######## block 1 ########
**Block 1: where the registers sit**

Scale: 3 px per um. Other sequential cells in the stronger gray, the rest of the logic in the fainter gray.
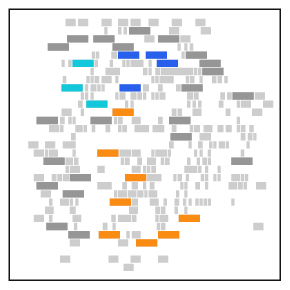

==> src/rtl/conv_acc_ctrl.sv <==
// -----------------------------------------------------------------------------
// conv_acc_ctrl
// Sequencer for the CNN partial-sum datapath. For each output window it
// clears the four lane accumulators, streams KLEN operand reads, raises
// add_en one cycle behind each read (to match the 1-cycle memory latency),
// and then offers the reduced result downstream on a valid/ready handshake.
// A run covers num_win windows and ends with a one-cycle done pulse.
//
// Ports:
//   clk        rising-edge clock
//   rst        synchronous, active-high reset
//   start      begin a run (only looked at while idle)
//   num_win    number of windows in the run, captured when start is accepted
//   busy       high whenever the sequencer is not idle
//   acc_clr    accumulator clear strobe
//   rd_en      operand memory read enable
//   rd_addr    operand memory read address (free-running, wraps)
//   add_en     accumulator add enable (rd_en delayed by one cycle)
//   out_valid  reduced result is valid
//   out_ready  downstream accepts the result
//   wr_idx     index of the window currently offered
//   done       one-cycle pulse at the end of a run
// -----------------------------------------------------------------------------
module conv_acc_ctrl #(
  parameter int KLEN   = 16,
  parameter int ADDR_W = 8,
  parameter int CNT_W  = 8
) (
  input  logic              clk,
  input  logic              rst,
  input  logic              start,
  input  logic [CNT_W-1:0]  num_win,
  output logic              busy,
  output logic              acc_clr,
  output logic              rd_en,
  output logic [ADDR_W-1:0] rd_addr,
  output logic              add_en,
  output logic              out_valid,
  input  logic              out_ready,
  output logic [CNT_W-1:0]  wr_idx,
  output logic              done
);

  localparam logic [2:0] S_IDLE   = 3'd0;
  localparam logic [2:0] S_CLEAR  = 3'd1;
  localparam logic [2:0] S_ACCUM  = 3'd2;
  localparam logic [2:0] S_SETTLE = 3'd3;
  localparam logic [2:0] S_OUT    = 3'd4;

  // Term counter only needs to reach KLEN-1.
  localparam int K_W = (KLEN > 1) ? $clog2(KLEN) : 1;

  logic [2:0]       state;
  logic [2:0]       state_nxt;
  logic [K_W-1:0]   k_cnt;
  logic [CNT_W-1:0] num_win_q;

  logic accept;    // start taken in IDLE with a non-empty run
  logic empty_run; // start taken in IDLE with num_win == 0
  logic transfer;  // result handed downstream this cycle
  logic last_win;  // the window on offer is the final one of the run
  logic last_term; // final read of the current window

  assign accept    = (state == S_IDLE) && start && (num_win != '0);
  assign empty_run = (state == S_IDLE) && start && (num_win == '0);
  assign transfer  = (state == S_OUT) && out_ready;
  assign last_win  = (wr_idx == (num_win_q - CNT_W'(1)));
  assign last_term = (k_cnt == K_W'(KLEN - 1));

  // NOTE: every combinational output gets a default before the case so that
  // no path leaves it unassigned; otherwise a latch would be inferred.
  always_comb begin
    state_nxt = state;
    case (state)
      S_IDLE:   if (accept) state_nxt = S_CLEAR;
      S_CLEAR:  state_nxt = S_ACCUM;
      S_ACCUM:  if (last_term) state_nxt = S_SETTLE;
      S_SETTLE: state_nxt = S_OUT;
      S_OUT:    if (out_ready) state_nxt = last_win ? S_IDLE : S_CLEAR;
      default:  state_nxt = S_IDLE;
    endcase
  end

  // Outputs are registered from the next state so that each strobe lines up
  // with the state it belongs to, with no decode glitches on the ports.
  // NOTE: sequential state uses non-blocking assignments so every register
  // samples the pre-edge values, independent of statement order.
  always_ff @(posedge clk) begin
    if (rst) begin
      state     <= S_IDLE;
      k_cnt     <= '0;
      num_win_q <= '0;
      busy      <= 1'b0;
      acc_clr   <= 1'b0;
      rd_en     <= 1'b0;
      rd_addr   <= '0;
      add_en    <= 1'b0;
      out_valid <= 1'b0;
      wr_idx    <= '0;
      done      <= 1'b0;
    end else begin
      state     <= state_nxt;
      busy      <= (state_nxt != S_IDLE);
      acc_clr   <= (state_nxt == S_CLEAR);
      rd_en     <= (state_nxt == S_ACCUM);
      out_valid <= (state_nxt == S_OUT);
      // Read data arrives one cycle after rd_en, so the add follows it.
      add_en    <= rd_en;
      done      <= empty_run || (transfer && last_win);

      if (state == S_ACCUM) k_cnt <= k_cnt + K_W'(1);
      else                  k_cnt <= '0;

      // The address is not rewound between windows: window w starts where
      // window w-1 stopped, i.e. at w*KLEN modulo the address space.
      if (accept)                rd_addr <= '0;
      else if (state == S_ACCUM) rd_addr <= rd_addr + ADDR_W'(1);

      if (accept) begin
        num_win_q <= num_win;
        wr_idx    <= '0;
      end else if (transfer && !last_win) begin
        wr_idx    <= wr_idx + CNT_W'(1);
      end
    end
  end

endmodule

==> config.mk <==
export PLATFORM = sky130hd
export DESIGN_NAME = conv_acc_ctrl
export DESIGN_NICKNAME = d
export VERILOG_FILES = /design/src/rtl/conv_acc_ctrl.sv
export SDC_FILE = /design/constraint.sdc
export NUM_CORES = 1
export LEC_CHECK = 0
export ABC_AREA = 1
export CAP_MARGIN = 20
export CORE_MARGIN = 2
export CORE_UTILIZATION = 25
export DETAILED_ROUTE_END_ITERATION = 6
export PLACE_DENSITY = 0.47
export SYNTH_ARGS = -nofsm -noshare
export SYNTH_HDL_FRONTEND = slang
export SYNTH_SLANG_ARGS = --single-unit
==> constraint.sdc <==
create_clock -name clk -period 5.04 [get_ports clk]
set_clock_uncertainty 0.1 [all_clocks]
set_input_delay 1.008 -clock clk [delete_from_list [all_inputs] [get_ports clk]]
set_output_delay 1.008 -clock clk [all_outputs]
set_load 0.02 [all_outputs]
######## block 2 ########
`src/rtl/bike_pkg.sv`:
```
// Shared constants, rng_start encodings, sampler state type and FIFO word packing
// for the h0 random-index front end.
package bike_pkg;
  localparam int R         = 10163;
  localparam int H_DAT_W   = 14;
  localparam int RAW_W     = 32;
  localparam int RNG_DAT_W = 64;
  localparam int SLOT_W    = 16;
  localparam int LO_OFS    = 0;
  localparam int HI_OFS    = 16;

  localparam logic [H_DAT_W-1:0] R_V = R[H_DAT_W-1:0];

  localparam logic [1:0] RNG_IDLE    = 2'd0;
  localparam logic [1:0] RNG_RUN     = 2'd1;
  localparam logic [1:0] RNG_RESTART = 2'd2;

  typedef enum logic [1:0] {
    ST_IDLE,
    ST_FILL,
    ST_PUSH
  } smp_state_e;

  function automatic logic [RNG_DAT_W-1:0] pack_pair(input logic [H_DAT_W-1:0] lo,
                                                     input logic [H_DAT_W-1:0] hi);
    logic [RNG_DAT_W-1:0] w;
    w = '0;
    w[LO_OFS +: H_DAT_W] = lo;
    w[HI_OFS +: H_DAT_W] = hi;
    return w;
  endfunction
endpackage

```
`src/rtl/rng_slot_chk.sv`:
```
// Per-slot candidate check: mask to H_DAT_W, accept if < r, optionally reject a
// duplicate of the pair's first candidate (RNG_PAIR_DUP_FILTER_EN).
module rng_slot_chk
  import bike_pkg::*;
(
  input  logic [SLOT_W-1:0]  slot_in,
  input  logic [H_DAT_W-1:0] ref_val,
  input  logic               ref_vld,
  output logic [H_DAT_W-1:0] cand,
  output logic               accept
);
`ifdef RNG_PAIR_DUP_FILTER_EN
  localparam logic DUP_EN = 1'b1;
`else
  localparam logic DUP_EN = 1'b0;
`endif

  logic unused_hi;

  assign unused_hi = ^slot_in[SLOT_W-1:H_DAT_W];
  assign cand      = slot_in[H_DAT_W-1:0];
  assign accept    = (cand < R_V) & ~(DUP_EN & ref_vld & (cand == ref_val));
endmodule

```
`src/rtl/rng_rej_sampler.sv`:
```
// Rejection sampler: splits raw words into two slots, keeps candidates < r and
// packs accepted ones in pairs into RNG FIFO words. Option: RNG_PAIR_DUP_FILTER_EN.
module rng_rej_sampler
  import bike_pkg::*;
(
  input  logic                 clk,
  input  logic                 rst,
  input  logic [1:0]           rng_start,
  input  logic                 raw_valid,
  output logic                 raw_ready,
  input  logic [RAW_W-1:0]     raw_din,
  input  logic                 fifo_full,
  output logic                 fifo_wr,
  output logic [RNG_DAT_W-1:0] fifo_dout,
  output logic [15:0]          rej_cnt
);
  smp_state_e           state_q, state_d;
  logic [H_DAT_W-1:0]   c1_q, c1_d;
  logic                 c1_vld_q, c1_vld_d;
  logic [RNG_DAT_W-1:0] dout_q, dout_d;
  logic [15:0]          rej_q, rej_d;

  logic [H_DAT_W-1:0] cand0, cand1, ref1;
  logic               acc0, acc1, ref1_vld, xfer;
  logic [1:0]         rej_inc;
  logic [16:0]        rej_sum;

  assign raw_ready = (state_q == ST_FILL) & (rng_start == RNG_RUN);
  assign xfer      = raw_valid & raw_ready;
  assign fifo_wr   = (state_q == ST_PUSH) & ~fifo_full;
  assign fifo_dout = dout_q;
  assign rej_cnt   = rej_q;

  // Slot1 pairs with the held c1 only if slot0 did not already complete that pair;
  // with nothing held it pairs with an accepted slot0.
  always_comb begin
    ref1     = c1_q;
    ref1_vld = 1'b0;
    if (c1_vld_q) begin
      ref1_vld = ~acc0;
    end else begin
      ref1     = cand0;
      ref1_vld = acc0;
    end
  end

  rng_slot_chk u_slot0 (
    .slot_in (raw_din[SLOT_W-1:0]),
    .ref_val (c1_q),
    .ref_vld (c1_vld_q),
    .cand    (cand0),
    .accept  (acc0)
  );

  rng_slot_chk u_slot1 (
    .slot_in (raw_din[2*SLOT_W-1:SLOT_W]),
    .ref_val (ref1),
    .ref_vld (ref1_vld),
    .cand    (cand1),
    .accept  (acc1)
  );

  assign rej_inc = {1'b0, ~acc0} + {1'b0, ~acc1};
  assign rej_sum = {1'b0, rej_q} + {15'd0, rej_inc};

  always_comb begin
    state_d  = state_q;
    c1_d     = c1_q;
    c1_vld_d = c1_vld_q;
    dout_d   = dout_q;
    rej_d    = rej_q;
    if (rng_start == RNG_RESTART) begin
      state_d  = ST_FILL;
      c1_vld_d = 1'b0;
      rej_d    = '0;
    end else begin
      unique case (state_q)
        ST_IDLE: c1_vld_d = 1'b0;
        ST_FILL: begin
          if (rng_start == RNG_IDLE) begin
            state_d  = ST_IDLE;
            c1_vld_d = 1'b0;
          end else if (xfer) begin
            rej_d = rej_sum[16] ? 16'hFFFF : rej_sum[15:0];
            if (c1_vld_q) begin
              if (acc0) begin
                dout_d   = pack_pair(c1_q, cand0);
                state_d  = ST_PUSH;
                c1_d     = cand1;
                c1_vld_d = acc1;
              end else if (acc1) begin
                dout_d   = pack_pair(c1_q, cand1);
                state_d  = ST_PUSH;
                c1_vld_d = 1'b0;
              end
            end else if (acc0 && acc1) begin
              dout_d  = pack_pair(cand0, cand1);
              state_d = ST_PUSH;
            end else if (acc0 || acc1) begin
              c1_d     = acc0 ? cand0 : cand1;
              c1_vld_d = 1'b1;
            end
          end
        end
        ST_PUSH: begin
          if (rng_start == RNG_IDLE) begin
            state_d  = ST_IDLE;
            c1_vld_d = 1'b0;
          end else if (fifo_wr) begin
            state_d = ST_FILL;
          end
        end
        default: state_d = ST_IDLE;
      endcase
    end
  end

  always_ff @(posedge clk or posedge rst) begin
    if (rst) begin
      state_q  <= ST_IDLE;
      c1_q     <= '0;
      c1_vld_q <= 1'b0;
      dout_q   <= '0;
      rej_q    <= '0;
    end else begin
      state_q  <= state_d;
      c1_q     <= c1_d;
      c1_vld_q <= c1_vld_d;
      dout_q   <= dout_d;
      rej_q    <= rej_d;
    end
  end
endmodule
```
`config.mk`:
```
export PLATFORM = sky130hd
export DESIGN_NAME = rng_rej_sampler
export DESIGN_NICKNAME = d
export VERILOG_FILES = /design/src/rtl/bike_pkg.sv /design/src/rtl/rng_slot_chk.sv /design/src/rtl/rng_rej_sampler.sv
export SDC_FILE = /design/constraint.sdc
export NUM_CORES = 1
export LEC_CHECK = 0
export CAP_MARGIN = 5
export CORE_MARGIN = 5
export CORE_UTILIZATION = 45
export DETAILED_ROUTE_END_ITERATION = 7
export GPL_TIMING_DRIVEN = 0
export PLACE_DENSITY_LB_ADDON = 0.15
export SLEW_MARGIN = 0
export SYNTH_ARGS = -nofsm -noshare
export SYNTH_HDL_FRONTEND = slang
export SYNTH_HIERARCHICAL = 1
export SYNTH_SLANG_ARGS = --single-unit
```
`constraint.sdc`:
```
create_clock -name clk -period 3.5 [get_ports clk]
set_input_delay 1.05 -clock clk [delete_from_list [all_inputs] [get_ports clk]]
set_output_delay 1.05 -clock clk [all_outputs]
set_load 0.03 [all_outputs]
```

## Gallery

Metal layers overlaid.
Scale: 3 px per um.
panel A
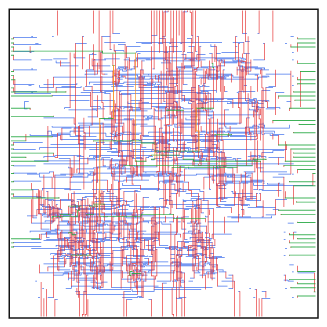
panel B
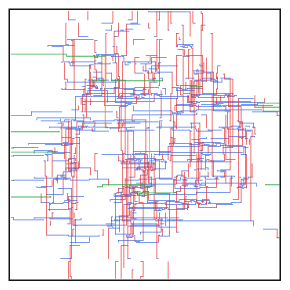
For block 1, see panel B.
For block 2, see panel A.

**Block 1: the metal 3 layer**

Scale: 3 px per um.
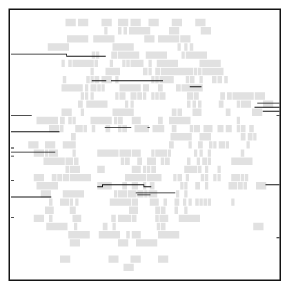
share of all routed wire = 4.0%
wire length on this layer = 181 um
longest straight run = 18.4 um

## Picture notes: 'where the registers sit' of block 1
state -> cyan  # flops 3
k_cnt -> blue  # flops 4, where top center
wr_idx -> orange  # flops 8
fin util: 33.09%
flip-flop and latch share of the layout cell area: 31.03%

==> git commit body, block 1 <==
Update PnR metrics after Yosys + OpenROAD run

- Result of the run: finished, final reports clean
- H-Tree Level Count: 2
- Worst reg-to-reg setup slack: just under 3 ns
- The synthesized netlist devotes 34.42% of its cell area to simple gates.
* Combinational Power Share: roughly 15%
- Clock buffer cells: 5
- In this run the tools logged warnings totalling 26.
- Top layer used by detailed routing: met4
- Worst Max-Slew Pin Slew: about 0.76 ns
- Per the post-route antenna check, the number of violating nets is 0.
- Number of max-cap violations: 0
- The sequential cells in the finished layout cover a total of around 740 um2.
- According to the cell report, flip-flops and latches in the layout number 37.
* Placeable core area: around 7000 um2
- The largest single stage delay on the critical path is approximately 0.5 ns.
- Path type of the worst min-delay path: reg2reg
- Total routed wire length on the met1 layer: 2215 um
- The OpenROAD report gives the critical path a data arrival time of around 2.8 ns.
* Largest family of logic cells by area: simple AND/OR/NAND/NOR gates
* Floorplan Nets: between 200 and 300
- Top post-synthesis cells by count: 50 x sky130_fd_sc_hd__nand2_1, 37 x sky130_fd_sc_hd__dfxtp_1, 37 x sky130_fd_sc_hd__nor2_1, 28 x sky130_fd_sc_hd__inv_1, 25 x sky130_fd_sc_hd__nand3_1
* Logic depth of the worst setup path including buffers: 8
* Kind of cell with the highest combined delay on the critical path: buffers and inverters
* Post-CTS Resized: 0
* Adder Share, Synth: under 10%
* Count of distinct cell types in the synthesized netlist: 27
- The final layout report lists a filler cell count of 807.
- Per the layout report, the design carries 33 non-clock buffers.
- Met1 demand-to-capacity share in global routing: between 15 and 20%
- Length of the first detailed-routing pass in iterations: 4
* Setup TNS Final: 0 ns
- Setup repair after global routing missed its margin: false
- Number of buffers inserted by post-CTS setup repair: 0
- Per the synthesis report, the single largest cell type by area occupies 40.19% of cell area.
- The later pin in the worst-skew pair is clocked with a latency of approximately 0.3 ns.
- The die is ~90 um wide.
* Flip-flops with a built-in enable: 0
- Comb_multi_in: around 180
- Startpoint of the lowest-slack register-to-register path: num_win_q[0]
* Peak clock frequency supported by timing: ~0.36 GHz
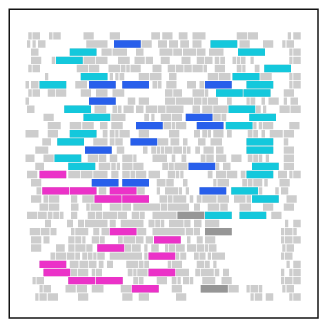
**Above:** block 2 (where the registers sit).
Scale: 3 px per um. Other sequential cells in the stronger gray, the rest of the logic in the fainter gray.
fifo_dout -> cyan  # flops 28
c1_q -> blue  # flops 14
rej_cnt -> magenta  # flops 16
not colored = 3
register area: 1526 um2
fin util: 64.09%
sequential group power: 1.07 mW
flip-flop and latch share of the layout cell area: 28.84%

==> git commit body, block 2 <==
Update PnR metrics after Yosys + OpenROAD run

- DRC viols: 0
* WS Path Type: in2reg
* Number of buffer and inverter instances along the worst setup path: 2
- Clock-cell share of area: under 10%
- Worst Max-Slew Pin Slew: 0.6913 ns
- The number of antenna diodes in the final layout is 0.
- In this run the VDD rail shows a maximum IR drop of 250.2 uV.
* Final design area excluding fillers: between 5000 and 6000 um2
* Sequential share of power: 35.6%
* Number of I/O port buffers: between 70 and 80
* Result of the run: finished, final reports clean
- For hold timing, the worst endpoint is c1_q[13].
* Well-tap cell count: around 110
- Top layer used by detailed routing: met4
- Detailed routing placed a total of 4609 um of wire on met2.
- In the finished design the tool counted flip-flops and latches totalling between 60 and 70.
- Total clock buffers created by CTS: 9
* Kind of end point of the critical path: register

######## block 3 ########
**Block 3: clock network drawn from the DEF**

Scale: 6 px per um.
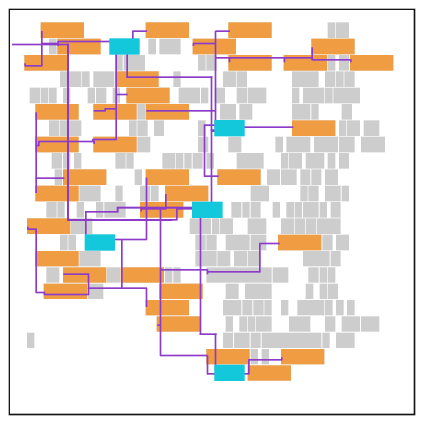

--- config.mk ---
export PLATFORM = sky130hd
export DESIGN_NAME = uart_rx_ex_flat
export DESIGN_NICKNAME = d
export VERILOG_FILES = /design/src/rtl/uart_rx_ex_if.sv /design/src/rtl/uart_rx_ex.sv /design/src/flat_wrapper.sv
export SDC_FILE = /design/constraint.sdc
export NUM_CORES = 1
export LEC_CHECK = 0
export CAP_MARGIN = 20
export CELL_PAD_IN_SITES_DETAIL_PLACEMENT = 0
export CELL_PAD_IN_SITES_GLOBAL_PLACEMENT = 1
export CORE_MARGIN = 2
export CORE_UTILIZATION = 45
export CTS_CLUSTER_DIAMETER = 40
export DETAILED_ROUTE_END_ITERATION = 8
export DONT_BUFFER_PORTS = 1
export PLACE_DENSITY = 0.8
export SLEW_MARGIN = 25
export SYNTH_ARGS = -nofsm -noshare
export SYNTH_HDL_FRONTEND = slang
export SYNTH_SLANG_ARGS = --single-unit
--- constraint.sdc ---
create_clock -name clock -period 6.36 [get_ports clock]
set_clock_uncertainty 0.05 [all_clocks]
set_input_delay 1.272 -clock clock [delete_from_list [all_inputs] [get_ports clock]]
set_output_delay 1.272 -clock clock [all_outputs]
set_load 0.01 [all_outputs]
--- src/rtl/uart_rx_ex_if.sv ---
// uart_rx_ex_if: word stream plus per-word status flags from the UART receiver to its consumer.
interface uart_rx_ex_if #(parameter int DATA_WIDTH = 8);
    logic [DATA_WIDTH-1:0] data;
    logic data_valid;
    logic data_ready;
    logic parity_error;
    logic framing_error;
    logic break_detect;
    logic overrun;
    modport master (output data, data_valid, parity_error, framing_error, break_detect, overrun, input data_ready);
    modport slave (input data, data_valid, parity_error, framing_error, break_detect, overrun, output data_ready);
endinterface

--- src/rtl/uart_rx_ex.sv ---
// uart_rx_ex: parametrised oversampling UART receiver with parity/framing/break/overrun reporting.
// Define UART_RX_MAJORITY_EN to take a 2-of-3 majority vote at every sample point.
module uart_rx_ex #(
    parameter int DATA_WIDTH  = 8,
    parameter int OVERSAMPLE  = 16,
    parameter int PARITY_TYPE = 0,
    parameter int STOP_BITS   = 1
) (
    input  logic clock,
    input  logic reset,
    input  logic rx,
    uart_rx_ex_if.master m
);
    localparam int CW = $clog2(OVERSAMPLE) + 1;
    localparam int HALF = OVERSAMPLE / 2;
    localparam bit HAS_PAR = PARITY_TYPE != 0;
    typedef enum logic [2:0] {IDLE, START, DATA, PARITY, STOP, COMPLETE, BREAK_WAIT} state_t;
    state_t state;
    logic [1:0] sync;
    logic rx_s, bit_in, tick, done, perr, fe_n, bk_n;
    logic [CW-1:0] cnt;
    logic [3:0] idx;
    logic [DATA_WIDTH-1:0] shreg;
    logic xacc, par_s, ferr, brk;
    assign rx_s = sync[1];
    always_ff @(posedge clock) sync <= reset ? 2'b11 : {sync[0], rx};
`ifdef UART_RX_MAJORITY_EN
    logic [1:0] hist;
    always_ff @(posedge clock) hist <= reset ? 2'b11 : {hist[0], rx_s};
    assign bit_in = (hist[1] & hist[0]) | (hist[1] & rx_s) | (hist[0] & rx_s);
`else
    assign bit_in = rx_s;
`endif
    assign tick = cnt == CW'(OVERSAMPLE - 1);
    assign done = state == STOP && tick && idx == 4'(STOP_BITS - 1);
    assign perr = (PARITY_TYPE == 1) ? (par_s != xacc) :
                  (PARITY_TYPE == 2) ? (par_s == xacc) :
                  (PARITY_TYPE == 3) ? !par_s :
                  (PARITY_TYPE == 4) && par_s;
    // Stop-bit and break status include the sample being taken this very cycle.
    assign fe_n = ferr | ~bit_in;
    assign bk_n = shreg == '0 && (!HAS_PAR || !par_s) && fe_n;
    always_ff @(posedge clock) begin
        if (reset) begin
            state <= IDLE;
            cnt <= '0;
            idx <= '0;
            shreg <= '0;
            xacc <= 1'b0;
            par_s <= 1'b0;
            ferr <= 1'b0;
            brk <= 1'b0;
            m.data <= '0;
            m.data_valid <= 1'b0;
            m.parity_error <= 1'b0;
            m.framing_error <= 1'b0;
            m.break_detect <= 1'b0;
            m.overrun <= 1'b0;
        end else begin
            if (m.data_valid && m.data_ready) begin
                m.data_valid <= 1'b0;
                m.overrun <= 1'b0;
            end
            if (done && (!m.data_valid || m.data_ready)) begin
                m.data <= shreg;
                m.data_valid <= 1'b1;
                m.parity_error <= perr;
                m.framing_error <= fe_n;
                m.break_detect <= bk_n;
            end else if (done) begin
                m.overrun <= 1'b1;
            end
            case (state)
                IDLE: if (!bit_in) begin
                    cnt <= CW'(1);
                    state <= START;
                end
                START: if (bit_in) begin
                    state <= IDLE;
                end else if (cnt == CW'(HALF - 1)) begin
                    cnt <= '0;
                    idx <= '0;
                    xacc <= 1'b0;
                    ferr <= 1'b0;
                    par_s <= 1'b0;
                    state <= DATA;
                end else begin
                    cnt <= cnt + 1'b1;
                end
                DATA: if (tick) begin
                    cnt <= '0;
                    shreg <= {bit_in, shreg[DATA_WIDTH-1:1]};
                    xacc <= xacc ^ bit_in;
                    idx <= idx == 4'(DATA_WIDTH - 1) ? 4'd0 : idx + 4'd1;
                    if (idx == 4'(DATA_WIDTH - 1)) state <= HAS_PAR ? PARITY : STOP;
                end else begin
                    cnt <= cnt + 1'b1;
                end
                PARITY: if (tick) begin
                    cnt <= '0;
                    par_s <= bit_in;
                    state <= STOP;
                end else begin
                    cnt <= cnt + 1'b1;
                end
                STOP: if (tick) begin
                    cnt <= '0;
                    ferr <= fe_n;
                    brk <= bk_n;
                    idx <= done ? 4'd0 : idx + 4'd1;
                    if (done) state <= COMPLETE;
                end else begin
                    cnt <= cnt + 1'b1;
                end
                // A break keeps the line low; hold off new starts until it idles.
                COMPLETE: state <= brk ? BREAK_WAIT : IDLE;
                BREAK_WAIT: if (bit_in) state <= IDLE;
                default: state <= IDLE;
            endcase
        end
    end
endmodule

--- src/flat_wrapper.sv ---
// flat-port wrapper written by rule: the top's interface ports become plain ports
module uart_rx_ex_flat 
#(
    parameter int DATA_WIDTH  = 8,
    parameter int OVERSAMPLE  = 16,
    parameter int PARITY_TYPE = 0,
    parameter int STOP_BITS   = 1
)
  (clock, reset, rx, m_data, m_data_valid, m_parity_error, m_framing_error, m_break_detect, m_overrun, m_data_ready);
  uart_rx_ex_if #(.DATA_WIDTH(DATA_WIDTH)) m_i ();
  input  logic clock;
  input  logic reset;
  input  logic rx;
  output wire logic [$bits(m_i.data)-1:0] m_data;
  output wire logic [$bits(m_i.data_valid)-1:0] m_data_valid;
  output wire logic [$bits(m_i.parity_error)-1:0] m_parity_error;
  output wire logic [$bits(m_i.framing_error)-1:0] m_framing_error;
  output wire logic [$bits(m_i.break_detect)-1:0] m_break_detect;
  output wire logic [$bits(m_i.overrun)-1:0] m_overrun;
  input wire logic [$bits(m_i.data_ready)-1:0] m_data_ready;
  assign m_data = m_i.data;
  assign m_data_valid = m_i.data_valid;
  assign m_parity_error = m_i.parity_error;
  assign m_framing_error = m_i.framing_error;
  assign m_break_detect = m_i.break_detect;
  assign m_overrun = m_i.overrun;
  assign m_i.data_ready = m_data_ready;
  uart_rx_ex #(.DATA_WIDTH(DATA_WIDTH), .OVERSAMPLE(OVERSAMPLE), .PARITY_TYPE(PARITY_TYPE), .STOP_BITS(STOP_BITS)) u_core (.clock(clock), .reset(reset), .rx(rx), .m(m_i));
endmodule
######## block 4 ########
--- src/rtl/reg_file_sb_if.sv ---
// Register-file bus: write port, two read ports, scoreboard reserve and clear-sweep control.
// master drives requests; slave (the register file) returns read data and status.
interface reg_file_sb_if #(
    parameter int unsigned WIDTH  = 16,
    parameter int unsigned ADDR_W = 3
);
    logic              we;
    logic [ADDR_W-1:0] wa;
    logic [WIDTH-1:0]  wd;
    logic [ADDR_W-1:0] ra1;
    logic [ADDR_W-1:0] ra2;
    logic [WIDTH-1:0]  rd1;
    logic [WIDTH-1:0]  rd2;
    logic              rsv;
    logic [ADDR_W-1:0] rsv_addr;
    logic              busy1;
    logic              busy2;
    logic              clr_start;
    logic              clr_busy;

    modport master (
        output we, wa, wd, ra1, ra2, rsv, rsv_addr, clr_start,
        input  rd1, rd2, busy1, busy2, clr_busy
    );

    modport slave (
        input  we, wa, wd, ra1, ra2, rsv, rsv_addr, clr_start,
        output rd1, rd2, busy1, busy2, clr_busy
    );
endinterface

--- src/rtl/reg_file_sb.sv ---
// NREGS x WIDTH register file with one write port, two async read ports, write-to-read bypass,
// per-register busy scoreboard and a one-register-per-cycle clear sweep.
module reg_file_sb #(
    parameter int unsigned WIDTH   = 16,
    parameter int unsigned ADDR_W  = 3,
    parameter bit          BYPASS  = 1'b1,
    parameter bit          R0_ZERO = 1'b0
) (
    input logic          clk,
    input logic          reset,
    reg_file_sb_if.slave bus
);
    localparam int unsigned NREGS = 2 ** ADDR_W;

    typedef enum logic {StIdle, StSweep} state_e;

    state_e            state_q, state_d;
    logic [ADDR_W-1:0] ptr_q, ptr_d;
    logic [WIDTH-1:0]  regs_q [NREGS];
    logic [NREGS-1:0]  busy_q, busy_d;
    logic              idle, sweep, wr_en, rsv_en;
    logic              hit1, hit2, rsv_hit1, rsv_hit2;

    assign idle  = (state_q == StIdle);
    assign sweep = (state_q == StSweep);

    // Register 0 silently drops writes and reserves when it is hard-wired to zero.
    assign wr_en  = idle && bus.we  && !(R0_ZERO && bus.wa == '0);
    assign rsv_en = idle && bus.rsv && !(R0_ZERO && bus.rsv_addr == '0);

    always_comb begin
        state_d = state_q;
        ptr_d   = ptr_q;
        unique case (state_q)
            StIdle: begin
                if (bus.clr_start) begin
                    state_d = StSweep;
                    ptr_d   = '0;
                end
            end
            StSweep: begin
                ptr_d = ptr_q + ADDR_W'(1);
                if (ptr_q == ADDR_W'(NREGS - 1)) begin
                    state_d = StIdle;
                end
            end
            default: state_d = StIdle;
        endcase
    end

    // Reserve is applied after the write so a same-address reserve leaves the bit set.
    always_comb begin
        busy_d = busy_q;
        if (wr_en) begin
            busy_d[bus.wa] = 1'b0;
        end
        if (rsv_en) begin
            busy_d[bus.rsv_addr] = 1'b1;
        end
        if (sweep) begin
            busy_d[ptr_q] = 1'b0;
        end
    end

    always_ff @(posedge clk) begin
        if (reset) begin
            state_q <= StIdle;
            ptr_q   <= '0;
            busy_q  <= '0;
            for (int i = 0; i < NREGS; i++) begin
                regs_q[i] <= '0;
            end
        end else begin
            state_q <= state_d;
            ptr_q   <= ptr_d;
            busy_q  <= busy_d;
            if (wr_en) begin
                regs_q[bus.wa] <= bus.wd;
            end
            if (sweep) begin
                regs_q[ptr_q] <= '0;
            end
        end
    end

    assign hit1     = BYPASS && bus.we && (bus.wa == bus.ra1) && idle;
    assign hit2     = BYPASS && bus.we && (bus.wa == bus.ra2) && idle;
    assign rsv_hit1 = bus.rsv && (bus.rsv_addr == bus.ra1);
    assign rsv_hit2 = bus.rsv && (bus.rsv_addr == bus.ra2);

    always_comb begin
        bus.rd1   = hit1 ? bus.wd : regs_q[bus.ra1];
        bus.rd2   = hit2 ? bus.wd : regs_q[bus.ra2];
        bus.busy1 = busy_q[bus.ra1] & ~(hit1 & ~rsv_hit1);
        bus.busy2 = busy_q[bus.ra2] & ~(hit2 & ~rsv_hit2);
        if (R0_ZERO && bus.ra1 == '0) begin
            bus.rd1   = '0;
            bus.busy1 = 1'b0;
        end
        if (R0_ZERO && bus.ra2 == '0) begin
            bus.rd2   = '0;
            bus.busy2 = 1'b0;
        end
    end

    assign bus.clr_busy = sweep;
endmodule

--- src/flat_wrapper.sv ---
// flat-port wrapper written by rule: the top's interface ports become plain ports
module reg_file_sb_flat 
#(
    parameter int unsigned WIDTH   = 16,
    parameter int unsigned ADDR_W  = 3,
    parameter bit          BYPASS  = 1'b1,
    parameter bit          R0_ZERO = 1'b0
)
  (clk, reset, bus_we, bus_wa, bus_wd, bus_ra1, bus_ra2, bus_rsv, bus_rsv_addr, bus_clr_start, bus_rd1, bus_rd2, bus_busy1, bus_busy2, bus_clr_busy);
  reg_file_sb_if #(.WIDTH(WIDTH), .ADDR_W(ADDR_W)) bus_i ();
  input logic clk;
  input logic reset;
  input wire logic [$bits(bus_i.we)-1:0] bus_we;
  input wire logic [$bits(bus_i.wa)-1:0] bus_wa;
  input wire logic [$bits(bus_i.wd)-1:0] bus_wd;
  input wire logic [$bits(bus_i.ra1)-1:0] bus_ra1;
  input wire logic [$bits(bus_i.ra2)-1:0] bus_ra2;
  input wire logic [$bits(bus_i.rsv)-1:0] bus_rsv;
  input wire logic [$bits(bus_i.rsv_addr)-1:0] bus_rsv_addr;
  input wire logic [$bits(bus_i.clr_start)-1:0] bus_clr_start;
  output wire logic [$bits(bus_i.rd1)-1:0] bus_rd1;
  output wire logic [$bits(bus_i.rd2)-1:0] bus_rd2;
  output wire logic [$bits(bus_i.busy1)-1:0] bus_busy1;
  output wire logic [$bits(bus_i.busy2)-1:0] bus_busy2;
  output wire logic [$bits(bus_i.clr_busy)-1:0] bus_clr_busy;
  assign bus_i.we = bus_we;
  assign bus_i.wa = bus_wa;
  assign bus_i.wd = bus_wd;
  assign bus_i.ra1 = bus_ra1;
  assign bus_i.ra2 = bus_ra2;
  assign bus_i.rsv = bus_rsv;
  assign bus_i.rsv_addr = bus_rsv_addr;
  assign bus_i.clr_start = bus_clr_start;
  assign bus_rd1 = bus_i.rd1;
  assign bus_rd2 = bus_i.rd2;
  assign bus_busy1 = bus_i.busy1;
  assign bus_busy2 = bus_i.busy2;
  assign bus_clr_busy = bus_i.clr_busy;
  reg_file_sb #(.WIDTH(WIDTH), .ADDR_W(ADDR_W), .BYPASS(BYPASS), .R0_ZERO(R0_ZERO)) u_core (.clk(clk), .reset(reset), .bus(bus_i));
endmodule
--- config.mk ---
export PLATFORM = sky130hd
export DESIGN_NAME = reg_file_sb_flat
export DESIGN_NICKNAME = d
export VERILOG_FILES = /design/src/rtl/reg_file_sb_if.sv /design/src/rtl/reg_file_sb.sv /design/src/flat_wrapper.sv
export SDC_FILE = /design/constraint.sdc
export NUM_CORES = 1
export LEC_CHECK = 0
export CORE_UTILIZATION = 60
export CTS_CLUSTER_DIAMETER = 80
export DETAILED_ROUTE_END_ITERATION = 10
export PLACE_DENSITY = 0.82
export SLEW_MARGIN = 30
export SYNTH_ARGS = -nofsm -noshare
export SYNTH_HDL_FRONTEND = slang
export SYNTH_SLANG_ARGS = --single-unit
--- constraint.sdc ---
create_clock -name clk -period 7.32 [get_ports clk]
set_input_delay 2.196 -clock clk [delete_from_list [all_inputs] [get_ports clk]]
set_output_delay 2.196 -clock clk [all_outputs]
set_load 0.01 [all_outputs]

## Gallery

Routing congestion map.
(a)
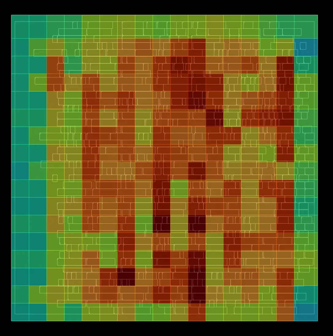
(b)
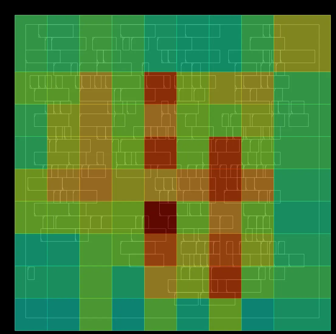
Of these, highest track usage: (a)
Of these, highest utilization: (a)
(b) is block 3.
(a) is block 4.

**Block 4: metal layers overlaid**

Scale: 2 px per um.
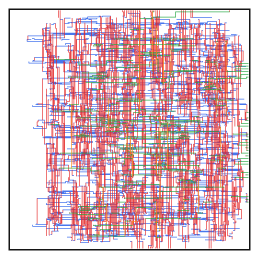
metal 2 -> red  # wire length 11100 um
metal 1 -> blue  # wire length 7610 um
metal 4 -> orange  # wire length 540 um
metal 3 -> green  # wire length 1790 um

==> git commit body, block 4 <==
Update PnR metrics after Yosys + OpenROAD run

- HPWL after DPL: around 13000 um
- The number of maximum-capacitance violations recorded for the run is 0.
- Detailed Route Iter0 Violations: 666
- The script extracted a net switching power of between 500 and 600 uW.
- Hold Slack: 0.5252 ns
* Plain + repair buffers: about 90
- Fillers: 819
- VDD sags by at most 166.6 uV.
- met2 track demand over resource after global routing is between 50% and 60%.
- Sequence of cells on the critical path: clkdlybuf4s50_1 > buf_4 > mux4_2 > mux2_2 > mux2_2 > clkdlybuf4s50_1
- Flip-flop and latch share of the layout cell area: 42.36%
- In the final design database the tool counted 654 nets.
- Biggest fanout along the worst timing path: 24
- Result of the run: finished, final reports clean
* Hold Fails Final Rpt: 0
- Clock tree root buffer cell: sky130_fd_sc_hd__clkbuf_16
- At the end of routability-driven placement, the weighted congestion stood at 0.8619.
- After routing the design area is 9641 um2.
- Worst Path Arrival: 4.54 ns
- According to the timing report, the critical path is captured at bus_rd2[4].
- End of the worst register-to-register path: u_core.regs_q[1][13]
* Length of the first detailed-routing pass in iterations: 5
* Cell accounting for the most synthesized area: sky130_fd_sc_hd__edfxtp_1
* Fin util: 72.23%
- Flip-flop count of the largest register, all copies and words added: 128
- Largest net degree at the start of global routing: about 43
* Largest cells by area: sky130_fd_sc_hd__edfxtp_1 46%, sky130_fd_sc_hd__mux4_1 14%, sky130_fd_sc_hd__nor3_1 7.7%, sky130_fd_sc_hd__mux2_2 6.8%, sky130_fd_sc_hd__mux4_2 6.8%
- Startpoint of the lowest-slack register-to-register path: u_core.bus.clr_busy
- Clock-cell share of area: under 10%
* Flip-flops with a built-in enable: 128
* Largest stage delay on the critical path: 0.53 ns
- The worst path meets setup with between 0.5 and 0.6 ns of slack.
- Registers take 4084 um2.
- The highest layer touched by signal routing is met4.
- Relative slew margins: 41.17%
* Wire length of the first global-routing pass: around 32000 um
* Met3 Resource Use GR: 5.323%
* Area share of the largest cell type after synthesis: between 40% and 50%
- The dominant power group in this design is registers.
- For this design, the CTS-stage hold fixing added 0 buffers.
* Peak clock frequency supported by timing: between 0.1 and 0.15 GHz
* Kind of end point of the critical path: output port
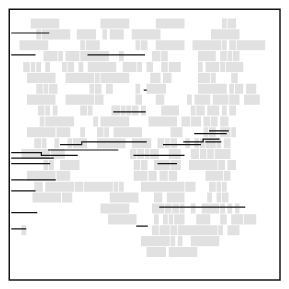
**Above:** block 3 (the metal 3 layer).
Scale: 4 px per um.
nets with wire on the layer = 16
main direction = horizontal
share of all routed wire = 5.7%
wire length on this layer = 215 um
longest straight run = 21.2 um

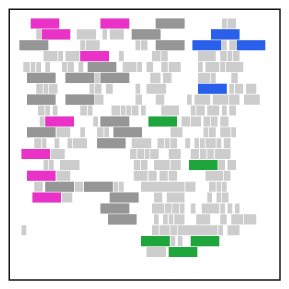
**Above:** block 3 (where the registers sit).
Scale: 4 px per um. Other sequential cells in the stronger gray, the rest of the logic in the fainter gray.
u_core.idx -> blue  # flops 4, where upper right
u_core.cnt -> green  # flops 5
u_core.m.data -> magenta  # flops 8
not colored = 19

Notes on 'clock network drawn from the DEF' of block 3 above:
clock wires -> purple  # length 482 um
flip-flops -> orange  # count 36
clock drivers -> cyan  # count 5
flops lie = spread over the die

==> git commit body, block 3 <==
Update PnR metrics after Yosys + OpenROAD run

- The flow ran to the end, and the final reports show no timing, DRC or antenna violations.
* Via count of the first global-routing pass: between 1000 and 1500
- met1 track demand over resource after global routing is between 20 and 25%.
- Looking at the area split, the leading class of cells is combinational gates.
- For this configuration, the core starts out at a cell density of 46.07%.
- Remaining antenna violation count after routing: 0
* Total number of yosys warnings: 0
* Share of final-layout standard cells stronger than drive strength 1: under 10%
* Ys cells: 220
- Along the worst path, the maximum fanout reaches 11.
- After layout, the design draws a total of 441.5 uW.
- In the routed layout, each cell is associated on average with a via count of 5.746.
- Hold Slack: approximately 0.36 ns
* Flip-flop and latch count after synthesis: 36
- Width of the chip: ~67 um
* WS Path Type: reg2reg
- Met3 Resource Use GR: approximately 5.3%
- Sequential group power: between 200 and 250 uW
- Setup repair after global routing left no endpoint under its margin.
- After its last routability iteration, the placer logged a weighted congestion of around 0.9.
* Top logic cells by instance count in the layout: 36 x sky130_fd_sc_hd__dfxtp_1, 32 x sky130_fd_sc_hd__nor2_1, 25 x sky130_fd_sc_hd__nand2_1, 21 x sky130_fd_sc_hd__a21oi_1, 11 x sky130_fd_sc_hd__o21ai_0
- Dividing the synthesized area by the synthesized cell count gives about 8.2 um2.
* Chip footprint: between 4000 and 5000 um2
* Area share of the largest cell type after synthesis: between 30% and 40%
- Counting instances, the worst hold path has a depth of 1.
* Wire length of the first global-routing pass: around 6300 um

######## block 5 ########
`src/rtl/cpu_pkg.sv`:
```
// cpu_pkg: shared core types, including the hazard scoreboard entry and forwarding constants
package cpu_pkg;
  localparam int REG_ADDR_MAX_W = 8;
  localparam int FWD_REGFILE = 0;
  typedef struct packed {
    logic                      valid;
    logic [REG_ADDR_MAX_W-1:0] rd;
    logic                      we;
    logic                      is_load;
  } hazard_entry_t;
endpackage

```
`src/rtl/hazard_match.sv`:
```
// hazard_match: per-port priority encoder over the scoreboard, youngest match wins; sb[k-1] is stage k; outputs sel (0 = regfile) and load_block (youngest match is a load too young to forward)
module hazard_match
  import cpu_pkg::*;
#(
  parameter int NUM_STAGES   = 3,
  parameter int REG_ADDR_W   = 5,
  parameter int LOAD_LATENCY = 2,
  parameter int SEL_W        = $clog2(NUM_STAGES + 1)
) (
  input  hazard_entry_t [NUM_STAGES-1:0] sb,
  input  logic [REG_ADDR_W-1:0]          rs,
  output logic [SEL_W-1:0]               sel,
  output logic                           load_block
);
  always_comb begin
    sel = SEL_W'(FWD_REGFILE);
    load_block = 1'b0;
    for (int k = NUM_STAGES; k >= 1; k--) begin
      if (sb[k-1].valid && sb[k-1].we && sb[k-1].rd != '0 && sb[k-1].rd == REG_ADDR_MAX_W'(rs)) begin
        load_block = sb[k-1].is_load && k < LOAD_LATENCY;
        sel = load_block ? SEL_W'(FWD_REGFILE) : SEL_W'(k);
      end
    end
  end
endmodule

```
`src/rtl/hazard_unit.sv`:
```
// hazard_unit: scoreboard-based forwarding/load-use/flush/freeze controller; optional perf counters o_stall_cycles/o_fwd_count with HAZARD_PERF_EN; ports: i_clk, i_rst_n, issue candidate, i_flush, i_mem_ready -> o_issue_accept, o_stall, o_fwd_sel
module hazard_unit
  import cpu_pkg::*;
#(
  parameter int NUM_STAGES     = 3,
  parameter int NUM_READ_PORTS = 2,
  parameter int REG_ADDR_W     = 5,
  parameter int LOAD_LATENCY   = 2,
  parameter int SEL_W          = $clog2(NUM_STAGES + 1)
) (
  input  logic                                 i_clk,
  input  logic                                 i_rst_n,
  input  logic                                 i_issue_valid,
  input  logic [REG_ADDR_W-1:0]                i_issue_rd,
  input  logic                                 i_issue_rd_we,
  input  logic                                 i_issue_is_load,
  input  logic [NUM_READ_PORTS*REG_ADDR_W-1:0] i_issue_rs,
  input  logic                                 i_flush,
  input  logic                                 i_mem_ready,
  output logic                                 o_issue_accept,
  output logic                                 o_stall,
  output logic [NUM_READ_PORTS*SEL_W-1:0]      o_fwd_sel
`ifdef HAZARD_PERF_EN
  ,
  output logic [31:0]                          o_stall_cycles,
  output logic [31:0]                          o_fwd_count
`endif
);
  hazard_entry_t [NUM_STAGES-1:0] sb;
  hazard_entry_t                  cand;
  logic [NUM_READ_PORTS-1:0]      blk;
  for (genvar p = 0; p < NUM_READ_PORTS; p++) begin : g_port
    hazard_match #(
      .NUM_STAGES  (NUM_STAGES),
      .REG_ADDR_W  (REG_ADDR_W),
      .LOAD_LATENCY(LOAD_LATENCY),
      .SEL_W       (SEL_W)
    ) u_match (
      .sb        (sb),
      .rs        (i_issue_rs[p*REG_ADDR_W +: REG_ADDR_W]),
      .sel       (o_fwd_sel[p*SEL_W +: SEL_W]),
      .load_block(blk[p])
    );
  end
  assign o_stall = i_issue_valid & ~i_flush & (|blk);
  assign o_issue_accept = i_issue_valid & ~i_flush & ~o_stall & i_mem_ready;
  assign cand = '{valid: 1'b1, rd: REG_ADDR_MAX_W'(i_issue_rd), we: i_issue_rd_we, is_load: i_issue_is_load};
  // A rejected candidate (stall or flush) enters as a bubble; the whole chain freezes on memory wait.
  always_ff @(posedge i_clk or negedge i_rst_n) begin
    if (!i_rst_n) begin
      sb <= '0;
    end else if (i_mem_ready) begin
      for (int k = NUM_STAGES - 1; k > 0; k--) sb[k] <= sb[k-1];
      sb[0] <= o_issue_accept ? cand : '0;
    end
  end
`ifdef HAZARD_PERF_EN
  always_ff @(posedge i_clk or negedge i_rst_n) begin
    if (!i_rst_n) begin
      o_stall_cycles <= '0;
      o_fwd_count <= '0;
    end else begin
      if (o_stall && i_mem_ready && ~&o_stall_cycles) o_stall_cycles <= o_stall_cycles + 32'd1;
      if (o_issue_accept && |o_fwd_sel && ~&o_fwd_count) o_fwd_count <= o_fwd_count + 32'd1;
    end
  end
`endif
endmodule

```
`config.mk`:
```
export PLATFORM = sky130hd
export DESIGN_NAME = hazard_unit
export DESIGN_NICKNAME = d
export VERILOG_FILES = /design/src/rtl/cpu_pkg.sv /design/src/rtl/hazard_match.sv /design/src/rtl/hazard_unit.sv
export SDC_FILE = /design/constraint.sdc
export NUM_CORES = 1
export LEC_CHECK = 0
export ABC_AREA = 1
export CAP_MARGIN = 20
export CORE_ASPECT_RATIO = 1.25
export CORE_UTILIZATION = 52
export DETAILED_ROUTE_END_ITERATION = 7
export GPL_ROUTABILITY_DRIVEN = 0
export PLACE_DENSITY = 0.86
export SYNTH_ARGS = -nofsm -noshare
export SYNTH_HDL_FRONTEND = slang
export SYNTH_HIERARCHICAL = 1
export SYNTH_SLANG_ARGS = --single-unit
```
`constraint.sdc`:
```
create_clock -name i_clk -period 1.7 [get_ports i_clk]
set_input_delay 0.425 -clock i_clk [delete_from_list [all_inputs] [get_ports i_clk]]
set_output_delay 0.425 -clock i_clk [all_outputs]
set_load 0.02 [all_outputs]
```
######## block 6 ########
## src/rtl/pc_pkg.sv

```systemverilog
// ============================================================================
//  Module   : pc_pkg
//  Brief    : Shared types and constants for the fetch-stage PC unit.
//  Revision : 1.0 - initial release
// ============================================================================
`default_nettype none

package pc_pkg;

    typedef enum logic [2:0] {
        SEQ    = 3'd0,
        BRANCH = 3'd1,
        JUMP   = 3'd2,
        CALL   = 3'd3,
        RET    = 3'd4,
        TRAP   = 3'd5
    } pc_sel_t;

    localparam int          PC_INC           = 4;
    localparam logic [31:0] PC_RESET_VEC_DEF = 32'h0000_0000;
    localparam logic [31:0] PC_TRAP_VEC_DEF  = 32'h0000_0100;

    // Instruction targets must be word aligned.
    function automatic logic is_misaligned(input logic [1:0] lsbs);
        return |lsbs;
    endfunction

endpackage

`default_nettype wire

```

## src/rtl/pc_ras.sv

```systemverilog
// ============================================================================
//  Module   : pc_ras
//  Brief    : Circular return-address stack; a push when full overwrites the
//             oldest entry. Holds while stalled.
//  Revision : 1.0 - initial release
// ============================================================================
`default_nettype none

module pc_ras #(
    parameter int SIZE      = 32,
    parameter int RAS_DEPTH = 4
) (
    input  logic            CLK,
    input  logic            RESET_N,
    input  logic            i_stall,
    input  logic            i_push,
    input  logic            i_pop,
    input  logic [SIZE-1:0] i_push_data,
    output logic [SIZE-1:0] o_top_data,
    output logic            o_empty,
    output logic            o_full
);

    localparam int c_PTR_W = $clog2(RAS_DEPTH);
    localparam int c_CNT_W = c_PTR_W + 1;

    logic [SIZE-1:0]    r_mem [RAS_DEPTH];
    logic [c_PTR_W-1:0] r_wr_ptr;
    logic [c_CNT_W-1:0] r_count;

    logic               w_do_push;
    logic               w_do_pop;
    logic [c_PTR_W-1:0] w_top_ptr;

    assign w_do_push = i_push & ~i_stall;
    assign w_do_pop  = i_pop & ~i_stall & ~o_empty;
    assign w_top_ptr = r_wr_ptr - c_PTR_W'(1);

    always_ff @(posedge CLK) begin
        if (w_do_push) begin
            r_mem[r_wr_ptr] <= i_push_data;
        end
    end

    // Once full, the write pointer sits on the oldest slot, so a further
    // push naturally overwrites it while the count saturates.
    always_ff @(posedge CLK or negedge RESET_N) begin
        if (!RESET_N) begin
            r_wr_ptr <= '0;
            r_count  <= '0;
        end else if (w_do_push) begin
            r_wr_ptr <= r_wr_ptr + c_PTR_W'(1);
            if (!o_full) begin
                r_count <= r_count + c_CNT_W'(1);
            end
        end else if (w_do_pop) begin
            r_wr_ptr <= w_top_ptr;
            r_count  <= r_count - c_CNT_W'(1);
        end
    end

    assign o_top_data = r_mem[w_top_ptr];
    assign o_empty    = (r_count == '0);
    assign o_full     = (r_count == c_CNT_W'(RAS_DEPTH));

endmodule

`default_nettype wire

```

## src/rtl/pc_ctrl.sv

```systemverilog
// ============================================================================
//  Module   : pc_ctrl
//  Brief    : Fetch-stage program counter with stall, misalignment trap and
//             optional return-address stack (enabled by macro PC_RAS_EN).
//  Revision : 1.0 - initial release
// ============================================================================
`default_nettype none

module pc_ctrl
    import pc_pkg::*;
#(
    parameter int              SIZE      = 32,
    parameter logic [SIZE-1:0] RESET_VEC = SIZE'(PC_RESET_VEC_DEF),
    parameter logic [SIZE-1:0] TRAP_VEC  = SIZE'(PC_TRAP_VEC_DEF),
    parameter int              RAS_DEPTH = 4
) (
    input  logic            CLK,
    input  logic            RESET_N,
    input  logic            STALL,
    input  logic [2:0]      PC_SEL,
    input  logic [SIZE-1:0] TARGET,
    output logic [SIZE-1:0] PC,
    output logic [SIZE-1:0] PC_PLUS4,
    output logic            MISALIGN,
    output logic            RAS_EMPTY,
    output logic            RAS_FULL
);

    logic [SIZE-1:0] r_pc;
    logic            r_misalign;
    logic [SIZE-1:0] w_pc_nxt;
    logic            w_mis_nxt;
    logic [SIZE-1:0] w_pc_plus4;
    logic            w_tgt_bad;

    assign w_pc_plus4 = r_pc + SIZE'(PC_INC);
    assign w_tgt_bad  = is_misaligned(TARGET[1:0]);

`ifdef PC_RAS_EN
    logic            w_push;
    logic            w_pop;
    logic [SIZE-1:0] w_ras_top;
    logic            w_ras_empty;
    logic            w_ras_full;

    pc_ras #(
        .SIZE      (SIZE),
        .RAS_DEPTH (RAS_DEPTH)
    ) u_ras (
        .CLK         (CLK),
        .RESET_N     (RESET_N),
        .i_stall     (STALL),
        .i_push      (w_push),
        .i_pop       (w_pop),
        .i_push_data (w_pc_plus4),
        .o_top_data  (w_ras_top),
        .o_empty     (w_ras_empty),
        .o_full      (w_ras_full)
    );

    assign RAS_EMPTY = w_ras_empty;
    assign RAS_FULL  = w_ras_full;
`else
    assign RAS_EMPTY = 1'b1;
    // Constant 0 for every legal depth.
    assign RAS_FULL  = (RAS_DEPTH == 0);
`endif

    always_comb begin
        w_pc_nxt  = r_pc;
        w_mis_nxt = 1'b0;
`ifdef PC_RAS_EN
        w_push    = 1'b0;
        w_pop     = 1'b0;
`endif
        if (PC_SEL == TRAP) begin
            w_pc_nxt = TRAP_VEC;
        end else if (!STALL) begin
            case (PC_SEL)
                BRANCH, JUMP: begin
                    if (w_tgt_bad) begin
                        w_pc_nxt  = TRAP_VEC;
                        w_mis_nxt = 1'b1;
                    end else begin
                        w_pc_nxt  = TARGET;
                    end
                end
                CALL: begin
                    if (w_tgt_bad) begin
                        w_pc_nxt  = TRAP_VEC;
                        w_mis_nxt = 1'b1;
                    end else begin
                        w_pc_nxt  = TARGET;
`ifdef PC_RAS_EN
                        w_push    = 1'b1;
`endif
                    end
                end
                RET: begin
                    // Without a valid stack entry, TARGET is the fallback.
`ifdef PC_RAS_EN
                    if (!w_ras_empty) begin
                        w_pc_nxt  = w_ras_top;
                        w_pop     = 1'b1;
                    end else
`endif
                    if (w_tgt_bad) begin
                        w_pc_nxt  = TRAP_VEC;
                        w_mis_nxt = 1'b1;
                    end else begin
                        w_pc_nxt  = TARGET;
                    end
                end
                default: w_pc_nxt = w_pc_plus4;
            endcase
        end
    end

    always_ff @(posedge CLK or negedge RESET_N) begin
        if (!RESET_N) begin
            r_pc       <= RESET_VEC;
            r_misalign <= 1'b0;
        end else begin
            r_pc       <= w_pc_nxt;
            r_misalign <= w_mis_nxt;
        end
    end

    assign PC       = r_pc;
    assign PC_PLUS4 = w_pc_plus4;
    assign MISALIGN = r_misalign;

endmodule

`default_nettype wire

```

## config.mk

```make
export PLATFORM = sky130hd
export DESIGN_NAME = pc_ctrl
export DESIGN_NICKNAME = d
export VERILOG_FILES = /design/src/rtl/pc_pkg.sv /design/src/rtl/pc_ras.sv /design/src/rtl/pc_ctrl.sv
export SDC_FILE = /design/constraint.sdc
export NUM_CORES = 1
export LEC_CHECK = 0
export CORE_UTILIZATION = 39
export CTS_CLUSTER_DIAMETER = 200
export DETAILED_ROUTE_END_ITERATION = 8
export GPL_TIMING_DRIVEN = 0
export PLACE_DENSITY = 0.88
export SETUP_SLACK_MARGIN = 0.3
export SLEW_MARGIN = 20
export SYNTH_ARGS = -nofsm -noshare
export SYNTH_HDL_FRONTEND = slang
export SYNTH_SLANG_ARGS = --single-unit
```

## constraint.sdc

```tcl
create_clock -name CLK -period 2 [get_ports CLK]
set_input_delay 0.3 -clock CLK [delete_from_list [all_inputs] [get_ports CLK]]
set_output_delay 0.3 -clock CLK [all_outputs]
set_load 0.01 [all_outputs]
```

**Block 6: clock network drawn from the DEF**

Scale: 4 px per um.
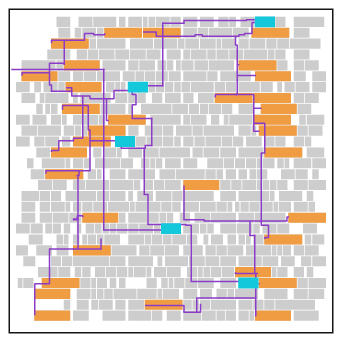
clock wires -> purple  # length 641 um
flip-flops -> orange  # count 33
clock drivers -> cyan  # count 5
flops lie = spread over the die

==> git commit body, block 6 <==
Update PnR metrics after Yosys + OpenROAD run

- The run finished, with violations left.
- The checks that failed: setup timing.
* Logic depth of the worst setup path including buffers: 8
* Post-synth ARST share: 100.0%
* Final critical-path setup slack: -0.5342 ns
- Setup TNS Final: -10.16 ns
- Sequential share of the synthesized area: 34.38%
- Remaining antenna violation count after routing: 0
- In the final layout, the share of cells above drive strength 1 is between 50% and 60%.
- Number of I/O port buffers: between 100 and 150
- Flip-flop and latch share of the layout cell area: between 10% and 20%
- Antenna violations before repair: 0
- Before placement the cells fill between 40% and 50% of the core.
- Vias after detailed routing: a little under 4000
* Clk pin slew, worst setup/hold paths: approximately 0.080 ns
- According to the tapcell log, the count of inserted taps is 75.
* Setup violations, final: 34
* Total power density per cell area: 405.1 nW/um2
* Post-layout total power: ~2.1 mW
* Worst-case clock skew: between 0.005 and 0.006 ns
- Capture point of the critical path: PC_PLUS4[31]
- Kind of cell with the highest combined delay on the critical path: buffers and inverters
- Site Rows: 28
- Of the total power, the share spent switching nets is a little under two fifths.
* Number of I/O pins: 105
- Measured on the final layout, buffering overhead outside the clock network stands at between 40 and 50%.
- Primary FF master, synth: sky130_fd_sc_hd__dfrtp_1
- Count of distinct cell types in the synthesized netlist: 50
- The final layout report lists a non-clock buffer count of roughly 230.
- Counting instances in the post-synthesis netlist gives the leading cell types as 39 x sky130_fd_sc_hd__nand2_1, 33 x sky130_fd_sc_hd__dfrtp_1, 19 x sky130_fd_sc_hd__xnor2_1, 17 x sky130_fd_sc_hd__nand3_1, 14 x sky130_fd_sc_hd__o21ai_1.
- Hold Slack: roughly 0.43 ns
- Excluding fillers, the count of instances in the completed layout stands at ~580.
* Fin util: approximately 87%
- Critical Path RT: between 1.5 and 2 ns
- Largest cells by area: sky130_fd_sc_hd__dfrtp_1 34%, sky130_fd_sc_hd__xnor2_1 6.9%, sky130_fd_sc_hd__nand2_1 6.1%, sky130_fd_sc_hd__nand3_1 3.5%, sky130_fd_sc_hd__xor2_1 3.3%
* Power in combinational cells: 739 uW
- Measured in cells, the most critical reg-to-reg path has a length of 11.
- Per the OpenROAD floorplan log, the area of the core is ~6000 um2.
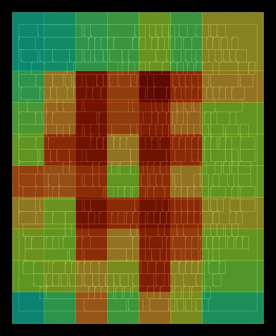
**Above:** block 5 (routing congestion map).
Tot GR Track Use: 31.03%
detailed-route wire length per cell: 12.43 um

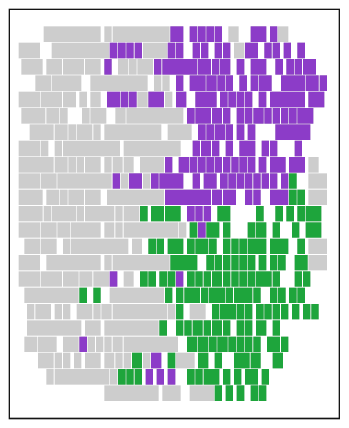
**Above:** block 5 (placement by RTL instance).
Scale: 6 px per um. Other cells in gray.
g_port[0].u_match -> purple  # cells 129
g_port[1].u_match -> green  # cells 128

==> git commit body, block 5 <==
Update PnR metrics after Yosys + OpenROAD run

- In the final layout, the multi-input gates occupy 1171 um2.
* Clock buffer cells: 3
- The critical path goes through nor2_1 > nand2_1 > nand2_1 > nand2_2 > nand4_4 > nor2_2 > nor2_4 > nand2_2 > nor2_4 > buf_6.
- During placement, the flow inserted port buffers numbering 27.
* Number of buffers inserted by post-CTS setup repair: 3
- Per the post-place timing report, worst setup slack is -1.093 ns.
* Largest cell class by area: combinational gates
* Final critical-path setup slack: -0.4318 ns
- Top layer used by detailed routing: met4
- Leaving out the clock tree, the finished layout contains an inverter count of roughly 58.
* End of the worst register-to-register path: sb[1]
- Setup violations, final: 9
- Failing checks: setup timing
- Static leakage: roughly 1.4 nW
- Count of warning messages emitted by the tools: 29
- After clock tree synthesis, the flow added hold-fix buffers numbering 0.
- Switching power of the nets: 464.3 uW
- Logic depth of the worst setup path including buffers: 10
- Post-CTS Resized: 57
- Final max-slew violation count: 0
* Worst setup path start: sb[4]
* Result of the run: finished with violations
* Share of final-layout standard cells stronger than drive strength 1: ~28%
- The register with the most flip-flops in the layout has 22 of them.
- The count of cells in the finished layout, fillers not included, comes to 435.
- Final design area excluding fillers: around 2600 um2
* Final layout net count: 422
* Hold Fails Final Rpt: 0
* Sequential share of power: 45.8%
* Largest stage delay on the critical path: between 0.4 and 0.5 ns
* Site Rows: 23
- Clock tree synthesis inserted a total of 3 buffers.
* Setup repair after global routing missed its margin: true
- Vias per std cell: a little over 5
* Largest registers: sb x22
* H-Tree Level Count: 1
- Critical Path RT: 1.27 ns
- Clock latency of the later-clocked register in the worst-skew pair: approximately 0.26 ns
- DRC viols: 0
* Most used logic cell in the final layout: sky130_fd_sc_hd__nand2_1

==> layout pictures side by side <==
The metal 3 layer.
picture 1
Scale: 4 px per um.
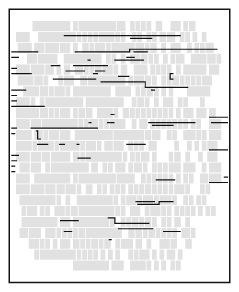
picture 2
Scale: 3 px per um.
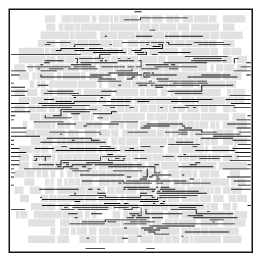
| picture | from |
|---|---|
| picture 2 | block 6 |
| picture 1 | block 5 |
The one with the largest die is picture 2.

Key to picture 2:
share of all routed wire = 13%
nets with wire on the layer = 198


######## block 7 ########
**Block 7: metal layers overlaid**

Scale: 8 px per um.
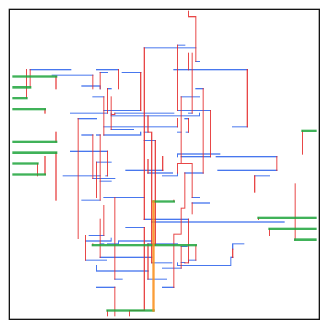

--- config.mk ---
export PLATFORM = sky130hd
export DESIGN_NAME = priority_encoder
export DESIGN_NICKNAME = d
export VERILOG_FILES = /design/src/rtl/priority_encoder.sv
export SDC_FILE = /design/constraint.sdc
export NUM_CORES = 1
export LEC_CHECK = 0
export CELL_PAD_IN_SITES_DETAIL_PLACEMENT = 1
export CELL_PAD_IN_SITES_GLOBAL_PLACEMENT = 2
export CORE_UTILIZATION = 16
export CTS_CLUSTER_DIAMETER = 50
export DETAILED_ROUTE_END_ITERATION = 12
export PLACE_DENSITY_LB_ADDON = 0.1
export SKIP_CTS_REPAIR_TIMING = 1
export SYNTH_ARGS = -nofsm -noshare
export SYNTH_HDL_FRONTEND = slang
export SYNTH_SLANG_ARGS = --single-unit
--- constraint.sdc ---
create_clock -name clk -period 1.6 [get_ports clk]
set_input_delay 0.4 -clock clk [delete_from_list [all_inputs] [get_ports clk]]
set_output_delay 0.4 -clock clk [all_outputs]
set_load 0.005 [all_outputs]
--- src/rtl/priority_encoder.sv ---
// priority_encoder: registered most-significant-bit priority encoder.
// The combinational core is a halving tree stored as an implicit binary heap.
// Node 1 is the root. Node n has children 2n (low half) and 2n+1 (high half).
// Nodes WIDTH/2 .. WIDTH-1 are leaves, and each leaf encodes one bit pair of a.
// The result is captured into an output register that has one cycle of latency.
module priority_encoder #(
  parameter int WIDTH = 8,
  parameter int IDX_W = $clog2(WIDTH)
) (
  input  logic             clk,
  input  logic             rst_n,
  input  logic             in_valid,
  input  logic [WIDTH-1:0] a,
  output logic             out_valid,
  output logic [IDX_W-1:0] y,
  output logic             none
);

  localparam int HALF = WIDTH / 2;

  // Every heap node carries a full-width index.
  // A node at depth d covers WIDTH>>d bits, so only its low IDX_W-d index
  // bits can be non-zero. Its upper bits are always driven to zero.
  logic [IDX_W-1:0] idx_h [1:WIDTH-1];
  logic             nz_h  [1:WIDTH-1];

  genvar gi;
  generate
    for (gi = 1; gi < WIDTH; gi++) begin : g_node
      // Depth of this node in the tree: floor(log2(gi)).
      localparam int DEPTH = $clog2(gi + 1) - 1;
      // Number of index bits produced by each child of this node.
      localparam int CW    = IDX_W - DEPTH - 1;

      if (gi >= HALF) begin : g_leaf
        // Leaf: encode the bit pair {a[2j+1], a[2j]}, where j = gi - HALF.
        localparam int J = gi - HALF;
        assign idx_h[gi] = {{(IDX_W-1){1'b0}}, a[2*J+1]};
        assign nz_h[gi]  = ~(a[2*J+1] | a[2*J]);
      end else begin : g_inner
        // Inner node: the high half wins whenever it holds any set bit.
        // The selected half is flagged by setting index bit CW.
        localparam logic [IDX_W-1:0] HI_BIT = IDX_W'(1) << CW;
        assign idx_h[gi] = nz_h[2*gi+1] ? idx_h[2*gi]
                                        : (idx_h[2*gi+1] | HI_BIT);
        assign nz_h[gi]  = nz_h[2*gi+1] & nz_h[2*gi];
      end
    end
  endgenerate

  logic [IDX_W-1:0] enc_idx;
  logic             enc_nz;

  assign enc_idx = idx_h[1];
  assign enc_nz  = nz_h[1];

  logic [IDX_W-1:0] y_q, y_d;
  logic             none_q, none_d;
  logic             out_valid_q, out_valid_d;

  // Next-state: capture the encoder result on valid; otherwise hold y/none.
  // When the input is not valid, a is never observed, so X/Z on a is harmless.
  always_comb begin
    y_d         = y_q;
    none_d      = none_q;
    out_valid_d = 1'b0;
    if (in_valid) begin
      y_d         = enc_idx;
      none_d      = enc_nz;
      out_valid_d = 1'b1;
    end
  end

  // Output register with synchronous active-low reset; reset overrides capture.
  always_ff @(posedge clk) begin
    if (!rst_n) begin
      y_q         <= '0;
      none_q      <= 1'b1;
      out_valid_q <= 1'b0;
    end else begin
      y_q         <= y_d;
      none_q      <= none_d;
      out_valid_q <= out_valid_d;
    end
  end

  assign y         = y_q;
  assign none      = none_q;
  assign out_valid = out_valid_q;

endmodule

######## block 8 ########
### src/rtl/fp32_pkg.sv
// fp32_pkg
// Shared FP32 constants and the 28-bit aligned-sum layout used by the adder
// stage and by stage4_normalize_pack. Also holds the record that crosses the
// normalize -> round/pack pipeline register.
package fp32_pkg;

    localparam logic [7:0]  FP32_EXP_MAX = 8'hFF;
    localparam logic [31:0] FP32_QNAN    = 32'h7FC00000;
    localparam int          FP32_MAN_W   = 24;

    // 28-bit sum layout: [27] carry, [26] hidden, [25:3] fraction, [2:0] GRS
    localparam int SUM_W       = 28;
    localparam int SUM_CARRY   = 27;
    localparam int SUM_HIDDEN  = 26;
    localparam int SUM_FRAC_HI = 25;
    localparam int SUM_FRAC_LO = 3;
    localparam int SUM_GUARD   = 2;
    localparam int SUM_ROUND   = 1;
    localparam int SUM_STICKY  = 0;

    // Normalized word held between the two stages. man is the sum layout with
    // the carry bit dropped (always 0 after normalization).
    typedef struct packed {
        logic              sign;
        logic              nan;
        logic              inf;
        logic              zero;
        logic signed [9:0] exp;
        logic [26:0]       man;
    } norm_t;

endpackage

### src/rtl/lzc27.sv
// lzc27
// Combinational leading-zero counter over a 27-bit value.
// Ports:
//   value  in  27  value to scan, bit 26 is the most significant
//   count  out 5   number of leading zeros, 27 when value is all zero
module lzc27 (
    input  logic [26:0] value,
    output logic [4:0]  count
);

    // Scan upward; the highest set bit is the last to write the count.
    always_comb begin
        count = 5'd27;
        for (int i = 0; i < 27; i++) begin
            if (value[i]) begin
                count = 5'(26 - i);
            end
        end
    end

endmodule

### src/rtl/stage4_normalize_pack.sv
// stage4_normalize_pack
// Final stage of the FP32 add/subtract pipeline: normalizes the raw aligned
// sum, rounds to nearest-even and packs an IEEE-754 single result.
// Two register stages: s1 (normalized word) and s2 (packed result + flags).
//
// Ports:
//   clk, rst_n                    clock, asynchronous active-low reset
//   in_valid/in_ready             upstream handshake
//   in_sign, in_exp, in_man       raw sum (sign, larger biased exp, 28-bit mag)
//   in_nan, in_inf                special-case overrides from earlier stages
//   out_valid/out_ready           downstream handshake
//   result                        packed FP32 word
//   flag_overflow/underflow/inexact  exception flags, qualified by out_valid
//
// Handshake: a word moves on a cycle where valid and ready are both high.
// valid never depends on ready; once out_valid is high, result and flags are
// held until out_ready takes them. in_ready is combinational from out_ready
// and the stage valids only.
module stage4_normalize_pack
    import fp32_pkg::*;
(
    input  logic        clk,
    input  logic        rst_n,
    input  logic        in_valid,
    output logic        in_ready,
    input  logic        in_sign,
    input  logic [7:0]  in_exp,
    input  logic [27:0] in_man,
    input  logic        in_nan,
    input  logic        in_inf,
    output logic        out_valid,
    input  logic        out_ready,
    output logic [31:0] result,
    output logic        flag_overflow,
    output logic        flag_underflow,
    output logic        flag_inexact
);

    logic  s1_valid;
    norm_t s1;
    logic  s1_load;
    logic  s2_load;

    assign s2_load  = !out_valid || out_ready;
    assign s1_load  = !s1_valid || s2_load;
    assign in_ready = s1_load;

    // ---------------- Stage N: normalize ----------------
    logic [4:0]        lz;
    logic signed [9:0] e_eff;
    logic signed [9:0] e_lim;
    logic signed [9:0] lz_s;
    logic signed [9:0] shift;
    norm_t             n_next;

    lzc27 u_lzc (
        .value (in_man[SUM_HIDDEN:0]),
        .count (lz)
    );

    always_comb begin
        e_eff  = (in_exp == 8'd0) ? 10'sd1 : $signed({2'b00, in_exp});
        e_lim  = e_eff - 10'sd1;
        lz_s   = $signed({5'b00000, lz});
        // Never shift past exp 1: beyond that the value stays denormal.
        shift  = (lz_s < e_lim) ? lz_s : e_lim;
        n_next = '0;
        n_next.sign = in_sign;
        n_next.nan  = in_nan;
        n_next.inf  = in_inf;
        if (in_nan || in_inf) begin
            n_next.man = '0;
        end else if (in_man == '0) begin
            n_next.zero = 1'b1;
        end else if (in_man[SUM_CARRY]) begin
            // Right shift by one; the dropped bit folds into sticky.
            n_next.man = {in_man[SUM_CARRY:SUM_GUARD],
                          in_man[SUM_ROUND] | in_man[SUM_STICKY]};
            n_next.exp = e_eff + 10'sd1;
        end else begin
            n_next.man = in_man[SUM_HIDDEN:0] << shift[4:0];
            n_next.exp = e_eff - shift;
        end
    end

    always_ff @(posedge clk or negedge rst_n) begin
        if (!rst_n) begin
            s1_valid <= 1'b0;
            s1       <= '0;
        end else if (s1_load) begin
            s1_valid <= in_valid;
            if (in_valid) begin
                s1 <= n_next;
            end
        end
    end

    // ---------------- Stage R: round and pack ----------------
    logic                  round_up;
    logic                  inexact;
    logic [FP32_MAN_W:0]   m_sum;
    logic [FP32_MAN_W-1:0] m_fin;
    logic signed [9:0]     e_rnd;
    logic [7:0]            exp_field;
    logic [31:0]           r_next;
    logic [2:0]            f_next;   // {overflow, underflow, inexact}

    always_comb begin
        round_up = s1.man[SUM_GUARD] &
                   (s1.man[SUM_ROUND] | s1.man[SUM_STICKY] | s1.man[SUM_FRAC_LO]);
        inexact  = |s1.man[SUM_GUARD:SUM_STICKY];
        m_sum    = {1'b0, s1.man[SUM_HIDDEN:SUM_FRAC_LO]} + {{FP32_MAN_W{1'b0}}, round_up};
        if (m_sum[FP32_MAN_W]) begin
            m_fin = m_sum[FP32_MAN_W:1];
            e_rnd = s1.exp + 10'sd1;
        end else begin
            m_fin = m_sum[FP32_MAN_W-1:0];
            e_rnd = s1.exp;
        end
        // A denormal (exp 1, hidden 0) that rounds into the hidden bit picks
        // up exp field 1 here with no special casing.
        exp_field = m_fin[FP32_MAN_W-1] ? e_rnd[7:0] : 8'h00;
        r_next    = {s1.sign, exp_field, m_fin[FP32_MAN_W-2:0]};
        f_next    = {1'b0, (exp_field == 8'h00) && inexact, inexact};
        if (e_rnd >= 10'sd255) begin
            r_next = {s1.sign, FP32_EXP_MAX, 23'h0};
            f_next = 3'b101;
        end
        if (s1.zero) begin
            r_next = {s1.sign, 31'h0};
            f_next = 3'b000;
        end
        if (s1.inf) begin
            r_next = {s1.sign, FP32_EXP_MAX, 23'h0};
            f_next = 3'b000;
        end
        if (s1.nan) begin
            r_next = FP32_QNAN;
            f_next = 3'b000;
        end
    end

    always_ff @(posedge clk or negedge rst_n) begin
        if (!rst_n) begin
            out_valid      <= 1'b0;
            result         <= 32'h0;
            flag_overflow  <= 1'b0;
            flag_underflow <= 1'b0;
            flag_inexact   <= 1'b0;
        end else if (s2_load) begin
            out_valid <= s1_valid;
            if (s1_valid) begin
                result                                        <= r_next;
                {flag_overflow, flag_underflow, flag_inexact} <= f_next;
            end else begin
                // Flags only mean something alongside out_valid.
                {flag_overflow, flag_underflow, flag_inexact} <= 3'b000;
            end
        end
    end

endmodule

### config.mk
export PLATFORM = sky130hd
export DESIGN_NAME = stage4_normalize_pack
export DESIGN_NICKNAME = d
export VERILOG_FILES = /design/src/rtl/fp32_pkg.sv /design/src/rtl/lzc27.sv /design/src/rtl/stage4_normalize_pack.sv
export SDC_FILE = /design/constraint.sdc
export NUM_CORES = 1
export LEC_CHECK = 0
export CAP_MARGIN = 25
export CORE_ASPECT_RATIO = 1.1
export CORE_MARGIN = 5
export CORE_UTILIZATION = 35
export DETAILED_ROUTE_END_ITERATION = 8
export GPL_TIMING_DRIVEN = 0
export SLEW_MARGIN = 15
export SYNTH_ARGS = -nofsm -noshare
export SYNTH_HDL_FRONTEND = slang
export SYNTH_SLANG_ARGS = --single-unit
### constraint.sdc
create_clock -name clk -period 2.7 [get_ports clk]
set_clock_uncertainty 0.1 [all_clocks]
set_input_delay 0.405 -clock clk [delete_from_list [all_inputs] [get_ports clk]]
set_output_delay 0.405 -clock clk [all_outputs]
set_load 0.02 [all_outputs]
######## block 9 ########
<file path="config.mk">
export PLATFORM = sky130hd
export DESIGN_NAME = alu_seq
export DESIGN_NICKNAME = d
export VERILOG_FILES = /design/src/rtl/alu_seq.sv
export SDC_FILE = /design/constraint.sdc
export NUM_CORES = 1
export LEC_CHECK = 0
export ABC_AREA = 1
export CAP_MARGIN = 25
export CORE_MARGIN = 10
export CORE_UTILIZATION = 40
export DETAILED_ROUTE_END_ITERATION = 16
export MAX_ROUTING_LAYER = met4
export PLACE_DENSITY = 0.68
export SETUP_SLACK_MARGIN = 0.3
export SYNTH_ARGS = -nofsm -noshare
export SYNTH_HDL_FRONTEND = slang
export SYNTH_SLANG_ARGS = --single-unit
export TNS_END_PERCENT = 5
</file>
<file path="constraint.sdc">
create_clock -name clk -period 3 [get_ports clk]
set_input_delay 0.3 -clock clk [delete_from_list [all_inputs] [get_ports clk]]
set_output_delay 0.3 -clock clk [all_outputs]
set_load 0.02 [all_outputs]
</file>
<file path="src/rtl/alu_seq.sv">
// Multi-cycle ALU sequencer: operand fetch over a single register-file read port, flag upkeep, write-back.
// Optional feature: define ALU_SEQ_ADC_EN to run ADC with C=1 as a second INC pass (state EXEC2).
`timescale 1ns/1ps

package alu_seq_pkg;
  typedef enum logic [4:0] {
    OP_ADD = 5'd1,
    OP_ADC = 5'd2,
    OP_SUB = 5'd3,
    OP_AND = 5'd4,
    OP_OR  = 5'd5,
    OP_XOR = 5'd6,
    OP_CMP = 5'd7,
    OP_INC = 5'd8,
    OP_DEC = 5'd9,
    OP_SHL = 5'd10,
    OP_SHR = 5'd11
  } opcode_t;
endpackage

module alu_seq
  import alu_seq_pkg::*;
#(
  parameter int WORD_SIZE  = 16,
  parameter int REG_ADDR_W = 3
) (
  input  logic                  clk,
  input  logic                  rst,
  input  logic                  req_valid,
  output logic                  req_ready,
  input  opcode_t               req_opcode,
  input  logic [REG_ADDR_W-1:0] req_rx,
  input  logic [REG_ADDR_W-1:0] req_ry,
  output logic [REG_ADDR_W-1:0] rf_raddr,
  input  logic [WORD_SIZE-1:0]  rf_rdata,
  output logic [WORD_SIZE-1:0]  alu_a,
  output logic [WORD_SIZE-1:0]  alu_b,
  output opcode_t               alu_opcode,
  input  logic [WORD_SIZE-1:0]  alu_out,
  output logic                  rf_we,
  output logic [REG_ADDR_W-1:0] rf_waddr,
  output logic [WORD_SIZE-1:0]  rf_wdata,
  output logic [2:0]            flags,
  output logic                  done
);

  typedef enum logic [2:0] {
    S_IDLE  = 3'd0,
    S_RD_X  = 3'd1,
    S_RD_Y  = 3'd2,
    S_EXEC  = 3'd3,
`ifdef ALU_SEQ_ADC_EN
    S_EXEC2 = 3'd4,
`endif
    S_WB    = 3'd5
  } state_t;

  localparam int C_BIT = 2;

  state_t                r_state;
  opcode_t               r_op;
  logic [REG_ADDR_W-1:0] r_rx, r_ry, r_raddr, r_waddr;
  logic [WORD_SIZE-1:0]  r_a, r_res;
  logic [2:0]            r_flags;
  logic                  r_ready, r_we, r_done;

  logic [2:0] w_flags;
  logic       w_upd, w_wb, w_zero, w_msb, w_two_pass, w_to_wb;

  assign w_zero = (alu_out == '0);
  assign w_msb  = alu_out[WORD_SIZE-1];

`ifdef ALU_SEQ_ADC_EN
  assign w_two_pass = (r_op == OP_ADC) && r_flags[C_BIT];
  assign w_to_wb    = ((r_state == S_EXEC) && !w_two_pass) || (r_state == S_EXEC2);
`else
  assign w_two_pass = 1'b0;
  assign w_to_wb    = (r_state == S_EXEC);
`endif

  // Flags for the first (or only) pass; carry comes from comparisons on latched operands.
  always_comb begin
    // NOTE: every output gets a default first so no path leaves it unassigned (no latch).
    w_flags = r_flags;
    w_upd   = 1'b1;
    w_wb    = 1'b1;
    case (r_op)
      OP_ADD, OP_ADC: w_flags = {alu_out < r_a, w_msb, w_zero};
      OP_SUB:         w_flags = {r_a < rf_rdata, w_msb, w_zero};
      OP_INC:         w_flags = {w_zero, w_msb, w_zero};
      OP_DEC:         w_flags = {r_a == '0, w_msb, w_zero};
      OP_AND, OP_OR, OP_XOR, OP_SHL, OP_SHR:
                      w_flags = {1'b0, w_msb, w_zero};
      OP_CMP: begin
        w_flags = {r_a < rf_rdata, 1'b0, alu_out[0]};
        w_wb    = 1'b0;
      end
      default: begin
        w_upd = 1'b0;
        w_wb  = 1'b0;
      end
    endcase
  end

  always_comb begin
    alu_a      = '0;
    alu_b      = '0;
    alu_opcode = OP_ADD;
    case (r_state)
      S_EXEC: begin
        alu_a      = r_a;
        alu_b      = rf_rdata;
        alu_opcode = r_op;
      end
`ifdef ALU_SEQ_ADC_EN
      S_EXEC2: begin
        alu_a      = r_res;
        alu_opcode = OP_INC;
      end
`endif
      default: ;
    endcase
  end

  always_ff @(posedge clk) begin
    // NOTE: sequential state uses non-blocking assignments so all flops update from pre-edge values.
    if (rst) begin
      r_state <= S_IDLE;
      r_op    <= OP_ADD;
      r_rx    <= '0;
      r_ry    <= '0;
      r_raddr <= '0;
      r_waddr <= '0;
      r_a     <= '0;
      r_res   <= '0;
      r_flags <= '0;
      r_ready <= 1'b1;
      r_we    <= 1'b0;
      r_done  <= 1'b0;
    end else begin
      r_we    <= 1'b0;
      r_waddr <= '0;
      r_done  <= 1'b0;
      if (w_to_wb) begin
        r_done  <= 1'b1;
        r_we    <= w_wb;
        r_waddr <= w_wb ? r_rx : '0;
      end
      case (r_state)
        S_IDLE: begin
          if (req_valid) begin
            r_op    <= req_opcode;
            r_rx    <= req_rx;
            r_ry    <= req_ry;
            r_raddr <= req_rx;
            r_ready <= 1'b0;
            r_state <= S_RD_X;
          end
        end
        S_RD_X: begin
          r_raddr <= r_ry;
          r_state <= S_RD_Y;
        end
        S_RD_Y: begin
          r_a     <= rf_rdata;
          r_raddr <= '0;
          r_state <= S_EXEC;
        end
        S_EXEC: begin
          r_res <= alu_out;
          if (w_upd) r_flags <= w_flags;
`ifdef ALU_SEQ_ADC_EN
          r_state <= w_two_pass ? S_EXEC2 : S_WB;
`else
          r_state <= S_WB;
`endif
        end
`ifdef ALU_SEQ_ADC_EN
        S_EXEC2: begin
          // Carry out of the whole ADC is pass-1 carry or the +1 wrapping to zero.
          r_res   <= alu_out;
          r_flags <= {r_flags[C_BIT] | w_zero, w_msb, w_zero};
          r_state <= S_WB;
        end
`endif
        S_WB: begin
          r_ready <= 1'b1;
          r_state <= S_IDLE;
        end
        default: begin
          r_ready <= 1'b1;
          r_state <= S_IDLE;
        end
      endcase
    end
  end

  assign req_ready = r_ready;
  assign rf_raddr  = r_raddr;
  assign rf_we     = r_we;
  assign rf_waddr  = r_waddr;
  assign rf_wdata  = r_we ? r_res : '0;
  assign flags     = r_flags;
  assign done      = r_done;

endmodule

</file>
######## block 10 ########
File: src/rtl/chan_seq_mux.sv
// Channel sequencer/mux: picks one of CHANNELS data lanes, either from a manual
// one-hot request or by auto round-robin rotation with a programmable dwell.
module chan_seq_mux #(
  parameter int BUS_WIDTH   = 1,
  parameter int CHANNELS    = 4,
  parameter int DWELL_WIDTH = 8
) (
  input  logic                          clk,
  input  logic                          rst,
  input  logic                          mode,
  input  logic [CHANNELS-1:0]           sel,
  input  logic [DWELL_WIDTH-1:0]        dwell,
  input  logic [CHANNELS*BUS_WIDTH-1:0] data_in,
  output logic [BUS_WIDTH-1:0]          out,
  output logic [CHANNELS-1:0]           cur_sel,
  output logic                          advance,
  output logic                          sel_err
);

  localparam logic [CHANNELS-1:0]    SEL_RST  = {{(CHANNELS-1){1'b0}}, 1'b1};
  localparam logic [DWELL_WIDTH-1:0] CNT_ZERO = {DWELL_WIDTH{1'b0}};
  localparam logic [DWELL_WIDTH-1:0] CNT_ONE  = {{(DWELL_WIDTH-1){1'b0}}, 1'b1};

  function automatic logic is_onehot(input logic [CHANNELS-1:0] v);
    logic seen;
    logic multi;
    seen  = 1'b0;
    multi = 1'b0;
    for (int i = 0; i < CHANNELS; i++) begin
      multi = multi | (seen & v[i]);
      seen  = seen | v[i];
    end
    return seen & ~multi;
  endfunction

  logic [DWELL_WIDTH-1:0] cnt_q, cnt_d;
  logic [CHANNELS-1:0]    cur_sel_q, cur_sel_d;
  logic [BUS_WIDTH-1:0]   out_q, out_d;
  logic                   advance_q, advance_d;
  logic                   sel_err_q, sel_err_d;
  logic [DWELL_WIDTH-1:0] last_cnt_s;
  logic [CHANNELS-1:0]    rot_sel_s;

  // Dwell of zero behaves as one, so the terminal count is never below zero.
  assign last_cnt_s = (dwell == CNT_ZERO) ? CNT_ZERO : (dwell - CNT_ONE);
  assign rot_sel_s  = {cur_sel_q[CHANNELS-2:0], cur_sel_q[CHANNELS-1]};

  // AND-OR one-hot data mux driven by the registered selection.
  always_comb begin
    out_d = {BUS_WIDTH{1'b0}};
    for (int i = 0; i < CHANNELS; i++) begin
      out_d = out_d | (data_in[i*BUS_WIDTH +: BUS_WIDTH] & {BUS_WIDTH{cur_sel_q[i]}});
    end
  end

  // Next-state for selection, dwell counter and status pulses.
  always_comb begin
    cnt_d     = cnt_q;
    cur_sel_d = cur_sel_q;
    advance_d = 1'b0;
    sel_err_d = 1'b0;
    if (!mode) begin
      cnt_d = CNT_ZERO;
      if (is_onehot(sel)) begin
        cur_sel_d = sel;
      end else begin
        sel_err_d = 1'b1;
      end
    end else begin
      // >= rather than == so a dwell shortened below the count rotates at once.
      if (cnt_q >= last_cnt_s) begin
        cur_sel_d = rot_sel_s;
        cnt_d     = CNT_ZERO;
        advance_d = 1'b1;
      end else begin
        cnt_d = cnt_q + CNT_ONE;
      end
    end
    // Recover to channel 0 should the selection register ever be corrupted.
    cur_sel_d = is_onehot(cur_sel_d) ? cur_sel_d : SEL_RST;
  end

  // State and output registers with synchronous reset.
  always_ff @(posedge clk) begin
    if (rst) begin
      cnt_q     <= CNT_ZERO;
      cur_sel_q <= SEL_RST;
      out_q     <= {BUS_WIDTH{1'b0}};
      advance_q <= 1'b0;
      sel_err_q <= 1'b0;
    end else begin
      cnt_q     <= cnt_d;
      cur_sel_q <= cur_sel_d;
      out_q     <= out_d;
      advance_q <= advance_d;
      sel_err_q <= sel_err_d;
    end
  end

  assign out     = out_q;
  assign cur_sel = cur_sel_q;
  assign advance = advance_q;
  assign sel_err = sel_err_q;

endmodule
File: config.mk
export PLATFORM = sky130hd
export DESIGN_NAME = chan_seq_mux
export DESIGN_NICKNAME = d
export VERILOG_FILES = /design/src/rtl/chan_seq_mux.sv
export SDC_FILE = /design/constraint.sdc
export NUM_CORES = 1
export LEC_CHECK = 0
export CAP_MARGIN = 20
export CORE_MARGIN = 2
export CORE_UTILIZATION = 44
export DETAILED_ROUTE_END_ITERATION = 8
export GPL_TIMING_DRIVEN = 0
export PLACE_DENSITY = 0.74
export SLEW_MARGIN = 15
export SYNTH_ARGS = -nofsm -noshare
export SYNTH_HDL_FRONTEND = slang
export SYNTH_SLANG_ARGS = --single-unit
File: constraint.sdc
create_clock -name clk -period 3 [get_ports clk]
set_clock_uncertainty 0.05 [all_clocks]
set_input_delay 0.3 -clock clk [delete_from_list [all_inputs] [get_ports clk]]
set_output_delay 0.3 -clock clk [all_outputs]
set_load 0.03 [all_outputs]
**Block 9: metal layers overlaid**

Scale: 2 px per um.
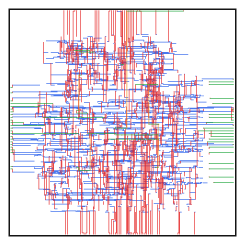
metal 3 -> green  # wire length 522 um
metal 2 -> red  # wire length 4570 um
metal 4 -> orange  # wire length 136 um
metal 1 -> blue  # wire length 4540 um

==> git commit body, block 9 <==
Update PnR metrics after Yosys + OpenROAD run

- Largest net degree at the start of global routing: 55
- Xor and xnor fraction of the mapped netlist area: 0%
* Floorplan Nets: between 500 and 600
* Flip-flop and latch count after synthesis: slightly below 60
* WS Path Type: reg2out
- Post-synth ARST share: 0%
* Switching share of power: between 30% and 40%
* Number of cells produced by synthesis: just over 500
- Per the post-run analysis, buffers plus inverters along the critical path come to 3.
- The number of maximum-capacitance violations recorded for the run is 0.
* Synth-to-layout area growth: 40.82%
* Min-delay src: r_rx[0]
- Area share of the largest cell type after synthesis: between 30% and 40%
- Global routing consumed, on the met2 layer, between 20% and 30% of the routing resources.
- For this run, the detailed router's first-pass iteration total came to 4.
- Static leakage: between 2 and 2.5 nW
- Sequence of cells on the critical path: inv_2 > nor2_4 > nand2_8 > inv_4 > nand2_1 > clkdlybuf4s50_1
- Per the OpenROAD floorplan log, the area of the die is about 13000 um2.
- Result of the run: finished, final reports clean
- The detail route stage leaves a number of antenna-violating nets equal to 0.
* Antenna violations before repair: 0
- Combinational Power Share: about a quarter
- Tot GR Track Use: 15.75%
* Final weighted congestion in routability-driven placement: slightly above 0.8
- Non-filler cells in the finished layout: 722
- The power report attributes to the clock group a share of approximately a third.
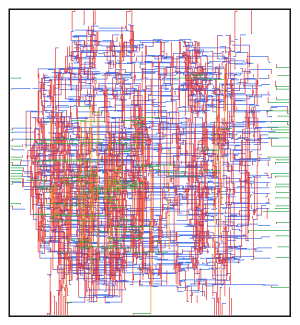
**Above:** block 8 (metal layers overlaid).
Scale: 2 px per um.
metal 4 -> orange  # wire length 1220 um
metal 3 -> green  # wire length 1290 um
metal 1 -> blue  # wire length 10500 um
metal 2 -> red  # wire length 12100 um

==> git commit body, block 8 <==
Update PnR metrics after Yosys + OpenROAD run

* Result of the run: finished with violations
* Failing checks: setup timing
* Worst Max-Slew Pin Slew: roughly 0.67 ns
* Busiest layer in global routing: met2
- Counting only logic cells after layout, the most numerous master is sky130_fd_sc_hd__nand2_1.
* Total routed wire length on the met1 layer: approximately 10000 um
- Total power density per cell area: between 400 and 500 nW/um2
- Signal nets in the final route climb as high as met4.
- 0 antenna diodes ended up in the layout.
* Well-tap cell count: 243
* Remaining antenna violation count after routing: 0
- After layout, the worst setup slack is -2.030 ns.
* Chip footprint: around 21000 um2
- Post-Syn Area: between 6000 and 7000 um2
- For this run, the final setup violation count is recorded as roughly 70.
- The largest registers in the layout are s1 x41, result x32.
- The design draws around 4.2 mW.
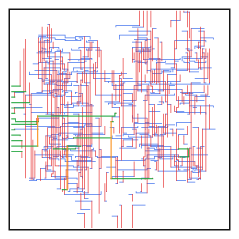
**Above:** block 10 (metal layers overlaid).
Scale: 4 px per um.
metal 1 -> blue  # wire length 1090 um
metal 3 -> green  # wire length 99.1 um
metal 2 -> red  # wire length 1470 um
metal 4 -> orange  # wire length 32.6 um

==> git commit body, block 10 <==
Update PnR metrics after Yosys + OpenROAD run

* Sequential share of the synthesized area: roughly a quarter
* Register area: 300.3 um2
- The end-of-flow timing check tallies setup violations at 0.
- Per the breakdown, switching nets consume a little under a third of all power.
- Slowest-stage cell, CP: sky130_fd_sc_hd__ha_1
- Synthesis inferred 15 register bits.
- The worst path uses about 94% of the clock period.
- The most used flip-flop cell after synthesis is sky130_fd_sc_hd__dfxtp_1.
- For this design the static power due to leakage is around 0.65 nW.
* Number of I/O port buffers: 25
- Setup repair after global routing left no endpoint under its margin.
* Clock tree root buffer cell: sky130_fd_sc_hd__clkbuf_4
- In the per-layer breakdown of the detailed-route log, met1 shows around 1100 um.
- Critical Path RT: 3.13 ns
- Result of the run: finished, final reports clean
- The number of placed instances, taps included, is about 190.
* Number of buffer and inverter instances along the worst setup path: 2
- Hold Fails Final Rpt: 0
- Min-delay src: cnt_q[0]
- Clock tree buffers and inverters occupy approximately 1.7% of the routed design's cell area.
* Hold Slack: 0.4544 ns
* Post-layout total power: 446.0 uW
* Worst reg-to-reg setup slack: ~0.76 ns
* Number of cells produced by synthesis: 134
- GR Layer Usage met2: about 37%
- Per the timing report, the biggest fanout along the worst path comes to 5.
- Top post-synthesis cells by count: 15 x sky130_fd_sc_hd__dfxtp_1, 15 x sky130_fd_sc_hd__nand2_1, 12 x sky130_fd_sc_hd__nor2_1, 10 x sky130_fd_sc_hd__ha_1, 10 x sky130_fd_sc_hd__nand3_1
* Flip-flop count of the largest register, all copies and words added: 8
- The first global-routing pass estimated around 4200 um of wire.
- Number of max-cap violations: 0
- Share of final-layout standard cells stronger than drive strength 1: roughly 18%
- The main area contributors are sky130_fd_sc_hd__dfxtp_1 26%, sky130_fd_sc_hd__ha_1 11%, sky130_fd_sc_hd__xor2_1 5.4%, sky130_fd_sc_hd__nand2_1 5.0%, sky130_fd_sc_hd__nand3_1 4.4%.
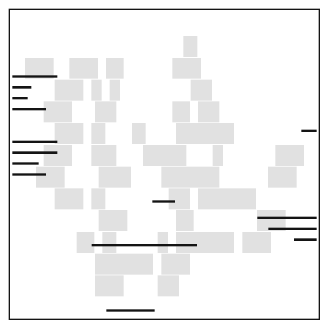
**Above:** block 7 (the metal 3 layer).
Scale: 8 px per um.
longest straight run = 12.9 um
share of all routed wire = 11%

## Picture notes: 'metal layers overlaid' of block 7
metal 4 -> orange  # wire length 13.6 um
metal 2 -> red  # wire length 288 um
metal 3 -> green  # wire length 68.5 um
metal 1 -> blue  # wire length 244 um
detailed-route wire length per cell: 10.96 um
Tot GR Track Use: 10.29%
Total Routed Length: 614 um
vias after detailed routing: 248

==> git commit body, block 7 <==
Update PnR metrics after Yosys + OpenROAD run

* Internal Dissipation: ~280 uW
- Final layout net count: approximately 54
- Result of the run: finished, final reports clean
* DRC viols: 0
- In this run the remaining antenna-violating nets after routing total 0.
- After floorplanning, the die was sized to cover about 1500 um2.
- Flip-flop count of the largest register, all copies and words added: 3
- End of the worst register-to-register path: y[0]
- Setup repair after global routing left no endpoint under its margin.
- Fin util: 35.47%
- Port buffering added 15 buffers.
- Largest cell class by area: non-clock buffers
- Biggest fanout along the worst timing path: 2
- Detailed-routed wire length on met2: around 290 um
* Largest stage delay on the critical path: around 0.5 ns
* Most used logic cell in the final layout: sky130_fd_sc_hd__clkdlybuf4s50_1

==> screenshots <==
Clock network drawn from the DEF.
shot_01.png
Scale: 3 px per um.
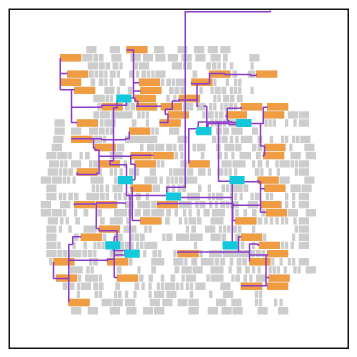
shot_02.png
Scale: 2 px per um.
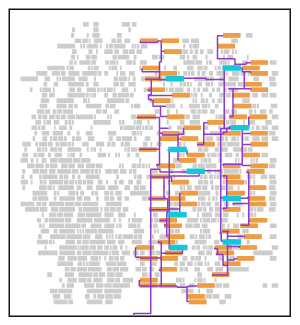
shot_03.png
Scale: 10 px per um.
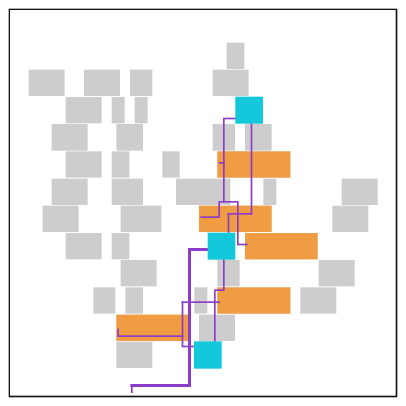
shot_04.png
Scale: 6 px per um.
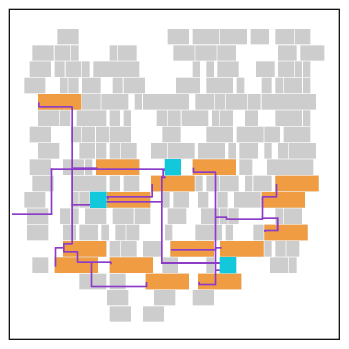
shot_03.png: block 7
shot_04.png: block 10
shot_02.png: block 8
shot_01.png: block 9
Of these, fewest sequential cells: shot_03.png
Of these, largest die: shot_02.png

Key to shot_03.png:
flip-flops -> orange  # count 5
clock drivers -> cyan  # count 3
clock wires -> purple  # length 92.5 um
routed clock nets = 4


######## block 11 ########
**Block 11: routing congestion map**

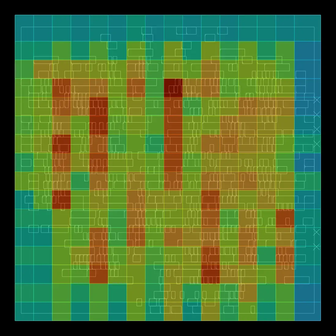

$ cat config.mk
export PLATFORM = sky130hd
export DESIGN_NAME = cru_master
export DESIGN_NICKNAME = d
export VERILOG_FILES = /design/src/rtl/cru_master.sv
export SDC_FILE = /design/constraint.sdc
export NUM_CORES = 1
export LEC_CHECK = 0
export ABC_AREA = 1
export CAP_MARGIN = 20
export CORE_MARGIN = 2
export CORE_UTILIZATION = 35
export CTS_CLUSTER_DIAMETER = 150
export CTS_CLUSTER_SIZE = 10
export DETAILED_ROUTE_END_ITERATION = 8
export SETUP_SLACK_MARGIN = 0.05
export SYNTH_ARGS = -nofsm -noshare
export SYNTH_HDL_FRONTEND = slang
export SYNTH_SLANG_ARGS = --single-unit
$ cat constraint.sdc
create_clock -name clk -period 1.9 [get_ports clk]
set_clock_uncertainty 0.1 [all_clocks]
set_input_delay 0.19 -clock clk [delete_from_list [all_inputs] [get_ports clk]]
set_output_delay 0.19 -clock clk [all_outputs]
set_load 0.03 [all_outputs]
$ cat src/rtl/cru_master.sv
// cru_master: TI-style CRU bus initiator serializing 1-16 bit LDCR/STCR-like transfers (define CRU_READBACK_VERIFY_EN for write readback verification)
module cru_master #(
  parameter int CLK_DIV = 4,
  parameter int CNT_W   = 8
) (
  input  logic        clk,
  input  logic        reset,
  input  logic        start,
  input  logic        rw,
  input  logic [0:14] base_addr,
  input  logic [0:4]  count,
  input  logic [0:15] wdata,
  output logic [0:15] rdata,
  output logic        busy,
  output logic        done,
  output logic        verify_err,
  output logic [0:14] cru_addr,
  output logic        cru_clk,
  output logic        cru_out,
  output logic        memen,
  output logic        ph3,
  input  logic        cru_in
);
`ifdef CRU_READBACK_VERIFY_EN
  localparam bit VERIFY = 1'b1;
`else
  localparam bit VERIFY = 1'b0;
`endif
  typedef enum logic [2:0] {IDLE, ARM, SETUP, STROBE, HOLD, DONE} state_t;
  state_t           r_state, w_next;
  logic [CNT_W-1:0] r_cnt;
  logic [14:0]      r_addr;
  logic [15:0]      r_wd, r_rdata;
  logic [3:0]       r_k, r_last;
  logic             r_rw, r_vrd, r_verr;
  logic             w_last, w_rd, w_phase, w_vnext;
  assign w_last     = r_cnt == CNT_W'(CLK_DIV - 1);
  assign w_rd       = r_rw | r_vrd;
  assign w_phase    = r_state inside {SETUP, STROBE, HOLD};
  assign w_vnext    = VERIFY && !r_rw && !r_vrd;
  assign busy       = w_phase || r_state == ARM;
  assign done       = r_state == DONE;
  assign cru_clk    = !(r_state == STROBE && !w_rd);
  assign ph3        = !(r_state == STROBE && w_rd);
  assign memen      = w_phase && w_rd;
  assign cru_addr   = r_addr;
  assign cru_out    = r_wd[r_k];
  assign rdata      = r_rdata;
  assign verify_err = r_verr;
  // State register; reset aborts any transfer without a done pulse
  always_ff @(posedge clk or posedge reset) begin
    if (reset) r_state <= IDLE;
    else r_state <= w_next;
  end
  // Next state: each bus phase lasts CLK_DIV cycles, a verified write bit inserts a read bit cycle after HOLD
  always_comb begin
    w_next = r_state;
    case (r_state)
      IDLE:    w_next = start ? ARM : IDLE;
      ARM:     w_next = SETUP;
      SETUP:   w_next = w_last ? STROBE : SETUP;
      STROBE:  w_next = w_last ? HOLD : STROBE;
      HOLD:    w_next = !w_last ? HOLD : (!w_vnext && r_k == r_last) ? DONE : SETUP;
      DONE:    w_next = IDLE;
      default: w_next = IDLE;
    endcase
  end
  // Transfer datapath: capture on accept, sample cru_in at the last edge of a read STROBE, advance address after HOLD
  always_ff @(posedge clk or posedge reset) begin
    if (reset) begin
      r_cnt   <= '0;
      r_addr  <= '0;
      r_wd    <= '0;
      r_rdata <= '0;
      r_k     <= '0;
      r_last  <= '0;
      r_rw    <= 1'b0;
      r_vrd   <= 1'b0;
      r_verr  <= 1'b0;
    end else begin
      r_cnt <= (w_phase && !w_last) ? r_cnt + CNT_W'(1) : '0;
      if (r_state == IDLE && start) begin
        r_rw    <= rw;
        r_addr  <= base_addr;
        r_last  <= 4'(count - 5'd1);
        r_wd    <= wdata;
        r_rdata <= '0;
        r_verr  <= 1'b0;
        r_k     <= '0;
        r_vrd   <= 1'b0;
      end
      if (r_state == STROBE && w_last && w_rd) begin
        r_rdata[r_k] <= cru_in === 1'b1;
        if (r_vrd && (cru_in !== r_wd[r_k])) r_verr <= 1'b1;
      end
      if (r_state == HOLD && w_last) begin
        r_vrd <= w_vnext;
        if (!w_vnext && r_k != r_last) begin
          r_k    <= r_k + 4'd1;
          r_addr <= r_addr + 15'd1;
        end
      end
    end
  end
endmodule
######## block 12 ########
`src/rtl/mux_sel_arbiter.sv`:
```
// Round-robin arbiter and select sequencer for the 8-input (2x 4:1 + 2:1) mux tree.
// Grants one requester for a bounded dwell, with a one-cycle break-before-make gap between grants.
module mux_sel_arbiter #(
  parameter int HOLD_CYCLES = 4,
  parameter int CW          = 8
) (
  input  logic       clk,
  input  logic       rst,
  input  logic [7:0] req,
  output logic [7:0] grant,
  output logic       grant_valid,
  output logic       s0,
  output logic       s1,
  output logic       s2,
  output logic       s3,
  output logic       x
);

  typedef enum logic [1:0] {
    IDLE  = 2'd0,
    GRANT = 2'd1,
    GAP   = 2'd2
  } state_t;

  localparam logic [CW-1:0] HOLD_INIT = CW'(HOLD_CYCLES - 1);

  state_t        state_q, state_d;
  logic [2:0]    cur_q, cur_d;
  logic [2:0]    ptr_q, ptr_d;
  logic [CW-1:0] cnt_q, cnt_d;
  logic [7:0]    grant_q, grant_d;
  logic          grant_valid_q, grant_valid_d;
  logic [2:0]    sel_q, sel_d;
  logic [2:0]    win_s;

  // First set request scanning p, p+1, ... p+7 modulo 8.
  function automatic logic [2:0] rr_pick(input logic [7:0] r, input logic [2:0] p);
    logic [2:0] idx;
    logic       found;
    rr_pick = p;
    found   = 1'b0;
    idx     = p;
    for (int i = 0; i < 8; i++) begin
      idx = p + 3'(i);
      if (!found && r[idx]) begin
        rr_pick = idx;
        found   = 1'b1;
      end
    end
  endfunction

  always_comb begin
    state_d       = state_q;
    cur_d         = cur_q;
    ptr_d         = ptr_q;
    cnt_d         = cnt_q;
    grant_d       = grant_q;
    sel_d         = sel_q;
    win_s         = rr_pick(req, ptr_q);
    case (state_q)
      IDLE, GAP: begin
        if (req != 8'h00) begin
          cur_d   = win_s;
          cnt_d   = HOLD_INIT;
          sel_d   = win_s;
          grant_d = 8'h01 << win_s;
          state_d = GRANT;
        end else begin
          grant_d = 8'h00;
          state_d = IDLE;
        end
      end
      GRANT: begin
        // Release on dropped request or exhausted dwell; the released index drops to lowest priority.
        if (!req[cur_q] || (cnt_q == '0)) begin
          grant_d = 8'h00;
          ptr_d   = cur_q + 3'd1;
          state_d = GAP;
        end else begin
          cnt_d = cnt_q - CW'(1);
        end
      end
      default: begin
        grant_d = 8'h00;
        state_d = IDLE;
      end
    endcase
    grant_valid_d = |grant_d;
  end

  always_ff @(posedge clk or posedge rst) begin
    if (rst) begin
      state_q       <= IDLE;
      cur_q         <= 3'd0;
      ptr_q         <= 3'd0;
      cnt_q         <= '0;
      grant_q       <= 8'h00;
      grant_valid_q <= 1'b0;
      sel_q         <= 3'd0;
    end else begin
      state_q       <= state_d;
      cur_q         <= cur_d;
      ptr_q         <= ptr_d;
      cnt_q         <= cnt_d;
      grant_q       <= grant_d;
      grant_valid_q <= grant_valid_d;
      sel_q         <= sel_d;
    end
  end

  // Both 4:1 muxes get the same low index bits; only x picks the half.
  assign grant       = grant_q;
  assign grant_valid = grant_valid_q;
  assign s0          = sel_q[0];
  assign s2          = sel_q[0];
  assign s1          = sel_q[1];
  assign s3          = sel_q[1];
  assign x           = sel_q[2];

endmodule

```
`config.mk`:
```
export PLATFORM = sky130hd
export DESIGN_NAME = mux_sel_arbiter
export DESIGN_NICKNAME = d
export VERILOG_FILES = /design/src/rtl/mux_sel_arbiter.sv
export SDC_FILE = /design/constraint.sdc
export NUM_CORES = 1
export LEC_CHECK = 0
export ABC_CLOCK_PERIOD_IN_PS = 4200
export CAP_MARGIN = 20
export CORE_MARGIN = 2
export CORE_UTILIZATION = 45
export DETAILED_ROUTE_END_ITERATION = 10
export GPL_TIMING_DRIVEN = 0
export PLACE_DENSITY = 0.7
export SLEW_MARGIN = 10
export SYNTH_ARGS = -nofsm -noshare
export SYNTH_HDL_FRONTEND = slang
export SYNTH_SLANG_ARGS = --single-unit
```
`constraint.sdc`:
```
create_clock -name clk -period 4.2 [get_ports clk]
set_input_delay 0.84 -clock clk [delete_from_list [all_inputs] [get_ports clk]]
set_output_delay 0.84 -clock clk [all_outputs]
set_load 0.02 [all_outputs]
```
######## block 13 ########
==> src/rtl/bin2ascii_seq_if.sv <==
// Handshake bundle for bin2ascii_seq: binary sample in, ASCII result out.
// master: the side that supplies bin_in and consumes the result.
// slave:  the converter itself.
interface bin2ascii_seq_if #(
    parameter int BIN_W  = 14,
    parameter int DIGITS = 4,
    parameter int SIGNED = 0
);
    logic [BIN_W-1:0]                bin_in;
    logic                            in_valid;
    logic                            in_ready;
    logic [8*(DIGITS+SIGNED)-1:0]    ascii_out;
    logic                            ovf;
    logic                            out_valid;
    logic                            out_ready;

    modport master (
        output bin_in, in_valid, out_ready,
        input  in_ready, ascii_out, ovf, out_valid
    );

    modport slave (
        input  bin_in, in_valid, out_ready,
        output in_ready, ascii_out, ovf, out_valid
    );
endinterface

==> src/rtl/bin2ascii_seq.sv <==
// Sequential binary-to-ASCII-decimal converter (shift-and-add-3 / double dabble).
// One ADD + one SHIFT state per input bit, then CONV formats the characters and
// OUT holds them until the sink takes them.
// Optional build macro BIN2ASCII_LZ_BLANK_EN: leading zero digits become spaces
// (least-significant digit always shown, no blanking when ovf is set).
module bin2ascii_seq #(
    parameter int BIN_W  = 14,
    parameter int DIGITS = 4,
    parameter int SIGNED = 0
) (
    input  logic           clk,
    input  logic           rst,
    bin2ascii_seq_if.slave bus
);
    localparam int BCD_W = 4 * DIGITS;
    localparam int OUT_W = 8 * (DIGITS + SIGNED);
    localparam int CNT_W = $clog2(BIN_W);

    localparam logic [2:0] StIdle  = 3'd0;
    localparam logic [2:0] StAdd   = 3'd1;
    localparam logic [2:0] StShift = 3'd2;
    localparam logic [2:0] StConv  = 3'd3;
    localparam logic [2:0] StOut   = 3'd4;

    logic [2:0]       state_q, state_d;
    logic [BIN_W-1:0] bin_q, bin_d;
    logic [BCD_W-1:0] bcd_q, bcd_d;
    logic [CNT_W-1:0] cnt_q, cnt_d;
    logic             sticky_q, sticky_d;
    logic [OUT_W-1:0] ascii_q, ascii_d;
    logic             ovf_q, ovf_d;
    logic             out_valid_q, out_valid_d;

    logic [BIN_W-1:0]    magnitude;
    logic [BCD_W-1:0]    bcd_adj;
    logic [8*DIGITS-1:0] digit_chars;
    logic [OUT_W-1:0]    conv_word;
`ifdef BIN2ASCII_LZ_BLANK_EN
    logic                lz_blank;
`endif

    assign bus.in_ready  = (state_q == StIdle) & ~rst;
    assign bus.ascii_out = ascii_q;
    assign bus.ovf       = ovf_q;
    assign bus.out_valid = out_valid_q;

    // Unsigned magnitude of the incoming sample; -2^(BIN_W-1) maps to 2^(BIN_W-1)
    always_comb begin
        magnitude = bus.bin_in;
        if (SIGNED != 0 && bus.bin_in[BIN_W-1]) begin
            magnitude = -bus.bin_in;
        end
    end

    // Add-3 correction applied to every BCD nibble in parallel (4-bit wrap)
    always_comb begin
        bcd_adj = bcd_q;
        for (int i = 0; i < DIGITS; i++) begin
            if (bcd_q[4*i +: 4] > 4'd4) begin
                bcd_adj[4*i +: 4] = bcd_q[4*i +: 4] + 4'd3;
            end
        end
    end

    // Digit characters, most significant first so blanking can stop at the first non-zero
    always_comb begin
`ifdef BIN2ASCII_LZ_BLANK_EN
        lz_blank = ~sticky_q;
`endif
        digit_chars = '0;
        for (int i = DIGITS - 1; i >= 0; i--) begin
            digit_chars[8*i +: 8] = {4'h3, bcd_q[4*i +: 4]};
`ifdef BIN2ASCII_LZ_BLANK_EN
            if (lz_blank && i != 0 && bcd_q[4*i +: 4] == 4'd0) begin
                digit_chars[8*i +: 8] = 8'h20;
            end else begin
                lz_blank = 1'b0;
            end
`endif
        end
    end

    if (SIGNED != 0) begin : g_sign
        logic neg_q;

        // Remember whether the accepted sample was negative
        always_ff @(posedge clk or posedge rst) begin
            if (rst) begin
                neg_q <= 1'b0;
            end else if (state_q == StIdle && bus.in_valid) begin
                neg_q <= bus.bin_in[BIN_W-1];
            end
        end

        assign conv_word = {(neg_q ? 8'h2D : 8'h20), digit_chars};
    end else begin : g_nosign
        assign conv_word = digit_chars;
    end

    // Next-state logic for the conversion sequencer
    always_comb begin
        state_d     = state_q;
        bin_d       = bin_q;
        bcd_d       = bcd_q;
        cnt_d       = cnt_q;
        sticky_d    = sticky_q;
        ascii_d     = ascii_q;
        ovf_d       = ovf_q;
        out_valid_d = out_valid_q;
        case (state_q)
            StIdle: begin
                if (bus.in_valid) begin
                    bin_d    = magnitude;
                    bcd_d    = '0;
                    sticky_d = 1'b0;
                    cnt_d    = '0;
                    state_d  = StAdd;
                end
            end
            StAdd: begin
                bcd_d   = bcd_adj;
                state_d = StShift;
            end
            StShift: begin
                {bcd_d, bin_d} = {bcd_q, bin_q} << 1;
                // Anything leaving the top digit means the value needs more digits
                sticky_d = sticky_q | bcd_q[BCD_W-1];
                cnt_d    = cnt_q + 1'b1;
                state_d  = (cnt_q == CNT_W'(BIN_W - 1)) ? StConv : StAdd;
            end
            StConv: begin
                ascii_d     = conv_word;
                ovf_d       = sticky_q;
                out_valid_d = 1'b1;
                state_d     = StOut;
            end
            StOut: begin
                if (bus.out_ready) begin
                    out_valid_d = 1'b0;
                    state_d     = StIdle;
                end
            end
            default: begin
                state_d = StIdle;
            end
        endcase
    end

    // State registers; reset aborts any conversion in flight
    always_ff @(posedge clk or posedge rst) begin
        if (rst) begin
            state_q     <= StIdle;
            bin_q       <= '0;
            bcd_q       <= '0;
            cnt_q       <= '0;
            sticky_q    <= 1'b0;
            ascii_q     <= '0;
            ovf_q       <= 1'b0;
            out_valid_q <= 1'b0;
        end else begin
            state_q     <= state_d;
            bin_q       <= bin_d;
            bcd_q       <= bcd_d;
            cnt_q       <= cnt_d;
            sticky_q    <= sticky_d;
            ascii_q     <= ascii_d;
            ovf_q       <= ovf_d;
            out_valid_q <= out_valid_d;
        end
    end
endmodule

==> src/flat_wrapper.sv <==
// flat-port wrapper written by rule: the top's interface ports become plain ports
module bin2ascii_seq_flat 
#(
    parameter int BIN_W  = 14,
    parameter int DIGITS = 4,
    parameter int SIGNED = 0
)
  (clk, rst, bus_bin_in, bus_in_valid, bus_out_ready, bus_in_ready, bus_ascii_out, bus_ovf, bus_out_valid);
  bin2ascii_seq_if #(.BIN_W(BIN_W), .DIGITS(DIGITS), .SIGNED(SIGNED)) bus_i ();
  input  logic clk;
  input  logic rst;
  input wire logic [$bits(bus_i.bin_in)-1:0] bus_bin_in;
  input wire logic [$bits(bus_i.in_valid)-1:0] bus_in_valid;
  input wire logic [$bits(bus_i.out_ready)-1:0] bus_out_ready;
  output wire logic [$bits(bus_i.in_ready)-1:0] bus_in_ready;
  output wire logic [$bits(bus_i.ascii_out)-1:0] bus_ascii_out;
  output wire logic [$bits(bus_i.ovf)-1:0] bus_ovf;
  output wire logic [$bits(bus_i.out_valid)-1:0] bus_out_valid;
  assign bus_i.bin_in = bus_bin_in;
  assign bus_i.in_valid = bus_in_valid;
  assign bus_i.out_ready = bus_out_ready;
  assign bus_in_ready = bus_i.in_ready;
  assign bus_ascii_out = bus_i.ascii_out;
  assign bus_ovf = bus_i.ovf;
  assign bus_out_valid = bus_i.out_valid;
  bin2ascii_seq #(.BIN_W(BIN_W), .DIGITS(DIGITS), .SIGNED(SIGNED)) u_core (.clk(clk), .rst(rst), .bus(bus_i));
endmodule
==> config.mk <==
export PLATFORM = sky130hd
export DESIGN_NAME = bin2ascii_seq_flat
export DESIGN_NICKNAME = d
export VERILOG_FILES = /design/src/rtl/bin2ascii_seq_if.sv /design/src/rtl/bin2ascii_seq.sv /design/src/flat_wrapper.sv
export SDC_FILE = /design/constraint.sdc
export NUM_CORES = 1
export LEC_CHECK = 0
export CORE_MARGIN = 3
export CORE_UTILIZATION = 54
export DETAILED_ROUTE_END_ITERATION = 8
export PLACE_DENSITY = 0.82
export SYNTH_ARGS = -nofsm -noshare
export SYNTH_HDL_FRONTEND = slang
export SYNTH_SLANG_ARGS = --single-unit
export TNS_END_PERCENT = 20
==> constraint.sdc <==
create_clock -name clk -period 3.1 [get_ports clk]
set_clock_uncertainty 0.15 [all_clocks]
set_input_delay 0.465 -clock clk [delete_from_list [all_inputs] [get_ports clk]]
set_output_delay 0.465 -clock clk [all_outputs]
set_load 0.05 [all_outputs]
**Block 12: routing congestion map**

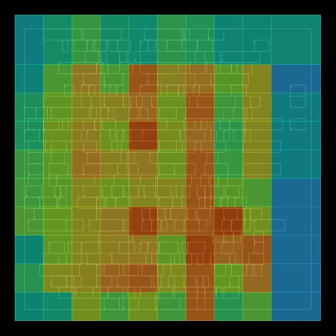
met3 Resource Use GR: 2.575%
met1 demand-to-capacity share in global routing: 29.96%
Tot GR Track Use: 20.01%
detailed-route wire length per cell: 15.85 um

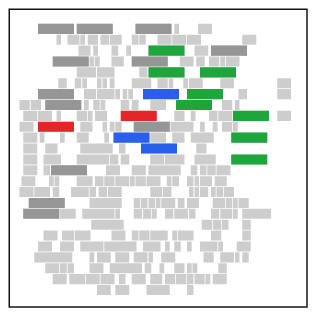
**Above:** block 12 (where the registers sit).
Scale: 4 px per um. Other sequential cells in the stronger gray, the rest of the logic in the fainter gray.
state_q -> red  # flops 2
grant -> green  # flops 8
sel_q -> blue  # flops 3
register area: 625.6 um2
sequential group power: 393 uW
flip-flop and latch share of the layout cell area: 24.32%
fin util: 54.46%

==> git commit body, block 12 <==
Update PnR metrics after Yosys + OpenROAD run

- Prior to clock tree synthesis, the placed netlist has a worst setup slack of about 0.60 ns.
- The placement summary gives the final routability congestion estimate as about 0.92.
- The chip occupies 5487 um2.
- The worst-case IR drop observed on VDD is between 400 and 500 uV.
- Relative slew margins: ~39%
- Leaving out the clock tree, the finished layout contains a buffer count of 38.
- Sequential share of power: between 10% and 20%
* Comb_multi_in: 178
- Ranked by total area, the top cell class in this layout is combinational gates.
* Most frequent cell on the critical path: sky130_fd_sc_hd__o211a_1
- Per the detailed-route log, wirelength across all metal layers totals about 5000 um.
- Cell internal power was estimated by the tool at 1.201 mW.
* Result of the run: finished, final reports clean
- ANT cells: 0
- For reference, the final report shows the hold violation count at 0.
- The synth_stat.txt file lists the number of cells as ~230.
- Counting distinct cell types in the post-synthesis netlist gives 60.
* Well-tap cell count: about 67
- After Yosys synthesis, and, or, nand and nor cells account for about 16% of the synthesized area.
- Worst Path Arrival: 3.57 ns
- Per the timing report, the most critical flop-to-flop path originates at ptr_q[1].
- Final design area excluding fillers: 2572 um2
- Number of max-cap violations: 0
- Fraction of area in multi-input gates: 55.89%
- TritonCTS clock tree: yes
- Number of I/O port buffers: 23
- The highest metal layer carrying signal wires in the routed design is met4.
- Total power density per cell area: between 900 and 1000 nW/um2
- In the detailed route, the total length drawn on met2 is between 2000 and 2500 um.
- The synthesized netlist devotes 6.172% of its cell area to XOR and XNOR gates.
- DRC viols: 0
- Adder Share, Synth: 2.831%
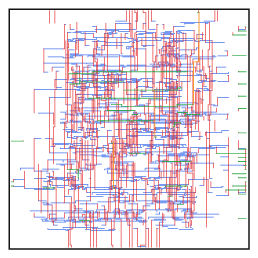
**Above:** block 13 (metal layers overlaid).
Scale: 3 px per um.
metal 3 -> green  # wire length 286 um
metal 2 -> red  # wire length 2940 um
metal 1 -> blue  # wire length 2660 um
metal 4 -> orange  # wire length 63.0 um

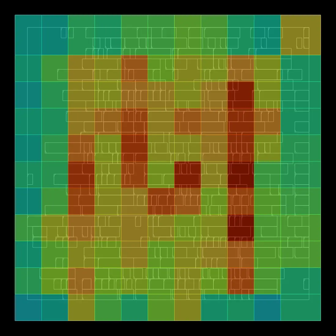
**Above:** block 13 (routing congestion map).
busiest layer in global routing: met2
GR Layer Usage met2: 33.75%
fin util: 68.29%

==> git commit body, block 13 <==
Update PnR metrics after Yosys + OpenROAD run

* Hold Crit Endpoint: u_core.bus.ascii_out[9]
- Tot GR Track Use: a little over a fifth
- Length of the first detailed-routing pass in iterations: 4
- The via count of the first global-routing pass came to between 2000 and 2500.
- In the synthesized netlist the async set-or-reset flop fraction comes to 100.0%.
- Setup repair after global routing missed its margin: false
- Post-layout total power: 3.962 mW
- The core region is 5172 um2.
- Combinational Power Share: 50.3%
- Setup TNS Final: 0 ns
- Sequence of cells on the critical path: nor4_1 > clkdlybuf4s50_1
- For reference, the mux area share after synthesis is under 10%.
* Result of the run: finished, final reports clean
- Top post-synthesis cells by count: 57 x sky130_fd_sc_hd__dfrtp_1, 37 x sky130_fd_sc_hd__nand2_1, 36 x sky130_fd_sc_hd__o21ai_0, 20 x sky130_fd_sc_hd__inv_1, 19 x sky130_fd_sc_hd__a21oi_1
- STA lists the maximum fanout along the critical path as 15.
* Number of I/O pins: ~53
- The worst hold path passes through 2 cells.
- Final non-clock buffer share: 14.10%
- Sequential share of power: 31.7%
- Worst reg-to-reg setup slack: 0.78 ns
* Static leakage: ~1.5 nW
* Top logic cells by instance count in the layout: 57 x sky130_fd_sc_hd__dfrtp_1, 44 x sky130_fd_sc_hd__clkdlybuf4s50_1, 37 x sky130_fd_sc_hd__nand2_1, 35 x sky130_fd_sc_hd__o21ai_0
- Area share of the largest cell type after synthesis: around half
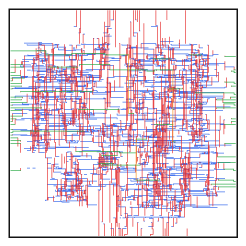
**Above:** block 11 (metal layers overlaid).
Scale: 2 px per um.
metal 3 -> green  # wire length 585 um
metal 4 -> orange  # wire length 85.7 um
metal 1 -> blue  # wire length 4810 um
metal 2 -> red  # wire length 4890 um

About 'routing congestion map' of block 11:
GR Layer Usage met2: 28.74%
Tot GR Track Use: 17.39%

==> git commit body, block 11 <==
Update PnR metrics after Yosys + OpenROAD run

* Result of the run: finished with violations
- Failing checks: DRC
- Per the synthesis report, the dominant area consumer among library cells is sky130_fd_sc_hd__dfrtp_1.
- Entering global routing, the biggest net connects between 60 and 70 pins.
* Sequence of cells on the critical path: buf_6 > nor2_4 > nor2_1 > o21ai_1 > nand2_1 > nand2_1 > nand2_1 > inv_1 > nand2_1 > buf_6
* Detailed Route Iter0 Violations: about 260
- Busiest layer in global routing: met2
- The synthesized netlist devotes under 10% of its cell area to adder and majority cells.
- Setup repair after global routing could not meet its margin everywhere.
- STA classifies the critical path endpoint as an output port.
- End of the worst register-to-register path: cru_addr[0]
- Non-filler cells in the finished layout: roughly 820
- Looking at the clock tree report, the root buffer type is sky130_fd_sc_hd__clkbuf_16.
- Detailed-route wire length per cell: about 13 um
- STA reports a reg2reg setup slack of around 0.19 ns.
- For the pin with the worst max-slew slack, the measured transition is 0.5508 ns.
- Per the TritonCTS log, the buffer count is 9.
- Detailed-routed wire length on met2: between 4000 and 5000 um
- Well-tap cell count: approximately 140
* DRC viols: 6
- Setup violations, final: 0
* Critical Path RT: around 1.6 ns
* Remaining antenna violation count after routing: 0

==> gallery <==
The metal 3 layer.
Plate I
Scale: 2 px per um.
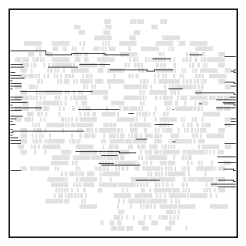
Plate II
Scale: 4 px per um.
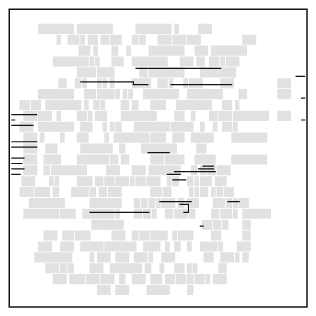
Plate III
Scale: 3 px per um.
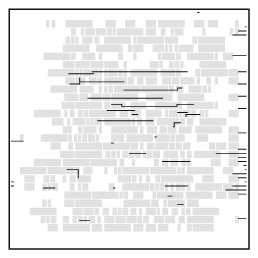
block 12: Plate II
block 13: Plate III
block 11: Plate I


######## block 14 ########
`src/rtl/cmd_tx_scheduler_pkg.sv`:
```
`default_nettype none
// ============================================================================
// cmd_tx_scheduler_pkg : shared types, command indices and default parameters
//                        for the command transmit scheduler.
// Revision: 1.0
// ============================================================================
package cmd_tx_scheduler_pkg;

  localparam int unsigned CLK_FREQ_DEFAULT         = 50_000_000;
  localparam int unsigned REPLY_WAIT_TICKS_DEFAULT = CLK_FREQ_DEFAULT / 10000;
  localparam int unsigned GAP_TICKS_DEFAULT        = 16;
  localparam int unsigned MAX_RETRIES_DEFAULT      = 3;

  localparam int unsigned NUM_CMDS    = 3;
  localparam int unsigned TIMER_MIN_W = 13;

  localparam logic [1:0] CMD_SR  = 2'd0;
  localparam logic [1:0] CMD_DPR = 2'd1;
  localparam logic [1:0] CMD_CCW = 2'd2;

  typedef enum logic [2:0] {
    ST_IDLE       = 3'd0,
    ST_START      = 3'd1,
    ST_TX         = 3'd2,
    ST_WAIT_REPLY = 3'd3,
    ST_GAP        = 3'd4
  } sched_state_e;

  // Round-robin successor over the three command slots.
  function automatic logic [1:0] next_cmd_idx(input logic [1:0] idx);
    return (idx == CMD_CCW) ? CMD_SR : idx + 2'd1;
  endfunction

  function automatic logic [2:0] cmd_onehot(input logic [1:0] idx);
    return 3'b001 << idx;
  endfunction

  function automatic int unsigned timer_width(input int unsigned a, input int unsigned b);
    int unsigned need;
    need = $clog2(((a > b) ? a : b) + 1);
    return (need > TIMER_MIN_W) ? need : TIMER_MIN_W;
  endfunction

endpackage
`default_nettype wire

```
`src/rtl/cmd_tx_scheduler_timer.sv`:
```
`default_nettype none
// ============================================================================
// sched_tick_timer : loadable down-counter with zero flag, shared by the
//                    reply window and the inter-exchange gap.
// Revision: 1.0
// ============================================================================
module sched_tick_timer
  import cmd_tx_scheduler_pkg::*;
#(
  parameter int unsigned WIDTH = TIMER_MIN_W
) (
  input  logic             clk,
  input  logic             rst,
  input  logic             load_i,
  input  logic [WIDTH-1:0] load_val_i,
  output logic             zero_o
);

  logic [WIDTH-1:0] count_q, count_d;

  always_comb begin
    count_d = count_q;
    if (load_i) begin
      count_d = load_val_i;
    end else if (count_q != '0) begin
      count_d = count_q - 1'b1;
    end
  end

  always_ff @(posedge clk) begin
    if (rst) begin
      count_q <= '0;
    end else begin
      count_q <= count_d;
    end
  end

  assign zero_o = (count_q == '0);

endmodule
`default_nettype wire

```
`src/rtl/cmd_tx_scheduler.sv`:
```
`default_nettype none
// ============================================================================
// cmd_tx_scheduler : arbitrates SR/DPR/CCW commands (repeats first, then
//                    round-robin), sequences tx/reply/gap and source switching.
// Revision: 1.0
// ============================================================================
module cmd_tx_scheduler
  import cmd_tx_scheduler_pkg::*;
#(
  parameter int unsigned CLK_FREQ         = CLK_FREQ_DEFAULT,
  parameter int unsigned REPLY_WAIT_TICKS = CLK_FREQ / 10000,
  parameter int unsigned GAP_TICKS        = GAP_TICKS_DEFAULT,
  parameter int unsigned MAX_RETRIES      = MAX_RETRIES_DEFAULT
) (
  input  logic       clk,
  input  logic       rst,
  input  logic [2:0] cmd_reqs,
  input  logic [2:0] repeat_reqs,
  input  logic       tx_done,
  input  logic       rx_frame_end,
  output logic       tx_start,
  output logic [1:0] tx_sel,
  output logic [2:0] cmd_acks,
  output logic [2:0] delays_after_cmds_for_reply,
  output logic       switch_com_src_req,
  output logic       com_src,
  output logic       sched_busy
);

  localparam int unsigned          TIMER_W     = timer_width(REPLY_WAIT_TICKS, GAP_TICKS);
  localparam logic [TIMER_W-1:0]   REPLY_LOAD  = TIMER_W'(REPLY_WAIT_TICKS - 1);
  localparam logic [TIMER_W-1:0]   GAP_LOAD    = TIMER_W'(GAP_TICKS - 1);
  localparam logic [1:0]           RETRY_LIMIT = 2'(MAX_RETRIES);

  sched_state_e     state_q, state_d;
  logic [1:0]       idx_q, idx_d;
  logic             fresh_q, fresh_d;
  logic [1:0]       rr_q, rr_d;
  logic [2:0]       pend_q, pend_d;
  logic [2:0][1:0]  retry_q, retry_d;
  logic             com_src_q, com_src_d;
  logic             switch_q, switch_d;

  logic             grant_vld;
  logic             grant_fresh;
  logic [1:0]       grant_idx;
  logic             grant_take;
  logic [2:0]       overflow;

  logic             tmr_load;
  logic [TIMER_W-1:0] tmr_load_val;
  logic             tmr_zero;

  sched_tick_timer #(
    .WIDTH (TIMER_W)
  ) u_timer (
    .clk        (clk),
    .rst        (rst),
    .load_i     (tmr_load),
    .load_val_i (tmr_load_val),
    .zero_o     (tmr_zero)
  );

  // Pending repeats outrank fresh requests; fresh requests rotate from rr_q.
  always_comb begin
    logic [1:0] cand;
    grant_vld   = 1'b0;
    grant_fresh = 1'b0;
    grant_idx   = CMD_SR;
    cand        = rr_q;
    if (|pend_q) begin
      grant_vld = 1'b1;
      if (pend_q[0]) begin
        grant_idx = CMD_SR;
      end else if (pend_q[1]) begin
        grant_idx = CMD_DPR;
      end else begin
        grant_idx = CMD_CCW;
      end
    end else begin
      for (int k = 0; k < int'(NUM_CMDS); k++) begin
        if (!grant_vld && cmd_reqs[cand]) begin
          grant_vld   = 1'b1;
          grant_fresh = 1'b1;
          grant_idx   = cand;
        end
        cand = next_cmd_idx(cand);
      end
    end
  end

  assign grant_take = (state_q == ST_IDLE) && grant_vld;

  always_comb begin
    state_d      = state_q;
    idx_d        = idx_q;
    fresh_d      = fresh_q;
    rr_d         = rr_q;
    tmr_load     = 1'b0;
    tmr_load_val = REPLY_LOAD;
    unique case (state_q)
      ST_IDLE: begin
        if (grant_vld) begin
          state_d = ST_START;
          idx_d   = grant_idx;
          fresh_d = grant_fresh;
          rr_d    = next_cmd_idx(grant_idx);
        end
      end
      ST_START: begin
        state_d = ST_TX;
      end
      ST_TX: begin
        if (tx_done) begin
          state_d      = ST_WAIT_REPLY;
          tmr_load     = 1'b1;
          tmr_load_val = REPLY_LOAD;
        end
      end
      ST_WAIT_REPLY: begin
        if (rx_frame_end || tmr_zero) begin
          state_d      = ST_GAP;
          tmr_load     = 1'b1;
          tmr_load_val = GAP_LOAD;
        end
      end
      ST_GAP: begin
        if (tmr_zero) begin
          state_d = ST_IDLE;
        end
      end
      default: begin
        state_d = ST_IDLE;
      end
    endcase
  end

  // A grant consumes the old pending bit; a same-cycle repeat pulse re-arms it.
  always_comb begin
    pend_d   = pend_q;
    retry_d  = retry_q;
    overflow = 3'b000;
    for (int i = 0; i < int'(NUM_CMDS); i++) begin
      if (grant_take && (grant_idx == 2'(i))) begin
        pend_d[i] = 1'b0;
        if (grant_fresh) begin
          retry_d[i] = 2'd0;
        end else if (retry_q[i] != 2'b11) begin
          retry_d[i] = retry_q[i] + 2'd1;
        end
      end
      if (repeat_reqs[i]) begin
        if (retry_q[i] == RETRY_LIMIT) begin
          overflow[i] = 1'b1;
          retry_d[i]  = 2'd0;
        end else begin
          pend_d[i] = 1'b1;
        end
      end
    end
    switch_d  = |overflow;
    com_src_d = com_src_q ^ (|overflow);
  end

  always_ff @(posedge clk) begin
    if (rst) begin
      state_q   <= ST_IDLE;
      idx_q     <= CMD_SR;
      fresh_q   <= 1'b0;
      rr_q      <= CMD_SR;
      pend_q    <= 3'b000;
      retry_q   <= '0;
      com_src_q <= 1'b0;
      switch_q  <= 1'b0;
    end else begin
      state_q   <= state_d;
      idx_q     <= idx_d;
      fresh_q   <= fresh_d;
      rr_q      <= rr_d;
      pend_q    <= pend_d;
      retry_q   <= retry_d;
      com_src_q <= com_src_d;
      switch_q  <= switch_d;
    end
  end

  assign tx_start                    = (state_q == ST_START);
  assign tx_sel                      = ((state_q == ST_START) || (state_q == ST_TX)) ? idx_q : 2'd0;
  assign cmd_acks                    = ((state_q == ST_START) && fresh_q) ? cmd_onehot(idx_q) : 3'b000;
  assign delays_after_cmds_for_reply = (state_q == ST_WAIT_REPLY) ? cmd_onehot(idx_q) : 3'b000;
  assign switch_com_src_req          = switch_q;
  assign com_src                     = com_src_q;
  assign sched_busy                  = (state_q != ST_IDLE);

endmodule
`default_nettype wire

```
`config.mk`:
```
export PLATFORM = sky130hd
export DESIGN_NAME = cmd_tx_scheduler
export DESIGN_NICKNAME = d
export VERILOG_FILES = /design/src/rtl/cmd_tx_scheduler_pkg.sv /design/src/rtl/cmd_tx_scheduler_timer.sv /design/src/rtl/cmd_tx_scheduler.sv
export SDC_FILE = /design/constraint.sdc
export NUM_CORES = 1
export LEC_CHECK = 0
export CORE_ASPECT_RATIO = 1.1
export CORE_UTILIZATION = 59
export CTS_CLUSTER_DIAMETER = 150
export CTS_CLUSTER_SIZE = 10
export DETAILED_ROUTE_END_ITERATION = 10
export PLACE_DENSITY = 0.81
export REMOVE_ABC_BUFFERS = 1
export SETUP_SLACK_MARGIN = 0.3
export SYNTH_ARGS = -nofsm -noshare
export SYNTH_HDL_FRONTEND = slang
export SYNTH_HIERARCHICAL = 1
export SYNTH_SLANG_ARGS = --single-unit
```
`constraint.sdc`:
```
create_clock -name clk -period 7.6 [get_ports clk]
set_input_delay 1.52 -clock clk [delete_from_list [all_inputs] [get_ports clk]]
set_output_delay 1.52 -clock clk [all_outputs]
set_load 0.05 [all_outputs]
```
######## block 15 ########
File: config.mk
export PLATFORM = sky130hd
export DESIGN_NAME = fifo_rd_unpacker
export DESIGN_NICKNAME = d
export VERILOG_FILES = /design/src/rtl/fifo_rd_unpacker.sv
export SDC_FILE = /design/constraint.sdc
export NUM_CORES = 1
export LEC_CHECK = 0
export CAP_MARGIN = 20
export CORE_MARGIN = 2
export CORE_UTILIZATION = 53
export DETAILED_ROUTE_END_ITERATION = 6
export HOLD_SLACK_MARGIN = 0.05
export PLACE_DENSITY = 0.85
export REMOVE_ABC_BUFFERS = 1
export SYNTH_ARGS = -nofsm -noshare
export SYNTH_HDL_FRONTEND = slang
export SYNTH_SLANG_ARGS = --single-unit
export TNS_END_PERCENT = 1
File: constraint.sdc
create_clock -name clk -period 2.64 [get_ports clk]
set_input_delay 0.264 -clock clk [delete_from_list [all_inputs] [get_ports clk]]
set_output_delay 0.264 -clock clk [all_outputs]
set_load 0.02 [all_outputs]
File: src/rtl/fifo_rd_unpacker.sv
// fifo_rd_unpacker: pops wide words from a show-ahead FIFO and emits them as
// DATA_W/OUT_W narrow beats on a valid/ready stream, refilling back-to-back.
// Optional build macro FIFO_UNPACK_MSB_FIRST_EN: emit most-significant slice first
// (default, macro undefined: least-significant slice first).
module fifo_rd_unpacker #(
   parameter int unsigned DATA_W = 128,
   parameter int unsigned OUT_W  = 32
) (
   input  logic              clk,
   input  logic              rstn,
   output logic              o_fifo_rden,
   input  logic [DATA_W-1:0] i_fifo_rddata,
   input  logic              i_fifo_empty,
   output logic              o_valid,
   output logic [OUT_W-1:0]  o_data,
   output logic              o_last,
   input  logic              i_ready
);

   localparam int unsigned RATIO = DATA_W / OUT_W;
   localparam int unsigned CNT_W = (RATIO > 1) ? $clog2(RATIO) : 1;
   localparam logic [CNT_W-1:0] CntLast = CNT_W'(RATIO - 1);

   // Reject configurations that cannot be split into at least two whole beats
   if ((RATIO < 2) || ((DATA_W % OUT_W) != 0)) begin : g_bad_cfg
      $error("fifo_rd_unpacker: DATA_W must be a multiple of OUT_W with ratio >= 2");
   end

   typedef enum logic {StIdle, StServe} state_e;

   state_e            state_q;
   logic [DATA_W-1:0] word_q;
   logic [CNT_W-1:0]  cnt_q;

   logic        is_last;
   logic        xfer;
   int unsigned sel;

   // Handshake decode and the combinational pop request
   always_comb begin
      is_last     = (cnt_q == CntLast);
      xfer        = (state_q == StServe) && i_ready;
      // Pop from idle, or on the final-beat transfer so the next word follows with no bubble
      o_fifo_rden = !i_fifo_empty && ((state_q == StIdle) || (xfer && is_last));
      o_valid     = (state_q == StServe);
      o_last      = o_valid && is_last;
   end

   // Slice selection for the current beat
   always_comb begin
`ifdef FIFO_UNPACK_MSB_FIRST_EN
      sel = (RATIO - 1) - 32'(cnt_q);
`else
      sel = 32'(cnt_q);
`endif
      o_data = OUT_W'(word_q >> (sel * OUT_W));
   end

   // Control FSM: load a word, step through its slices, reload or go idle after the last
   always_ff @(posedge clk or negedge rstn) begin
      if (!rstn) begin
         state_q <= StIdle;
         word_q  <= '0;
         cnt_q   <= '0;
      end else begin
         unique case (state_q)
            StIdle: begin
               if (!i_fifo_empty) begin
                  word_q  <= i_fifo_rddata;
                  cnt_q   <= '0;
                  state_q <= StServe;
               end
            end
            StServe: begin
               if (i_ready) begin
                  if (!is_last) begin
                     cnt_q <= cnt_q + 1'b1;
                  end else if (!i_fifo_empty) begin
                     word_q <= i_fifo_rddata;
                     cnt_q  <= '0;
                  end else begin
                     cnt_q   <= '0;
                     state_q <= StIdle;
                  end
               end
            end
            default: state_q <= StIdle;
         endcase
      end
   end

endmodule

######## block 16 ########
--- src/rtl/approx_mult_pkg.sv ---
// Shared constants and elaboration helpers for the approximate multiplier pipeline.
package approx_mult_pkg;

  localparam logic MODE_EXACT  = 1'b0;
  localparam logic MODE_APPROX = 1'b1;

  // Ceiling log2, usable in constant expressions.
  function automatic int clog2(input int value);
    int r;
    r = 0;
    while ((1 << r) < value) r++;
    return r;
  endfunction

  // Bit width of one sub-product held in tree level k (level 0 holds 4-bit tiles).
  function automatic int stage_width(input int k);
    return 4 << k;
  endfunction

endpackage

--- src/rtl/approx_kernel_2x2.sv ---
// 2x2-bit multiplier tile. Approximate mode drops the carry of the 3x3 case,
// which yields 7 instead of 9; every other digit pair is exact.
module approx_kernel_2x2
  import approx_mult_pkg::*;
(
  input  logic [1:0] x,
  input  logic [1:0] y,
  input  logic       approx,
  output logic [3:0] r
);

  logic [3:0] exact_r;
  logic [3:0] approx_r;

  assign exact_r  = {2'b00, x} * {2'b00, y};
  assign approx_r = {1'b0,
                     x[1] & y[1],
                     (x[1] & y[0]) | (x[0] & y[1]),
                     x[0] & y[0]};
  assign r = (approx == MODE_APPROX) ? approx_r : exact_r;

endmodule

--- src/rtl/approx_mult_pipe.sv ---
// Pipelined unsigned multiplier built as a tree of 2x2 tiles.
// Level 0 registers all tile products; every further level merges groups of
// four sub-products into one of twice the width. Each level has its own
// enable so bubbles are squeezed out under backpressure.
module approx_mult_pipe
  import approx_mult_pkg::*;
#(
  parameter  int N     = 16,
  parameter  int TAG_W = 4,
  localparam int LAT   = clog2(N)
) (
  input  logic             clk,
  input  logic             rst_n,
  input  logic             in_valid,
  output logic             in_ready,
  input  logic [N-1:0]     in_a,
  input  logic [N-1:0]     in_b,
  input  logic             in_approx,
  input  logic [TAG_W-1:0] in_tag,
  output logic             out_valid,
  input  logic             out_ready,
  output logic [2*N-1:0]   out_p,
  output logic             out_approx,
  output logic [TAG_W-1:0] out_tag
);

  // Number of 2-bit digits per operand.
  localparam int D = N / 2;

  logic [LAT-1:0]            en;
  logic [LAT-1:0]            v_q;
  logic [LAT-1:0]            v_d;
  logic [LAT-1:0]            mode_q;
  logic [LAT-1:0]            mode_d;
  logic [LAT-1:0][TAG_W-1:0] tag_q;
  logic [LAT-1:0][TAG_W-1:0] tag_d;

  // Enable chain from the output back to the input: a level may load when it
  // is empty or when the level after it is itself moving.
  always_comb begin
    logic run;
    en  = '0;
    run = out_ready | ~v_q[LAT-1];
    for (int k = LAT - 1; k >= 0; k--) begin
      if (k < LAT - 1) run = ~v_q[k] | run;
      en[k] = run;
    end
  end

  // Upstream view of each level: the input port for level 0, the previous level otherwise.
  always_comb begin
    v_d       = '0;
    mode_d    = '0;
    tag_d     = '0;
    v_d[0]    = in_valid;
    mode_d[0] = in_approx;
    tag_d[0]  = in_tag;
    for (int k = 1; k < LAT; k++) begin
      v_d[k]    = v_q[k-1];
      mode_d[k] = mode_q[k-1];
      tag_d[k]  = tag_q[k-1];
    end
  end

  // Valid, mode and tag advance with their level; sideband only loads with a real beat.
  always_ff @(posedge clk or negedge rst_n) begin
    if (!rst_n) begin
      v_q    <= '0;
      mode_q <= '0;
      tag_q  <= '0;
    end else begin
      for (int k = 0; k < LAT; k++) begin
        if (en[k]) begin
          v_q[k] <= v_d[k];
          if (v_d[k]) begin
            mode_q[k] <= mode_d[k];
            tag_q[k]  <= tag_d[k];
          end
        end
      end
    end
  end

  for (genvar k = 0; k < LAT; k++) begin : g_lvl
    localparam int W  = stage_width(k);
    localparam int DK = D >> k;

    // Sub-product (i, j) covers digit group i of a and digit group j of b,
    // stored at slot i*DK + j.
    logic [W*DK*DK-1:0] prod_d;
    logic [W*DK*DK-1:0] prod_q;

    if (k == 0) begin : g_tiles
      for (genvar i = 0; i < D; i++) begin : g_row
        for (genvar j = 0; j < D; j++) begin : g_col
          approx_kernel_2x2 u_kernel (
            .x      (in_a[2*i +: 2]),
            .y      (in_b[2*j +: 2]),
            .approx (in_approx),
            .r      (prod_d[(i*D + j)*4 +: 4])
          );
        end
      end
    end else begin : g_tree
      localparam int WP = W / 2;
      localparam int DP = 2 * DK;
      for (genvar i = 0; i < DK; i++) begin : g_row
        for (genvar j = 0; j < DK; j++) begin : g_col
          logic [WP-1:0] ll;
          logic [WP-1:0] hl;
          logic [WP-1:0] lh;
          logic [WP-1:0] hh;
          assign ll = g_lvl[k-1].prod_q[((2*i)*DP   + 2*j)*WP   +: WP];
          assign hl = g_lvl[k-1].prod_q[((2*i+1)*DP + 2*j)*WP   +: WP];
          assign lh = g_lvl[k-1].prod_q[((2*i)*DP   + 2*j+1)*WP +: WP];
          assign hh = g_lvl[k-1].prod_q[((2*i+1)*DP + 2*j+1)*WP +: WP];
          // Full-width sum; the product of two WP/2-bit groups always fits W bits.
          assign prod_d[(i*DK + j)*W +: W] = W'(ll)
                                           + (W'(hl) << (WP/2))
                                           + (W'(lh) << (WP/2))
                                           + (W'(hh) << WP);
        end
      end
    end

    // Product register for this level; holds while stalled or fed a bubble.
    always_ff @(posedge clk or negedge rst_n) begin
      if (!rst_n) begin
        prod_q <= '0;
      end else if (en[k] && v_d[k]) begin
        prod_q <= prod_d;
      end
    end
  end

  assign in_ready   = en[0];
  assign out_valid  = v_q[LAT-1];
  assign out_approx = mode_q[LAT-1];
  assign out_tag    = tag_q[LAT-1];
  assign out_p      = g_lvl[LAT-1].prod_q;

endmodule
--- config.mk ---
export PLATFORM = sky130hd
export DESIGN_NAME = approx_mult_pipe
export DESIGN_NICKNAME = d
export VERILOG_FILES = /design/src/rtl/approx_mult_pkg.sv /design/src/rtl/approx_kernel_2x2.sv /design/src/rtl/approx_mult_pipe.sv
export SDC_FILE = /design/constraint.sdc
export NUM_CORES = 1
export LEC_CHECK = 0
export ABC_AREA = 1
export CELL_PAD_IN_SITES_DETAIL_PLACEMENT = 0
export CELL_PAD_IN_SITES_GLOBAL_PLACEMENT = 1
export CORE_MARGIN = 1
export CORE_UTILIZATION = 30
export DETAILED_ROUTE_END_ITERATION = 10
export GPL_TIMING_DRIVEN = 0
export PLACE_DENSITY = 0.64
export SLEW_MARGIN = 20
export SYNTH_ARGS = -nofsm -noshare
export SYNTH_HDL_FRONTEND = slang
export SYNTH_SLANG_ARGS = --single-unit
--- constraint.sdc ---
create_clock -name clk -period 9.7 [get_ports clk]
set_input_delay 1.455 -clock clk [delete_from_list [all_inputs] [get_ports clk]]
set_output_delay 1.455 -clock clk [all_outputs]
set_load 0.01 [all_outputs]
######## block 17 ########
$ cat config.mk
export PLATFORM = sky130hd
export DESIGN_NAME = toggle_sequencer
export DESIGN_NICKNAME = d
export VERILOG_FILES = /design/src/rtl/toggle_sequencer.sv
export SDC_FILE = /design/constraint.sdc
export NUM_CORES = 1
export LEC_CHECK = 0
export CORE_AREA = 2 2 123 125
export DETAILED_ROUTE_END_ITERATION = 16
export DIE_AREA = 0 0 125 127
export PLACE_DENSITY = 0.81
export SYNTH_ARGS = -nofsm -noshare
export SYNTH_HDL_FRONTEND = slang
export SYNTH_SLANG_ARGS = --single-unit
$ cat constraint.sdc
create_clock -name clock -period 2.03 [get_ports clock]
set_input_delay 0.203 -clock clock [delete_from_list [all_inputs] [get_ports clock]]
set_output_delay 0.203 -clock clock [all_outputs]
set_load 0.005 [all_outputs]
$ cat src/rtl/toggle_sequencer.sv
// Multi-channel toggle generator: each channel flips its output every period+1
// clocks, either free-running or for a burst of a programmed number of toggles.
module toggle_sequencer #(
  parameter int CHANNELS = 4,
  parameter int WIDTH    = 8,
  localparam int CW      = (CHANNELS > 1) ? $clog2(CHANNELS) : 1
) (
  input  logic                clock,
  input  logic                reset_n,
  input  logic                load_valid,
  output logic                load_ready,
  input  logic [CW-1:0]       load_channel,
  input  logic [WIDTH-1:0]    load_period,
  input  logic [WIDTH-1:0]    load_count,
  input  logic                load_mode,
  input  logic [CHANNELS-1:0] start,
  input  logic [CHANNELS-1:0] stop,
  output logic [CHANNELS-1:0] toggle_out,
  output logic [CHANNELS-1:0] busy,
  output logic [CHANNELS-1:0] done
);

  typedef enum logic {
    IDLE = 1'b0,
    RUN  = 1'b1
  } state_t;

  localparam logic [WIDTH-1:0] ZERO_W = {WIDTH{1'b0}};
  localparam logic [WIDTH-1:0] ONE_W  = WIDTH'(1'b1);

  state_t             state_r       [CHANNELS];
  state_t             state_nxt_s   [CHANNELS];
  logic [WIDTH-1:0]   period_r      [CHANNELS];
  logic [WIDTH-1:0]   period_nxt_s  [CHANNELS];
  logic [WIDTH-1:0]   count_r       [CHANNELS];
  logic [WIDTH-1:0]   count_nxt_s   [CHANNELS];
  logic [WIDTH-1:0]   tick_r        [CHANNELS];
  logic [WIDTH-1:0]   tick_nxt_s    [CHANNELS];
  logic [WIDTH-1:0]   remaining_r   [CHANNELS];
  logic [WIDTH-1:0]   remaining_nxt_s [CHANNELS];
  logic [CHANNELS-1:0] mode_r;
  logic [CHANNELS-1:0] mode_nxt_s;
  logic [CHANNELS-1:0] toggle_r;
  logic [CHANNELS-1:0] toggle_nxt_s;
  logic [CHANNELS-1:0] busy_r;
  logic [CHANNELS-1:0] done_r;
  logic [CHANNELS-1:0] done_nxt_s;
  logic [CHANNELS-1:0] load_hit_s;
  logic                load_ready_s;
  logic                chan_in_range_s;

  // Load handshake decode; out-of-range channels always accept and are dropped.
  always_comb begin
    load_ready_s    = 1'b1;
    load_hit_s      = {CHANNELS{1'b0}};
    chan_in_range_s = ({1'b0, load_channel} < (CW + 1)'(CHANNELS));
    for (int i = 0; i < CHANNELS; i++) begin
      if (chan_in_range_s && (load_channel == CW'(i))) begin
        load_ready_s  = (state_r[i] == IDLE);
        load_hit_s[i] = load_valid && (state_r[i] == IDLE);
      end else begin
        load_hit_s[i] = 1'b0;
      end
    end
  end

  // Per-channel next-state, counter and output logic.
  always_comb begin
    for (int i = 0; i < CHANNELS; i++) begin
      state_nxt_s[i]     = state_r[i];
      period_nxt_s[i]    = period_r[i];
      count_nxt_s[i]     = count_r[i];
      mode_nxt_s[i]      = mode_r[i];
      tick_nxt_s[i]      = tick_r[i];
      remaining_nxt_s[i] = remaining_r[i];
      toggle_nxt_s[i]    = toggle_r[i];
      done_nxt_s[i]      = 1'b0;
      case (state_r[i])
        IDLE: begin
          if (load_hit_s[i]) begin
            // A same-edge start is deliberately dropped in favour of the load.
            period_nxt_s[i] = load_period;
            count_nxt_s[i]  = load_count;
            mode_nxt_s[i]   = load_mode;
          end else if (start[i] && !stop[i]) begin
            if (mode_r[i] && (count_r[i] == ZERO_W)) begin
              done_nxt_s[i] = 1'b1;
            end else begin
              state_nxt_s[i]     = RUN;
              tick_nxt_s[i]      = period_r[i];
              remaining_nxt_s[i] = count_r[i];
            end
          end else begin
            state_nxt_s[i] = IDLE;
          end
        end
        RUN: begin
          if (stop[i]) begin
            state_nxt_s[i] = IDLE;
          end else if (tick_r[i] == ZERO_W) begin
            toggle_nxt_s[i] = ~toggle_r[i];
            tick_nxt_s[i]   = period_r[i];
            if (mode_r[i]) begin
              remaining_nxt_s[i] = remaining_r[i] - ONE_W;
              if (remaining_r[i] == ONE_W) begin
                state_nxt_s[i] = IDLE;
                done_nxt_s[i]  = 1'b1;
              end else begin
                state_nxt_s[i] = RUN;
              end
            end else begin
              remaining_nxt_s[i] = remaining_r[i];
            end
          end else begin
            tick_nxt_s[i] = tick_r[i] - ONE_W;
          end
        end
        default: begin
          state_nxt_s[i] = IDLE;
        end
      endcase
    end
  end

  // State and output registers with synchronous active-low reset.
  always_ff @(posedge clock) begin
    if (!reset_n) begin
      for (int i = 0; i < CHANNELS; i++) begin
        state_r[i]     <= IDLE;
        period_r[i]    <= ZERO_W;
        count_r[i]     <= ZERO_W;
        tick_r[i]      <= ZERO_W;
        remaining_r[i] <= ZERO_W;
      end
      mode_r   <= {CHANNELS{1'b0}};
      toggle_r <= {CHANNELS{1'b0}};
      busy_r   <= {CHANNELS{1'b0}};
      done_r   <= {CHANNELS{1'b0}};
    end else begin
      for (int i = 0; i < CHANNELS; i++) begin
        state_r[i]     <= state_nxt_s[i];
        period_r[i]    <= period_nxt_s[i];
        count_r[i]     <= count_nxt_s[i];
        tick_r[i]      <= tick_nxt_s[i];
        remaining_r[i] <= remaining_nxt_s[i];
        busy_r[i]      <= (state_nxt_s[i] == RUN);
      end
      mode_r   <= mode_nxt_s;
      toggle_r <= toggle_nxt_s;
      done_r   <= done_nxt_s;
    end
  end

  assign load_ready = load_ready_s;
  assign toggle_out = toggle_r;
  assign busy       = busy_r;
  assign done       = done_r;

endmodule

**Block 15: clock network drawn from the DEF**

Scale: 3 px per um.
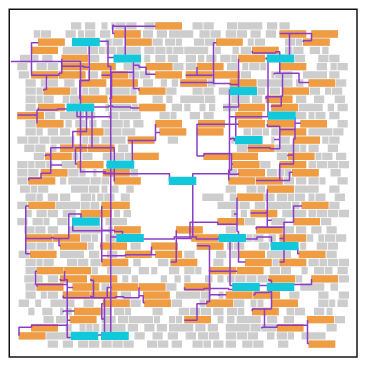
flip-flops -> orange  # count 131
clock drivers -> cyan  # count 17
clock wires -> purple  # length 1570 um
flops lie = spread over the die
routed clock nets = 18

==> git commit body, block 15 <==
Update PnR metrics after Yosys + OpenROAD run

* Primary FF master, synth: sky130_fd_sc_hd__dfrtp_1
* Number of cells produced by synthesis: about 500
* Number of buffer and inverter instances along the worst setup path: 2
- End of the worst register-to-register path: word_q[64]
- Per the timing report, the most critical flop-to-flop path originates at cnt_q[0].
- 167 I/O pins were placed.
- TritonCTS built the clock tree.
- H-Tree Level Count: 4
* Result of the run: finished, final reports clean
* Clock tree root buffer cell: sky130_fd_sc_hd__clkbuf_16
- STA classifies the critical path startpoint as a register.
- In the final design database the tool counted roughly 770 nets.
* Detailed-route wire length per cell: a little over 20 um
* Met1 demand-to-capacity share in global routing: 33.92%
- Width of the chip: ~120 um
- Flip-flop and latch share of the layout cell area: 37.01%
- Buffers inserted to repair hold after CTS numbered 1.
- For reference, the most critical setup path is categorized as reg2out.
* Post-Syn Area: approximately 6600 um2
* Most used logic cell in the final layout: sky130_fd_sc_hd__clkdlybuf4s50_1
* Final non-clock buffer share: around a fifth
- The number of antenna violations at the first check in global routing was 0.
- The launch point of the critical path was reported as cnt_q[0].
- Once iteration 0 of detailed routing completed, the report listed approximately 530 DRC markers.
- Power group with the highest consumption: combinational cells
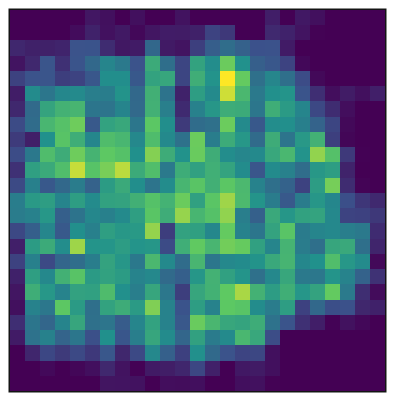
**Above:** block 17 (wiring heat map).
Scale: 3 px per um. 25 x 25 tiles, from dark purple (low) to yellow (high), scaled to the fullest tile. Values are wire area over tile area, all layers added.
nearly empty tiles = 17%
tiles over half the peak = 31%
mean over tiles = 0.21
emptiest ninth of the die = upper right

==> git commit body, block 17 <==
Update PnR metrics after Yosys + OpenROAD run

* Result of the run: finished, final reports clean
- For this configuration, the core starts out at a cell density of between 50 and 60%.
* Avg Inst Size Synth: around 7.8 um2
* Hold Crit Endpoint: state_r[0]
- Power group with the highest consumption: registers
* Overflow left after global routing: 0
- Walking the worst path, the cells encountered are inv_1 > ha_1 > or4b_4 > o21ai_4 > nor2_1 > o311a_1 > a31o_1.
- Post-CTS Resized: 7
* DRC viols: 0
- Clock Power: 3.06 mW
* Xor and xnor fraction of the mapped netlist area: less than 1%
* Fillers: around 1200
- Logic depth of the worst setup path including buffers: 7
- Global routing consumed, over all layers together, approximately 26% of the routing resources.
- For met3 alone, demand over resource in global routing was under 10%.
* Clk pin slew, worst setup/hold paths: ~0.07 ns
* Detailed-routed wire length on met2: 10240 um
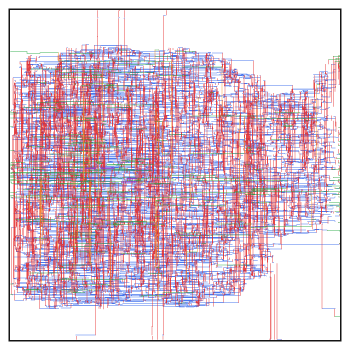
**Above:** block 16 (metal layers overlaid).
Scale: 1 px per um.
metal 5 -> purple  # wire length 43.2 um
metal 4 -> orange  # wire length 2170 um
metal 3 -> green  # wire length 5460 um
metal 1 -> blue  # wire length 54.0 mm
metal 2 -> red  # wire length 48.8 mm

==> git commit body, block 16 <==
Update PnR metrics after Yosys + OpenROAD run

* HPWL after DPL: between 80000 and 90000 um
- Count of clock tree sinks: 504
- Worst reg-to-reg setup slack: 5.70 ns
- In this run the cell area of the synthesized design comes to roughly 32000 um2.
* Fillers: around 11000
* Post-placement cell count: ~5200
- The floorplan step set the die width to between 300 and 400 um.
* Most flops, register: g_lvl.prod_q
* Total cell area reported by yosys after synthesis: about 32000 um2
* Count of warning messages emitted by the tools: ~90
- ANT cells: 2
* Clock buffer cells: roughly 80
- Path type of the worst min-delay path: reg2reg
- Power group with the highest consumption: combinational cells
- The analysis attributes to net switching a power of about 4.7 mW.
* Number of I/O port buffers: ~46
- The flow inserted about 1400 tap cells.
- Sequential group power: a little over 3 mW
- Result of the run: finished, final reports clean
* Avg Inst Size Synth: around 8.5 um2
* Share of cell area taken by muxes after synthesis: 0%
- Plain + repair buffers: 252
* Hold Fails Final Rpt: 0
- Wire length of the first global-routing pass: between 150000 and 200000 um
- Final layout net count: about 4400
- Seq Cell Count: approximately 500
* Hold Slack: between 0.4 and 0.5 ns
- Primary FF master, synth: sky130_fd_sc_hd__dfrtp_1
- Yosys reports that the leading cell type by area covers between 30% and 40% of the netlist area.
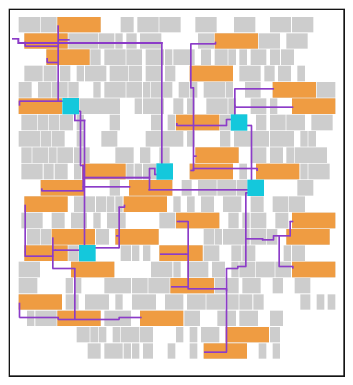
**Above:** block 14 (clock network drawn from the DEF).
Scale: 6 px per um.
flip-flops -> orange  # count 32
clock drivers -> cyan  # count 5
clock wires -> purple  # length 412 um
flops lie = spread over the die
routed clock nets = 6
Clock Power: 102 uW
clock latency of the later-clocked register in the worst-skew pair: 0.33 ns

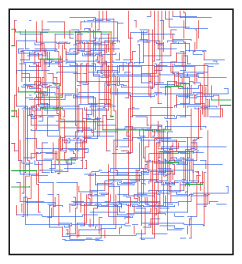
**Above:** block 14 (metal layers overlaid).
Scale: 4 px per um.
metal 2 -> red  # wire length 1890 um
metal 4 -> orange  # wire length 43.5 um
metal 3 -> green  # wire length 127 um
metal 1 -> blue  # wire length 1900 um
detailed-route wire length per cell: 13.68 um
vias after detailed routing: 1740
Total Routed Length: 3953 um
Tot GR Track Use: 24.85%

==> git commit body, block 14 <==
Update PnR metrics after Yosys + OpenROAD run

* Sequential share of the synthesized area: 34.41%
- The clock network takes up 2.703% of total cell area after layout.
- Sequential share of power: a little under two fifths
* Sequence of cells on the critical path: nor3b_1 > nand2_1 > nor3b_1 > clkdlybuf4s50_1
- Antenna violations before repair: 0
- Detailed placement reports a standard cell area of roughly 2100 um2.
- For this run, the detailed router reports a per-instance via density of between 6 and 7.
* Result of the run: finished, final reports clean
- Hold Crit Endpoint: idx_q[0]
* Top post-synthesis cells by count: 32 x sky130_fd_sc_hd__dfxtp_1, 19 x sky130_fd_sc_hd__a21oi_1, 19 x sky130_fd_sc_hd__nand2_1, 16 x sky130_fd_sc_hd__nor2_1
- After synthesis, the largest family of logic cells by area is simple AND/OR/NAND/NOR gates.
- Largest cells by area: sky130_fd_sc_hd__dfxtp_1 34%, sky130_fd_sc_hd__a21oi_1 5.1%, sky130_fd_sc_hd__nand2_1 3.8%, sky130_fd_sc_hd__xnor2_1 3.3%, sky130_fd_sc_hd__nor2_1 3.2%
* Chip footprint: between 3000 and 4000 um2
- Number of max-cap violations: 0
- The switching component of the power was reported as between 200 and 300 uW.
- OpenSTA lists the critical path endpoint as cmd_acks[1].
* HPWL after DPL: 2823 um
* Total number of yosys warnings: 6
- After detailed routing, the met2 layer carries 1885 um of wire.
- Most frequent cell on the critical path: sky130_fd_sc_hd__nor3b_1
- Count of clock tree sinks: 32
- Per the post-run analysis, buffers plus inverters along the critical path come to 1.
- Per the layout report, the design carries 245 filler cells.
- Power in combinational cells: 356 uW
- At the end of routability-driven placement, the weighted congestion stood at just over 0.8.
- Per the OpenROAD power report, leakage power amounts to ~0.8 nW.
* Share of final-layout standard cells stronger than drive strength 1: 10.59%

==> notes/layouts.md <==
Pictures saved along the way, in no particular order.

The metal 3 layer.
image #1
Scale: 2 px per um.
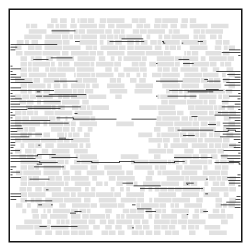
image #2
Scale: 2 px per um.
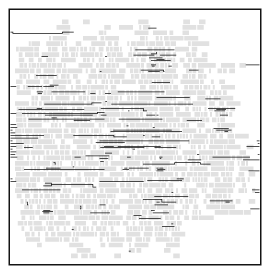
image #3
Scale: 4 px per um.
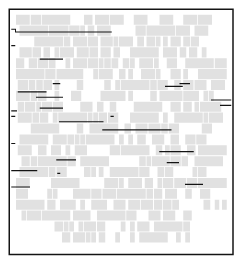
image #4
Scale: 1 px per um.
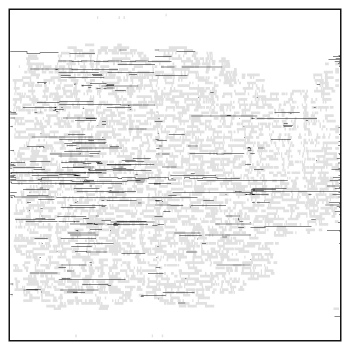
Block 14 is image #3.
Block 17 is image #2.
Block 15 is image #1.
Block 16 is image #4.
Of these, largest die: image #4
Of these, smallest die: image #3

Key to image #2:
wire length on this layer = 1240 um
nets with wire on the layer = 105
share of all routed wire = 6.1%


######## block 18 ########
**Block 18: routing congestion map**

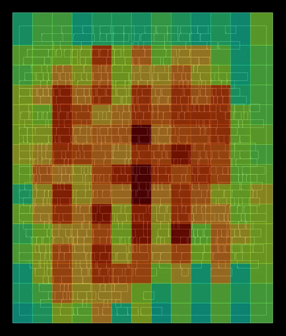

`config.mk`:
```
export PLATFORM = sky130hd
export DESIGN_NAME = bar_graph_pwm_wb_flat
export DESIGN_NICKNAME = d
export VERILOG_FILES = /design/src/rtl/bar_graph_pwm_wb_if.sv /design/src/rtl/bar_graph_pwm_wb.sv /design/src/flat_wrapper.sv
export SDC_FILE = /design/constraint.sdc
export NUM_CORES = 1
export LEC_CHECK = 0
export CAP_MARGIN = 20
export CORE_ASPECT_RATIO = 1.2
export CORE_MARGIN = 2
export CORE_UTILIZATION = 57
export DETAILED_ROUTE_END_ITERATION = 10
export PLACE_DENSITY = 0.88
export SYNTH_ARGS = -nofsm -noshare
export SYNTH_HDL_FRONTEND = slang
export SYNTH_SLANG_ARGS = --single-unit
```
`constraint.sdc`:
```
create_clock -name clk -period 1.84 [get_ports clk]
set_input_delay 0.368 -clock clk [delete_from_list [all_inputs] [get_ports clk]]
set_output_delay 0.368 -clock clk [all_outputs]
set_load 0.005 [all_outputs]
```
`src/rtl/bar_graph_pwm_wb_if.sv`:
```
// bar_graph_pwm_wb_if: Wishbone slave bus bundle for the LED bar-graph controller.
interface bar_graph_pwm_wb_if #(
   parameter int ADDR_WIDTH = 3,
   parameter int DATA_WIDTH = 16
);
   logic [ADDR_WIDTH-1:0] wbs_address;
   logic [DATA_WIDTH-1:0] wbs_writedata;
   logic [DATA_WIDTH-1:0] wbs_readdata;
   logic                  wbs_strobe;
   logic                  wbs_write;
   logic                  wbs_cycle;
   logic                  wbs_ack;
   modport master (
      output wbs_address, wbs_writedata, wbs_strobe, wbs_write, wbs_cycle,
      input  wbs_readdata, wbs_ack
   );
   modport slave (
      input  wbs_address, wbs_writedata, wbs_strobe, wbs_write, wbs_cycle,
      output wbs_readdata, wbs_ack
   );
endinterface

```
`src/rtl/bar_graph_pwm_wb.sv`:
```
// bar_graph_pwm_wb: Wishbone LED bar-graph controller with display modes, tick prescaler and PWM brightness.
module bar_graph_pwm_wb #(
   parameter int ADDR_WIDTH = 3,
   parameter int DATA_WIDTH = 16,
   parameter int NUM_LEDS   = 8,
   parameter int PWM_BITS   = 8
) (
   input  logic                clk,
   input  logic                reset,
   output logic [NUM_LEDS-1:0] bar_graph,
   bar_graph_pwm_wb_if.slave   wbs
);
   logic [3:0]            ctrl_q, ctrl_d;
   logic [DATA_WIDTH-1:0] value_q, value_d;
   logic [PWM_BITS-1:0]   bright_q, bright_d;
   logic [DATA_WIDTH-1:0] period_q, period_d;
   logic [DATA_WIDTH-1:0] presc_q, presc_d;
   logic                  phase_q, phase_d;
   logic [NUM_LEDS-1:0]   scroll_q, scroll_d;
   logic [PWM_BITS-1:0]   cnt_q, cnt_d;
   logic [NUM_LEDS-1:0]   bar_q, bar_d;
   logic                  ack_q, ack_d;
   logic [DATA_WIDTH-1:0] rdata_q, rdata_d;
   logic                  req, wr, wr_ctrl, wr_value, wr_bright, wr_period;
   logic                  tick, on, enter_scroll;
   logic [1:0]            mode;
   logic [NUM_LEDS-1:0]   therm, pat;
   logic [DATA_WIDTH-1:0] rmux;
   logic [DATA_WIDTH-1:0] wdata;
   logic [ADDR_WIDTH-1:0] addr;
   always_comb begin
      wdata     = wbs.wbs_writedata;
      addr      = wbs.wbs_address;
      req       = wbs.wbs_cycle & wbs.wbs_strobe & ~ack_q;
      wr        = req & wbs.wbs_write;
      wr_ctrl   = wr && addr == ADDR_WIDTH'(0);
      wr_value  = wr && addr == ADDR_WIDTH'(1);
      wr_bright = wr && addr == ADDR_WIDTH'(2);
      wr_period = wr && addr == ADDR_WIDTH'(3);
      mode      = ctrl_q[2:1];
      tick      = presc_q == period_q;
      // all-ones brightness must be fully on, which cnt < BRIGHT alone never reaches
      on        = (&bright_q) | (cnt_q < bright_q);
      therm     = '0;
      for (int i = 0; i < NUM_LEDS; i++) therm[i] = value_q > DATA_WIDTH'(i);
      pat = mode == 2'd0 ? value_q[NUM_LEDS-1:0] :
            mode == 2'd1 ? therm :
            mode == 2'd2 ? value_q[NUM_LEDS-1:0] & {NUM_LEDS{phase_q}} : scroll_q;
      enter_scroll = wr_ctrl && wdata[2:1] == 2'b11 && mode != 2'b11;
      rmux = addr == ADDR_WIDTH'(0) ? DATA_WIDTH'(ctrl_q) :
             addr == ADDR_WIDTH'(1) ? value_q :
             addr == ADDR_WIDTH'(2) ? DATA_WIDTH'(bright_q) :
             addr == ADDR_WIDTH'(3) ? period_q :
             addr == ADDR_WIDTH'(4) ? DATA_WIDTH'(pat) : '0;
   end
   always_comb begin
      ctrl_d   = wr_ctrl ? wdata[3:0] : ctrl_q;
      value_d  = wr_value ? wdata : value_q;
      bright_d = wr_bright ? wdata[PWM_BITS-1:0] : bright_q;
      period_d = wr_period ? wdata : period_q;
      presc_d  = (wr_period | tick) ? '0 : presc_q + DATA_WIDTH'(1);
      phase_d  = phase_q ^ tick;
      // a VALUE load beats a same-cycle rotate; the doubled vector gives a rotate-left that also works for one LED
      scroll_d = wr_value ? wdata[NUM_LEDS-1:0] :
                 enter_scroll ? value_q[NUM_LEDS-1:0] :
                 tick ? NUM_LEDS'({scroll_q, scroll_q} >> (NUM_LEDS - 1)) : scroll_q;
      cnt_d    = cnt_q + PWM_BITS'(1);
      bar_d    = ctrl_q[0] ? ((pat & {NUM_LEDS{on}}) ^ {NUM_LEDS{ctrl_q[3]}}) : '0;
      ack_d    = req;
      rdata_d  = (req & ~wbs.wbs_write) ? rmux : rdata_q;
   end
   always_ff @(posedge clk) begin
      if (!reset) begin
         ctrl_q   <= '0;
         value_q  <= '0;
         bright_q <= '1;
         period_q <= '0;
         presc_q  <= '0;
         phase_q  <= 1'b1;
         scroll_q <= '0;
         cnt_q    <= '0;
         bar_q    <= '0;
         ack_q    <= 1'b0;
         rdata_q  <= '0;
      end else begin
         ctrl_q   <= ctrl_d;
         value_q  <= value_d;
         bright_q <= bright_d;
         period_q <= period_d;
         presc_q  <= presc_d;
         phase_q  <= phase_d;
         scroll_q <= scroll_d;
         cnt_q    <= cnt_d;
         bar_q    <= bar_d;
         ack_q    <= ack_d;
         rdata_q  <= rdata_d;
      end
   end
   assign bar_graph        = bar_q;
   assign wbs.wbs_ack      = ack_q;
   assign wbs.wbs_readdata = rdata_q;
endmodule

```
`src/flat_wrapper.sv`:
```
// flat-port wrapper written by rule: the top's interface ports become plain ports
module bar_graph_pwm_wb_flat 
#(
   parameter int ADDR_WIDTH = 3,
   parameter int DATA_WIDTH = 16,
   parameter int NUM_LEDS   = 8,
   parameter int PWM_BITS   = 8
)
  (clk, reset, bar_graph, wbs_wbs_address, wbs_wbs_writedata, wbs_wbs_strobe, wbs_wbs_write, wbs_wbs_cycle, wbs_wbs_readdata, wbs_wbs_ack);
  bar_graph_pwm_wb_if #(.ADDR_WIDTH(ADDR_WIDTH), .DATA_WIDTH(DATA_WIDTH)) wbs_i ();
  input  logic clk;
  input  logic reset;
  output logic [NUM_LEDS-1:0] bar_graph;
  input wire logic [$bits(wbs_i.wbs_address)-1:0] wbs_wbs_address;
  input wire logic [$bits(wbs_i.wbs_writedata)-1:0] wbs_wbs_writedata;
  input wire logic [$bits(wbs_i.wbs_strobe)-1:0] wbs_wbs_strobe;
  input wire logic [$bits(wbs_i.wbs_write)-1:0] wbs_wbs_write;
  input wire logic [$bits(wbs_i.wbs_cycle)-1:0] wbs_wbs_cycle;
  output wire logic [$bits(wbs_i.wbs_readdata)-1:0] wbs_wbs_readdata;
  output wire logic [$bits(wbs_i.wbs_ack)-1:0] wbs_wbs_ack;
  assign wbs_i.wbs_address = wbs_wbs_address;
  assign wbs_i.wbs_writedata = wbs_wbs_writedata;
  assign wbs_i.wbs_strobe = wbs_wbs_strobe;
  assign wbs_i.wbs_write = wbs_wbs_write;
  assign wbs_i.wbs_cycle = wbs_wbs_cycle;
  assign wbs_wbs_readdata = wbs_i.wbs_readdata;
  assign wbs_wbs_ack = wbs_i.wbs_ack;
  bar_graph_pwm_wb #(.ADDR_WIDTH(ADDR_WIDTH), .DATA_WIDTH(DATA_WIDTH), .NUM_LEDS(NUM_LEDS), .PWM_BITS(PWM_BITS)) u_core (.clk(clk), .reset(reset), .bar_graph(bar_graph), .wbs(wbs_i));
endmodule
```
######## block 19 ########
### config.mk
export PLATFORM = sky130hd
export DESIGN_NAME = half_sub_bist
export DESIGN_NICKNAME = d
export VERILOG_FILES = /design/src/rtl/half_sub_bist.sv
export SDC_FILE = /design/constraint.sdc
export NUM_CORES = 1
export LEC_CHECK = 0
export ABC_CLOCK_PERIOD_IN_PS = 2300
export CAP_MARGIN = 40
export CORE_MARGIN = 1.5
export CORE_UTILIZATION = 49
export CTS_BUF_LIST = sky130_fd_sc_hd__clkbuf_16
export DETAILED_ROUTE_END_ITERATION = 10
export PLACE_DENSITY = 0.77
export SLEW_MARGIN = 30
export SYNTH_ARGS = -nofsm -noshare
export SYNTH_HDL_FRONTEND = slang
export SYNTH_SLANG_ARGS = --single-unit
### constraint.sdc
create_clock -name clk -period 2.3 [get_ports clk]
set_input_delay 0.345 -clock clk [delete_from_list [all_inputs] [get_ports clk]]
set_output_delay 0.345 -clock clk [all_outputs]
set_load 0.05 [all_outputs]
### src/rtl/half_sub_bist.sv
// ============================================================================
// Module      : half_sub_bist
// Description : Built-in self-test engine for a half-subtracter cell.
// Revision    : 1.0
// ============================================================================
`default_nettype none

module half_sub_bist #(
   parameter int SETTLE_CYCLES = 2,
   parameter int PASSES        = 1,
   parameter int ERR_W         = 4
) (
   input  logic             clk,
   input  logic             rst,
   input  logic             start,
   input  logic             difference,
   input  logic             bout,
   output logic             a,
   output logic             b,
   output logic             busy,
   output logic             done,
   output logic             pass,
   output logic [ERR_W-1:0] err_count,
   output logic             fail_valid,
   output logic [3:0]       fail_vector
);

   localparam int CNT_W  = (SETTLE_CYCLES > 1) ? $clog2(SETTLE_CYCLES + 1) : 1;
   localparam int PASS_W = (PASSES > 1) ? $clog2(PASSES + 1) : 1;

   localparam logic [1:0] S_IDLE   = 2'd0;
   localparam logic [1:0] S_SETTLE = 2'd1;
   localparam logic [1:0] S_CHECK  = 2'd2;
   localparam logic [1:0] S_DONE   = 2'd3;

   localparam logic [ERR_W-1:0]  ERR_MAX   = {ERR_W{1'b1}};
   localparam logic [CNT_W-1:0]  CNT_LAST  = CNT_W'(SETTLE_CYCLES - 1);
   localparam logic [PASS_W-1:0] PASS_LAST = PASS_W'(PASSES - 1);

   logic [1:0]        state_q, state_d;
   logic [CNT_W-1:0]  cnt_q, cnt_d;
   logic [PASS_W-1:0] pass_idx_q, pass_idx_d;
   logic              a_q, a_d;
   logic              b_q, b_d;
   logic              busy_q, busy_d;
   logic              done_q, done_d;
   logic [ERR_W-1:0]  err_count_q, err_count_d;
   logic              fail_valid_q, fail_valid_d;
   logic [3:0]        fail_vector_q, fail_vector_d;

   logic w_exp_diff;
   logic w_exp_bout;
   logic w_mismatch;

   assign w_exp_diff = a_q ^ b_q;
   assign w_exp_bout = ~a_q & b_q;
   assign w_mismatch = (w_exp_diff != difference) || (w_exp_bout != bout);

   always_comb begin
      state_d       = state_q;
      cnt_d         = cnt_q;
      pass_idx_d    = pass_idx_q;
      a_d           = a_q;
      b_d           = b_q;
      busy_d        = busy_q;
      done_d        = done_q;
      err_count_d   = err_count_q;
      fail_valid_d  = fail_valid_q;
      fail_vector_d = fail_vector_q;

      case (state_q)
         S_IDLE, S_DONE: begin
            if (start) begin
               a_d           = 1'b0;
               b_d           = 1'b0;
               busy_d        = 1'b1;
               done_d        = 1'b0;
               err_count_d   = '0;
               fail_valid_d  = 1'b0;
               fail_vector_d = '0;
               cnt_d         = '0;
               pass_idx_d    = '0;
               state_d       = S_SETTLE;
            end
         end
         S_SETTLE: begin
            cnt_d = cnt_q + 1'b1;
            if (cnt_q == CNT_LAST) begin
               state_d = S_CHECK;
            end
         end
         S_CHECK: begin
            if (w_mismatch) begin
               if (err_count_q != ERR_MAX) begin
                  err_count_d = err_count_q + 1'b1;
               end
               if (!fail_valid_q) begin
                  fail_vector_d = {a_q, b_q, difference, bout};
                  fail_valid_d  = 1'b1;
               end
            end
            cnt_d = '0;
            if (!(a_q && b_q)) begin
               {a_d, b_d} = {a_q, b_q} + 2'd1;
               state_d    = S_SETTLE;
            end else if (pass_idx_q < PASS_LAST) begin
               a_d        = 1'b0;
               b_d        = 1'b0;
               pass_idx_d = pass_idx_q + 1'b1;
               state_d    = S_SETTLE;
            end else begin
               a_d     = 1'b0;
               b_d     = 1'b0;
               busy_d  = 1'b0;
               done_d  = 1'b1;
               state_d = S_DONE;
            end
         end
         default: state_d = S_IDLE;
      endcase
   end

   always_ff @(posedge clk) begin
      if (rst) begin
         state_q       <= S_IDLE;
         cnt_q         <= '0;
         pass_idx_q    <= '0;
         a_q           <= 1'b0;
         b_q           <= 1'b0;
         busy_q        <= 1'b0;
         done_q        <= 1'b0;
         err_count_q   <= '0;
         fail_valid_q  <= 1'b0;
         fail_vector_q <= '0;
      end else begin
         state_q       <= state_d;
         cnt_q         <= cnt_d;
         pass_idx_q    <= pass_idx_d;
         a_q           <= a_d;
         b_q           <= b_d;
         busy_q        <= busy_d;
         done_q        <= done_d;
         err_count_q   <= err_count_d;
         fail_valid_q  <= fail_valid_d;
         fail_vector_q <= fail_vector_d;
      end
   end

   assign a           = a_q;
   assign b           = b_q;
   assign busy        = busy_q;
   assign done        = done_q;
   assign pass        = done_q && (err_count_q == '0);
   assign err_count   = err_count_q;
   assign fail_valid  = fail_valid_q;
   assign fail_vector = fail_vector_q;

endmodule

`default_nettype wire

######## block 20 ########
**src/rtl/uart_pkg.sv**
```systemverilog
// uart_pkg: shared state encoding and constants for the UART receive path
package uart_pkg;
   typedef logic [2:0] state_t;
   localparam state_t IDLE   = 3'd0;
   localparam state_t START  = 3'd1;
   localparam state_t DATA   = 3'd2;
   localparam state_t PARITY = 3'd3;
   localparam state_t STOP   = 3'd4;
   localparam state_t DONE   = 3'd5;
   localparam logic PAR_EVEN = 1'b0;
   localparam logic PAR_ODD  = 1'b1;
   localparam int MIN_PRESCALE = 4;
endpackage

```
**src/rtl/uart_rx_sampler.sv**
```systemverilog
// uart_rx_sampler: per-bit oversampling counter and 3-point majority vote
module uart_rx_sampler
   import uart_pkg::*;
#(
   parameter int PRESCALE_W = 6
) (
   input  logic                  clk,
   input  logic                  rst,
   input  logic                  run,
   input  logic                  pre,
   input  logic                  rx,
   input  logic [PRESCALE_W-1:0] ps,
   output logic                  bit_tick,
   output logic                  sampled_bit
);
   localparam logic [PRESCALE_W-1:0] ONE = PRESCALE_W'(1);
   logic [PRESCALE_W-1:0] edge_cnt, half;
   logic [2:0] smp;
   logic third;
   assign half = ps >> 1;
   assign bit_tick = run && edge_cnt == ps - ONE;
   // at the minimum prescale the third sample coincides with the tick, so use it live
   assign third = edge_cnt == half + ONE ? rx : smp[2];
   assign sampled_bit = (smp[0] & smp[1]) | (smp[0] & third) | (smp[1] & third);
   // pre: a back-to-back start bit has already been low for one clock
   always_ff @(posedge clk or negedge rst)
      if (!rst) begin
         edge_cnt <= '0;
         smp <= '0;
      end else begin
         edge_cnt <= run ? (bit_tick ? '0 : edge_cnt + ONE) : (pre ? ONE : '0);
         if (run && edge_cnt == half - ONE) smp[0] <= rx;
         if (run && edge_cnt == half) smp[1] <= rx;
         if (run && edge_cnt == half + ONE) smp[2] <= rx;
      end
endmodule

```
**src/rtl/uart_rx_ctrl.sv**
```systemverilog
// uart_rx_ctrl: UART receive FSM with deserializer, parity and stop-bit checking
module uart_rx_ctrl
   import uart_pkg::*;
#(
   parameter int DATA_WIDTH = 8,
   parameter int PRESCALE_W = 6
) (
   input  logic                  clk,
   input  logic                  rst,
   input  logic                  RX_IN,
   input  logic [PRESCALE_W-1:0] prescale,
   input  logic                  PAR_EN,
   input  logic                  PAR_TYP,
   input  logic                  STOP2,
   output logic [DATA_WIDTH-1:0] P_DATA,
   output logic                  data_valid,
   output logic                  par_err,
   output logic                  stp_err,
   output logic                  busy
);
   localparam logic [PRESCALE_W-1:0] PS_MIN = PRESCALE_W'(MIN_PRESCALE);
   state_t state, nxt;
   logic run, restart, start_go, tick, smp_bit, stop_last;
   logic par_flag, stp_flag, dv_n, pe_n, se_n;
   logic par_en_q, par_typ_q, stop2_q;
   logic [PRESCALE_W-1:0] ps_q;
   logic [3:0] bit_cnt;
   logic [DATA_WIDTH-1:0] shreg;
   assign run = state != IDLE && state != DONE;
   assign restart = state == DONE && !RX_IN;
   assign start_go = (state == IDLE || state == DONE) && !RX_IN;
   assign stop_last = state == STOP && tick && bit_cnt == {3'b0, stop2_q};
   uart_rx_sampler #(.PRESCALE_W(PRESCALE_W)) u_smp (
      .clk(clk),
      .rst(rst),
      .run(run),
      .pre(restart),
      .rx(RX_IN),
      .ps(ps_q),
      .bit_tick(tick),
      .sampled_bit(smp_bit)
   );
   always_ff @(posedge clk or negedge rst)
      if (!rst) state <= IDLE;
      else state <= nxt;
   always_comb begin
      nxt = state;
      case (state)
         IDLE:    if (!RX_IN) nxt = START;
         START:   if (tick) nxt = smp_bit ? IDLE : DATA;
         DATA:    if (tick && bit_cnt == 4'(DATA_WIDTH - 1)) nxt = par_en_q ? PARITY : STOP;
         PARITY:  if (tick) nxt = STOP;
         STOP:    if (stop_last) nxt = DONE;
         DONE:    nxt = RX_IN ? IDLE : START;
         default: nxt = IDLE;
      endcase
   end
   always_comb begin
      busy = state != IDLE;
      se_n = stop_last && (stp_flag || !smp_bit);
      pe_n = stop_last && par_flag;
      dv_n = stop_last && !se_n && !par_flag;
   end
   // flags are registered on the STOP->DONE edge so they are high exactly for the DONE clock
   always_ff @(posedge clk or negedge rst)
      if (!rst) begin
         bit_cnt <= '0;
         ps_q <= PS_MIN;
         par_en_q <= 1'b0;
         par_typ_q <= 1'b0;
         stop2_q <= 1'b0;
         shreg <= '0;
         par_flag <= 1'b0;
         stp_flag <= 1'b0;
         P_DATA <= '0;
         data_valid <= 1'b0;
         par_err <= 1'b0;
         stp_err <= 1'b0;
      end else begin
         bit_cnt <= nxt != state ? '0 : bit_cnt + {3'b0, tick};
         if (start_go) begin
            ps_q <= prescale < PS_MIN ? PS_MIN : prescale;
            par_en_q <= PAR_EN;
            par_typ_q <= PAR_TYP;
            stop2_q <= STOP2;
         end
         if (state == DATA && tick) shreg <= {smp_bit, shreg[DATA_WIDTH-1:1]};
         par_flag <= state == DONE ? 1'b0 :
                     state == PARITY && tick ? smp_bit != ((^shreg) ^ (par_typ_q == PAR_ODD)) : par_flag;
         stp_flag <= state == DONE ? 1'b0 : (state == STOP && tick && !smp_bit) ? 1'b1 : stp_flag;
         if (dv_n) P_DATA <= shreg;
         data_valid <= dv_n;
         par_err <= pe_n;
         stp_err <= se_n;
      end
endmodule

```
**config.mk**
```make
export PLATFORM = sky130hd
export DESIGN_NAME = uart_rx_ctrl
export DESIGN_NICKNAME = d
export VERILOG_FILES = /design/src/rtl/uart_pkg.sv /design/src/rtl/uart_rx_sampler.sv /design/src/rtl/uart_rx_ctrl.sv
export SDC_FILE = /design/constraint.sdc
export NUM_CORES = 1
export LEC_CHECK = 0
export CORE_ASPECT_RATIO = 0.6
export CORE_MARGIN = 4
export CORE_UTILIZATION = 29
export CTS_CLUSTER_SIZE = 14
export DETAILED_ROUTE_END_ITERATION = 8
export SETUP_SLACK_MARGIN = 0.2
export SLEW_MARGIN = 20
export SYNTH_ARGS = -nofsm -noshare
export SYNTH_HDL_FRONTEND = slang
export SYNTH_SLANG_ARGS = --single-unit
```
**constraint.sdc**
```tcl
create_clock -name clk -period 4.9 [get_ports clk]
set_input_delay 0.98 -clock clk [delete_from_list [all_inputs] [get_ports clk]]
set_output_delay 0.98 -clock clk [all_outputs]
set_load 0.005 [all_outputs]
```
######## block 21 ########
`config.mk`:
```
export PLATFORM = sky130hd
export DESIGN_NAME = msi_cache_ctrl
export DESIGN_NICKNAME = d
export VERILOG_FILES = /design/src/rtl/msi_cache_ctrl.sv
export SDC_FILE = /design/constraint.sdc
export NUM_CORES = 1
export LEC_CHECK = 0
export CAP_MARGIN = 0
export CORE_ASPECT_RATIO = 1.25
export CORE_MARGIN = 8
export CORE_UTILIZATION = 52
export CTS_CLUSTER_SIZE = 10
export DETAILED_ROUTE_END_ITERATION = 10
export PLACE_DENSITY = 0.76
export SLEW_MARGIN = 20
export SYNTH_ARGS = -nofsm -noshare
export SYNTH_HDL_FRONTEND = slang
export SYNTH_SLANG_ARGS = --single-unit
export TNS_END_PERCENT = 50
```
`constraint.sdc`:
```
create_clock -name clk -period 2.9 [get_ports clk]
set_input_delay 0.58 -clock clk [delete_from_list [all_inputs] [get_ports clk]]
set_output_delay 0.58 -clock clk [all_outputs]
set_load 0.005 [all_outputs]
```
`src/rtl/msi_cache_ctrl.sv`:
```
// Direct-mapped write-back data cache controller with MSI snooping on a split bus.
// Define MSI_STATS_EN to add the saturating hit_cnt/miss_cnt outputs.
module msi_cache_ctrl #(
  parameter int LINES = 4
) (
  input  logic        clk,
  input  logic        rst,
  input  logic [7:0]  pr_din,
  output logic [7:0]  pr_dout,
  input  logic [5:0]  pr_addr,
  input  logic        pr_rd,
  input  logic        pr_wr,
  output logic        pr_done,
  input  logic [15:0] bus_din,
  output logic [15:0] bus_dout,
  input  logic        bus_done_in,
  output logic        bus_done_out,
  input  logic        bus_grant,
  output logic        bus_request,
  input  logic [4:0]  bus_addr_in,
  output logic [4:0]  bus_addr_out,
  input  logic [2:0]  bus_op_in,
  output logic [2:0]  bus_op_out
`ifdef MSI_STATS_EN
  ,
  output logic [7:0]  hit_cnt,
  output logic [7:0]  miss_cnt
`endif
);

  // state       | meaning
  // Q_INITIAL   | one idle cycle after reset
  // Q_MONITOR   | serve snoops, then processor hits / dispatch misses
  // Q_FLUSH     | write back an M line requested by a remote BusRd/BusRdX
  // Q_WB        | write back the M victim before refilling
  // Q_BUS_RD    | read miss refill, line ends S
  // Q_BUS_RDX   | write miss refill, line ends M
  // Q_BUS_UPGR  | single-cycle upgrade S->M on a write hit
  typedef enum logic [6:0] {
    Q_INITIAL  = 7'b0000001,
    Q_MONITOR  = 7'b0000010,
    Q_FLUSH    = 7'b0000100,
    Q_WB       = 7'b0001000,
    Q_BUS_RD   = 7'b0010000,
    Q_BUS_RDX  = 7'b0100000,
    Q_BUS_UPGR = 7'b1000000
  } state_t;

  localparam int IW = $clog2(LINES);
  localparam int TW = 5 - IW;

  localparam logic [2:0] OP_NONE  = 3'b000;
  localparam logic [2:0] OP_RD    = 3'b001;
  localparam logic [2:0] OP_UPGR  = 3'b010;
  localparam logic [2:0] OP_FLUSH = 3'b011;
  localparam logic [2:0] OP_RDX   = 3'b100;

  localparam logic [1:0] ST_I = 2'b00;
  localparam logic [1:0] ST_S = 2'b01;
  localparam logic [1:0] ST_M = 2'b11;

  state_t state, state_nxt;

  logic [1:0]    msi_state [LINES];
  logic [TW-1:0] tag_q     [LINES];
  logic [15:0]   data_q    [LINES];

  logic [5:0]    req_addr;
  logic          req_wr;
  logic [7:0]    req_din;
  logic [IW-1:0] snp_idx;
  logic          snp_rdx;

  logic [IW-1:0] pr_idx, snp_idx_c, req_idx, fl_idx;
  logic [TW-1:0] pr_tag, snp_tag_c, req_tag;
  logic          pr_hit, snp_hit, snp_flush, snp_inv, accept, xfer_done;

  function automatic logic [7:0] get_byte(input logic [15:0] w, input logic sel);
    return sel ? w[15:8] : w[7:0];
  endfunction

  function automatic logic [15:0] put_byte(input logic [15:0] w, input logic sel,
                                           input logic [7:0] b);
    return sel ? {b, w[7:0]} : {w[15:8], b};
  endfunction

  assign pr_idx    = pr_addr[IW:1];
  assign pr_tag    = pr_addr[5:IW+1];
  assign snp_idx_c = bus_addr_in[IW-1:0];
  assign snp_tag_c = bus_addr_in[4:IW];
  assign req_idx   = req_addr[IW:1];
  assign req_tag   = req_addr[5:IW+1];
  assign fl_idx    = (state == Q_WB) ? req_idx : snp_idx;
  assign xfer_done = bus_grant && bus_done_in;

  assign pr_hit  = (msi_state[pr_idx] != ST_I) && (tag_q[pr_idx] == pr_tag);
  assign snp_hit = (bus_op_in != OP_NONE) && (msi_state[snp_idx_c] != ST_I) &&
                   (tag_q[snp_idx_c] == snp_tag_c);
  assign snp_flush = snp_hit && (msi_state[snp_idx_c] == ST_M) &&
                     ((bus_op_in == OP_RD) || (bus_op_in == OP_RDX));
  assign snp_inv   = snp_hit && (msi_state[snp_idx_c] == ST_S) &&
                     ((bus_op_in == OP_RDX) || (bus_op_in == OP_UPGR));
  // pr_done masks the still-held request in the cycle the completion is reported
  assign accept = (state == Q_MONITOR) && (pr_rd || pr_wr) && !pr_done &&
                  !snp_flush && !snp_inv;

  always_comb begin
    state_nxt    = state;
    bus_request  = 1'b0;
    bus_op_out   = OP_NONE;
    bus_addr_out = '0;
    bus_dout     = '0;
    bus_done_out = 1'b0;
    case (state)
      Q_INITIAL: state_nxt = Q_MONITOR;
      Q_MONITOR: begin
        if (snp_flush) begin
          state_nxt = Q_FLUSH;
        end else if (accept) begin
          if (pr_hit) begin
            if (pr_wr && (msi_state[pr_idx] == ST_S)) state_nxt = Q_BUS_UPGR;
          end else if (msi_state[pr_idx] == ST_M) begin
            state_nxt = Q_WB;
          end else begin
            state_nxt = pr_wr ? Q_BUS_RDX : Q_BUS_RD;
          end
        end
      end
      Q_FLUSH, Q_WB: begin
        bus_request = 1'b1;
        if (bus_grant) begin
          bus_op_out   = OP_FLUSH;
          bus_addr_out = {tag_q[fl_idx], fl_idx};
          bus_dout     = data_q[fl_idx];
          if (bus_done_in) begin
            bus_done_out = 1'b1;
            if (state == Q_WB) state_nxt = req_wr ? Q_BUS_RDX : Q_BUS_RD;
            else               state_nxt = Q_MONITOR;
          end
        end
      end
      Q_BUS_RD, Q_BUS_RDX: begin
        bus_request = 1'b1;
        if (bus_grant) begin
          bus_op_out   = (state == Q_BUS_RD) ? OP_RD : OP_RDX;
          bus_addr_out = req_addr[5:1];
          if (bus_done_in) begin
            bus_done_out = 1'b1;
            state_nxt    = Q_MONITOR;
          end
        end
      end
      Q_BUS_UPGR: begin
        bus_request = 1'b1;
        if (bus_grant) begin
          bus_op_out   = OP_UPGR;
          bus_addr_out = req_addr[5:1];
          bus_done_out = 1'b1;
          state_nxt    = Q_MONITOR;
        end
      end
      default: state_nxt = Q_INITIAL;
    endcase
  end

  always_ff @(posedge clk) begin
    if (rst) begin
      state    <= Q_INITIAL;
      pr_done  <= 1'b0;
      pr_dout  <= '0;
      req_addr <= '0;
      req_wr   <= 1'b0;
      req_din  <= '0;
      snp_idx  <= '0;
      snp_rdx  <= 1'b0;
      for (int i = 0; i < LINES; i++) begin
        msi_state[i] <= ST_I;
        tag_q[i]     <= '0;
        data_q[i]    <= '0;
      end
    end else begin
      state   <= state_nxt;
      pr_done <= 1'b0;
      case (state)
        Q_MONITOR: begin
          if (snp_flush) begin
            snp_idx <= snp_idx_c;
            snp_rdx <= (bus_op_in == OP_RDX);
          end else if (snp_inv) begin
            msi_state[snp_idx_c] <= ST_I;
          end else if (accept) begin
            req_addr <= pr_addr;
            req_wr   <= pr_wr;
            req_din  <= pr_din;
            if (pr_hit && !pr_wr) begin
              pr_dout <= get_byte(data_q[pr_idx], pr_addr[0]);
              pr_done <= 1'b1;
            end else if (pr_hit && (msi_state[pr_idx] == ST_M)) begin
              data_q[pr_idx] <= put_byte(data_q[pr_idx], pr_addr[0], pr_din);
              pr_done        <= 1'b1;
            end
          end
        end
        Q_FLUSH: if (xfer_done) msi_state[snp_idx] <= snp_rdx ? ST_I : ST_S;
        Q_WB:    if (xfer_done) msi_state[req_idx] <= ST_I;
        Q_BUS_RD, Q_BUS_RDX: begin
          if (xfer_done) begin
            tag_q[req_idx] <= req_tag;
            pr_done        <= 1'b1;
            if (state == Q_BUS_RD) begin
              data_q[req_idx]    <= bus_din;
              msi_state[req_idx] <= ST_S;
              pr_dout            <= get_byte(bus_din, req_addr[0]);
            end else begin
              data_q[req_idx]    <= put_byte(bus_din, req_addr[0], req_din);
              msi_state[req_idx] <= ST_M;
            end
          end
        end
        Q_BUS_UPGR: begin
          if (bus_grant) begin
            msi_state[req_idx] <= ST_M;
            data_q[req_idx]    <= put_byte(data_q[req_idx], req_addr[0], req_din);
            pr_done            <= 1'b1;
          end
        end
        default: ;
      endcase
    end
  end

`ifdef MSI_STATS_EN
  always_ff @(posedge clk) begin
    if (rst) begin
      hit_cnt  <= '0;
      miss_cnt <= '0;
    end else if (accept) begin
      if (pr_hit) begin
        if (hit_cnt != 8'hff) hit_cnt <= hit_cnt + 8'd1;
      end else if (miss_cnt != 8'hff) begin
        miss_cnt <= miss_cnt + 8'd1;
      end
    end
  end
`endif

endmodule

```
**Block 20: clock network drawn from the DEF**

Scale: 4 px per um.
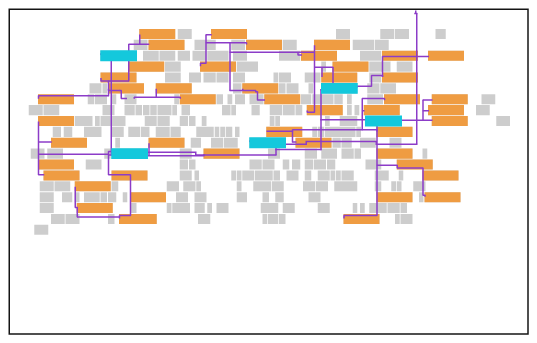
flip-flops -> orange  # count 46
clock wires -> purple  # length 606 um
clock drivers -> cyan  # count 5
routed clock nets = 6
clock latency of the later-clocked register in the worst-skew pair: 0.29 ns
Clock Power: 332 uW
worst-case clock skew: 0.009795 ns
proportion of power drawn by the clock network: 20.2%

==> git commit body, block 20 <==
Update PnR metrics after Yosys + OpenROAD run

- Post-synth ARST share: 100.0%
* Static leakage: about 1.3 nW
* Length of the first detailed-routing pass in iterations: 4
- DRC viols: 0
- Floorplan Nets: 254
- Seq Cell Count: about 46
* Final clock period utilization by the worst path: between 60% and 70%
- Detailed-route wire length per cell: ~14 um
- Logic depth of the worst setup path including buffers: 9
* Biggest fanout along the worst timing path: 8
- Detailed-routed wire length on met2: 1760 um
- Setup violations, final: 0
* Largest cells by area: sky130_fd_sc_hd__dfrtp_1 44%, sky130_fd_sc_hd__xnor2_1 8.9%, sky130_fd_sc_hd__mux2_2 6.6%, sky130_fd_sc_hd__mux2_4 4.7%, sky130_fd_sc_hd__ha_1 3.4%
- Primary FF master, synth: sky130_fd_sc_hd__dfrtp_1
* Total cell area reported by yosys after synthesis: 2561 um2
* Result of the run: finished, final reports clean
* Vias per std cell: around 4.7
* Path type of the worst min-delay path: reg2reg
- The worst path meets setup with approximately 1.5 ns of slack.
* Min-delay src: par_flag
- Crit path time final: 3.382 ns
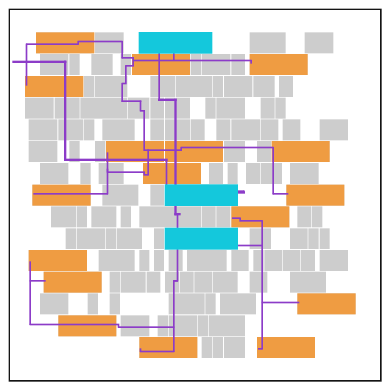
**Above:** block 19 (clock network drawn from the DEF).
Scale: 8 px per um.
clock drivers -> cyan  # count 3
flip-flops -> orange  # count 17
clock wires -> purple  # length 260 um
flops lie = spread over the die
routed clock nets = 4
Clock Power: 354 uW
worst-case clock skew: 0.003859 ns

==> git commit body, block 19 <==
Update PnR metrics after Yosys + OpenROAD run

* Result of the run: finished, final reports clean
- Across all hold checks on the routed design, the worst slack comes to ~0.45 ns.
* Seq Cell Count: 17
* Xor and xnor fraction of the mapped netlist area: 1.910%
* Largest cell class by area: combinational gates
- Global routing used roughly 23% of the available tracks.
- Kind of end point of the critical path: output port
- Per the Yosys statistics, synthesis produced 107 cells.
- The final antenna diode tally reported by the flow is 0.
- Logic depth of the worst setup path including buffers: 5
* Fin util: about 70%
- According to the timing report, the critical path is captured at pass.
- Clk pin slew, worst setup/hold paths: 0.05 ns
- Looking at the clock tree report, the H-tree level count equals 1.
- Detailed Route Iter0 Violations: 12
* Number of I/O pins: 19
* Count of warning messages emitted by the tools: 30
* Share of cell area taken by muxes after synthesis: ~1.5%
* Total number of yosys warnings: 0
- Number of cells produced by synthesis: 107
- Clock tree synthesis selected as its root buffer the cell sky130_fd_sc_hd__clkbuf_16.
- Top layer used by detailed routing: met4
- According to the floorplan report, the placeable core area is roughly 1700 um2.
- The iteration count recorded for the first detailed-route pass is 4.
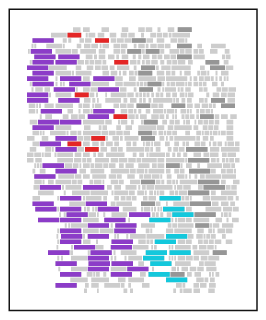
**Above:** block 21 (where the registers sit).
Scale: 2 px per um. Other sequential cells in the stronger gray, the rest of the logic in the fainter gray.
data_q -> purple  # flops 64
tag_q -> cyan  # flops 12
req_din -> red  # flops 8
flip-flop and latch share of the layout cell area: 30.91%
fin util: 72.94%
sequential group power: 1.90 mW

==> git commit body, block 21 <==
Update PnR metrics after Yosys + OpenROAD run

- The run finished, with violations left.
- Failing checks: setup timing
* Count of warning messages emitted by the tools: 28
- Of all power groups, the one with the highest power is the clock network.
- Sequential cells placed in the final layout were counted as about 120.
* Setup violations, final: 19
- Worst-case clock skew: slightly above 0.01 ns
- Number of I/O port buffers: roughly 78
* Post-Syn Area: ~7500 um2
* Largest cells by area: sky130_fd_sc_hd__edfxtp_1 34%, sky130_fd_sc_hd__mux4_2 12%, sky130_fd_sc_hd__mux2i_1 9.5%, sky130_fd_sc_hd__dfxtp_1 9.1%, sky130_fd_sc_hd__nor2_1 5.1%
- The global route stage reports its total congestion overflow as 0.
- Final critical-path setup slack: -0.2981 ns
- Comb_multi_in: around 480
- Area share of the largest cell type after synthesis: between 30% and 40%
* Kind of end point of the critical path: output port
* Hold Crit Endpoint: pr_dout[3]
* Primary FF master, synth: sky130_fd_sc_hd__edfxtp_1
* Met3 Resource Use GR: 5.512%
- In this run the count of I/O pins placed on the die edge is 79.
* Plain + repair buffers: approximately 220
* Cell accounting for the most synthesized area: sky130_fd_sc_hd__edfxtp_1
* Detailed Route Iter0 Violations: 505
- Static leakage: about 4.2 nW
* Flip-flops with a built-in enable: between 80 and 90
- Slowest-stage cell, CP: sky130_fd_sc_hd__mux4_2
- Number of buffers inserted by post-CTS setup repair: 30
- Of the total synthesized cell area, the portion taken by AND-OR and OR-AND cells is 12.87%.
- Clock network power for this build is 2.12 mW.
- Summing the areas of all fa, ha and maj instances in the mapped netlist gives 0% of the synthesized area.
* Worst supply voltage drop on vdd: roughly 410 uV
- In the post-synthesis netlist, the cell with the most instances is sky130_fd_sc_hd__nor2_1.
- Path type of the worst min-delay path: reg2reg
- The routed design could run at a clock period as short as roughly 3.2 ns.
- Among the stages of the critical path, the cell type that occurs most often is sky130_fd_sc_hd__buf_6.
* Hold Fails Final Rpt: 0
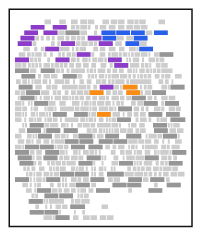
**Above:** block 18 (where the registers sit).
Scale: 2 px per um. Other sequential cells in the stronger gray, the rest of the logic in the fainter gray.
u_core.wbs.wbs_readdata -> purple  # flops 16
u_core.ctrl_q -> orange  # flops 4
u_core.bar_graph -> blue  # flops 8
not colored = 74

About 'routing congestion map' of block 18:
detailed-route wire length per cell: 17.85 um
busiest layer in global routing: met2
Tot GR Track Use: 28.65%
fin util: 71.31%
met3 Resource Use GR: 4.692%

==> git commit body, block 18 <==
Update PnR metrics after Yosys + OpenROAD run

- Slowest-stage cell, CP: sky130_fd_sc_hd__dfxtp_1
- End of the worst register-to-register path: u_core.scroll_q[0]
- The plain and repair buffers instantiated in the layout total around 95.
- The repair_antennas step left the layout with diodes totalling 0.
- Final weighted congestion in routability-driven placement: roughly 1
* Result of the run: finished, final reports clean
- Across the routed clock network, the largest skew measured is approximately 0.016 ns.
* Number of buffer and inverter instances along the worst setup path: 1
- Looking at the area split, the leading class of cells is combinational gates.
- For this run, global-route usage on met2 was measured as between 50% and 60%.
- Number of I/O pins: 49
- Detailed Route Iter0 Violations: 397
* Adder Share, Synth: roughly 2.2%
- By area the synthesized netlist is led by sky130_fd_sc_hd__dfxtp_1 40%, sky130_fd_sc_hd__mux2i_1 7.0%, sky130_fd_sc_hd__nand2_1 6.8%, sky130_fd_sc_hd__a21boi_0 5.0%, sky130_fd_sc_hd__xor2_1 4.6%.
* Clock buffer cells: 9


## Gallery

Clock network drawn from the DEF.
panel A
Scale: 3 px per um.
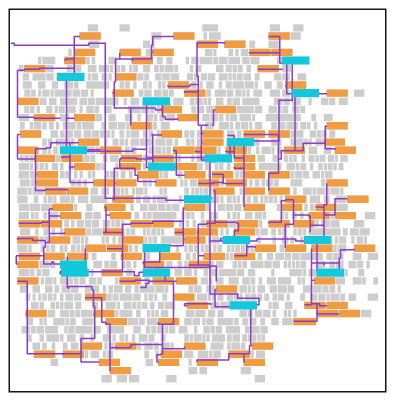
panel B
Scale: 3 px per um.
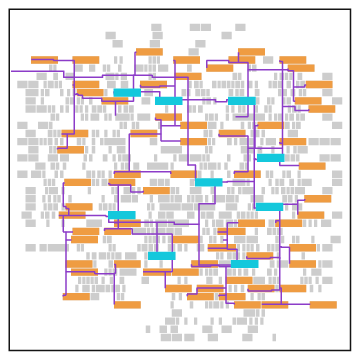
panel C
Scale: 6 px per um.
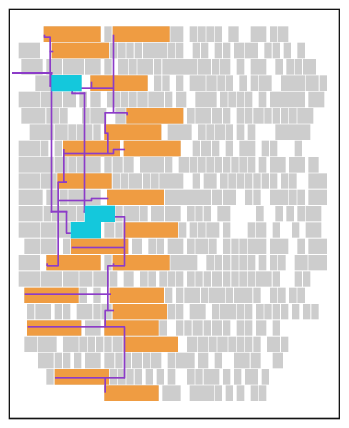
panel D
Scale: 3 px per um.
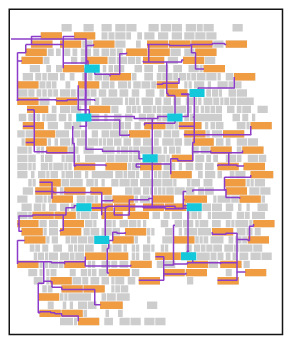
panel E
Scale: 4 px per um.
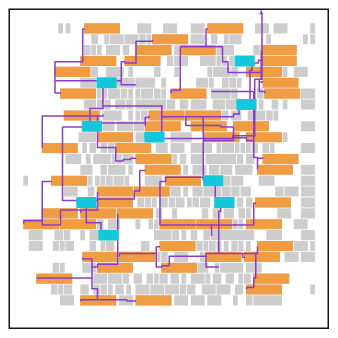
panel F
Scale: 2 px per um.
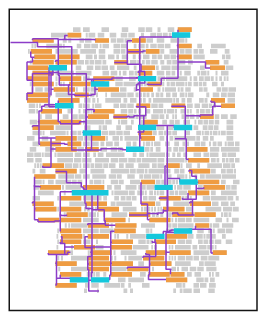
Panel B is block 11.
Panel D is block 18.
Panel E is block 13.
Panel C is block 5.
Panel A is block 17.
Panel F is block 21.
- largest die: panel F
- fewest sequential cells: panel C

Key to panel C:
clock drivers -> cyan  # count 3
flip-flops -> orange  # count 22
clock wires -> purple  # length 245 um
routed clock nets = 4


==> screenshots <==
Clock network drawn from the DEF.
picture 1
Scale: 4 px per um.
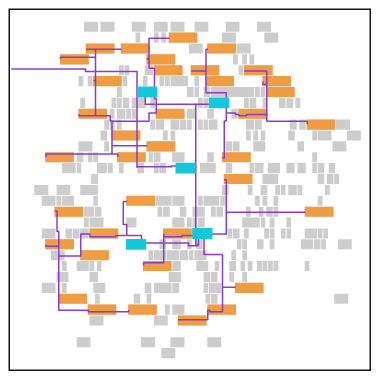
picture 2
Scale: 4 px per um.
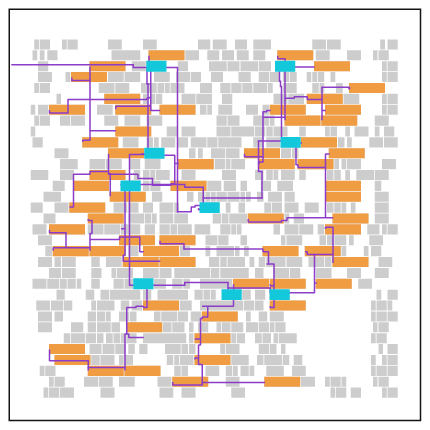
picture 3
Scale: 4 px per um.
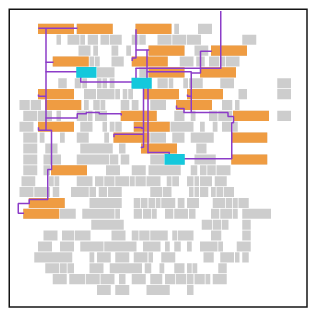
picture 4
Scale: 3 px per um.
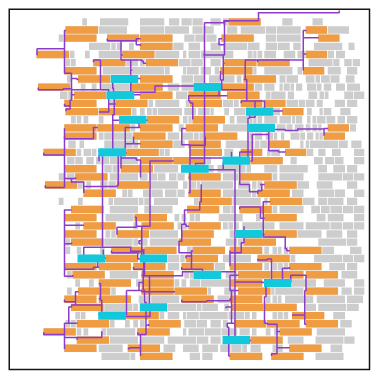
picture 1 -> block 1
picture 4 -> block 4
picture 3 -> block 12
picture 2 -> block 2
The one with the largest die is picture 4.

Key to picture 4:
clock drivers -> cyan  # count 17
flip-flops -> orange  # count 140
clock wires -> purple  # length 1560 um
routed clock nets = 18

Power and IR drop assume default switching activity.
